# prga_encrypt_stream

[src/rtl/prga_encrypt_stream.sv]
// RC4 PRGA stream encryptor: XORs a handshaked plaintext stream with the RC4 keystream and
// writes a length-prefixed ciphertext image (ct[0] = length, ct[1..len] = ciphertext).
module prga_encrypt_stream #(
    parameter int unsigned MAX_LEN = 255
) (
    input  logic       clk,
    input  logic       rst,
    input  logic       en,
    output logic       rdy,
    output logic [7:0] s_addr,
    input  logic [7:0] s_rddata,
    output logic [7:0] s_wrdata,
    output logic       s_wren,
    input  logic [7:0] pt_data,
    input  logic       pt_valid,
    input  logic       pt_last,
    output logic       pt_ready,
    output logic [7:0] ct_addr,
    output logic [7:0] ct_wrdata,
    output logic       ct_wren,
    output logic       trunc
);

    localparam logic [7:0] MaxLen = 8'(MAX_LEN);

    typedef enum logic [3:0] {
        StIdle, StRdI, StLatI, StRdJ, StLatJ, StWrI, StWrJ,
        StRdP, StLatP, StWaitPt, StWrLen, StDone
    } state_e;

    state_e     state_q, state_d;
    logic [7:0] i_q, i_d, j_q, j_d, k_q, k_d;
    logic [7:0] si_q, si_d, sj_q, sj_d, pad_q, pad_d;
    logic       rdy_q, rdy_d, trunc_q, trunc_d;

    always_ff @(posedge clk or posedge rst) begin
        if (rst) begin
            state_q <= StIdle;
            i_q     <= 8'd0;
            j_q     <= 8'd0;
            k_q     <= 8'd1;
            si_q    <= 8'd0;
            sj_q    <= 8'd0;
            pad_q   <= 8'd0;
            rdy_q   <= 1'b1;
            trunc_q <= 1'b0;
        end else begin
            state_q <= state_d;
            i_q     <= i_d;
            j_q     <= j_d;
            k_q     <= k_d;
            si_q    <= si_d;
            sj_q    <= sj_d;
            pad_q   <= pad_d;
            rdy_q   <= rdy_d;
            trunc_q <= trunc_d;
        end
    end

    always_comb begin
        state_d   = state_q;
        i_d       = i_q;
        j_d       = j_q;
        k_d       = k_q;
        si_d      = si_q;
        sj_d      = sj_q;
        pad_d     = pad_q;
        rdy_d     = rdy_q;
        trunc_d   = trunc_q;
        s_addr    = 8'd0;
        s_wrdata  = 8'd0;
        s_wren    = 1'b0;
        pt_ready  = 1'b0;
        ct_addr   = 8'd0;
        ct_wrdata = 8'd0;
        ct_wren   = 1'b0;

        case (state_q)
            StIdle: begin
                if (en) begin
                    i_d     = 8'd1;
                    j_d     = 8'd0;
                    k_d     = 8'd1;
                    trunc_d = 1'b0;
                    rdy_d   = 1'b0;
                    state_d = StRdI;
                end
            end
            StRdI: begin
                s_addr  = i_q;
                state_d = StLatI;
            end
            StLatI: begin
                s_addr  = i_q;
                si_d    = s_rddata;
                j_d     = j_q + s_rddata;
                state_d = StRdJ;
            end
            StRdJ: begin
                s_addr  = j_q;
                state_d = StLatJ;
            end
            StLatJ: begin
                s_addr  = j_q;
                sj_d    = s_rddata;
                state_d = StWrI;
            end
            StWrI: begin
                s_addr   = i_q;
                s_wrdata = sj_q;
                s_wren   = 1'b1;
                state_d  = StWrJ;
            end
            StWrJ: begin
                s_addr   = j_q;
                s_wrdata = si_q;
                s_wren   = 1'b1;
                state_d  = StRdP;
            end
            StRdP: begin
                s_addr  = si_q + sj_q;
                state_d = StLatP;
            end
            StLatP: begin
                s_addr  = si_q + sj_q;
                pad_d   = s_rddata;
                state_d = StWaitPt;
            end
            StWaitPt: begin
                // Keystream byte is already in pad, so the write happens in the handshake cycle
                pt_ready  = 1'b1;
                ct_addr   = k_q;
                ct_wrdata = pad_q ^ pt_data;
                ct_wren   = pt_valid;
                if (pt_valid) begin
                    if (pt_last) begin
                        state_d = StWrLen;
                    end else if (k_q == MaxLen) begin
                        trunc_d = 1'b1;
                        state_d = StWrLen;
                    end else begin
                        i_d     = i_q + 8'd1;
                        k_d     = k_q + 8'd1;
                        state_d = StRdI;
                    end
                end
            end
            StWrLen: begin
                ct_addr   = 8'd0;
                ct_wrdata = k_q;
                ct_wren   = 1'b1;
                state_d   = StDone;
            end
            StDone: begin
                rdy_d   = 1'b1;
                state_d = StIdle;
            end
            default: state_d = StIdle;
        endcase
    end

    assign rdy   = rdy_q;
    assign trunc = trunc_q;

endmodule

[config.mk]
export PLATFORM = sky130hd
export DESIGN_NAME = prga_encrypt_stream
export DESIGN_NICKNAME = d
export VERILOG_FILES = /design/src/rtl/prga_encrypt_stream.sv
export SDC_FILE = /design/constraint.sdc
export NUM_CORES = 1
export LEC_CHECK = 0
export CORE_UTILIZATION = 30
export DETAILED_ROUTE_END_ITERATION = 16
export HOLD_SLACK_MARGIN = 0.1
export PLACE_DENSITY = 0.49
export SYNTH_ARGS = -nofsm -noshare
export SYNTH_HDL_FRONTEND = slang
export SYNTH_SLANG_ARGS = --single-unit
[constraint.sdc]
create_clock -name clk -period 3.1 [get_ports clk]
set_clock_uncertainty 0.05 [all_clocks]
set_input_delay 0.93 -clock clk [delete_from_list [all_inputs] [get_ports clk]]
set_output_delay 0.93 -clock clk [all_outputs]
set_load 0.02 [all_outputs]
# dmem_access_unit

## src/rtl/dmem_access_unit.sv

```systemverilog
// MEM-stage data RAM initiator: byte/half/word loads and stores on a word-wide
// RAM with 1-cycle read latency; sub-word stores use read-modify-write.
module dmem_access_unit #(
  parameter int unsigned ADDR_W = 10,
  parameter int unsigned DATA_W = 32
) (
  input  logic              clk,
  input  logic              rst_n,
  input  logic              req_valid,
  input  logic              req_we,
  input  logic [1:0]        req_size,
  input  logic              req_signed,
  input  logic [31:0]       req_addr,
  input  logic [DATA_W-1:0] req_wdata,
  output logic              stall,
  output logic              rsp_valid,
  output logic [DATA_W-1:0] rsp_rdata,
  output logic              misalign,
  output logic [ADDR_W-1:0] ram_addr,
  output logic [DATA_W-1:0] ram_din,
  input  logic [DATA_W-1:0] ram_dout,
  output logic              ram_we
);

  typedef enum logic [1:0] {
    IDLE      = 2'd0,
    LOAD_WAIT = 2'd1,
    RMW_WR    = 2'd2
  } state_t;

  state_t            state_q, state_d;
  logic [ADDR_W-1:0] waddr_q;
  logic [1:0]        lane_q;
  logic [1:0]        size_q;
  logic              signed_q;
  logic [15:0]       wdata_q;
  logic [DATA_W-1:0] rdata_q, rdata_d;
  logic              capture;

  logic [ADDR_W-1:0] req_word_addr;
  logic              req_misaligned;
  logic [7:0]        byte_sel;
  logic [15:0]       half_sel;
  logic [DATA_W-1:0] load_ext;
  logic [DATA_W-1:0] rmw_word;
  logic              unused_addr_bits;

  // Upper byte-address bits wrap within the RAM depth.
  assign req_word_addr    = req_addr[ADDR_W+1:2];
  assign unused_addr_bits = ^req_addr[31:ADDR_W+2];

  assign req_misaligned = ((req_size == 2'b01) && req_addr[0]) ||
                          (req_size[1] && (req_addr[1:0] != 2'b00));

  // Lane selection and extension of the returned load word.
  always_comb begin
    byte_sel = ram_dout[{lane_q, 3'b000} +: 8];
    half_sel = lane_q[1] ? ram_dout[31:16] : ram_dout[15:0];
    case (size_q)
      2'b00:   load_ext = {{24{signed_q & byte_sel[7]}}, byte_sel};
      2'b01:   load_ext = {{16{signed_q & half_sel[15]}}, half_sel};
      default: load_ext = ram_dout;
    endcase
  end

  // Merge store data into the word read back for a sub-word store.
  always_comb begin
    rmw_word = ram_dout;
    if (size_q == 2'b00) begin
      rmw_word[{lane_q, 3'b000} +: 8] = wdata_q[7:0];
    end else begin
      rmw_word[{lane_q[1], 4'b0000} +: 16] = wdata_q;
    end
  end

  always_ff @(posedge clk) begin
    if (!rst_n) begin
      state_q  <= IDLE;
      waddr_q  <= '0;
      lane_q   <= 2'b00;
      size_q   <= 2'b00;
      signed_q <= 1'b0;
      wdata_q  <= '0;
      rdata_q  <= '0;
    end else begin
      state_q <= state_d;
      rdata_q <= rdata_d;
      if (capture) begin
        waddr_q  <= req_word_addr;
        lane_q   <= req_addr[1:0];
        size_q   <= req_size;
        signed_q <= req_signed;
        wdata_q  <= req_wdata[15:0];
      end
    end
  end

  // Next state and Mealy outputs; IDLE drives the RAM straight from the request.
  always_comb begin
    state_d   = state_q;
    stall     = 1'b0;
    rsp_valid = 1'b0;
    misalign  = 1'b0;
    ram_we    = 1'b0;
    ram_addr  = req_word_addr;
    ram_din   = '0;
    rdata_d   = rdata_q;
    capture   = 1'b0;

    case (state_q)
      IDLE: begin
        if (req_valid) begin
          if (req_misaligned) begin
            rsp_valid = 1'b1;
            misalign  = 1'b1;
            rdata_d   = '0;
          end else if (req_we && req_size[1]) begin
            ram_we    = 1'b1;
            ram_din   = req_wdata;
            rsp_valid = 1'b1;
          end else begin
            stall   = 1'b1;
            capture = 1'b1;
            state_d = req_we ? RMW_WR : LOAD_WAIT;
          end
        end
      end
      LOAD_WAIT: begin
        ram_addr  = waddr_q;
        rsp_valid = 1'b1;
        rdata_d   = load_ext;
        state_d   = IDLE;
      end
      RMW_WR: begin
        ram_addr  = waddr_q;
        ram_din   = rmw_word;
        ram_we    = 1'b1;
        rsp_valid = 1'b1;
        state_d   = IDLE;
      end
      default: state_d = IDLE;
    endcase

    // Reset cycle: quiet outputs, abandon any access in flight.
    if (!rst_n) begin
      state_d   = IDLE;
      stall     = 1'b0;
      rsp_valid = 1'b0;
      misalign  = 1'b0;
      ram_we    = 1'b0;
      ram_addr  = '0;
      ram_din   = '0;
      rdata_d   = '0;
      capture   = 1'b0;
    end
  end

  assign rsp_rdata = rdata_d;

endmodule

```

## config.mk

```make
export PLATFORM = sky130hd
export DESIGN_NAME = dmem_access_unit
export DESIGN_NICKNAME = d
export VERILOG_FILES = /design/src/rtl/dmem_access_unit.sv
export SDC_FILE = /design/constraint.sdc
export NUM_CORES = 1
export LEC_CHECK = 0
export CAP_MARGIN = 0
export CORE_ASPECT_RATIO = 1.25
export CORE_MARGIN = 3
export CORE_UTILIZATION = 45
export DETAILED_ROUTE_END_ITERATION = 8
export GPL_TIMING_DRIVEN = 0
export PLACE_DENSITY_LB_ADDON = 0.3
export SYNTH_ARGS = -nofsm -noshare
export SYNTH_HDL_FRONTEND = slang
export SYNTH_SLANG_ARGS = --single-unit
export TNS_END_PERCENT = 30
```

## constraint.sdc

```tcl
create_clock -name clk -period 5.8 [get_ports clk]
set_input_delay 1.16 -clock clk [delete_from_list [all_inputs] [get_ports clk]]
set_output_delay 1.16 -clock clk [all_outputs]
set_load 0.01 [all_outputs]
```

# edge_sync_bank

File: src/rtl/edge_sync_pkg.sv
// Shared types and limits for the edge_sync_bank synchronizer/edge-monitor slice.
package edge_sync_pkg;

    typedef enum logic [1:0] {
        EDGE_OFF  = 2'b00,
        EDGE_RISE = 2'b01,
        EDGE_FALL = 2'b10,
        EDGE_BOTH = 2'b11
    } edge_mode_e;

    localparam int unsigned MIN_SYNC_STAGES = 2;
    localparam int unsigned MIN_CNT_W       = 1;

endpackage

File: src/rtl/edge_sync_chan.sv
// One channel: synchronizer chain, optional debounce filter, edge detect, counter and sticky.
// Debounce is compiled in only when EDGE_SYNC_DEBOUNCE_EN is defined.
module edge_sync_chan
    import edge_sync_pkg::*;
#(
    parameter int unsigned SYNC_STAGES = 2,
    parameter int unsigned CNT_W       = 8,
    parameter int unsigned DB_CYCLES   = 4
) (
    input  logic             clk,
    input  logic             rst_n,
    input  logic             async_in,
    input  edge_mode_e       mode,
    input  logic             clr,
    input  logic             ready,
    output logic             pulse_out,
    output logic             sticky,
    output logic [CNT_W-1:0] evt_cnt
);

    localparam logic [CNT_W-1:0] CNT_MAX = '1;

    logic [SYNC_STAGES-1:0] sync_q;
    logic                   hist_q;
    logic                   lvl_c;
    logic                   rise_c;
    logic                   fall_c;
    logic                   event_c;

`ifdef EDGE_SYNC_DEBOUNCE_EN
    localparam int unsigned DB_W = (DB_CYCLES > 1) ? $clog2(DB_CYCLES) : 1;

    logic            filt_q;
    logic [DB_W-1:0] db_cnt_q;

    // Filtered level only follows the synchronized level after DB_CYCLES stable cycles
    always_ff @(posedge clk) begin
        if (!rst_n) begin
            filt_q   <= 1'b0;
            db_cnt_q <= '0;
        end else if (sync_q[SYNC_STAGES-1] != filt_q) begin
            if (db_cnt_q == DB_W'(DB_CYCLES - 1)) begin
                filt_q   <= sync_q[SYNC_STAGES-1];
                db_cnt_q <= '0;
            end else begin
                db_cnt_q <= db_cnt_q + DB_W'(1);
            end
        end else begin
            db_cnt_q <= '0;
        end
    end

    assign lvl_c = filt_q;
`else
    localparam int unsigned DB_CYCLES_UNUSED = DB_CYCLES;

    assign lvl_c = sync_q[SYNC_STAGES-1];
`endif

    // Edge qualification against the runtime mode, suppressed until warm-up completes
    always_comb begin
        event_c = 1'b0;
        rise_c  = lvl_c & ~hist_q;
        fall_c  = ~lvl_c & hist_q;
        case (mode)
            EDGE_RISE: event_c = rise_c;
            EDGE_FALL: event_c = fall_c;
            EDGE_BOTH: event_c = rise_c | fall_c;
            default:   event_c = 1'b0;
        endcase
        event_c = event_c & ready;
    end

    always_ff @(posedge clk) begin
        if (!rst_n) begin
            sync_q    <= '0;
            hist_q    <= 1'b0;
            pulse_out <= 1'b0;
            sticky    <= 1'b0;
            evt_cnt   <= '0;
        end else begin
            sync_q    <= {sync_q[SYNC_STAGES-2:0], async_in};
            hist_q    <= lvl_c;
            pulse_out <= event_c;
            // A clear that coincides with an event keeps that event
            if (clr) begin
                sticky  <= event_c;
                evt_cnt <= event_c ? CNT_W'(1) : '0;
            end else if (event_c) begin
                sticky <= 1'b1;
                if (evt_cnt != CNT_MAX) begin
                    evt_cnt <= evt_cnt + CNT_W'(1);
                end
            end
        end
    end

endmodule

File: src/rtl/edge_sync_bank.sv
// Multi-channel synchronizer and edge-event monitor with shared warm-up gating.
// Optional per-channel debounce filter: define EDGE_SYNC_DEBOUNCE_EN.
module edge_sync_bank
    import edge_sync_pkg::*;
#(
    parameter int unsigned CH          = 4,
    parameter int unsigned SYNC_STAGES = 2,
    parameter int unsigned CNT_W       = 8,
    parameter int unsigned DB_CYCLES   = 4
) (
    input  logic                clk,
    input  logic                rst_n,
    input  logic [CH-1:0]       async_in,
    input  logic [2*CH-1:0]     mode,
    input  logic [CH-1:0]       clr,
    output logic [CH-1:0]       pulse_out,
    output logic [CH-1:0]       sticky,
    output logic [CH*CNT_W-1:0] evt_cnt,
    output logic                ready
);

    localparam int unsigned WU_W = $clog2(SYNC_STAGES + 1) + 1;

    logic [WU_W-1:0] wu_cnt_q;

    if (SYNC_STAGES < MIN_SYNC_STAGES) begin : g_bad_sync
        $error("edge_sync_bank: SYNC_STAGES below minimum");
    end
    if (CNT_W < MIN_CNT_W) begin : g_bad_cnt
        $error("edge_sync_bank: CNT_W below minimum");
    end

    // Warm-up: ready rises SYNC_STAGES+1 cycles after reset release and holds
    always_ff @(posedge clk) begin
        if (!rst_n) begin
            wu_cnt_q <= '0;
            ready    <= 1'b0;
        end else if (!ready) begin
            wu_cnt_q <= wu_cnt_q + WU_W'(1);
            ready    <= (wu_cnt_q == WU_W'(SYNC_STAGES));
        end
    end

    for (genvar i = 0; i < CH; i++) begin : g_chan
        edge_sync_chan #(
            .SYNC_STAGES (SYNC_STAGES),
            .CNT_W       (CNT_W),
            .DB_CYCLES   (DB_CYCLES)
        ) u_chan (
            .clk       (clk),
            .rst_n     (rst_n),
            .async_in  (async_in[i]),
            .mode      (edge_mode_e'(mode[2*i +: 2])),
            .clr       (clr[i]),
            .ready     (ready),
            .pulse_out (pulse_out[i]),
            .sticky    (sticky[i]),
            .evt_cnt   (evt_cnt[i*CNT_W +: CNT_W])
        );
    end

endmodule

File: config.mk
export PLATFORM = sky130hd
export DESIGN_NAME = edge_sync_bank
export DESIGN_NICKNAME = d
export VERILOG_FILES = /design/src/rtl/edge_sync_pkg.sv /design/src/rtl/edge_sync_chan.sv /design/src/rtl/edge_sync_bank.sv
export SDC_FILE = /design/constraint.sdc
export NUM_CORES = 1
export LEC_CHECK = 0
export CORE_ASPECT_RATIO = 1.2
export CORE_UTILIZATION = 51
export CTS_CLUSTER_DIAMETER = 30
export DETAILED_ROUTE_END_ITERATION = 16
export PLACE_DENSITY = 0.79
export SLEW_MARGIN = 20
export SYNTH_ARGS = -nofsm -noshare
export SYNTH_HDL_FRONTEND = slang
export SYNTH_SLANG_ARGS = --single-unit
export TNS_END_PERCENT = 100
File: constraint.sdc
create_clock -name clk -period 2.2 [get_ports clk]
set_input_delay 0.33 -clock clk [delete_from_list [all_inputs] [get_ports clk]]
set_output_delay 0.33 -clock clk [all_outputs]
set_load 0.01 [all_outputs]
# mesh_config_sequencer

<file path="src/rtl/mesh_config_sequencer.sv">
// mesh_config_sequencer: streams column slices of per-row configuration words
// onto the west edge of a ROWS x COLS mesh. Rows shift either aligned or skewed
// into a systolic wavefront. After the last word drains, one commit pulse
// tells the mesh to swap shadow configuration into active.
module mesh_config_sequencer #(
    parameter int ROWS  = 4,
    parameter int COLS  = 4,
    parameter int CFG_W = 64
) (
    input  logic                  clk,
    input  logic                  reset,
    input  logic                  start,
    input  logic                  skew,
    input  logic                  abort,
    input  logic                  cfg_valid,
    output logic                  cfg_ready,
    input  logic [ROWS*CFG_W-1:0] cfg_data,
    output logic [ROWS*CFG_W-1:0] cfg_out,
    output logic [ROWS-1:0]       cfg_shift,
    output logic                  cfg_commit,
    output logic                  busy,
    output logic                  done,
    output logic                  err
);
    localparam int BEAT_W  = $clog2(COLS + 1);
    localparam int DRAIN_W = $clog2(ROWS + 1);

    typedef enum logic [1:0] {IDLE, FETCH, DRAIN, COMMIT} state_e;

    state_e             state_q, state_d;
    logic [BEAT_W-1:0]  beat_cnt_q, beat_cnt_d;
    logic [DRAIN_W-1:0] drain_cnt_q, drain_cnt_d;
    logic               skew_q, skew_d;
    logic               done_q, done_d;
    logic               err_q, err_d;
    // Valid bit per delay-line stage; the timing of valid data is the same for
    // every row, only the tap position differs.
    logic [ROWS-1:0]    vld_q, vld_d;

    logic accept;
    logic shift_en;

    // Status outputs decode straight from state, so reset zeroes them at once.
    assign cfg_ready  = (state_q == FETCH);
    assign busy       = (state_q != IDLE);
    assign cfg_commit = (state_q == COMMIT);
    assign done       = done_q;
    assign err        = err_q;

    // abort wins over a beat arriving on the same edge.
    assign accept   = cfg_ready && cfg_valid && !abort;
    // The delay line keeps moving through stall cycles so stalls become bubbles.
    assign shift_en = ((state_q == FETCH) || (state_q == DRAIN)) && !abort;

    // Next-state, counters and status flags.
    always_comb begin
        // NOTE: every signal written here gets a default first, so no path infers a latch.
        state_d     = state_q;
        beat_cnt_d  = beat_cnt_q;
        drain_cnt_d = drain_cnt_q;
        skew_d      = skew_q;
        done_d      = done_q;
        err_d       = start && (state_q != IDLE);

        unique case (state_q)
            IDLE: begin
                if (start) begin
                    state_d    = FETCH;
                    skew_d     = skew;
                    beat_cnt_d = '0;
                    done_d     = 1'b0;
                end
            end
            FETCH: begin
                if (accept) begin
                    beat_cnt_d = beat_cnt_q + 1'b1;
                    if (beat_cnt_q == BEAT_W'(COLS - 1)) begin
                        state_d     = DRAIN;
                        // Skewed rows need ROWS-1 extra cycles to empty the line.
                        drain_cnt_d = skew_q ? DRAIN_W'(ROWS - 1) : '0;
                    end
                end
            end
            DRAIN: begin
                if (drain_cnt_q == '0) begin
                    state_d = COMMIT;
                end else begin
                    drain_cnt_d = drain_cnt_q - 1'b1;
                end
            end
            COMMIT: begin
                state_d = IDLE;
                done_d  = 1'b1;
            end
            default: state_d = IDLE;
        endcase

        // Cancel: back to IDLE with no commit; also blocks a same-edge start.
        if (abort) begin
            state_d = IDLE;
            done_d  = 1'b0;
            skew_d  = skew_q;
        end
    end

    // Delay-line valid bits: stage 0 takes the accept, later stages follow.
    always_comb begin
        vld_d = '0;
        if (shift_en) begin
            vld_d[0] = accept;
            for (int s = 1; s < ROWS; s++) begin
                vld_d[s] = vld_q[s-1];
            end
        end
    end

    // Control registers.
    always_ff @(posedge clk or posedge reset) begin
        if (reset) begin
            state_q     <= IDLE;
            beat_cnt_q  <= '0;
            drain_cnt_q <= '0;
            skew_q      <= 1'b0;
            done_q      <= 1'b0;
            err_q       <= 1'b0;
            vld_q       <= '0;
        end else begin
            // NOTE: non-blocking assignments so every register samples pre-edge values.
            state_q     <= state_d;
            beat_cnt_q  <= beat_cnt_d;
            drain_cnt_q <= drain_cnt_d;
            skew_q      <= skew_d;
            done_q      <= done_d;
            err_q       <= err_d;
            vld_q       <= vld_d;
        end
    end

    // Per-row word stages: row r keeps stages 0..r and taps 0 or r by skew.
    for (genvar r = 0; r < ROWS; r++) begin : g_row
        logic [CFG_W-1:0] word_q [0:r];

        // Stage registers load only with valid data, so a tap holds its last word.
        always_ff @(posedge clk or posedge reset) begin
            if (reset) begin
                // NOTE: the word stages are reset too, since cfg_out must read 0 during reset.
                for (int s = 0; s <= r; s++) begin
                    word_q[s] <= '0;
                end
            end else begin
                if (accept) begin
                    word_q[0] <= cfg_data[r*CFG_W +: CFG_W];
                end
                for (int s = 1; s <= r; s++) begin
                    if (shift_en && vld_q[s-1]) begin
                        word_q[s] <= word_q[s-1];
                    end
                end
            end
        end

        assign cfg_out[r*CFG_W +: CFG_W] = skew_q ? word_q[r] : word_q[0];
        assign cfg_shift[r]              = skew_q ? vld_q[r]  : vld_q[0];
    end

endmodule
</file>
<file path="config.mk">
export PLATFORM = sky130hd
export DESIGN_NAME = mesh_config_sequencer
export DESIGN_NICKNAME = d
export VERILOG_FILES = /design/src/rtl/mesh_config_sequencer.sv
export SDC_FILE = /design/constraint.sdc
export NUM_CORES = 1
export LEC_CHECK = 0
export CAP_MARGIN = 40
export CORE_ASPECT_RATIO = 1.5
export CORE_UTILIZATION = 52
export CTS_CLUSTER_DIAMETER = 50
export DETAILED_ROUTE_END_ITERATION = 10
export PLACE_DENSITY = 0.87
export SLEW_MARGIN = 20
export SYNTH_ARGS = -nofsm -noshare
export SYNTH_HDL_FRONTEND = slang
export SYNTH_SLANG_ARGS = --single-unit
</file>
<file path="constraint.sdc">
create_clock -name clk -period 33.2 [get_ports clk]
set_input_delay 6.64 -clock clk [delete_from_list [all_inputs] [get_ports clk]]
set_output_delay 6.64 -clock clk [all_outputs]
set_load 0.005 [all_outputs]
</file>
# mem_arbiter

## src/rtl/mem_arb_defs_pkg.sv

```systemverilog
// mem_arb_defs: shared state and owner encodings for the memory arbiter
package mem_arb_defs;

    typedef enum logic [1:0] {
        IDLE   = 2'd0,
        BUSY_I = 2'd1,
        BUSY_D = 2'd2
    } state_t;

    typedef enum logic [1:0] {
        NONE  = 2'd0,
        IPORT = 2'd1,
        DPORT = 2'd2
    } owner_t;

endpackage

```

## src/rtl/mem_arbiter_arb_grant.sv

```systemverilog
// arb_grant: data-priority grant with an instruction anti-starvation counter
module arb_grant
    import mem_arb_defs::*;
#(
    parameter int STARVE_LIMIT = 3
) (
    input  logic       clk,
    input  logic       rst,
    input  logic       en,
    input  logic       i_req,
    input  logic       d_req,
    output logic [1:0] grant
);

    localparam int SW = $clog2(STARVE_LIMIT + 1);

    logic [SW-1:0] starve;

    // data wins unless the instruction port has lost STARVE_LIMIT times in a row
    always_comb
        grant = !en ? NONE :
                (d_req && (starve < SW'(STARVE_LIMIT) || !i_req)) ? DPORT :
                i_req ? IPORT : NONE;

    // count consecutive lost arbitrations; only arbitration cycles update it
    always_ff @(posedge clk)
        if (rst)
            starve <= '0;
        else if (en)
            starve <= (!i_req || grant == IPORT) ? '0 :
                      (grant == DPORT && starve != SW'(STARVE_LIMIT)) ? starve + 1'b1 : starve;

endmodule

```

## src/rtl/mem_arbiter.sv

```systemverilog
// mem_arbiter: shares one fixed-latency memory between instruction and data ports
module mem_arbiter
    import mem_arb_defs::*;
#(
    parameter int LATENCY      = 2,
    parameter int STARVE_LIMIT = 3
) (
    input  logic        clk,
    input  logic        rst,
    input  logic        i_req,
    input  logic [15:0] i_addr,
    output logic [15:0] i_rdata,
    output logic        i_done,
    output logic        i_stall,
    input  logic        d_rd,
    input  logic        d_wr,
    input  logic [15:0] d_addr,
    input  logic [15:0] d_wdata,
    output logic [15:0] d_rdata,
    output logic        d_done,
    output logic        d_stall,
    output logic [15:0] mem_addr,
    output logic [15:0] mem_wdata,
    output logic        mem_en,
    output logic        mem_wr,
    input  logic [15:0] mem_rdata,
    output logic        err
);

    localparam int CW = $clog2(LATENCY) + 1;

    state_t        state, state_n;
    logic [CW-1:0] cnt;
    logic          wr_q;
    logic [1:0]    grant;
    logic          d_req, bad_d, bad_i, go_d, go_i, fin;

    assign d_req = d_rd | d_wr;
    assign bad_d = d_addr[0] | (d_rd & d_wr);
    assign bad_i = i_addr[0];
    assign go_d  = grant == DPORT;
    assign go_i  = grant == IPORT;
    assign fin   = cnt == '0;

    arb_grant #(.STARVE_LIMIT(STARVE_LIMIT)) u_grant (
        .clk   (clk),
        .rst   (rst),
        .en    (state == IDLE),
        .i_req (i_req),
        .d_req (d_req),
        .grant (grant)
    );

    // state, latency counter and write flag; the counter reloads every idle cycle
    always_ff @(posedge clk)
        if (rst) begin
            state <= IDLE;
            cnt   <= '0;
            wr_q  <= 1'b0;
        end else begin
            state <= state_n;
            cnt   <= (state == IDLE) ? CW'(LATENCY - 1) : (fin ? cnt : cnt - 1'b1);
            wr_q  <= (state == IDLE) ? d_wr : wr_q;
        end

    // aligned grants enter BUSY; busy states leave once the counter reaches zero
    always_comb
        state_n = (state == IDLE) ? ((go_d && !bad_d) ? BUSY_D :
                                     (go_i && !bad_i) ? BUSY_I : IDLE) :
                  fin ? IDLE : state;

    // command strobe on aligned grants, zero-latency error completion, data return at count zero
    always_comb begin
        mem_en    = (go_d && !bad_d) || (go_i && !bad_i);
        mem_wr    = go_d && !bad_d && d_wr;
        mem_addr  = (go_d && !bad_d) ? d_addr : (go_i && !bad_i) ? i_addr : '0;
        mem_wdata = ((go_d && !bad_d) || (go_i && !bad_i)) ? d_wdata : '0;
        err       = (go_d && bad_d) || (go_i && bad_i);
        d_done    = (go_d && bad_d) || (state == BUSY_D && fin);
        i_done    = (go_i && bad_i) || (state == BUSY_I && fin);
        d_rdata   = (state == BUSY_D && fin && !wr_q) ? mem_rdata : '0;
        i_rdata   = (state == BUSY_I && fin) ? mem_rdata : '0;
    end

    assign i_stall = i_req & ~i_done;
    assign d_stall = d_req & ~d_done;

endmodule

```

## config.mk

```make
export PLATFORM = sky130hd
export DESIGN_NAME = mem_arbiter
export DESIGN_NICKNAME = d
export VERILOG_FILES = /design/src/rtl/mem_arb_defs_pkg.sv /design/src/rtl/mem_arbiter_arb_grant.sv /design/src/rtl/mem_arbiter.sv
export SDC_FILE = /design/constraint.sdc
export NUM_CORES = 1
export LEC_CHECK = 0
export CORE_UTILIZATION = 26
export DETAILED_ROUTE_END_ITERATION = 10
export MAX_ROUTING_LAYER = met4
export PLACE_DENSITY_LB_ADDON = 0.05
export REMOVE_ABC_BUFFERS = 1
export SLEW_MARGIN = 20
export SYNTH_ARGS = -nofsm -noshare
export SYNTH_HDL_FRONTEND = slang
export SYNTH_SLANG_ARGS = --single-unit
export TNS_END_PERCENT = 50
```

## constraint.sdc

```tcl
create_clock -name clk -period 4.38 [get_ports clk]
set_clock_uncertainty 0.15 [all_clocks]
set_input_delay 1.095 -clock clk [delete_from_list [all_inputs] [get_ports clk]]
set_output_delay 1.095 -clock clk [all_outputs]
set_load 0.02 [all_outputs]
```

==> prga_encrypt_stream/m3.png <==
Scale: 4 px per micron. Cells faint in the background.
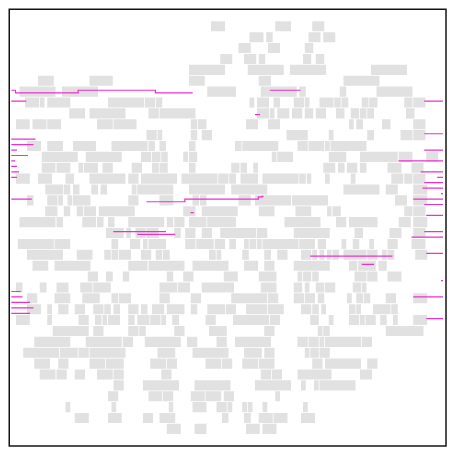
nets with wire on the layer	41
longest straight run	20.2 microns
share of all routed wire	2.7%
wire length on this layer	261 microns
main direction	horizontal
vias: 2,978
routing usage on met3: 1.97%

==> results.py, prga_encrypt_stream <==
# Metrics from the implementation run
metrics = {
    "setup_path": {
        "r2r-end": "k_q[3]",
        "setup.worst_path.end": "s_addr[6]",
        "cpMaxStageDelayCell": "dfrtp_1",
        "reg2reg_depth": 7,
        "critPathMaxStageDelay_ns": 0.38,
    },
    "grt": {
        "met1_usage_pct": 24.6,
        "grt_pass1_vias": 2984,
        "grt_max_degree": 34,
        "grt_overflow": 0,
    },
    "power": {
        "maxPowerGroup": "combinational logic",
        "power.switching_mw": 1.84,
        "p_leak_nw": 2.06,
    },
    "finish": {
        "final_nets": 491,
        "flops": 54,
        "buf_share_pct": 19.8,
        "drive_gt1_share_pct": 23.8,
        "nNonClkBuffers": 108,
        "seq_share_pct": 29.1,
        "logic_area_sq_um": 2020,
        "logic_gates": 273,
        "layout_top_cells": "dfrtp_1, buf_4, clkdlybuf4s50_1, nor2_1, a21oi_1",
        "sh_comb_area_pct": 43.4,
        "post-route-util_pct": 42.4,
    },
    "placed_design": {
        "portBuffers": 57,
        "placed_cell_area_sq_um": 4500,
        "dpl.hpwl_microns": 7480,
    },
    "synthesis": {
        "topCombFamilyByArea": "AND-OR/OR-AND gates",
        "ys_top_cells_by_count": "dfrtp_1, nor2_1, a21oi_1",
        "most_common_cell": "dfrtp_1",
        "simple_gate_area_share_pct": 16.6,
        "synth_area_leader_cell": "dfrtp_1",
        "syn_area_sq_um": 3420,
    },
    "floorplan": {
        "die_area_sq_um": 11800,
        "tap_cells": 140,
    },
    "run_status": {
        "run_status": "finished, final reports clean",
    },
    "timing": {
        "tightest_slew_ns": 0.702,
        "worst_slack_ns": 0.0427,
        "period_used_pct": 98.6,
        "holdWs_ns": 0.436,
        "fmax_mhz": 327,
    },
    "detailed_routing": {
        "antenna_left": 0,
    },
    "cts": {
        "clockBufferDepth": 2,
        "cts_root_buffer": "clkbuf_16",
        "path_clk_slew_ns": 0.07,
    },
}
prga_encrypt_stream: cells by family after synthesis:
family | Yosys count
AND-OR/OR-AND | 105
flip-flops | 54
XOR/XNOR | 20
multiplexers | 25
AND/OR/NAND/NOR | 105
adder cells (fa/ha/maj) | 18
buffers and inverters | 24
prga_encrypt_stream: what timing repair did:
item                       in CTS  in global routing
setup buffers                   0                  0
setup endpoints to repair      25                 12
hold buffers                    0                  0
pin swaps                       3                  7
resized                        62                 10
prga_encrypt_stream: metal layers:
layer  routed length, microns  part of all wire (%)
met2                     4580                    48
met5                        0                     0
met1                     4650                    49
met4                       29                  0.30
met3                      261                   2.7
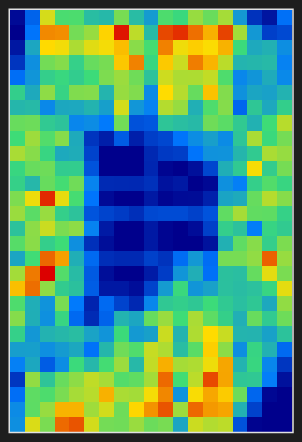
(mesh_config_sequencer/route_heat.png)
Scale: 1.5 px per micron. The die is cut into 19 by 28 equal tiles; dark blue is low, red is high, scaled to the fullest tile. Values are wire area over tile area, all layers added.
fullest tile	0.49
emptiest ninth of the die	center
mean over tiles	0.21
tiles over half the peak	42%
nearly empty tiles	6.0%
vias: 18.4k
total track usage: 26.4%

==> mesh_config_sequencer/congestion_map.png <==
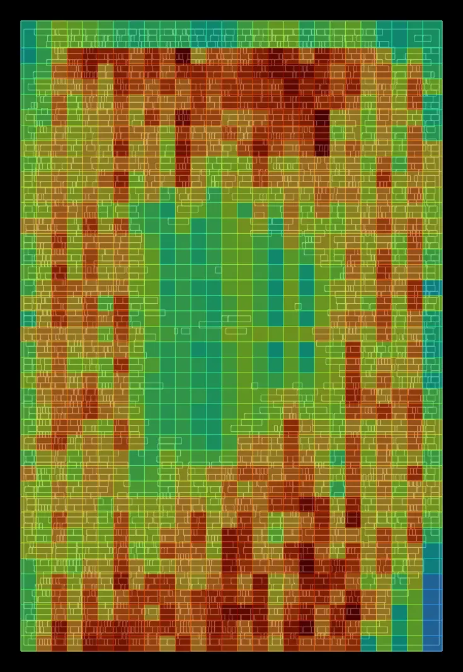
GRT busiest layer: met2
Final Core Density: 68.7%
met1 Use GR: 31.0%

==> results.py, mesh_config_sequencer <==
# Metrics from the implementation run
metrics = {
    "detailed_routing": {
        "drtIter0Drc": 1123,
        "dr.pass1.iters": 6,
        "vias_per_cell": 5.36,
        "wl_met2_microns": 36400,
    },
    "run_status": {
        "run_status": "finished, final reports clean",
    },
    "power": {
        "internal_power_mw": 1.91,
        "vdd_drop_max_mv": 0.0669,
    },
    "synthesis": {
        "edf_count": 0,
        "syn_area_sq_um": 27000,
        "yosys_warnings": 0,
        "synth_area_leader_cell": "dfrtp_1",
    },
    "setup_path": {
        "critPathCaptureType": "primary output",
        "cp.required_ns": 26.56,
    },
    "cts": {
        "clockBufferDepth": 3,
        "htreeDepth": 2,
        "cts_resized": 0,
    },
    "finish": {
        "final_nets": 2975,
    },
    "floorplan": {
        "core_area_sq_um": 50900,
        "design.portCount": 527,
    },
    "placed_design": {
        "gp_congestion": 0.848,
    },
    "grt": {
        "met2_usage_pct": 46.0,
        "grt_pass1_vias": 20500,
    },
    "timing": {
        "tightest_slew_ns": 0.823,
    },
}
mesh_config_sequencer: cell type report:
type | instances | area [sq um] | area share [%]
clock inverters | 15 | 156 | 0.447
inverters | 15 | 66.3 | 0.189
diodes | 17 | 42.5 | 0.122
clock buffers | 90 | 1740 | 4.98
repair buffers | 561 | 5880 | 16.8
flip-flops and latches | 655 | 16400 | 46.8
well taps | 669 | 837 | 2.39
multi-input cells | 1413 | 9880 | 28.2
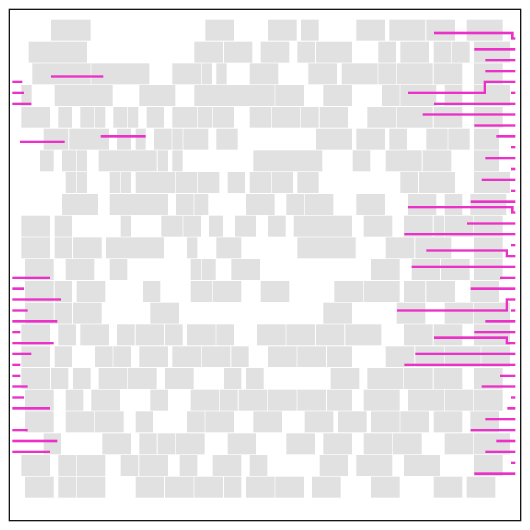
(mem_arbiter/m3.png)
Scale: 8 px per micron. Cells faint in the background.
wire length on this layer	296 microns
longest straight run	13.6 microns
nets with wire on the layer	61
share of all routed wire	7.1%
routing usage on met3: 3.75%
total routed wirelength: 4170 microns
vias: 1,404

==> results.py, mem_arbiter <==
# Metrics from the implementation run
metrics = {
    "finish": {
        "buf_share_pct": 60.0,
        "seq_share_pct": 5.47,
        "syn_to_final_growth_pct": 159,
        "stdcell_area_sq_um": 2560,
        "logic_area_sq_um": 769,
        "layout_top_cell": "clkdlybuf4s50_1",
    },
    "min_path": {
        "worstHoldStart": "wr_q",
        "holdPathEnd": "wr_q",
        "hold_path_depth": 2,
        "hp-class": "register to register",
    },
    "grt": {
        "met1_usage_pct": 24.2,
        "grt_max_degree": 18,
    },
    "power": {
        "internal_power_mw": 0.268,
        "p_clk_mw": 0.0880,
        "clock_power_share_pct": 22.4,
        "power.switching_mw": 0.125,
    },
    "floorplan": {
        "die_area_sq_um": 4060,
        "core_area_sq_um": 3660,
        "die_h_microns": 63.7,
        "initCoreUtil_pct": 27.1,
        "die_x_microns": 63.7,
    },
    "timing": {
        "setup_violations": 0,
        "slew_viol_final": 0,
        "holdWs_ns": 0.304,
    },
    "setup_path": {
        "r2r_start": "u_grant.starve[0]",
        "cpMaxStageDelayCell": "clkdlybuf4s50_1",
        "cp_common_cell": "clkdlybuf4s50_1",
    },
    "detailed_routing": {
        "antenna_left": 0,
        "drtIter0Drc": 50,
    },
    "synthesis": {
        "ys_top_cells_by_count": "and2_1, nor2b_1, a22o_2",
        "ys_seq_share_pct": 14.1,
        "yosysUniqueCellTypes": 33,
        "synthAoiAreaFrac_pct": 25.9,
    },
    "cts": {
        "ctsHoldBuffers": 0,
        "cts_root_buffer": "clkbuf_8",
        "post_cts_buffers": 0,
    },
    "placed_design": {
        "placed_cell_area_sq_um": 2450,
        "gp_congestion": 0.835,
    },
    "run_status": {
        "run_status": "finished, final reports clean",
    },
}
mem_arbiter: worst max-delay path by stage:
| stage | start | endpoint | slack (ns) |
|---|---|---|---|
| 2_1_floorplan | d_wr | mem_wdata[15] | 0.85 |
| 3_3_place_gp | i_req | mem_wdata[2] | 0.01 |
| 3_5_place_dp | i_req | mem_wdata[15] | -0.04 |
| 4_1_cts | i_req | mem_wdata[2] | 0.00003 |
| 5_1_grt | i_req | mem_addr[4] | -0.05 |
| 6_report | i_req | mem_addr[1] | 0.03 |
mem_arbiter: state kept, by name, indices dropped and copies added (netlist names):
name / flops
wr_q: 1
state: 2
cnt: 2
u_grant.starve: 2
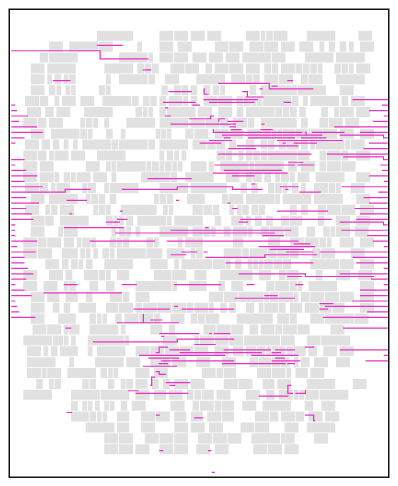
(dmem_access_unit/m3.png)
Scale: 4 px per micron. Cells faint in the background.
nets with wire on the layer	175
longest straight run	39.6 microns
wire length on this layer	1,560 microns
main direction	horizontal
share of all routed wire	9.1%
total routed wirelength: 17,100 microns
routing usage on met3: 5.35%
vias: 5,131

==> results.py, dmem_access_unit <==
# Metrics from the implementation run
metrics = {
    "grt": {
        "grt_overflow": 0,
        "antenna_found_initial": 0,
    },
    "power": {
        "power.switching_mw": 0.380,
        "power_frac_seq_pct": 37.4,
        "sw_frac_of_total_pct": 29.6,
    },
    "synthesis": {
        "synth_top_area_share_pct": 29.5,
        "edf_count": 0,
        "syn_area_sq_um": 4400,
        "yosys_warnings": 0,
    },
    "finish": {
        "nNonClkInverters": 8,
        "largest_register": "rdata_q",
        "clkbuf_count": 12,
        "logic_area_sq_um": 2850,
        "final-clk-cell-share_pct": 4.15,
        "flops": 65,
        "layout_top_cell": "clkdlybuf4s50_1",
        "regArea_sq_um": 1300,
    },
    "cts": {
        "clk_latency_ns": 0.33,
    },
    "timing": {
        "period_needed_ns": 4.84,
        "setup_violations": 0,
        "fmax_mhz": 207,
        "holdWs_ns": 0.444,
        "relSlewSlack_pct": 51.2,
    },
    "detailed_routing": {
        "avgRoutedWirePerCell_microns": 20.0,
        "drtIter0Drc": 454,
        "wl_met3_microns": 1560,
        "wl_met1_microns": 6580,
    },
    "floorplan": {
        "die_area_sq_um": 11000,
        "tap_cells": 123,
        "design.portCount": 181,
    },
    "setup_path": {
        "cp_cell_sequence": "clkdlybuf4s50_1 -> buf_2 -> o311a_1 -> clkbuf_1 -> nand2_1 -> o21ai_0 -> clkdlybuf4s50_1",
    },
    "run_status": {
        "run_status": "finished, final reports clean",
    },
}
dmem_access_unit: path summary, 6_finish.rpt:
check,from,endpoint,slack [ns]
worst max register to register,state_q[0],rdata_q[21],3.74
worst max-delay path,rst_n,rsp_rdata[30],0.96
worst min-delay path,rdata_q[4],rdata_q[4],0.44
worst min register to register,rdata_q[4],rdata_q[4],0.44
dmem_access_unit: worst register-to-register path, delay by kind of cell, from the launching register on:
family / cells / cell delay [ns]
AND/OR/NAND/NOR: 2 / 0.30
buffers and inverters: 2 / 0.53
flip-flops: 1 / 0.37
AND-OR/OR-AND: 2 / 0.49
adder cells (fa/ha/maj): 1 / 0.27
==> edge_sync_bank/congestion_map.png <==
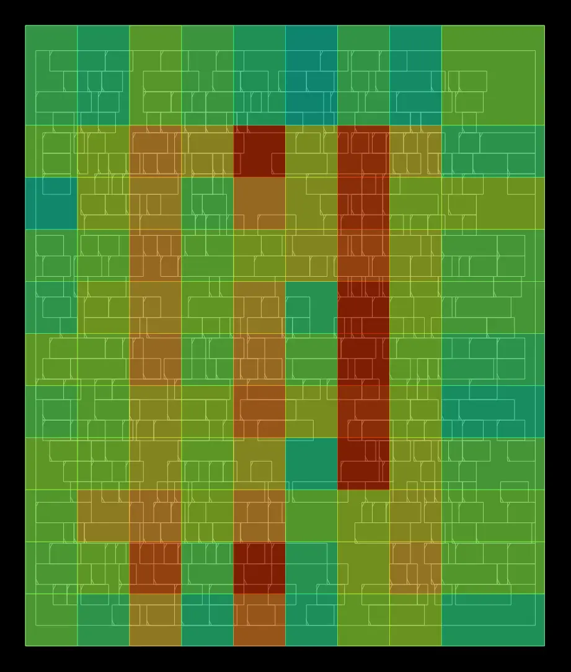
met1 Use GR: 25.8%
total track usage: 20.9%
met2 usage: 35.0%
Avg WL per Cell: 12.9 microns

==> edge_sync_bank/route_heat.png <==
Scale: 4 px per micron. The die is cut into 14 by 16 equal tiles; dark blue is low, red is high, scaled to the fullest tile. Values are wire area over tile area, all layers added.
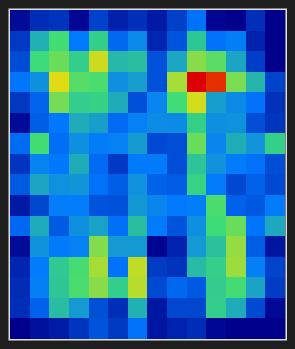
fullest tile	0.55
densest ninth of the die	upper left
nearly empty tiles	5.4%
total routed wirelength: 5470 microns
vias: 2,442

==> results.py, edge_sync_bank <==
# Metrics from the implementation run
metrics = {
    "run_status": {
        "run_status": "finished, final reports clean",
    },
    "finish": {
        "logic_gates": 219,
        "buf_share_pct": 18.7,
        "fillers": 412,
        "seq_share_pct": 32.8,
        "insertedDiodeCount": 0,
        "layout_top_cells": "clkdlybuf4s50_1, dfxtp_1, nand2_1, a21oi_1, inv_1",
    },
    "timing": {
        "worst_slack_ns": 0.139,
        "finalClockSkew_ns": 0.00735,
        "tightest_slew_ns": 0.473,
        "holdWs_ns": 0.435,
        "fmax_mhz": 485,
    },
    "detailed_routing": {
        "dr.pass1.iters": 4,
    },
    "grt": {
        "grt_overflow": 0,
    },
    "min_path": {
        "holdPathEnd": "g_chan[1].u_chan.sync_q[1]",
    },
    "setup_path": {
        "setup.worst_path.end": "g_chan[1].u_chan.evt_cnt[3]",
        "r2r_start": "g_chan[1].u_chan.hist_q",
    },
    "synthesis": {
        "avgSynthCellArea_sq_um": 8.85,
        "synth_flops": 56,
    },
    "floorplan": {
        "core_area_sq_um": 5040,
    },
    "cts": {
        "clockBufferDepth": 2,
    },
    "placed_design": {
        "placed_cell_area_sq_um": 3350,
    },
    "power": {
        "sw_frac_of_total_pct": 25.6,
    },
}
[edge_sync_bank: metal layers]
metal | vias up | share of wire [%] | track usage [%]
li1 | 1224 | - | -
met1 | 1153 | 46 | 25.8
met2 | 59 | 48 | 35.0
met3 | 6 | 4.8 | 5.22
met4 | 0 | 0.93 | 6.73
met5 | - | 0 | 0
[edge_sync_bank: critical path, stage by stage, from the launching register on]
cell and delay [ns]:
dfxtp_1 0.36, inv_1 0.06, ha_1 0.28, nand2b_1 0.16, a311o_1 0.45, or4_1 0.54
a21oi_1 0.16

==> gallery <==
I/O pins on the die edge.
picture 1
Scale: 4 px per micron. Pins as bars across the die edge, other pins in gray.
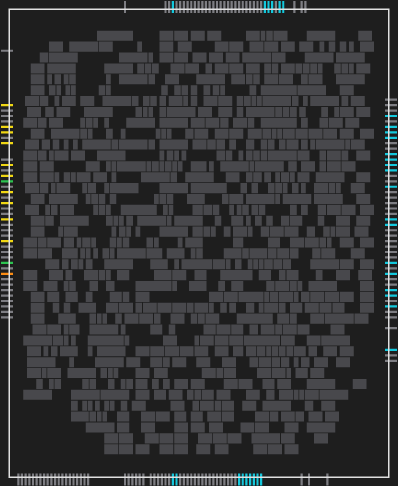
picture 2
Scale: 4 px per micron. Pins as bars across the die edge, other pins in gray.
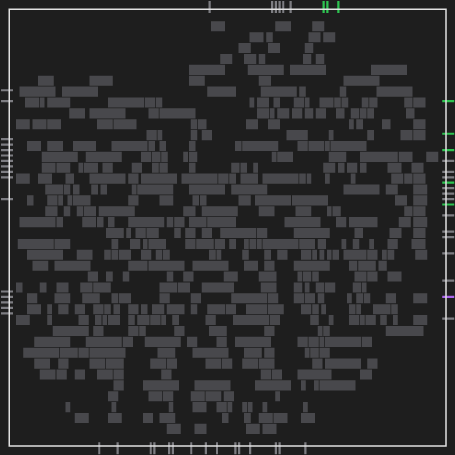
picture 3
Scale: 8 px per micron. Pins as bars across the die edge, other pins in gray.
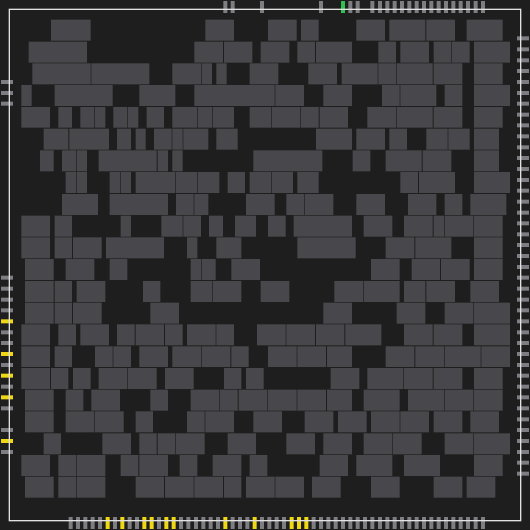
picture 4
Scale: 1.5 px per micron. Pins as bars across the die edge, other pins in gray.
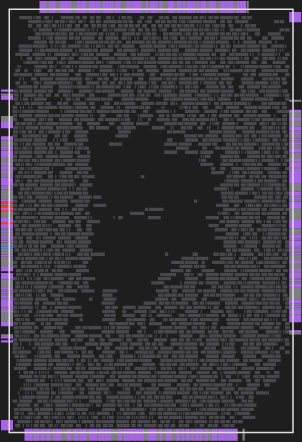
picture 5
Scale: 6 px per micron. Pins as bars across the die edge, other pins in gray.
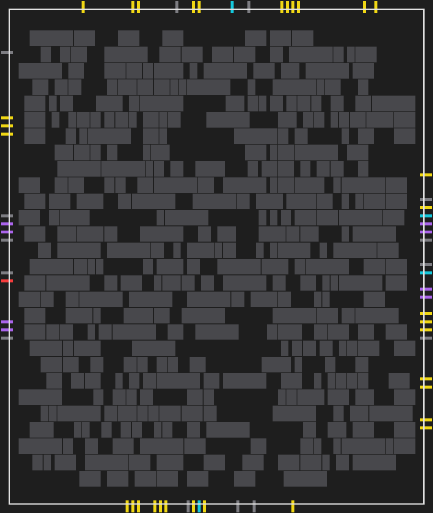
picture 1 -> dmem_access_unit
picture 3 -> mem_arbiter
picture 4 -> mesh_config_sequencer
picture 5 -> edge_sync_bank
picture 2 -> prga_encrypt_stream
The one with the smallest die is picture 3.
The one with the largest die is picture 4.

Key to picture 3:
color	port	pins	direction	edge
yellow	`i_rdata`	16	output	11 bottom, 5 left
green	`i_req`	1	input	top


# irrigation_zone_scheduler

==> irrigation_zone_scheduler/pinout.png <==
Scale: 6 px per micron. Pins as bars across the die edge, other pins in gray.
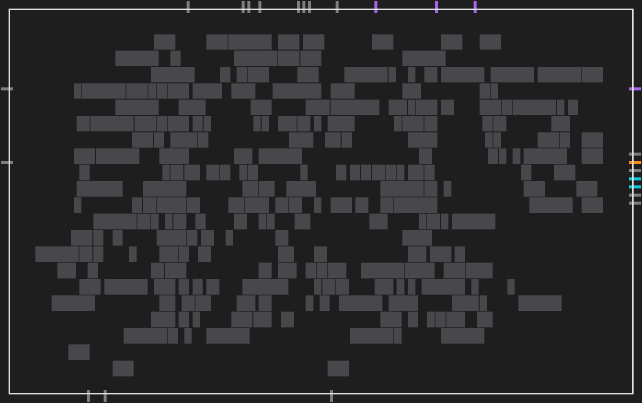

### src/rtl/irrigation_pkg.sv
// Shared encodings for the irrigation controllers: water level codes, watering mode
// and scheduler state.
package irrigation_pkg;

  localparam logic [1:0] WB_CRIT = 2'b00;
  localparam logic [1:0] WB_LOW  = 2'b01;
  localparam logic [1:0] WB_MED  = 2'b10;
  localparam logic [1:0] WB_HIGH = 2'b11;

  typedef enum logic [1:0] {
    MODE_NONE   = 2'd0,
    MODE_SPRINK = 2'd1,
    MODE_DRIP   = 2'd2
  } mode_e;

  typedef enum logic [1:0] {
    ST_IDLE  = 2'd0,
    ST_SCAN  = 2'd1,
    ST_WATER = 2'd2,
    ST_COOL  = 2'd3
  } state_e;

endpackage

### src/rtl/irrigation_mode_decode.sv
// Combinational watering decision from air, temperature and water level.
// Critical water level always yields MODE_NONE.
module irrigation_mode_decode
  import irrigation_pkg::*;
(
  input  logic       air_umidity,
  input  logic       temperature,
  input  logic [1:0] water_box,
  output mode_e      mode
);

  logic crit, low, med_high, do_sprink, do_drip;

  always_comb begin
    crit      = (water_box == WB_CRIT);
    low       = (water_box == WB_LOW);
    med_high  = (water_box == WB_MED) || (water_box == WB_HIGH);
    do_sprink = !crit && (!air_umidity || (!temperature && med_high));
    do_drip   = !crit && air_umidity && (temperature || low);
    mode      = MODE_NONE;
    if (do_sprink) begin
      mode = MODE_SPRINK;
    end else if (do_drip) begin
      mode = MODE_DRIP;
    end
  end

endmodule

### src/rtl/irrigation_zone_scheduler.sv
// Round-robin multi-zone irrigation scheduler: one zone waters at a time for a bounded run,
// followed by a valves-closed cool-down.
module irrigation_zone_scheduler
  import irrigation_pkg::*;
#(
  parameter int unsigned N_ZONES     = 4,
  parameter int unsigned RUN_CYCLES  = 1000,
  parameter int unsigned COOL_CYCLES = 100,
  parameter int unsigned CNT_W       = 16,
  localparam int unsigned ZW         = (N_ZONES > 1) ? $clog2(N_ZONES) : 1
) (
  input  logic               clk,
  input  logic               rst_n,
  input  logic               enable,
  input  logic               air_umidity,
  input  logic               temperature,
  input  logic [1:0]         water_box,
  input  logic [N_ZONES-1:0] soil_umidity,
  output logic [N_ZONES-1:0] sprinkler,
  output logic [N_ZONES-1:0] drip,
  output logic [ZW-1:0]      active_zone,
  output logic               busy,
  output logic               water_alarm,
  output logic               specific
);

  state_e             state_q, state_d;
  mode_e              mode_q, mode_d, cur_mode;
  logic [ZW-1:0]      ptr_q, ptr_d, zone_q, zone_d;
  logic [CNT_W-1:0]   cnt_q, cnt_d;
  logic [N_ZONES-1:0] sprinkler_d, drip_d, zone_onehot;
  logic               water_exit;

  function automatic logic [ZW-1:0] wrap_inc(input logic [ZW-1:0] z);
    return (z == ZW'(N_ZONES - 1)) ? '0 : z + 1'b1;
  endfunction

  irrigation_mode_decode u_mode_decode (
    .air_umidity (air_umidity),
    .temperature (temperature),
    .water_box   (water_box),
    .mode        (cur_mode)
  );

  always_comb begin
    state_d    = state_q;
    mode_d     = mode_q;
    ptr_d      = ptr_q;
    zone_d     = zone_q;
    cnt_d      = cnt_q;
    // All exit causes share one path so no priority between them is observable.
    water_exit = (cnt_q == '0) || soil_umidity[zone_q] || (water_box == WB_CRIT) || !enable;

    unique case (state_q)
      ST_IDLE: begin
        if (enable) state_d = ST_SCAN;
      end
      ST_SCAN: begin
        if (!enable) begin
          state_d = ST_IDLE;
        end else if (!soil_umidity[ptr_q] && (cur_mode != MODE_NONE)) begin
          state_d = ST_WATER;
          mode_d  = cur_mode;
          zone_d  = ptr_q;
          cnt_d   = CNT_W'(RUN_CYCLES - 1);
        end else begin
          ptr_d = wrap_inc(ptr_q);
        end
      end
      ST_WATER: begin
        if (water_exit) begin
          state_d = ST_COOL;
          cnt_d   = CNT_W'(COOL_CYCLES - 1);
          ptr_d   = wrap_inc(zone_q);
        end else begin
          cnt_d = cnt_q - 1'b1;
        end
      end
      ST_COOL: begin
        if (cnt_q == '0) begin
          state_d = enable ? ST_SCAN : ST_IDLE;
        end else begin
          cnt_d = cnt_q - 1'b1;
        end
      end
      default: state_d = ST_IDLE;
    endcase

    // Valves are registered from the next state so they track WATER cycle for cycle.
    zone_onehot = N_ZONES'(1) << zone_d;
    sprinkler_d = '0;
    drip_d      = '0;
    if (state_d == ST_WATER) begin
      if (mode_d == MODE_SPRINK) sprinkler_d = zone_onehot;
      if (mode_d == MODE_DRIP)   drip_d      = zone_onehot;
    end
  end

  always_ff @(posedge clk) begin
    if (!rst_n) begin
      state_q     <= ST_IDLE;
      mode_q      <= MODE_NONE;
      ptr_q       <= '0;
      zone_q      <= '0;
      cnt_q       <= '0;
      sprinkler   <= '0;
      drip        <= '0;
      water_alarm <= 1'b0;
      specific    <= 1'b0;
    end else begin
      state_q     <= state_d;
      mode_q      <= mode_d;
      ptr_q       <= ptr_d;
      zone_q      <= zone_d;
      cnt_q       <= cnt_d;
      sprinkler   <= sprinkler_d;
      drip        <= drip_d;
      water_alarm <= (water_box == WB_CRIT);
      specific    <= air_umidity && !temperature;
    end
  end

  assign busy        = (state_q == ST_WATER) || (state_q == ST_COOL);
  assign active_zone = (state_q == ST_WATER) ? zone_q : '0;

endmodule

### config.mk
export PLATFORM = sky130hd
export DESIGN_NAME = irrigation_zone_scheduler
export DESIGN_NICKNAME = d
export VERILOG_FILES = /design/src/rtl/irrigation_pkg.sv /design/src/rtl/irrigation_mode_decode.sv /design/src/rtl/irrigation_zone_scheduler.sv
export SDC_FILE = /design/constraint.sdc
export NUM_CORES = 1
export LEC_CHECK = 0
export CAP_MARGIN = 20
export CORE_ASPECT_RATIO = 0.6
export CORE_MARGIN = 2
export CORE_UTILIZATION = 32
export DETAILED_ROUTE_END_ITERATION = 8
export GPL_TIMING_DRIVEN = 0
export HOLD_SLACK_MARGIN = 0.03
export PLACE_DENSITY = 0.51
export REMOVE_ABC_BUFFERS = 1
export SLEW_MARGIN = 40
export SYNTH_ARGS = -nofsm -noshare
export SYNTH_HDL_FRONTEND = slang
export SYNTH_SLANG_ARGS = --single-unit
export TNS_END_PERCENT = 100
### constraint.sdc
create_clock -name clk -period 4.7 [get_ports clk]
set_input_delay 0.94 -clock clk [delete_from_list [all_inputs] [get_ports clk]]
set_output_delay 0.94 -clock clk [all_outputs]
set_load 0.02 [all_outputs]
# batpu_control_unit

### config.mk
export PLATFORM = sky130hd
export DESIGN_NAME = batpu_control_unit
export DESIGN_NICKNAME = d
export VERILOG_FILES = /design/src/rtl/batpu_ctrl_pkg.sv /design/src/rtl/batpu_control_unit.sv
export SDC_FILE = /design/constraint.sdc
export NUM_CORES = 1
export LEC_CHECK = 0
export CAP_MARGIN = 10
export CORE_AREA = 3 3 40 42
export CTS_BUF_LIST = sky130_fd_sc_hd__clkbuf_16
export DETAILED_ROUTE_END_ITERATION = 16
export DIE_AREA = 0 0 43 45
export DONT_BUFFER_PORTS = 1
export MAX_ROUTING_LAYER = met4
export PLACE_DENSITY_LB_ADDON = 0.05
export RECOVER_POWER = 50
export SYNTH_ARGS = -nofsm -noshare
export SYNTH_HDL_FRONTEND = slang
export SYNTH_SLANG_ARGS = --single-unit
### constraint.sdc
create_clock -name clk -period 2.65 [get_ports clk]
set_input_delay 0.3975 -clock clk [delete_from_list [all_inputs] [get_ports clk]]
set_output_delay 0.3975 -clock clk [all_outputs]
set_load 0.02 [all_outputs]
### src/rtl/batpu_ctrl_pkg.sv
// ---------------------------------------------------------------------------
// batpu_ctrl_pkg
// Shared types and constants for the BatPU2 control unit.
//   opcode_t   : 4-bit instruction opcode, inst_bus[15:12]
//   state_t    : control FSM states
//   COND_*     : branch condition codes, inst_bus[11:10]
//   WB_*       : writeback mux select values for reg_in_sel
// ---------------------------------------------------------------------------
package batpu_ctrl_pkg;

  typedef enum logic [3:0] {
    OP_NOP = 4'h0,
    OP_HLT = 4'h1,
    OP_ADD = 4'h2,
    OP_SUB = 4'h3,
    OP_NOR = 4'h4,
    OP_AND = 4'h5,
    OP_XOR = 4'h6,
    OP_RSH = 4'h7,
    OP_LDI = 4'h8,
    OP_ADI = 4'h9,
    OP_JMP = 4'hA,
    OP_BRH = 4'hB,
    OP_CAL = 4'hC,
    OP_RET = 4'hD,
    OP_LOD = 4'hE,
    OP_STR = 4'hF
  } opcode_t;

  typedef enum logic [2:0] {
    ST_RST_PC  = 3'd0,
    ST_FETCH   = 3'd1,
    ST_EXEC    = 3'd2,
    ST_MEM     = 3'd3,
    ST_RET_INC = 3'd4,
    ST_HALT    = 3'd5
  } state_t;

  // Branch conditions: bit 1 picks the flag (0 zero, 1 carry),
  // bit 0 inverts it.
  localparam logic [1:0] COND_Z  = 2'b00;
  localparam logic [1:0] COND_NZ = 2'b01;
  localparam logic [1:0] COND_C  = 2'b10;
  localparam logic [1:0] COND_NC = 2'b11;

  localparam logic [1:0] WB_ALU  = 2'b00;
  localparam logic [1:0] WB_IMM  = 2'b01;
  localparam logic [1:0] WB_LOAD = 2'b10;

endpackage

### src/rtl/batpu_control_unit.sv
// ---------------------------------------------------------------------------
// batpu_control_unit
// Multi-cycle control FSM of the BatPU2 8-bit core. Decodes the instruction
// word and drives every datapath control; handshakes with instruction and
// data memory; implements HLT with a run restart.
//
// Parameters
//   HALT_ON_RESET : 1 = go to HALT after the reset PC clear instead of FETCH
// Inputs
//   clk, rst      : core clock; asynchronous active-high reset
//   inst_bus      : instruction word (opcode [15:12], branch cond [11:10])
//   inst_valid    : instruction memory presents the word for the current PC
//   flag_out      : flag selected by flags_sel from the datapath
//   mem_ready     : data memory completes the current access this cycle
//   run           : restart request, honoured only in HALT
// Outputs
//   fetch_req, mem_req, mem_we             : memory requests
//   pc_en, pc_jmp, pc_sync_rst, pc_in_sel  : PC controls
//   cs_en, cs_sel                          : call stack (sel 1 push, 0 pop)
//   rb_a_we, rb_b_we, rb_c_we              : register file write enables
//   alu_b_sel, reg_in_sel                  : operand / writeback muxes
//   flags_we, flags_sel                    : flag register controls
//   halted                                 : FSM is in HALT
//   dbg_state                              : current FSM state
//
// Handshakes: a request (fetch_req / mem_req) is held high and stable until
// the matching completion (inst_valid / mem_ready) is sampled high on a
// rising edge; the transfer happens on that edge and the request is never
// withdrawn before it. Completions outside their request state are ignored.
// ---------------------------------------------------------------------------
module batpu_control_unit
  import batpu_ctrl_pkg::*;
#(
  parameter bit HALT_ON_RESET = 1'b0
) (
  input  logic        clk,
  input  logic        rst,
  input  logic [15:0] inst_bus,
  input  logic        inst_valid,
  input  logic        flag_out,
  input  logic        mem_ready,
  input  logic        run,
  output logic        fetch_req,
  output logic        mem_req,
  output logic        mem_we,
  output logic        pc_en,
  output logic        pc_jmp,
  output logic        pc_sync_rst,
  output logic        pc_in_sel,
  output logic        cs_en,
  output logic        cs_sel,
  output logic        rb_a_we,
  output logic        rb_b_we,
  output logic        rb_c_we,
  output logic        alu_b_sel,
  output logic [1:0]  reg_in_sel,
  output logic        flags_we,
  output logic        flags_sel,
  output logic        halted,
  output logic [2:0]  dbg_state
);

  state_t  state_q, state_d;
  // Remembers LOD vs STR across the MEM wait so the access qualifier does
  // not depend on the instruction bus staying stable.
  logic    is_store_q, is_store_d;
  opcode_t op;
  logic [1:0] cond;
  logic    unused_inst_bits;

  assign op   = opcode_t'(inst_bus[15:12]);
  assign cond = inst_bus[11:10];
  assign unused_inst_bits = ^inst_bus[9:0];
  assign dbg_state = state_q;

  always_ff @(posedge clk or posedge rst) begin
    if (rst) begin
      state_q    <= ST_RST_PC;
      is_store_q <= 1'b0;
    end else begin
      state_q    <= state_d;
      is_store_q <= is_store_d;
    end
  end

  always_comb begin
    state_d     = state_q;
    is_store_d  = is_store_q;
    fetch_req   = 1'b0;
    mem_req     = 1'b0;
    mem_we      = 1'b0;
    pc_en       = 1'b0;
    pc_jmp      = 1'b0;
    pc_sync_rst = 1'b0;
    pc_in_sel   = 1'b0;
    cs_en       = 1'b0;
    cs_sel      = 1'b0;
    rb_a_we     = 1'b0;
    rb_b_we     = 1'b0;
    rb_c_we     = 1'b0;
    alu_b_sel   = 1'b0;
    reg_in_sel  = WB_ALU;
    flags_we    = 1'b0;
    flags_sel   = 1'b0;
    halted      = 1'b0;

    case (state_q)
      ST_RST_PC: begin
        pc_sync_rst = 1'b1;
        state_d     = HALT_ON_RESET ? ST_HALT : ST_FETCH;
      end

      ST_FETCH: begin
        fetch_req = 1'b1;
        if (inst_valid) state_d = ST_EXEC;
      end

      ST_EXEC: begin
        state_d = ST_FETCH;
        case (op)
          OP_NOP: pc_en = 1'b1;
          OP_HLT: state_d = ST_HALT;
          OP_ADD, OP_SUB, OP_NOR, OP_AND, OP_XOR, OP_RSH: begin
            rb_c_we  = 1'b1;
            flags_we = 1'b1;
            pc_en    = 1'b1;
          end
          OP_LDI: begin
            rb_a_we    = 1'b1;
            reg_in_sel = WB_IMM;
            pc_en      = 1'b1;
          end
          OP_ADI: begin
            rb_a_we   = 1'b1;
            alu_b_sel = 1'b1;
            flags_we  = 1'b1;
            pc_en     = 1'b1;
          end
          OP_JMP: begin
            pc_en  = 1'b1;
            pc_jmp = 1'b1;
          end
          OP_BRH: begin
            // cond[1] selects the flag, cond[0] inverts the test.
            flags_sel = cond[1];
            pc_en     = 1'b1;
            pc_jmp    = flag_out ^ cond[0];
          end
          OP_CAL: begin
            cs_en  = 1'b1;
            cs_sel = 1'b1;
            pc_en  = 1'b1;
            pc_jmp = 1'b1;
          end
          OP_RET: begin
            // Pop returns the CAL's own address; RET_INC steps past it.
            cs_en     = 1'b1;
            pc_en     = 1'b1;
            pc_jmp    = 1'b1;
            pc_in_sel = 1'b1;
            state_d   = ST_RET_INC;
          end
          OP_LOD, OP_STR: begin
            is_store_d = (op == OP_STR);
            state_d    = ST_MEM;
          end
          default: state_d = ST_FETCH;
        endcase
      end

      ST_MEM: begin
        mem_req = 1'b1;
        mem_we  = is_store_q;
        if (mem_ready) begin
          pc_en = 1'b1;
          if (!is_store_q) begin
            rb_b_we    = 1'b1;
            reg_in_sel = WB_LOAD;
          end
          state_d = ST_FETCH;
        end
      end

      ST_RET_INC: begin
        pc_en   = 1'b1;
        state_d = ST_FETCH;
      end

      ST_HALT: begin
        halted = 1'b1;
        // Leaving HALT on the same edge makes a held run restart only once.
        if (run) begin
          pc_en   = 1'b1;
          state_d = ST_FETCH;
        end
      end

      default: state_d = ST_RST_PC;
    endcase
  end

endmodule

# nodf_module_if

==> src/rtl/nodf_module_if.sv <==
// Passive status tracker for one non-dataflow HLS kernel's ap_start/ap_ready/ap_done/ap_continue handshake.
// Exposes registered execution state, transaction counts, latencies, continue-stall cycles and a sticky error flag.
module nodf_module_if #(
  parameter int CNT_W = 32,
  parameter int LAT_W = 32
) (
  input  logic             clock,
  input  logic             reset,
  input  logic             ap_start,
  input  logic             ap_ready,
  input  logic             ap_done,
  input  logic             ap_continue,
  input  logic             finish,
  output logic [1:0]       state,
  output logic [CNT_W-1:0] start_cnt,
  output logic [CNT_W-1:0] done_cnt,
  output logic [LAT_W-1:0] cur_lat,
  output logic [LAT_W-1:0] last_lat,
  output logic [LAT_W-1:0] max_lat,
  output logic [CNT_W-1:0] stall_cnt,
  output logic             proto_err,
  output logic             finished
);

  typedef enum logic [1:0] {
    ST_IDLE = 2'd0,
    ST_RUN  = 2'd1,
    ST_WAIT = 2'd2,
    ST_FIN  = 2'd3
  } state_e;

  localparam logic [CNT_W-1:0] CNT_ONE = {{(CNT_W-1){1'b0}}, 1'b1};
  localparam logic [CNT_W-1:0] CNT_MAX = {CNT_W{1'b1}};
  localparam logic [LAT_W-1:0] LAT_ONE = {{(LAT_W-1){1'b0}}, 1'b1};
  localparam logic [LAT_W-1:0] LAT_MAX = {LAT_W{1'b1}};

  state_e           state_q,     state_d;
  logic [CNT_W-1:0] start_cnt_q, start_cnt_d;
  logic [CNT_W-1:0] done_cnt_q,  done_cnt_d;
  logic [LAT_W-1:0] cur_lat_q,   cur_lat_d;
  logic [LAT_W-1:0] last_lat_q,  last_lat_d;
  logic [LAT_W-1:0] max_lat_q,   max_lat_d;
  logic [CNT_W-1:0] stall_cnt_q, stall_cnt_d;
  logic             proto_err_q, proto_err_d;
  logic             finished_q,  finished_d;

  logic             rec_en_s;
  logic [LAT_W-1:0] rec_lat_s;
  logic [LAT_W-1:0] lat_inc_s;
  logic             viol_s;

  // Next-state, counter and latency-recording logic
  always_comb begin
    state_d     = state_q;
    start_cnt_d = start_cnt_q;
    done_cnt_d  = done_cnt_q;
    cur_lat_d   = cur_lat_q;
    last_lat_d  = last_lat_q;
    max_lat_d   = max_lat_q;
    stall_cnt_d = stall_cnt_q;
    proto_err_d = proto_err_q;
    finished_d  = finished_q;
    rec_en_s    = 1'b0;
    rec_lat_s   = {LAT_W{1'b0}};
    lat_inc_s   = (cur_lat_q == LAT_MAX) ? cur_lat_q : cur_lat_q + LAT_ONE;
    viol_s      = (ap_ready & ~ap_start)
                | ((state_q == ST_IDLE) & ap_done & ~ap_start)
                | ((state_q == ST_WAIT) & ap_done);

    if (state_q == ST_FIN) begin
      state_d = ST_FIN;
    end else if (finish) begin
      // Events on the finish cycle itself are deliberately dropped.
      state_d    = ST_FIN;
      finished_d = 1'b1;
    end else begin
      if (ap_start & ap_ready) begin
        start_cnt_d = (start_cnt_q == CNT_MAX) ? start_cnt_q : start_cnt_q + CNT_ONE;
      end else begin
        start_cnt_d = start_cnt_q;
      end
      if (viol_s) begin
        proto_err_d = 1'b1;
      end else begin
        proto_err_d = proto_err_q;
      end

      case (state_q)
        ST_IDLE: begin
          if (!ap_start) begin
            state_d = ST_IDLE;
          end else if (ap_done & ap_continue) begin
            rec_en_s  = 1'b1;
            rec_lat_s = LAT_ONE;
          end else if (ap_done) begin
            state_d   = ST_WAIT;
            cur_lat_d = LAT_ONE;
          end else begin
            state_d   = ST_RUN;
            cur_lat_d = LAT_ONE;
          end
        end
        ST_RUN: begin
          if (ap_done & ap_continue) begin
            state_d   = ST_IDLE;
            rec_en_s  = 1'b1;
            rec_lat_s = lat_inc_s;
          end else if (ap_done) begin
            // Latency is frozen here; waiting for continue does not extend it.
            state_d   = ST_WAIT;
            cur_lat_d = lat_inc_s;
          end else begin
            cur_lat_d = lat_inc_s;
          end
        end
        ST_WAIT: begin
          if (ap_continue) begin
            state_d   = ST_IDLE;
            rec_en_s  = 1'b1;
            rec_lat_s = cur_lat_q;
          end else begin
            stall_cnt_d = (stall_cnt_q == CNT_MAX) ? stall_cnt_q : stall_cnt_q + CNT_ONE;
          end
        end
        default: begin
          state_d = ST_IDLE;
        end
      endcase

      if (rec_en_s) begin
        last_lat_d = rec_lat_s;
        max_lat_d  = (rec_lat_s > max_lat_q) ? rec_lat_s : max_lat_q;
        done_cnt_d = (done_cnt_q == CNT_MAX) ? done_cnt_q : done_cnt_q + CNT_ONE;
        cur_lat_d  = {LAT_W{1'b0}};
      end else begin
        last_lat_d = last_lat_q;
      end
    end
  end

  // State and statistics registers with synchronous reset
  always_ff @(posedge clock) begin
    if (reset) begin
      state_q     <= ST_IDLE;
      start_cnt_q <= {CNT_W{1'b0}};
      done_cnt_q  <= {CNT_W{1'b0}};
      cur_lat_q   <= {LAT_W{1'b0}};
      last_lat_q  <= {LAT_W{1'b0}};
      max_lat_q   <= {LAT_W{1'b0}};
      stall_cnt_q <= {CNT_W{1'b0}};
      proto_err_q <= 1'b0;
      finished_q  <= 1'b0;
    end else begin
      state_q     <= state_d;
      start_cnt_q <= start_cnt_d;
      done_cnt_q  <= done_cnt_d;
      cur_lat_q   <= cur_lat_d;
      last_lat_q  <= last_lat_d;
      max_lat_q   <= max_lat_d;
      stall_cnt_q <= stall_cnt_d;
      proto_err_q <= proto_err_d;
      finished_q  <= finished_d;
    end
  end

  assign state     = state_q;
  assign start_cnt = start_cnt_q;
  assign done_cnt  = done_cnt_q;
  assign cur_lat   = cur_lat_q;
  assign last_lat  = last_lat_q;
  assign max_lat   = max_lat_q;
  assign stall_cnt = stall_cnt_q;
  assign proto_err = proto_err_q;
  assign finished  = finished_q;

endmodule

==> config.mk <==
export PLATFORM = sky130hd
export DESIGN_NAME = nodf_module_if
export DESIGN_NICKNAME = d
export VERILOG_FILES = /design/src/rtl/nodf_module_if.sv
export SDC_FILE = /design/constraint.sdc
export NUM_CORES = 1
export LEC_CHECK = 0
export CORE_MARGIN = 1
export CORE_UTILIZATION = 28
export DETAILED_ROUTE_END_ITERATION = 10
export HOLD_SLACK_MARGIN = 0.1
export PLACE_DENSITY = 0.53
export RECOVER_POWER = 25
export SYNTH_ARGS = -nofsm -noshare
export SYNTH_HDL_FRONTEND = slang
export SYNTH_SLANG_ARGS = --single-unit
==> constraint.sdc <==
create_clock -name clock -period 10.9 [get_ports clock]
set_input_delay 1.635 -clock clock [delete_from_list [all_inputs] [get_ports clock]]
set_output_delay 1.635 -clock clock [all_outputs]
set_load 0.03 [all_outputs]
# branch_predictor

**src/rtl/branch_predictor.sv**
```systemverilog
// branch_predictor: fetch-side next-PC predictor with a direct-mapped BTB
// and 2-bit saturating counters, resolved against execute-stage outcomes.
//
// Ports:
//   clk, rst       clock, asynchronous active-high reset
//   f_pc           fetch PC to predict for
//   pred_taken     combinational prediction for f_pc
//   pred_target    predicted next PC (BTB target or f_pc+4)
//   r_valid        resolve strobe from execute
//   r_pc           PC of the resolving instruction
//   r_br_type      branch kind (2 = not a branch, 3 = jal/jalr)
//   r_br_taken     actual outcome
//   r_target       actual taken target
//   r_pred_taken   prediction carried with the instruction
//   r_pred_target  predicted next PC carried with the instruction
//   flush          registered one-cycle pulse per mispredict
//   redirect_pc    registered correct next PC, valid while flush=1
//   br_count       resolved branch count
//   mispred_count  mispredict count

module branch_predictor #(
    parameter int BUS_WIDTH = 32,
    parameter int ENTRIES   = 16
) (
    input  logic                 clk,
    input  logic                 rst,
    input  logic [BUS_WIDTH-1:0] f_pc,
    output logic                 pred_taken,
    output logic [BUS_WIDTH-1:0] pred_target,
    input  logic                 r_valid,
    input  logic [BUS_WIDTH-1:0] r_pc,
    input  logic [2:0]           r_br_type,
    input  logic                 r_br_taken,
    input  logic [BUS_WIDTH-1:0] r_target,
    input  logic                 r_pred_taken,
    input  logic [BUS_WIDTH-1:0] r_pred_target,
    output logic                 flush,
    output logic [BUS_WIDTH-1:0] redirect_pc,
    output logic [31:0]          br_count,
    output logic [31:0]          mispred_count
);

    localparam int IDX_W = $clog2(ENTRIES);
    localparam int TAG_W = BUS_WIDTH - IDX_W - 2;

    localparam logic [2:0] BR_NONE = 3'd2;
    localparam logic [2:0] BR_JAL  = 3'd3;

    localparam logic [BUS_WIDTH-1:0] PC_STEP = BUS_WIDTH'(4);

    // BTB storage
    logic                 r_vld [ENTRIES];
    logic [TAG_W-1:0]     r_tag [ENTRIES];
    logic [BUS_WIDTH-1:0] r_tgt [ENTRIES];
    logic [1:0]           r_ctr [ENTRIES];
    logic                 r_unc [ENTRIES];

    logic                 r_flush;
    logic [BUS_WIDTH-1:0] r_redirect;
    logic [31:0]          r_br_cnt;
    logic [31:0]          r_mis_cnt;

    // Fetch-side lookup
    logic [IDX_W-1:0]     w_f_idx;
    logic [TAG_W-1:0]     w_f_tag;
    logic                 w_f_hit;
    logic [BUS_WIDTH-1:0] w_f_pc4;

    assign w_f_idx = f_pc[IDX_W+1:2];
    assign w_f_tag = f_pc[BUS_WIDTH-1:IDX_W+2];
    assign w_f_hit = r_vld[w_f_idx] && (r_tag[w_f_idx] == w_f_tag);
    assign w_f_pc4 = f_pc + PC_STEP;

    assign pred_taken  = w_f_hit && (r_unc[w_f_idx] || r_ctr[w_f_idx][1]);
    assign pred_target = pred_taken ? r_tgt[w_f_idx] : w_f_pc4;

    // Resolve-side lookup and mispredict detection
    logic [IDX_W-1:0]     w_r_idx;
    logic [TAG_W-1:0]     w_r_tag;
    logic                 w_r_hit;
    logic                 w_is_br;
    logic [BUS_WIDTH-1:0] w_r_pc4;
    logic [BUS_WIDTH-1:0] w_actual_next;
    logic [BUS_WIDTH-1:0] w_pred_next;
    logic                 w_mispredict;

    assign w_r_idx = r_pc[IDX_W+1:2];
    assign w_r_tag = r_pc[BUS_WIDTH-1:IDX_W+2];
    assign w_r_hit = r_vld[w_r_idx] && (r_tag[w_r_idx] == w_r_tag);
    assign w_is_br = (r_br_type != BR_NONE);
    assign w_r_pc4 = r_pc + PC_STEP;

    // A non-branch always falls through, whatever r_br_taken says
    assign w_actual_next = (w_is_br && r_br_taken) ? r_target : w_r_pc4;
    assign w_pred_next   = r_pred_taken ? r_pred_target : w_r_pc4;
    assign w_mispredict  = r_valid && (w_actual_next != w_pred_next);

    // Table update
    always_ff @(posedge clk or posedge rst) begin
        if (rst) begin
            for (int i = 0; i < ENTRIES; i++) begin
                r_vld[i] <= 1'b0;
                r_tag[i] <= '0;
                r_tgt[i] <= '0;
                r_ctr[i] <= 2'd0;
                r_unc[i] <= 1'b0;
            end
        end else if (r_valid && w_is_br) begin
            if (w_r_hit) begin
                if (r_br_taken) begin
                    if (r_ctr[w_r_idx] != 2'd3)
                        r_ctr[w_r_idx] <= r_ctr[w_r_idx] + 2'd1;
                    r_tgt[w_r_idx] <= r_target;
                end else if (r_ctr[w_r_idx] != 2'd0) begin
                    r_ctr[w_r_idx] <= r_ctr[w_r_idx] - 2'd1;
                end
            end else if (r_br_taken) begin
                // Allocation overwrites whatever occupied the slot
                r_vld[w_r_idx] <= 1'b1;
                r_tag[w_r_idx] <= w_r_tag;
                r_tgt[w_r_idx] <= r_target;
                if (r_br_type == BR_JAL) begin
                    r_ctr[w_r_idx] <= 2'd3;
                    r_unc[w_r_idx] <= 1'b1;
                end else begin
                    r_ctr[w_r_idx] <= 2'd2;
                    r_unc[w_r_idx] <= 1'b0;
                end
            end
        end
    end

    // Redirect and statistics
    always_ff @(posedge clk or posedge rst) begin
        if (rst) begin
            r_flush    <= 1'b0;
            r_redirect <= '0;
            r_br_cnt   <= '0;
            r_mis_cnt  <= '0;
        end else begin
            r_flush <= w_mispredict;
            if (w_mispredict)
                r_redirect <= w_actual_next;
            if (r_valid && w_is_br)
                r_br_cnt <= r_br_cnt + 32'd1;
            if (w_mispredict)
                r_mis_cnt <= r_mis_cnt + 32'd1;
        end
    end

    assign flush         = r_flush;
    assign redirect_pc   = r_redirect;
    assign br_count      = r_br_cnt;
    assign mispred_count = r_mis_cnt;

endmodule

```
**config.mk**
```make
export PLATFORM = sky130hd
export DESIGN_NAME = branch_predictor
export DESIGN_NICKNAME = d
export VERILOG_FILES = /design/src/rtl/branch_predictor.sv
export SDC_FILE = /design/constraint.sdc
export NUM_CORES = 2
export LEC_CHECK = 0
export ABC_AREA = 1
export CAP_MARGIN = 20
export CORE_ASPECT_RATIO = 1.4
export CORE_MARGIN = 5
export CORE_UTILIZATION = 30
export CTS_CLUSTER_DIAMETER = 60
export DETAILED_ROUTE_END_ITERATION = 7
export HOLD_SLACK_MARGIN = 0.1
export PLACE_DENSITY_LB_ADDON = 0.08
export SLEW_MARGIN = 20
export SYNTH_ARGS = -nofsm -noshare
export SYNTH_HDL_FRONTEND = slang
export SYNTH_SLANG_ARGS = --single-unit
```
**constraint.sdc**
```tcl
create_clock -name clk -period 88.7 [get_ports clk]
set_input_delay 8.87 -clock clk [delete_from_list [all_inputs] [get_ports clk]]
set_output_delay 8.87 -clock clk [all_outputs]
set_load 0.05 [all_outputs]
```
==> nodf_module_if/route_heat.png <==
Scale: 2 px per micron. The die is cut into 40 by 40 equal tiles; dark blue is low, red is high, scaled to the fullest tile. Values are wire area over tile area, all layers added.
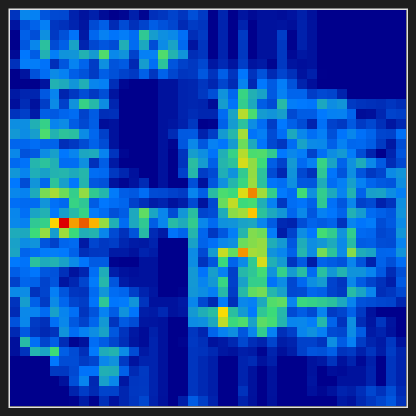
mean over tiles	0.14
emptiest ninth of the die	upper right
nearly empty tiles	17%
fullest tile	0.77
tiles over half the peak	3.9%
vias: 10.4k
total routed wirelength: 33,900 microns
total track usage: 17.3%
Avg WL per Cell: 16.8 microns

==> results.py, nodf_module_if <==
# Metrics from the implementation run
metrics = {
    "min_path": {
        "hold_path_depth": 2,
    },
    "timing": {
        "setup_violations": 0,
        "period_needed_ns": 6.29,
        "rsz0062_at_grt": "no",
        "finalClockSkew_ns": 0.0125,
        "slew_viol_final": 114,
    },
    "setup_path": {
        "critical-path-top-delay-family": "simple AND/OR/NAND/NOR gates",
        "path_max_fanout": 47,
    },
    "synthesis": {
        "area_leaders": "dfxtp_1, xnor2_1, nor2_1, a211oi_1, a21oi_1",
        "synthAoiAreaFrac_pct": 18.3,
        "xor_area_share_pct": 6.09,
    },
    "finish": {
        "layout_top_cell": "dfxtp_1",
        "top_area_cell_class": "logic gates",
    },
    "run_status": {
        "run_status": "finished with violations",
        "violations": "capacitance limit, slew limit",
    },
    "placed_design": {
        "dpl.hpwl_microns": 24200,
    },
    "floorplan": {
        "die_h_microns": 198,
        "die_area_sq_um": 39300,
    },
    "flow_run": {
        "warning_count": 28,
        "maxCapViolations": 1,
    },
}
nodf_module_if: worst min-delay path: stages (launching register included):
cell	delay, ns
dfxtp_1	0.34
a21oi_1	0.04
nor2_1	0.07
nodf_module_if: sequential cells by signal (all words and copies together) (netlist names):
register	count
done_cnt	32
state	2
proto_err	1
max_lat	32
stall_cnt	32
start_cnt	32
finished	1
cur_lat	32
last_lat	32
nodf_module_if: metal layers:
layer | routed length [microns] | GRT usage, % | part of all wire (%)
met1 | 16200 | 23.9 | 48
met2 | 14600 | 26.4 | 43
met3 | 2540 | 4.33 | 7.5
met4 | 503 | 4.79 | 1.5
met5 | 23 | 0 | 0.068
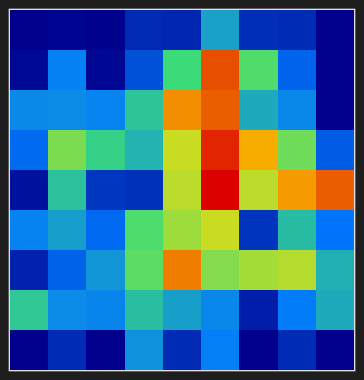
(batpu_control_unit/route_heat.png)
Scale: 8 px per micron. The die is cut into 9 by 9 equal tiles; dark blue is low, red is high, scaled to the fullest tile. Values are wire area over tile area, all layers added.
densest ninth of the die	center
emptiest ninth of the die	upper left
mean over tiles	0.11
vias: 478
total routed wirelength: 1290 microns
Avg WL per Cell: 15.0 microns

==> results.py, batpu_control_unit <==
# Metrics from the implementation run
metrics = {
    "run_status": {
        "run_status": "finished, final reports clean",
    },
    "grt": {
        "grt_pass1_wl_microns": 2040,
        "grt_overflow": 0,
        "grt_pass1_vias": 417,
    },
    "finish": {
        "post-route-util_pct": 47.3,
        "largest_reg_flops": 3,
        "flops": 4,
        "insertedDiodeCount": 0,
        "sh_comb_area_pct": 59.7,
        "clkbuf_count": 3,
    },
    "detailed_routing": {
        "wl_met1_microns": 608,
        "top_layer": "met3",
        "wl_met3_microns": 94,
    },
    "floorplan": {
        "tap_cells": 15,
        "core_area_sq_um": 1280,
        "rows": 13,
        "die_h_microns": 45,
    },
    "setup_path": {
        "cp-startpoint": "dbg_state[2]",
        "cp_cell_sequence": "nor3b_4 -> and3_1 -> and3b_1",
        "setup.worst_path.end": "reg_in_sel[0]",
    },
    "synthesis": {
        "area_leaders": "dfrtp_1, ha_1, inv_1, nor3_1, nand3_1",
        "yosys_warnings": 0,
        "edf_count": 0,
        "ys_cells": 68,
        "avgSynthCellArea_sq_um": 7.58,
        "mux_share_pct": 4.13,
        "syn-num-nets": 93,
        "synth_flops": 4,
        "synthArstFlopShare_pct": 100,
    },
    "cts": {
        "post_cts_buffers": 0,
        "clk_latency_ns": 0.22,
        "htreeDepth": 1,
        "clockBufferDepth": 2,
    },
    "timing": {
        "tightest_slew_ns": 0.740,
        "rsz0062_at_grt": "no",
    },
    "power": {
        "p_leak_nw": 0.257,
        "maxPowerGroup": "combinational logic",
        "power_frac_seq_pct": 23.1,
    },
    "placed_design": {
        "pre_cts_slack_ns": 0.626,
    },
    "min_path": {
        "hp-class": "primary input to register",
    },
    "flow_run": {
        "maxCapViolations": 0,
    },
}
==> batpu_control_unit: stage by stage <==
| step | cell area [sq um] | hold WS [ns] | instances |
|---|---|---|---|
| finish | 608 | 0.320 | 86 |
| global route | 608 | 0.319 | 86 |
| CTS | 623 | 0.319 | 86 |
| detailed placement | 538 | 0.178 | 82 |
| global placement | 538 | 0.177 | 82 |
| floorplan | 515 | 0.164 | 68 |
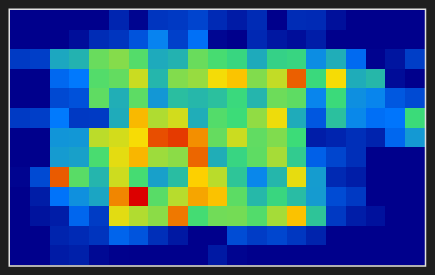
(irrigation_zone_scheduler/route_heat.png)
Scale: 4 px per micron. The die is cut into 21 by 13 equal tiles; dark blue is low, red is high, scaled to the fullest tile. Values are wire area over tile area, all layers added.
fullest tile	0.47
emptiest ninth of the die	lower right
nearly empty tiles	26%
mean over tiles	0.13
densest ninth of the die	center
Avg WL per Cell: 16.8 microns
total track usage: 17.2%
vias: 1,820
total routed wirelength: 5410 microns

Notes on irrigation_zone_scheduler/pinout.png above:
color	port	pins	direction	edge
purple	`sprinkler`	4	output	3 top, 1 right
orange	`specific`	1	output	right
cyan	`water_box`	2	input	right
all pins by edge	11 top, 8 right, 3 bottom, 2 left
PortBufs: 23
Die Y: 63.8 microns
die width: 104 microns

==> results.py, irrigation_zone_scheduler <==
# Metrics from the implementation run
metrics = {
    "synthesis": {
        "yosysUniqueCellTypes": 59,
        "synthArstFlopShare_pct": 0,
        "edf_count": 0,
        "ys_top_cells_by_count": "dfxtp_1, nor2_1, nand2_1, nand3_1, nor3_1",
        "yosys_warnings": 0,
        "ys_area_sq_um": 1910,
        "synth_flops": 34,
    },
    "power": {
        "power.switching_mw": 0.221,
        "p_leak_nw": 0.915,
        "clock_power_share_pct": 35.1,
        "power_frac_comb_pct": 22.0,
        "p_per_area_nw_per_um2": 320,
    },
    "floorplan": {
        "initCoreUtil_pct": 33.6,
        "rows": 21,
        "core_area_sq_um": 5680,
        "die_area_sq_um": 6620,
    },
    "cts": {
        "htreeDepth": 2,
        "ctsHoldBuffers": 0,
        "path_clk_slew_ns": 0.07,
        "clockBufferDepth": 2,
        "cts_root_buffer": "clkbuf_8",
    },
    "finish": {
        "insertedDiodeCount": 0,
    },
    "detailed_routing": {
        "vias_per_cell": 5.65,
        "dr.pass1.iters": 4,
        "antenna_left": 0,
        "wl_met2_microns": 1840,
    },
    "setup_path": {
        "critPathMaxStageDelay_ns": 0.63,
        "arrival_ns": 2.17,
        "cp.required_ns": 3.76,
        "cp-startpoint": "state_q[1]",
        "setup.worst_path.end": "active_zone[0]",
        "r2r_start": "cnt_q[0]",
    },
    "grt": {
        "antenna_found_initial": 0,
        "top_usage_layer": "met1",
    },
    "timing": {
        "relSlewSlack_pct": 56.4,
        "period_needed_ns": 3.11,
        "tns_ns": 0,
        "slew_viol_final": 0,
        "finalClockSkew_ns": 0.0102,
    },
    "run_status": {
        "run_status": "finished, final reports clean",
    },
    "placed_design": {
        "pre_cts_slack_ns": 1.26,
        "gp_congestion": 0.833,
    },
    "flow_run": {
        "maxCapViolations": 0,
    },
}
-- irrigation_zone_scheduler: logic make-up (layout without fill, tap and decap cells) --
logic type / after synthesis / in the layout / share of synthesized area, %
simple gates: 104 / 104 / 30.8
compound gates: 53 / 53 / 21.4
flops: 34 / 34 / 35.7
buf+inv: 21 / 40 / 4.46
mux: 8 / 8 / 5.70
fa+ha+maj: 3 / 3 / 1.97
-- irrigation_zone_scheduler: layout make-up --
cell class	count	area [sq um]
tap	80	100
multi-input combinational	168	1150
inverter	9	33.8
fill	575	3370
sequential	34	682
timing repair buffer	23	230
clock buffer	8	110
==> branch_predictor/pinout.png <==
Scale: 1 px per micron. Pins as bars across the die edge, other pins in gray.
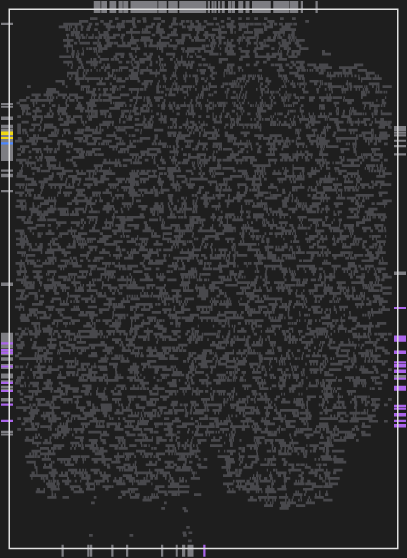
color	port	pins	direction	edge
purple	`f_pc`	32	input	23 right, 8 left, 1 bottom
yellow	`r_br_type`	3	input	left
blue	`r_pred_taken`	1	input	left
all pins by edge	146 top, 70 left, 35 right, 15 bottom
PortBufs: 265
Die Y: 538 microns
die width: 387 microns

==> results.py, branch_predictor <==
# Metrics from the implementation run
metrics = {
    "grt": {
        "grtUsageTotal_pct": 24.9,
        "grt_pass1_vias": 53500,
    },
    "cts": {
        "ctsHoldBuffers": 0,
        "clk_latency_ns": 0.80,
    },
    "run_status": {
        "run_status": "finished, final reports clean",
    },
    "timing": {
        "finalClockSkew_ns": 0.0354,
        "setup_violations": 0,
        "tightest_slew_ns": 1.22,
    },
    "placed_design": {
        "pre_cts_slack_ns": 64.61,
        "dpl.hpwl_microns": 170000,
    },
    "detailed_routing": {
        "drtIter0Drc": 4930,
        "wl_met3_microns": 13800,
        "dr.pass1.iters": 6,
    },
    "finish": {
        "post-route-util_pct": 34.8,
    },
    "synthesis": {
        "mux_share_pct": 1.32,
    },
    "setup_path": {
        "cp_common_cell": "nand2_1",
        "cp-startpoint": "f_pc[5]",
    },
    "floorplan": {
        "tap_cells": 2632,
    },
}
-- branch_predictor: per-stage QoR --
step | cell area (sq um) | cells
finish | 68900 | 11000
global route | 68900 | 11000
CTS | 68900 | 11000
detailed placement | 64200 | 10700
global placement | 64200 | 10700
floorplan | 59700 | 8306
-- branch_predictor: worst min-delay path by stage --
stage	from	end	cells past startpoint
2_1_floorplan	r_vld[11]	r_vld[11]	2
3_3_place_gp	r_vld[13]	r_vld[13]	2
3_5_place_dp	r_vld[13]	r_vld[13]	2
4_1_cts	r_vld[13]	r_vld[13]	2
5_1_grt	r_vld[11]	r_vld[11]	2
6_report	r_vld[13]	r_vld[13]	2

# i2s_rx_master

==> i2s_rx_master/pinout.png <==
Scale: 4 px per micron. Pins as bars across the die edge, other pins in gray.
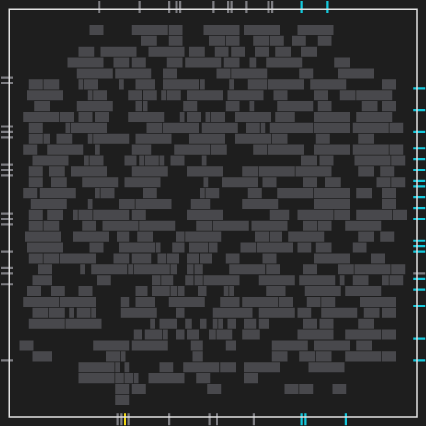

===== src/rtl/i2s_pkg.sv =====
// Shared constants and helpers for the I2S master receiver.
package i2s_pkg;

  // Serial format select values for the mode input.
  localparam logic I2S_MODE_STD = 1'b0;  // data MSB one bck after the lrck edge
  localparam logic I2S_MODE_LJ  = 1'b1;  // data MSB aligned with the lrck edge

  // Default geometry matching a PCM1808-class ADC at 256 fs.
  localparam int DEF_DATA_W       = 24;
  localparam int DEF_SLOT_W       = 32;
  localparam int DEF_BCK_DIV_LOG2 = 2;
  localparam int DEF_OUT_W        = 24;

  // Widest sample the extension helper can produce.
  localparam int EXT_MAX_W = 64;

  // Extends the low data_w bits of v to EXT_MAX_W bits. When sign_ext is set,
  // bit data_w-1 is replicated upward; otherwise the upper bits are zero.
  function automatic logic [EXT_MAX_W-1:0] extend_sample(
    input logic [EXT_MAX_W-1:0] v,
    input int                   data_w,
    input logic                 sign_ext
  );
    logic                 fill;
    logic [EXT_MAX_W-1:0] r;
    r    = v;
    fill = 1'b0;
    for (int i = 0; i < EXT_MAX_W; i++) begin
      if (i == data_w - 1) fill = sign_ext & v[i];
    end
    for (int i = 0; i < EXT_MAX_W; i++) begin
      if (i >= data_w) r[i] = fill;
    end
    return r;
  endfunction

endpackage


===== src/rtl/i2s_clkgen.sv =====
// Timing generator: one free-running counter yields the registered bit and
// frame clocks plus the single-cycle strobes the capture logic needs.
module i2s_clkgen
  import i2s_pkg::*;
#(
  parameter int SLOT_W       = DEF_SLOT_W,
  parameter int BCK_DIV_LOG2 = DEF_BCK_DIV_LOG2,
  localparam int IDX_W       = $clog2(SLOT_W),
  localparam int CNT_W       = BCK_DIV_LOG2 + IDX_W + 1
)(
  input  logic             clk,
  input  logic             reset,
  input  logic             en,
  output logic             bck,
  output logic             lrck,
  output logic             tick,
  output logic [IDX_W-1:0] bit_idx,
  output logic             slot,
  output logic             frame_start
);

  // Low counter value of the clk cycle just before bck rises.
  localparam logic [BCK_DIV_LOG2-1:0] TICK_LOW =
    BCK_DIV_LOG2'((1 << (BCK_DIV_LOG2 - 1)) - 1);

  if (BCK_DIV_LOG2 < 1) begin : g_bad_div
    $error("i2s_clkgen: BCK_DIV_LOG2 must be at least 1");
  end
  if ((SLOT_W & (SLOT_W - 1)) != 0) begin : g_bad_slot
    $error("i2s_clkgen: SLOT_W must be a power of two");
  end

  logic [CNT_W-1:0] cnt;
  logic [CNT_W-1:0] cnt_next;

  // Count while enabled; a disabled generator parks at the start of a frame.
  always_comb begin
    cnt_next = '0;
    if (en) cnt_next = cnt + 1'b1;
  end

  // bck/lrck come straight from flops fed by the next count, so they track
  // the counter bits exactly and never glitch.
  always_ff @(posedge clk or posedge reset) begin
    if (reset) begin
      cnt  <= '0;
      bck  <= 1'b0;
      lrck <= 1'b0;
    end else begin
      cnt  <= cnt_next;
      bck  <= cnt_next[BCK_DIV_LOG2-1];
      lrck <= cnt_next[CNT_W-1];
    end
  end

  assign tick        = en && (cnt[BCK_DIV_LOG2-1:0] == TICK_LOW);
  assign bit_idx     = cnt[CNT_W-2:BCK_DIV_LOG2];
  assign slot        = cnt[CNT_W-1];
  assign frame_start = en && (cnt == '0);

endmodule


===== src/rtl/i2s_rx_master.sv =====
// I2S / left-justified master receiver: deserialises din into stereo frames
// and offers each frame on a valid/ready port with a sticky overrun flag.
module i2s_rx_master
  import i2s_pkg::*;
#(
  parameter int DATA_W       = DEF_DATA_W,
  parameter int SLOT_W       = DEF_SLOT_W,
  parameter int BCK_DIV_LOG2 = DEF_BCK_DIV_LOG2,
  parameter int OUT_W        = DEF_OUT_W,
  parameter int SIGN_EXT     = 1
)(
  input  logic             clk,
  input  logic             reset,
  input  logic             en,
  input  logic             mode,
  input  logic             din,
  output logic             scki,
  output logic             bck,
  output logic             lrck,
  output logic [OUT_W-1:0] out_left,
  output logic [OUT_W-1:0] out_right,
  output logic             out_valid,
  input  logic             out_ready,
  output logic             overrun,
  input  logic             overrun_clr
);

  localparam int IDX_W = $clog2(SLOT_W);
  localparam logic [IDX_W-1:0] LAST_STD = IDX_W'(DATA_W);
  localparam logic [IDX_W-1:0] LAST_LJ  = IDX_W'(DATA_W - 1);

  if (DATA_W + 1 > SLOT_W) begin : g_bad_data_w
    $error("i2s_rx_master: DATA_W+1 must not exceed SLOT_W");
  end
  if (OUT_W < DATA_W) begin : g_bad_out_w
    $error("i2s_rx_master: OUT_W must be at least DATA_W");
  end
  if (OUT_W > EXT_MAX_W) begin : g_wide_out_w
    $error("i2s_rx_master: OUT_W exceeds the extension helper width");
  end
  if (BCK_DIV_LOG2 < 1) begin : g_bad_div
    $error("i2s_rx_master: BCK_DIV_LOG2 must be at least 1");
  end

  logic             tick;
  logic             slot;
  logic             frame_start;
  logic [IDX_W-1:0] bit_idx;

  i2s_clkgen #(
    .SLOT_W       (SLOT_W),
    .BCK_DIV_LOG2 (BCK_DIV_LOG2)
  ) u_clkgen (
    .clk         (clk),
    .reset       (reset),
    .en          (en),
    .bck         (bck),
    .lrck        (lrck),
    .tick        (tick),
    .bit_idx     (bit_idx),
    .slot        (slot),
    .frame_start (frame_start)
  );

  // The ADC runs from the system clock directly.
  assign scki = clk;

  logic              mode_q;
  logic              mode_eff;
  logic              in_window;
  logic              is_last;
  logic [DATA_W-1:0] sh_l;
  logic [DATA_W-1:0] sh_r;
  logic              frame_done_q;

  // Mode only changes at cnt==0, so the first cycle of a frame already uses
  // the incoming value while the rest of the frame uses the latched copy.
  always_comb begin
    in_window = 1'b0;
    is_last   = 1'b0;
    mode_eff  = frame_start ? mode : mode_q;
    if (mode_eff == I2S_MODE_LJ) begin
      in_window = (bit_idx <= LAST_LJ);
      is_last   = (bit_idx == LAST_LJ);
    end else begin
      in_window = (bit_idx != '0) && (bit_idx <= LAST_STD);
      is_last   = (bit_idx == LAST_STD);
    end
  end

  // Shift din into the active slot's register on each in-window sample tick;
  // flag the frame as done when the right slot's last bit is captured.
  always_ff @(posedge clk or posedge reset) begin
    if (reset) begin
      mode_q       <= I2S_MODE_STD;
      sh_l         <= '0;
      sh_r         <= '0;
      frame_done_q <= 1'b0;
    end else if (!en) begin
      sh_l         <= '0;
      sh_r         <= '0;
      frame_done_q <= 1'b0;
    end else begin
      if (frame_start) mode_q <= mode;
      frame_done_q <= tick && slot && is_last;
      if (tick && in_window) begin
        if (slot) sh_r <= (sh_r << 1) | DATA_W'(din);
        else      sh_l <= (sh_l << 1) | DATA_W'(din);
      end
    end
  end

  // Output handshake: a frame moves on a clk edge where out_valid && out_ready.
  // out_valid never drops without a transfer and out_left/out_right are stable
  // while it waits; a completed frame that finds the port still occupied is
  // dropped and recorded in overrun.
  logic drop;
  assign drop = frame_done_q && out_valid && !out_ready;

  // Output register, valid flag and sticky overrun (set beats clear).
  always_ff @(posedge clk or posedge reset) begin
    if (reset) begin
      out_left  <= '0;
      out_right <= '0;
      out_valid <= 1'b0;
      overrun   <= 1'b0;
    end else begin
      if (frame_done_q && !drop) begin
        out_left  <= OUT_W'(extend_sample(EXT_MAX_W'(sh_l), DATA_W, SIGN_EXT != 0));
        out_right <= OUT_W'(extend_sample(EXT_MAX_W'(sh_r), DATA_W, SIGN_EXT != 0));
        out_valid <= 1'b1;
      end else if (out_valid && out_ready) begin
        out_valid <= 1'b0;
      end
      if (drop)             overrun <= 1'b1;
      else if (overrun_clr) overrun <= 1'b0;
    end
  end

endmodule


===== config.mk =====
export PLATFORM = sky130hd
export DESIGN_NAME = i2s_rx_master
export DESIGN_NICKNAME = d
export VERILOG_FILES = /design/src/rtl/i2s_pkg.sv /design/src/rtl/i2s_clkgen.sv /design/src/rtl/i2s_rx_master.sv
export SDC_FILE = /design/constraint.sdc
export NUM_CORES = 1
export LEC_CHECK = 0
export CAP_MARGIN = 10
export CORE_MARGIN = 2
export CORE_UTILIZATION = 45
export CTS_CLUSTER_SIZE = 25
export DETAILED_ROUTE_END_ITERATION = 10
export HOLD_SLACK_MARGIN = 0.03
export PLACE_DENSITY = 0.65
export RECOVER_POWER = 50
export SLEW_MARGIN = 20
export SYNTH_ARGS = -nofsm -noshare
export SYNTH_HDL_FRONTEND = slang
export SYNTH_SLANG_ARGS = --single-unit

===== constraint.sdc =====
create_clock -name clk -period 4.6 [get_ports clk]
set_input_delay 0.69 -clock clk [delete_from_list [all_inputs] [get_ports clk]]
set_output_delay 0.69 -clock clk [all_outputs]
set_load 0.03 [all_outputs]

# ram_arbiter

<file path="src/rtl/rv32ima_pkg.sv">
// Shared types for the rv32ima memory subsystem: the RAM arbiter FSM state
// encoding and the grant encoding used to name the winning requester.
package rv32ima_pkg;

  typedef enum logic [1:0] {
    IDLE   = 2'b00,
    BUSY_I = 2'b01,
    BUSY_D = 2'b10
  } arb_state_t;

  typedef enum logic {
    GRANT_I = 1'b0,
    GRANT_D = 1'b1
  } grant_t;

endpackage

</file>
<file path="src/rtl/ram_arbiter.sv">
// Two-port arbiter sharing one synchronous RAM between instruction fetch and
// data load/store. Each access takes two cycles: the address is presented in
// IDLE, the RAM answers during the following BUSY cycle, where the grantee's
// ready pulses.
// Optional feature: define RAM_ARB_RR_EN to replace fixed data priority with
// alternating arbitration on contention (first contention after reset goes
// to fetch).
module ram_arbiter
  import rv32ima_pkg::*;
#(
  parameter int ADDR_W = 14,
  parameter int DATA_W = 32
) (
  input  logic              clk,
  input  logic              rst,
  input  logic              i_req,
  input  logic [ADDR_W-1:0] i_addr,
  output logic              i_ready,
  output logic [DATA_W-1:0] i_rdata,
  input  logic              d_req,
  input  logic              d_wen,
  input  logic [ADDR_W-1:0] d_addr,
  input  logic [DATA_W-1:0] d_wdata,
  output logic              d_ready,
  output logic [DATA_W-1:0] d_rdata,
  output logic [ADDR_W-1:0] ram_addr,
  output logic [DATA_W-1:0] ram_store,
  output logic              ram_wen,
  input  logic [DATA_W-1:0] ram_load
);

  arb_state_t r_state;
  arb_state_t w_state_nxt;
  grant_t     w_grant;
  logic       w_any_req;

  assign w_any_req = i_req | d_req;

`ifdef RAM_ARB_RR_EN
  grant_t r_last;

  // Grant selection: on contention, favour whoever did not win last time.
  always_comb begin
    w_grant = GRANT_D;
    if (i_req && d_req) begin
      w_grant = (r_last == GRANT_D) ? GRANT_I : GRANT_D;
    end else if (d_req) begin
      w_grant = GRANT_D;
    end else begin
      w_grant = GRANT_I;
    end
  end

  // Last-grant history: reset to DATA so the first contention goes to fetch.
  always_ff @(posedge clk or posedge rst) begin
    if (rst) begin
      r_last <= GRANT_D;
    end else if ((r_state == IDLE) && w_any_req) begin
      r_last <= w_grant;
    end
  end
`else
  // Fixed priority: data always beats fetch.
  assign w_grant = d_req ? GRANT_D : GRANT_I;
`endif

  // State register; reset drops any access in flight.
  always_ff @(posedge clk or posedge rst) begin
    if (rst) begin
      r_state <= IDLE;
    end else begin
      r_state <= w_state_nxt;
    end
  end

  // Next state: grant from IDLE, every BUSY state lasts exactly one cycle.
  always_comb begin
    w_state_nxt = r_state;
    case (r_state)
      IDLE: begin
        if (w_any_req) begin
          w_state_nxt = (w_grant == GRANT_D) ? BUSY_D : BUSY_I;
        end else begin
          w_state_nxt = IDLE;
        end
      end
      BUSY_I:  w_state_nxt = IDLE;
      BUSY_D:  w_state_nxt = IDLE;
      default: w_state_nxt = IDLE;
    endcase
  end

  // Outputs: RAM command in IDLE (suppressed while reset is held so no write
  // slips through), ready pulse in the BUSY state of the grantee.
  always_comb begin
    ram_addr  = '0;
    ram_store = '0;
    ram_wen   = 1'b0;
    i_ready   = 1'b0;
    d_ready   = 1'b0;
    case (r_state)
      IDLE: begin
        if (w_any_req && !rst) begin
          if (w_grant == GRANT_D) begin
            ram_addr  = d_addr;
            ram_store = d_wdata;
            ram_wen   = d_wen;
          end else begin
            ram_addr  = i_addr;
          end
        end else begin
          ram_addr = '0;
        end
      end
      BUSY_I:  i_ready = 1'b1;
      BUSY_D:  d_ready = 1'b1;
      default: begin
        i_ready = 1'b0;
        d_ready = 1'b0;
      end
    endcase
  end

  assign i_rdata = ram_load;
  assign d_rdata = ram_load;

endmodule

</file>
<file path="config.mk">
export PLATFORM = sky130hd
export DESIGN_NAME = ram_arbiter
export DESIGN_NICKNAME = d
export VERILOG_FILES = /design/src/rtl/rv32ima_pkg.sv /design/src/rtl/ram_arbiter.sv
export SDC_FILE = /design/constraint.sdc
export NUM_CORES = 1
export LEC_CHECK = 0
export ABC_AREA = 1
export CORE_AREA = 3 3 79 81
export CTS_BUF_LIST = sky130_fd_sc_hd__clkbuf_16
export DETAILED_ROUTE_END_ITERATION = 16
export DIE_AREA = 0 0 82 84
export PLACE_DENSITY = 0.84
export REMOVE_ABC_BUFFERS = 1
export SLEW_MARGIN = 25
export SYNTH_ARGS = -nofsm -noshare
export SYNTH_HDL_FRONTEND = slang
export SYNTH_SLANG_ARGS = --single-unit
</file>
<file path="constraint.sdc">
create_clock -name clk -period 3 [get_ports clk]
set_clock_uncertainty 0.05 [all_clocks]
set_input_delay 0.3 -clock clk [delete_from_list [all_inputs] [get_ports clk]]
set_output_delay 0.3 -clock clk [all_outputs]
set_load 0.02 [all_outputs]
</file>
# scroll_controller

<file path="config.mk">
export PLATFORM = sky130hd
export DESIGN_NAME = scroll_controller
export DESIGN_NICKNAME = d
export VERILOG_FILES = /design/src/rtl/scroll_pkg.sv /design/src/rtl/step_divider.sv /design/src/rtl/scroll_controller.sv
export SDC_FILE = /design/constraint.sdc
export NUM_CORES = 1
export LEC_CHECK = 0
export CAP_MARGIN = 10
export CORE_MARGIN = 8
export CORE_UTILIZATION = 45
export DETAILED_ROUTE_END_ITERATION = 8
export PLACE_DENSITY = 0.81
export SKIP_LAST_GASP = 1
export SLEW_MARGIN = 20
export SYNTH_ARGS = -nofsm -noshare
export SYNTH_HDL_FRONTEND = slang
export SYNTH_SLANG_ARGS = --single-unit
</file>
<file path="constraint.sdc">
create_clock -name clock -period 2.9 [get_ports clock]
set_clock_uncertainty 0.1 [all_clocks]
set_input_delay 0.58 -clock clock [delete_from_list [all_inputs] [get_ports clock]]
set_output_delay 0.58 -clock clock [all_outputs]
set_load 0.005 [all_outputs]
</file>
<file path="src/rtl/scroll_pkg.sv">
// Shared types and constants for the background scroll sequencer.
// Also the source of the tilemap bound used by the renderer side.
package scroll_pkg;

    typedef enum logic [1:0] {
        IDLE    = 2'd0,
        UPDATE  = 2'd1,
        DRAW    = 2'd2,
        RELEASE = 2'd3
    } scroll_state_e;

    // Largest legal left-edge tile so the screen never runs past the map.
    function automatic int max_offset(
        input int tilemap_length,
        input int screen_tiles
    );
        return tilemap_length - screen_tiles;
    endfunction

endpackage

</file>
<file path="src/rtl/step_divider.sv">
// Modulo-FRAMES_PER_STEP frame counter.
// Flags the frame on which a one-tile scroll step may be applied.
module step_divider #(
    parameter int FRAMES_PER_STEP = 4
) (
    input  logic clock,
    input  logic reset,
    input  logic advance,
    output logic step
);

    localparam int CW = (FRAMES_PER_STEP > 1) ? $clog2(FRAMES_PER_STEP) : 1;
    localparam logic [CW-1:0] LAST = CW'(FRAMES_PER_STEP - 1);

    logic [CW-1:0] count_q;
    logic [CW-1:0] count_d;

    // Advance the count once per update, wrapping after the last frame.
    always_comb begin
        count_d = count_q;
        if (advance) begin
            if (count_q == LAST) begin
                count_d = '0;
            end else begin
                count_d = count_q + 1'b1;
            end
        end
    end

    // Count register, cleared by synchronous reset.
    always_ff @(posedge clock) begin
        if (reset) begin
            count_q <= '0;
        end else begin
            count_q <= count_d;
        end
    end

    assign step = advance && (count_q == LAST);

endmodule

</file>
<file path="src/rtl/scroll_controller.sv">
// Per-frame scroll update followed by one background redraw handshake.
// x_offset only moves in UPDATE, so it is frozen for the whole redraw.
module scroll_controller #(
    parameter int TILEMAP_LENGTH  = 2000,
    parameter int SCREEN_TILES    = 20,
    parameter int FRAMES_PER_STEP = 4,
    parameter int OFFSET_W        = 11
) (
    input  logic                clock,
    input  logic                reset,
    input  logic                frame_tick,
    input  logic                scroll_left,
    input  logic                scroll_right,
    input  logic                bg_done,
    output logic                bg_enable,
    output logic [OFFSET_W-1:0] x_offset,
    output logic                busy,
    output logic                overrun
);

    import scroll_pkg::*;

    localparam int MAX_OFFSET = max_offset(TILEMAP_LENGTH, SCREEN_TILES);
    localparam logic [OFFSET_W-1:0] MAX_OFF = OFFSET_W'(MAX_OFFSET);

    scroll_state_e       state_q;
    scroll_state_e       state_d;
    logic [OFFSET_W-1:0] x_offset_q;
    logic [OFFSET_W-1:0] x_offset_d;
    logic                bg_enable_q;
    logic                bg_enable_d;
    logic                busy_q;
    logic                busy_d;
    logic                overrun_q;
    logic                overrun_d;
    logic                step;
    logic                advance;

    assign advance = (state_q == UPDATE);

    step_divider #(
        .FRAMES_PER_STEP(FRAMES_PER_STEP)
    ) u_step_divider (
        .clock  (clock),
        .reset  (reset),
        .advance(advance),
        .step   (step)
    );

    // Next state, saturating offset update and registered output values.
    always_comb begin
        state_d    = state_q;
        x_offset_d = x_offset_q;
        unique case (state_q)
            IDLE: begin
                if (frame_tick) begin
                    state_d = UPDATE;
                end
            end
            UPDATE: begin
                state_d = DRAW;
                if (step) begin
                    if (scroll_right && !scroll_left) begin
                        if (x_offset_q < MAX_OFF) begin
                            x_offset_d = x_offset_q + 1'b1;
                        end
                    end else if (scroll_left && !scroll_right) begin
                        if (x_offset_q != '0) begin
                            x_offset_d = x_offset_q - 1'b1;
                        end
                    end
                end
            end
            DRAW: begin
                if (bg_done) begin
                    state_d = RELEASE;
                end
            end
            RELEASE: begin
                if (!bg_done) begin
                    state_d = IDLE;
                end
            end
            default: begin
                state_d = IDLE;
            end
        endcase
        bg_enable_d = (state_d == DRAW);
        busy_d      = (state_d != IDLE);
        overrun_d   = frame_tick && (state_q != IDLE);
    end

    // State and output registers; reset also drops a pending enable.
    always_ff @(posedge clock) begin
        if (reset) begin
            state_q     <= IDLE;
            x_offset_q  <= '0;
            bg_enable_q <= 1'b0;
            busy_q      <= 1'b0;
            overrun_q   <= 1'b0;
        end else begin
            state_q     <= state_d;
            x_offset_q  <= x_offset_d;
            bg_enable_q <= bg_enable_d;
            busy_q      <= busy_d;
            overrun_q   <= overrun_d;
        end
    end

    assign bg_enable = bg_enable_q;
    assign x_offset  = x_offset_q;
    assign busy      = busy_q;
    assign overrun   = overrun_q;

endmodule

</file>
# fir_output_requant

[src/rtl/fir_pkg.sv]
// rtl/fir_pkg.sv - shared widths and defaults for the FIR filter datapath
package fir_pkg;

    localparam int FIR_ACC_W          = 32;
    localparam int FIR_SAMPLE_W       = 16;
    localparam int FIR_GAIN_SHIFT     = 7;
    localparam int FIR_FRAME_LEN      = 256;
    localparam int FIR_OUT_FIFO_DEPTH = 4;

    // Counter width that stays at least one bit for a modulus of 1.
    function automatic int fir_cnt_w(input int n);
        return (n > 1) ? $clog2(n) : 1;
    endfunction

endpackage

[src/rtl/axis_sync_fifo.sv]
// rtl/axis_sync_fifo.sv - first-word-fall-through data+last buffer with registered input ready
module axis_sync_fifo #(
    parameter int W     = 16,
    parameter int DEPTH = 4
) (
    input  logic                     axi_clk,
    input  logic                     axi_reset_n,
    input  logic                     push,
    input  logic [W-1:0]             push_data,
    input  logic                     push_last,
    input  logic                     pop,
    output logic [W-1:0]             head_data,
    output logic                     head_last,
    output logic [$clog2(DEPTH):0]   count,
    output logic                     full,
    output logic                     in_ready
);

    localparam int PW = $clog2(DEPTH);
    localparam int CW = PW + 1;

    logic [W:0]    mem_q [DEPTH];
    logic [W:0]    mem_d [DEPTH];
    logic [PW-1:0] wr_ptr_q, wr_ptr_d;
    logic [PW-1:0] rd_ptr_q, rd_ptr_d;
    logic [CW-1:0] count_q, count_d;
    logic          in_ready_q, in_ready_d;
    logic          wr_en, rd_en;

    assign wr_en = push & in_ready_q;
    assign rd_en = pop & (count_q != '0);

    always_comb begin
        mem_d    = mem_q;
        wr_ptr_d = wr_ptr_q;
        rd_ptr_d = rd_ptr_q;
        if (wr_en) begin
            mem_d[wr_ptr_q] = {push_last, push_data};
            wr_ptr_d        = wr_ptr_q + 1'b1;
        end
        if (rd_en) begin
            rd_ptr_d = rd_ptr_q + 1'b1;
        end
        count_d    = count_q + CW'(wr_en) - CW'(rd_en);
        // Ready looks ahead at the post-edge occupancy so it is a clean flop output.
        in_ready_d = (count_d < CW'(DEPTH));
    end

    always_ff @(posedge axi_clk or negedge axi_reset_n) begin
        if (!axi_reset_n) begin
            mem_q      <= '{default: '0};
            wr_ptr_q   <= '0;
            rd_ptr_q   <= '0;
            count_q    <= '0;
            in_ready_q <= 1'b0;
        end else begin
            mem_q      <= mem_d;
            wr_ptr_q   <= wr_ptr_d;
            rd_ptr_q   <= rd_ptr_d;
            count_q    <= count_d;
            in_ready_q <= in_ready_d;
        end
    end

    assign head_data = mem_q[rd_ptr_q][W-1:0];
    assign head_last = mem_q[rd_ptr_q][W];
    assign count     = count_q;
    assign full      = (count_q == CW'(DEPTH));
    assign in_ready  = in_ready_q;

endmodule

[src/rtl/fir_output_requant.sv]
// rtl/fir_output_requant.sv - rounding shift, saturation, frame tagging and output buffering of FIR sums
module fir_output_requant
    import fir_pkg::*;
#(
    parameter int IN_W       = FIR_ACC_W,
    parameter int OUT_W      = FIR_SAMPLE_W,
    parameter int SHIFT      = FIR_GAIN_SHIFT,
    parameter int FIFO_DEPTH = FIR_OUT_FIFO_DEPTH,
    parameter int FRAME_LEN  = FIR_FRAME_LEN
) (
    input  logic             axi_clk,
    input  logic             axi_reset_n,
    input  logic             s_axis_valid,
    input  logic [IN_W-1:0]  s_axis_data,
    output logic             s_axis_ready,
    output logic             m_axis_valid,
    output logic [OUT_W-1:0] m_axis_data,
    output logic             m_axis_last,
    input  logic             m_axis_ready,
    input  logic             sat_clr,
    output logic [15:0]      sat_count
);

    localparam int FW     = fir_cnt_w(FRAME_LEN);
    localparam int RND_SH = (SHIFT > 0) ? SHIFT - 1 : 0;
    localparam logic signed [IN_W:0] RND  = (SHIFT > 0) ? ((IN_W + 1)'(1) << RND_SH) : '0;
    localparam logic signed [IN_W:0] MAXV = {{(IN_W - OUT_W + 2){1'b0}}, {(OUT_W - 1){1'b1}}};
    localparam logic signed [IN_W:0] MINV = {{(IN_W - OUT_W + 2){1'b1}}, {(OUT_W - 1){1'b0}}};

    logic signed [IN_W:0] ext, rnd_sum, shifted;
    logic                 sat_hi, sat_lo, clamp;
    logic [OUT_W-1:0]     q_data;
    logic                 accept, pop, q_last;
    logic [15:0]          sat_count_q, sat_count_d;
    logic [FW-1:0]        frame_q, frame_d;
    logic                 fifo_full, fifo_ready;
    logic [$clog2(FIFO_DEPTH):0] fifo_count;

    // One guard bit keeps the rounding add from wrapping at the positive extreme.
    assign ext     = signed'({s_axis_data[IN_W-1], s_axis_data});
    assign rnd_sum = ext + RND;
    assign shifted = rnd_sum >>> SHIFT;
    assign sat_hi  = (shifted > MAXV);
    assign sat_lo  = (shifted < MINV);
    assign clamp   = sat_hi | sat_lo;

    always_comb begin
        q_data = shifted[OUT_W-1:0];
        if (sat_hi) begin
            q_data = MAXV[OUT_W-1:0];
        end else if (sat_lo) begin
            q_data = MINV[OUT_W-1:0];
        end
    end

    assign accept = s_axis_valid & s_axis_ready & ~fifo_full;
    assign q_last = (frame_q == FW'(FRAME_LEN - 1));

    always_comb begin
        sat_count_d = sat_count_q;
        frame_d     = frame_q;
        if (sat_clr) begin
            sat_count_d = '0;
        end else if (accept && clamp && (sat_count_q != 16'hFFFF)) begin
            sat_count_d = sat_count_q + 16'd1;
        end
        if (accept) begin
            frame_d = q_last ? '0 : frame_q + 1'b1;
        end
    end

    always_ff @(posedge axi_clk or negedge axi_reset_n) begin
        if (!axi_reset_n) begin
            sat_count_q <= '0;
            frame_q     <= '0;
        end else begin
            sat_count_q <= sat_count_d;
            frame_q     <= frame_d;
        end
    end

    assign m_axis_valid = (fifo_count != '0);
    assign pop          = m_axis_valid & m_axis_ready;
    assign s_axis_ready = fifo_ready;
    assign sat_count    = sat_count_q;

    axis_sync_fifo #(
        .W     (OUT_W),
        .DEPTH (FIFO_DEPTH)
    ) u_out_fifo (
        .axi_clk     (axi_clk),
        .axi_reset_n (axi_reset_n),
        .push        (accept),
        .push_data   (q_data),
        .push_last   (q_last),
        .pop         (pop),
        .head_data   (m_axis_data),
        .head_last   (m_axis_last),
        .count       (fifo_count),
        .full        (fifo_full),
        .in_ready    (fifo_ready)
    );

endmodule

[config.mk]
export PLATFORM = sky130hd
export DESIGN_NAME = fir_output_requant
export DESIGN_NICKNAME = d
export VERILOG_FILES = /design/src/rtl/fir_pkg.sv /design/src/rtl/axis_sync_fifo.sv /design/src/rtl/fir_output_requant.sv
export SDC_FILE = /design/constraint.sdc
export NUM_CORES = 1
export LEC_CHECK = 0
export CORE_MARGIN = 3
export CORE_UTILIZATION = 55
export CTS_CLUSTER_DIAMETER = 100
export DETAILED_ROUTE_END_ITERATION = 16
export PLACE_DENSITY = 0.8
export SLEW_MARGIN = 30
export SYNTH_ARGS = -nofsm -noshare
export SYNTH_HDL_FRONTEND = slang
export SYNTH_SLANG_ARGS = --single-unit
[constraint.sdc]
create_clock -name axi_clk -period 2.9 [get_ports axi_clk]
set_input_delay 0.58 -clock axi_clk [delete_from_list [all_inputs] [get_ports axi_clk]]
set_output_delay 0.58 -clock axi_clk [all_outputs]
set_load 0.1 [all_outputs]
==> ram_arbiter/route_heat.png <==
Scale: 4 px per micron. The die is cut into 16 by 17 equal tiles; dark blue is low, red is high, scaled to the fullest tile. Values are wire area over tile area, all layers added.
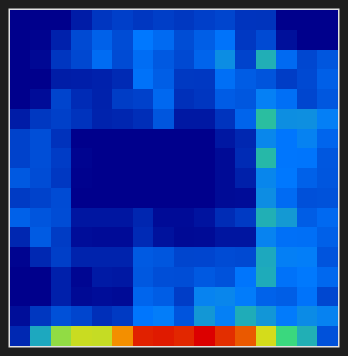
emptiest ninth of the die	center
fullest tile	1.2
mean over tiles	0.20
nearly empty tiles	18%
Avg WL per Cell: 19.4 microns
total routed wirelength: 6900 microns
vias: 1,502

==> ram_arbiter/pinout.png <==
Scale: 6 px per micron. Pins as bars across the die edge, other pins in gray.
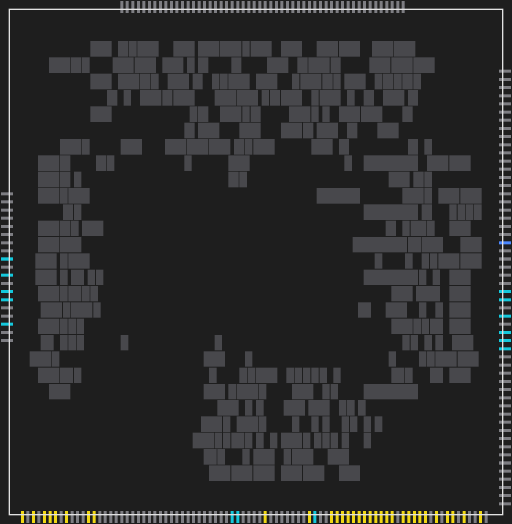
color	port	pins	direction	edge
cyan	`ram_addr`	14	output	6 right, 5 left, 3 bottom
blue	`ram_wen`	1	output	right
yellow	`i_rdata`	32	output	bottom
all pins by edge	85 bottom, 54 right, 52 top, 19 left
Die Y: 84 microns
die width: 82 microns

==> results.py, ram_arbiter <==
# Metrics from the implementation run
metrics = {
    "detailed_routing": {
        "antenna_left": 0,
        "wl_met2_microns": 3210,
        "drtIter0Drc": 67,
    },
    "power": {
        "p_clk_mw": 0.205,
        "power_frac_seq_pct": 6.2,
    },
    "synthesis": {
        "flop_cell": "dfrtp_1",
        "area_leaders": "buf_4, nor2_1, nand3_1, inv_1, nor2_2",
        "synth_flops": 2,
    },
    "finish": {
        "regArea_sq_um": 50.0,
        "clkbuf_count": 3,
        "sh_comb_area_pct": 27.2,
        "stdcell_area_sq_um": 2070,
        "drive_gt1_share_pct": 7.75,
        "flops": 2,
        "nNonClkBuffers": 115,
        "seq_share_pct": 2.42,
        "top_regs": "r_state (2)",
    },
    "floorplan": {
        "core_area_sq_um": 5540,
        "rows": 27,
        "design.portCount": 210,
        "tap_cells": 72,
    },
    "grt": {
        "grt_pass1_vias": 1462,
        "met3_usage_pct": 18.0,
        "grtUsageTotal_pct": 18.8,
    },
    "timing": {
        "rsz0062_at_grt": "no",
        "slew_viol_final": 0,
        "fmax_mhz": 417,
        "setup_violations": 0,
    },
    "cts": {
        "cts_resized": 0,
        "clk_latency_ns": 0.22,
        "path_clk_slew_ns": 0.03,
        "cts_tree": "yes",
        "ctsHoldBuffers": 0,
    },
    "setup_path": {
        "cp_cell_sequence": "clkdlybuf4s50_1 -> inv_1 -> nand2_2 -> nand3_2 -> nor2_1 -> clkdlybuf4s50_1",
        "critical-path-top-delay-family": "buffers and inverters",
        "start_kind": "primary input",
        "path_max_fanout": 14,
    },
    "flow_run": {
        "maxCapViolations": 0,
    },
    "min_path": {
        "hp-class": "primary input to asynchronous set/reset pin",
    },
    "run_status": {
        "run_status": "finished, final reports clean",
    },
}
ram_arbiter: how the worst max path moves through the flow:
stage	from	endpoint	slack, ns	cells past startpoint
2_1_floorplan	rst	ram_addr[0]	1.34	3
3_3_place_gp	i_req	ram_addr[13]	0.60	6
3_5_place_dp	d_req	ram_addr[8]	0.58	6
4_1_cts	i_req	ram_addr[13]	0.58	6
5_1_grt	d_req	ram_addr[13]	0.42	6
6_report	i_req	ram_addr[13]	0.60	6
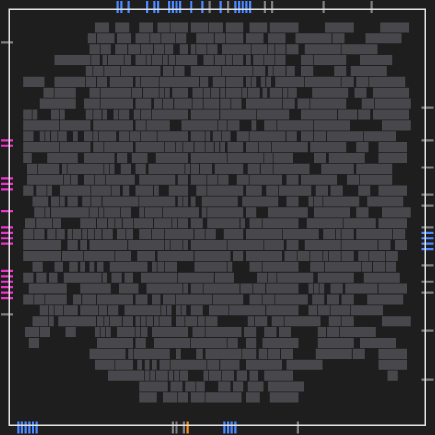
(fir_output_requant/pinout.png)
Scale: 4 px per micron. Pins as bars across the die edge, other pins in gray.
color	port	pins	direction	edge
magenta	`sat_count`	16	output	left
blue	`s_axis_data`	32	input	18 top, 10 bottom, 4 right
orange	`m_axis_valid`	1	output	bottom
all pins by edge	24 top, 18 left, 15 right, 15 bottom
PortBufs: 65
die width: 104 microns

==> results.py, fir_output_requant <==
# Metrics from the implementation run
metrics = {
    "synthesis": {
        "area_leaders": "dfrtp_1, a22o_1, mux4_2, nand2_1, xnor2_1",
        "synthAoiAreaFrac_pct": 15.3,
        "ys_area_sq_um": 5240,
        "edf_count": 0,
        "yosys_warnings": 0,
        "simple_gate_area_share_pct": 17.2,
        "syn-num-nets": 515,
        "topCombFamilyByArea": "simple AND/OR/NAND/NOR gates",
    },
    "flow_run": {
        "warning_count": 37,
        "maxCapViolations": 0,
    },
    "detailed_routing": {
        "vias_per_cell": 6.20,
        "wl_met3_microns": 982,
        "avgRoutedWirePerCell_microns": 20.2,
        "wl_met1_microns": 5680,
    },
    "placed_design": {
        "pre_cts_slack_ns": -0.638,
    },
    "finish": {
        "flops": 100,
        "top_area_cell_class": "logic gates",
        "logic_area_sq_um": 2920,
        "stdcell_area_sq_um": 7270,
        "insertedDiodeCount": 0,
    },
    "power": {
        "p_leak_nw": 3.21,
    },
    "cts": {
        "clockBufferDepth": 2,
        "cts_tree": "yes",
    },
    "grt": {
        "met2_usage_pct": 44.4,
    },
    "floorplan": {
        "initCoreUtil_pct": 56.8,
        "design.portCount": 72,
    },
    "timing": {
        "relSlewSlack_pct": 61.5,
    },
    "run_status": {
        "run_status": "finished, final reports clean",
    },
}
==> fir_output_requant: path summary, 6_finish.rpt <==
kind | from | endpoint | slack [ns] | cells past startpoint
worst max register to register | sat_count[3] | sat_count[13] | 0.45 | 8
worst max-delay path | s_axis_data[19] | sat_count[9] | 0.02 | 10
max in group asynchronous | axi_reset_n | sat_count[4] | 1.98 | 2
min in group axi_clk | frame_q[6] | frame_q[6] | 0.50 | 1
worst min-delay path | axi_reset_n | u_out_fifo.mem_q[55] | 0.20 | 1
worst min register to register | frame_q[6] | frame_q[6] | 0.50 | 1
==> i2s_rx_master/m2.png <==
Scale: 4 px per micron. Cells faint in the background.
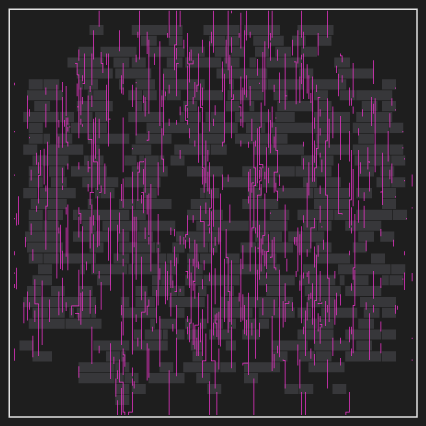
share of all routed wire	46%
main direction	vertical
longest straight run	48.3 microns
nets with wire on the layer	337
met2 usage: 23.2%
total routed wirelength: 7410 microns
vias: 2,499

## Picture notes: i2s_rx_master/pinout.png
color	port	pins	direction	edge
cyan	`out_right`	24	output	19 right, 3 bottom, 2 top
yellow	`out_valid`	1	output	bottom
die width: 102 microns
PortBufs: 59
Die Y: 102 microns

==> results.py, i2s_rx_master <==
# Metrics from the implementation run
metrics = {
    "run_status": {
        "run_status": "finished with violations",
        "violations": "capacitance limit, slew limit",
    },
    "synthesis": {
        "ys_sh_adder_pct": 0.877,
        "synth_area_leader_cell": "dfrtp_1",
        "ys_area_sq_um": 4280,
        "avgSynthCellArea_sq_um": 14.3,
        "flop_cell": "dfrtp_1",
        "ys_top_cells_by_count": "dfrtp_1, mux2_2, nand2_1",
        "topCombFamilyByArea": "multiplexers",
        "ys_seq_share_pct": 63.1,
        "edf_count": 0,
        "mux_share_pct": 19.1,
        "syn-num-nets": 310,
        "syn_inst": 300,
        "yosysUniqueCellTypes": 32,
    },
    "finish": {
        "seq_share_pct": 51.9,
        "drive_gt1_share_pct": 21.2,
        "layout_top_cells": "dfrtp_1, clkdlybuf4s50_1, mux2_2, nand2_1, mux2i_1",
        "clkbuf_count": 13,
        "logic_area_sq_um": 1470,
        "final-clk-cell-share_pct": 4.81,
        "final_nets": 369,
        "flops": 108,
    },
    "timing": {
        "relSlewSlack_pct": -64.4,
        "rsz0062_at_grt": "no",
        "tns_ns": 0,
        "tightest_slew_ns": 2.47,
        "slew_viol_final": 186,
        "hold_viol": 0,
        "setup_violations": 0,
    },
    "cts": {
        "cts_tree": "yes",
        "path_clk_slew_ns": 0.09,
    },
    "detailed_routing": {
        "wl_met1_microns": 3670,
        "antenna_left": 0,
        "top_layer": "met4",
        "drtIter0Drc": 93,
    },
    "setup_path": {
        "cp.required_ns": 3.91,
        "critPathKind": "clock port to primary output",
        "path_max_fanout": 2,
        "cp_cell_sequence": "clkbuf_8 -> clkbuf_8 -> clkdlybuf4s50_1",
    },
    "power": {
        "internal_power_mw": 1.31,
        "p_leak_nw": 2.42,
        "sw_frac_of_total_pct": 24.1,
        "power_frac_seq_pct": 55.8,
        "clock_power_share_pct": 39.6,
        "maxPowerGroup": "sequential cells",
        "power_mw": 1.72,
    },
    "floorplan": {
        "core_area_sq_um": 9240,
        "tap_cells": 129,
    },
    "grt": {
        "grtUsageTotal_pct": 16.1,
        "grt_pass1_wl_microns": 12700,
        "grt_overflow": 0,
        "met3_usage_pct": 3.17,
        "antenna_found_initial": 0,
    },
    "flow_run": {
        "maxCapViolations": 5,
    },
    "placed_design": {
        "pre_cts_slack_ns": 1.05,
        "placed_cell_area_sq_um": 4990,
    },
}
i2s_rx_master: path summary, 6_finish.rpt:
kind	slack [ns]	end	cells after the start	start
worst max-delay path	0.80	scki	3	clk
worst min-delay path	0.48	out_valid	2	frame_done_q
worst max register to register	2.05	out_left[3]	3	out_valid
worst min register to register	0.48	out_valid	2	frame_done_q
max in group asynchronous	1.12	sh_r[10]	3	reset
min in group asynchronous	1.01	out_left[11]	2	reset
==> scroll_controller/m2.png <==
Scale: 6 px per micron. Cells faint in the background.
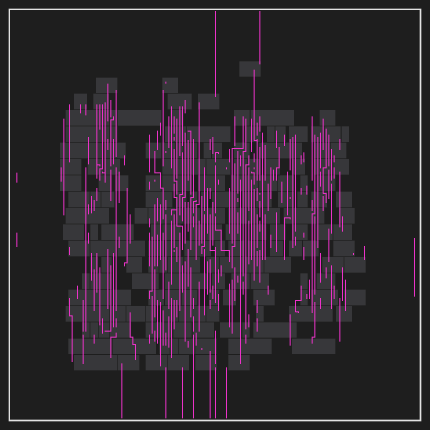
nets with wire on the layer	171
wire length on this layer	1,590 microns
main direction	vertical
vias: 1,205
total routed wirelength: 3220 microns
met2 usage: 25.7%

==> results.py, scroll_controller <==
# Metrics from the implementation run
metrics = {
    "power": {
        "internal_power_mw": 0.353,
        "p_comb_mw": 0.0952,
        "clock_power_share_pct": 25.8,
        "p_per_area_nw_per_um2": 289,
    },
    "finish": {
        "drive_gt1_share_pct": 22.3,
        "layout_top_cell": "buf_4",
        "stdcell_area_sq_um": 1650,
        "instances_no_fill": 210,
        "layout_top_cells": "buf_4, clkdlybuf4s50_1, dfxtp_1, nor2_1, ha_1",
    },
    "timing": {
        "rsz0062_at_grt": "no",
        "setup_violations": 0,
        "period_used_pct": 96.4,
    },
    "detailed_routing": {
        "top_layer": "met4",
        "wl_met2_microns": 1590,
        "avgRoutedWirePerCell_microns": 15.3,
        "wl_met1_microns": 1380,
        "dr.pass1.iters": 4,
    },
    "flow_run": {
        "warning_count": 26,
    },
    "setup_path": {
        "path_max_fanout": 10,
        "r2r_start": "x_offset[0]",
        "cp.required_ns": 3.00,
        "arrival_ns": 2.89,
        "cp-startpoint": "scroll_right",
    },
    "synthesis": {
        "avgSynthCellArea_sq_um": 9.05,
        "syn_inst": 136,
        "ys_top_cells_by_count": "dfxtp_1, nor2_1, ha_1",
    },
    "min_path": {
        "holdPathEnd": "u_step_divider.count_q[1]",
        "hp-class": "register to register",
    },
    "cts": {
        "cts_root_buffer": "clkbuf_4",
        "post_cts_buffers": 0,
        "cts_made_buffers": 3,
    },
    "grt": {
        "top_usage_layer": "met2",
        "grt_pass1_wl_microns": 5620,
        "grt_pass1_vias": 1273,
        "grt_max_degree": 12,
        "grt_overflow": 0,
    },
    "placed_design": {
        "gp_congestion": 0.970,
    },
    "floorplan": {
        "core_area_sq_um": 2690,
        "initCoreUtil_pct": 45.8,
        "design.portCount": 20,
    },
    "run_status": {
        "run_status": "finished, final reports clean",
    },
}
==> scroll_controller: kinds of logic after synthesis <==
group / Yosys count / synth area share, %
simple gates: 48 / 21.8
compound gates: 36 / 22.2
buf+inv: 8 / 3.15
fa+ha+maj: 12 / 12.8
flops: 18 / 29.3
xor+xnor: 7 / 4.98
mux: 7 / 5.79
==> scroll_controller: area by class of cell <==
| class | instances | area, sq um |
|---|---|---|
| fill | 244 | 1030 |
| multi-input combinational | 110 | 837 |
| timing repair buffer | 44 | 378 |
| sequential | 18 | 360 |
| tap | 31 | 38.8 |
| clock buffer | 3 | 22.5 |
| inverter | 4 | 17.5 |

==> layout pictures side by side <==
Signal wires on met3.
image #1
Scale: 6 px per micron. Cells faint in the background.
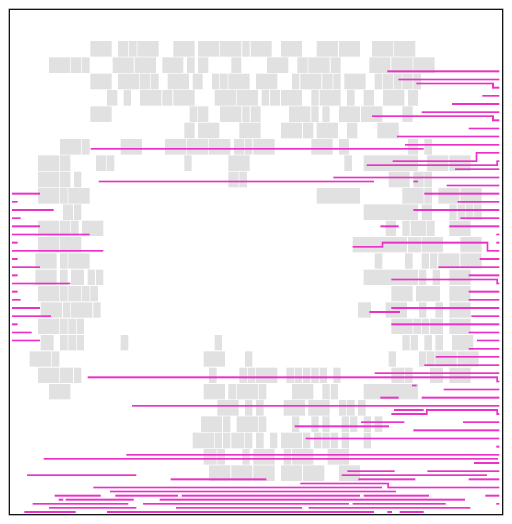
image #2
Scale: 6 px per micron. Cells faint in the background.
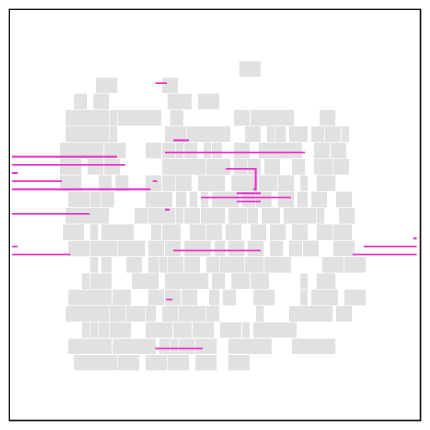
image #3
Scale: 4 px per micron. Cells faint in the background.
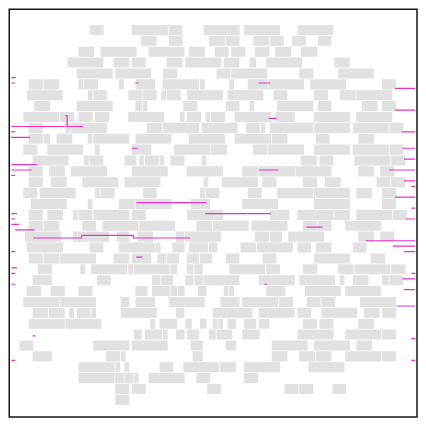
image #4
Scale: 4 px per micron. Cells faint in the background.
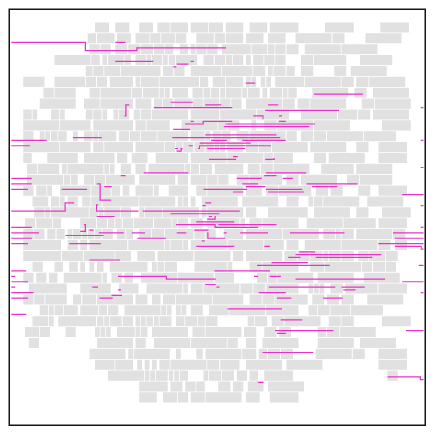
image #2 -> scroll_controller
image #4 -> fir_output_requant
image #3 -> i2s_rx_master
image #1 -> ram_arbiter
- smallest die: image #2

Key to image #1:
nets with wire on the layer	74
share of all routed wire	22%
main direction	horizontal
wire length on this layer	1,540 microns
longest straight run	75.4 microns



## Gallery

The metal 2 layer.
(a)
Scale: 6 px per micron. Cells faint in the background.
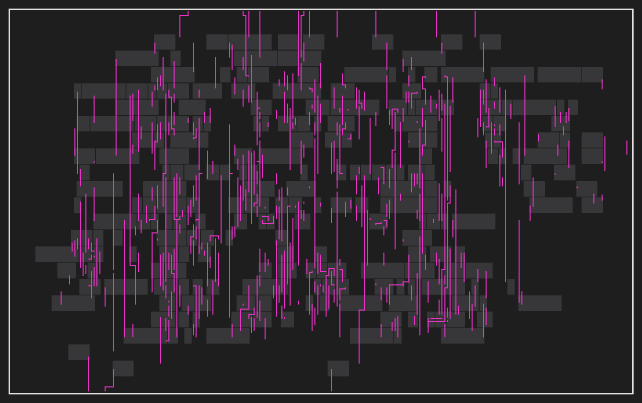
(b)
Scale: 1.5 px per micron. Cells faint in the background.
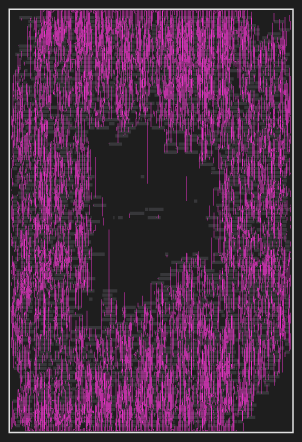
(c)
Scale: 2 px per micron. Cells faint in the background.
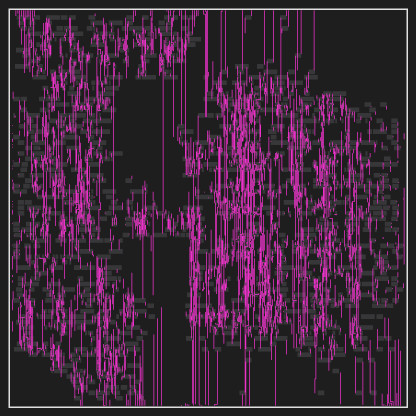
(d)
Scale: 12 px per micron. Cells faint in the background.
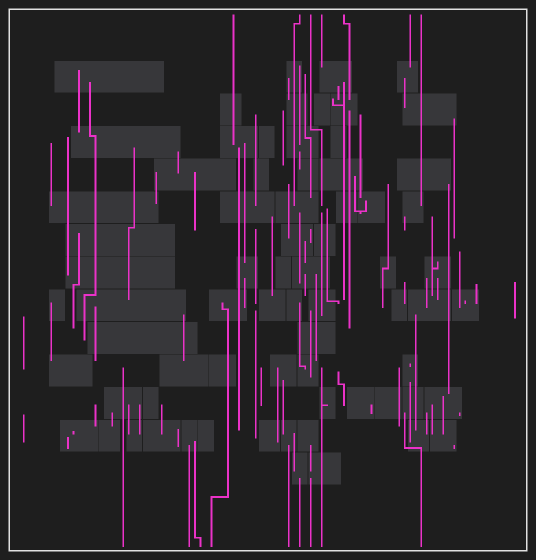
(e)
Scale: 6 px per micron. Cells faint in the background.
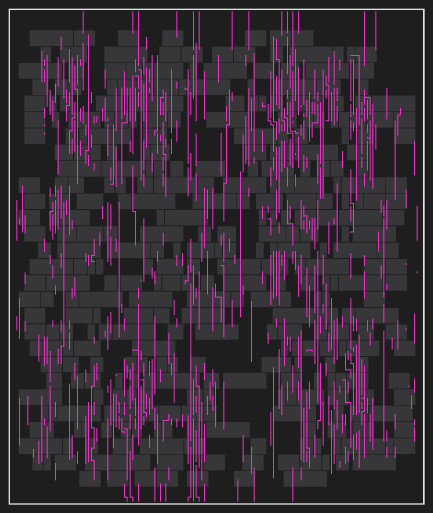
(f)
Scale: 4 px per micron. Cells faint in the background.
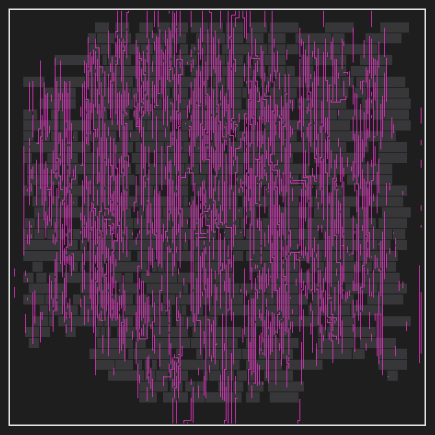
(b) -> mesh_config_sequencer
(a) -> irrigation_zone_scheduler
(e) -> edge_sync_bank
(d) -> batpu_control_unit
(c) -> nodf_module_if
(f) -> fir_output_requant
The one with the largest die is (b).
The one with the smallest die is (d).


## Gallery

Signal wires on met3.
shot_01.png
Scale: 2 px per micron. Cells faint in the background.
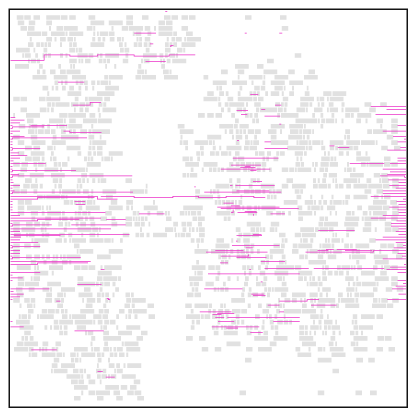
shot_02.png
Scale: 6 px per micron. Cells faint in the background.
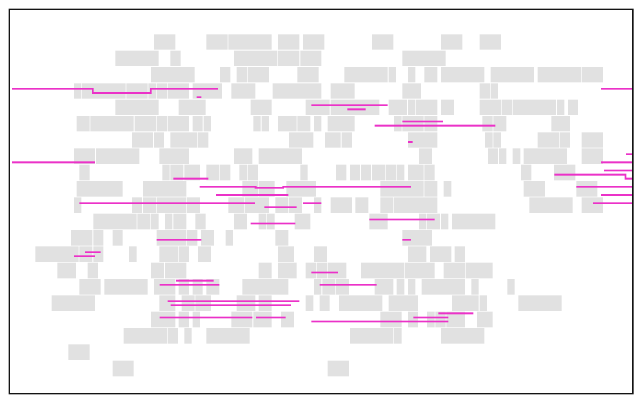
shot_03.png
Scale: 6 px per micron. Cells faint in the background.
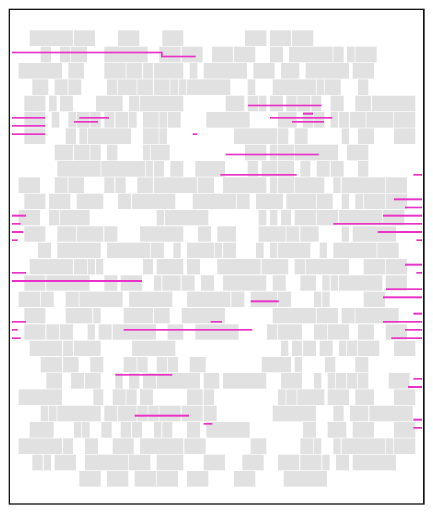
shot_04.png
Scale: 12 px per micron. Cells faint in the background.
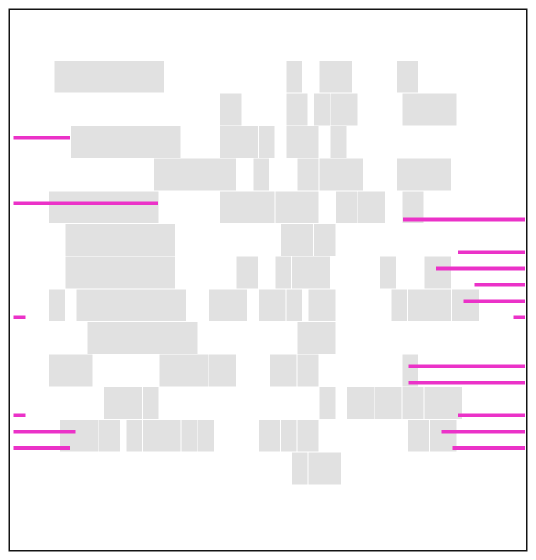
shot_05.png
Scale: 1.5 px per micron. Cells faint in the background.
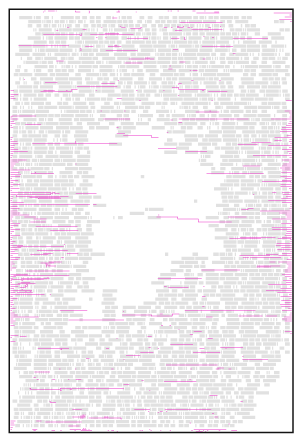
shot_06.png
Scale: 1 px per micron. Cells faint in the background.
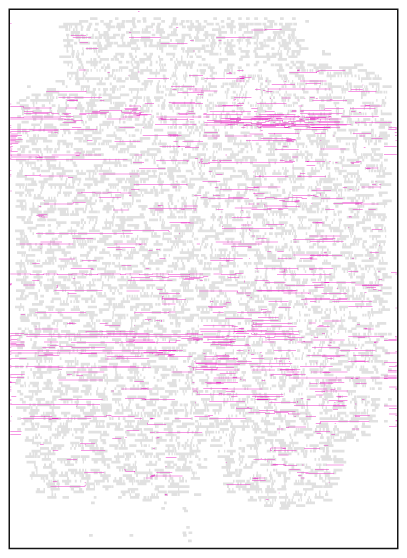
shot_03.png -> edge_sync_bank
shot_05.png -> mesh_config_sequencer
shot_02.png -> irrigation_zone_scheduler
shot_01.png -> nodf_module_if
shot_06.png -> branch_predictor
shot_04.png -> batpu_control_unit
- smallest die: shot_04.png
- largest die: shot_06.png

Power and IR drop assume default switching activity.
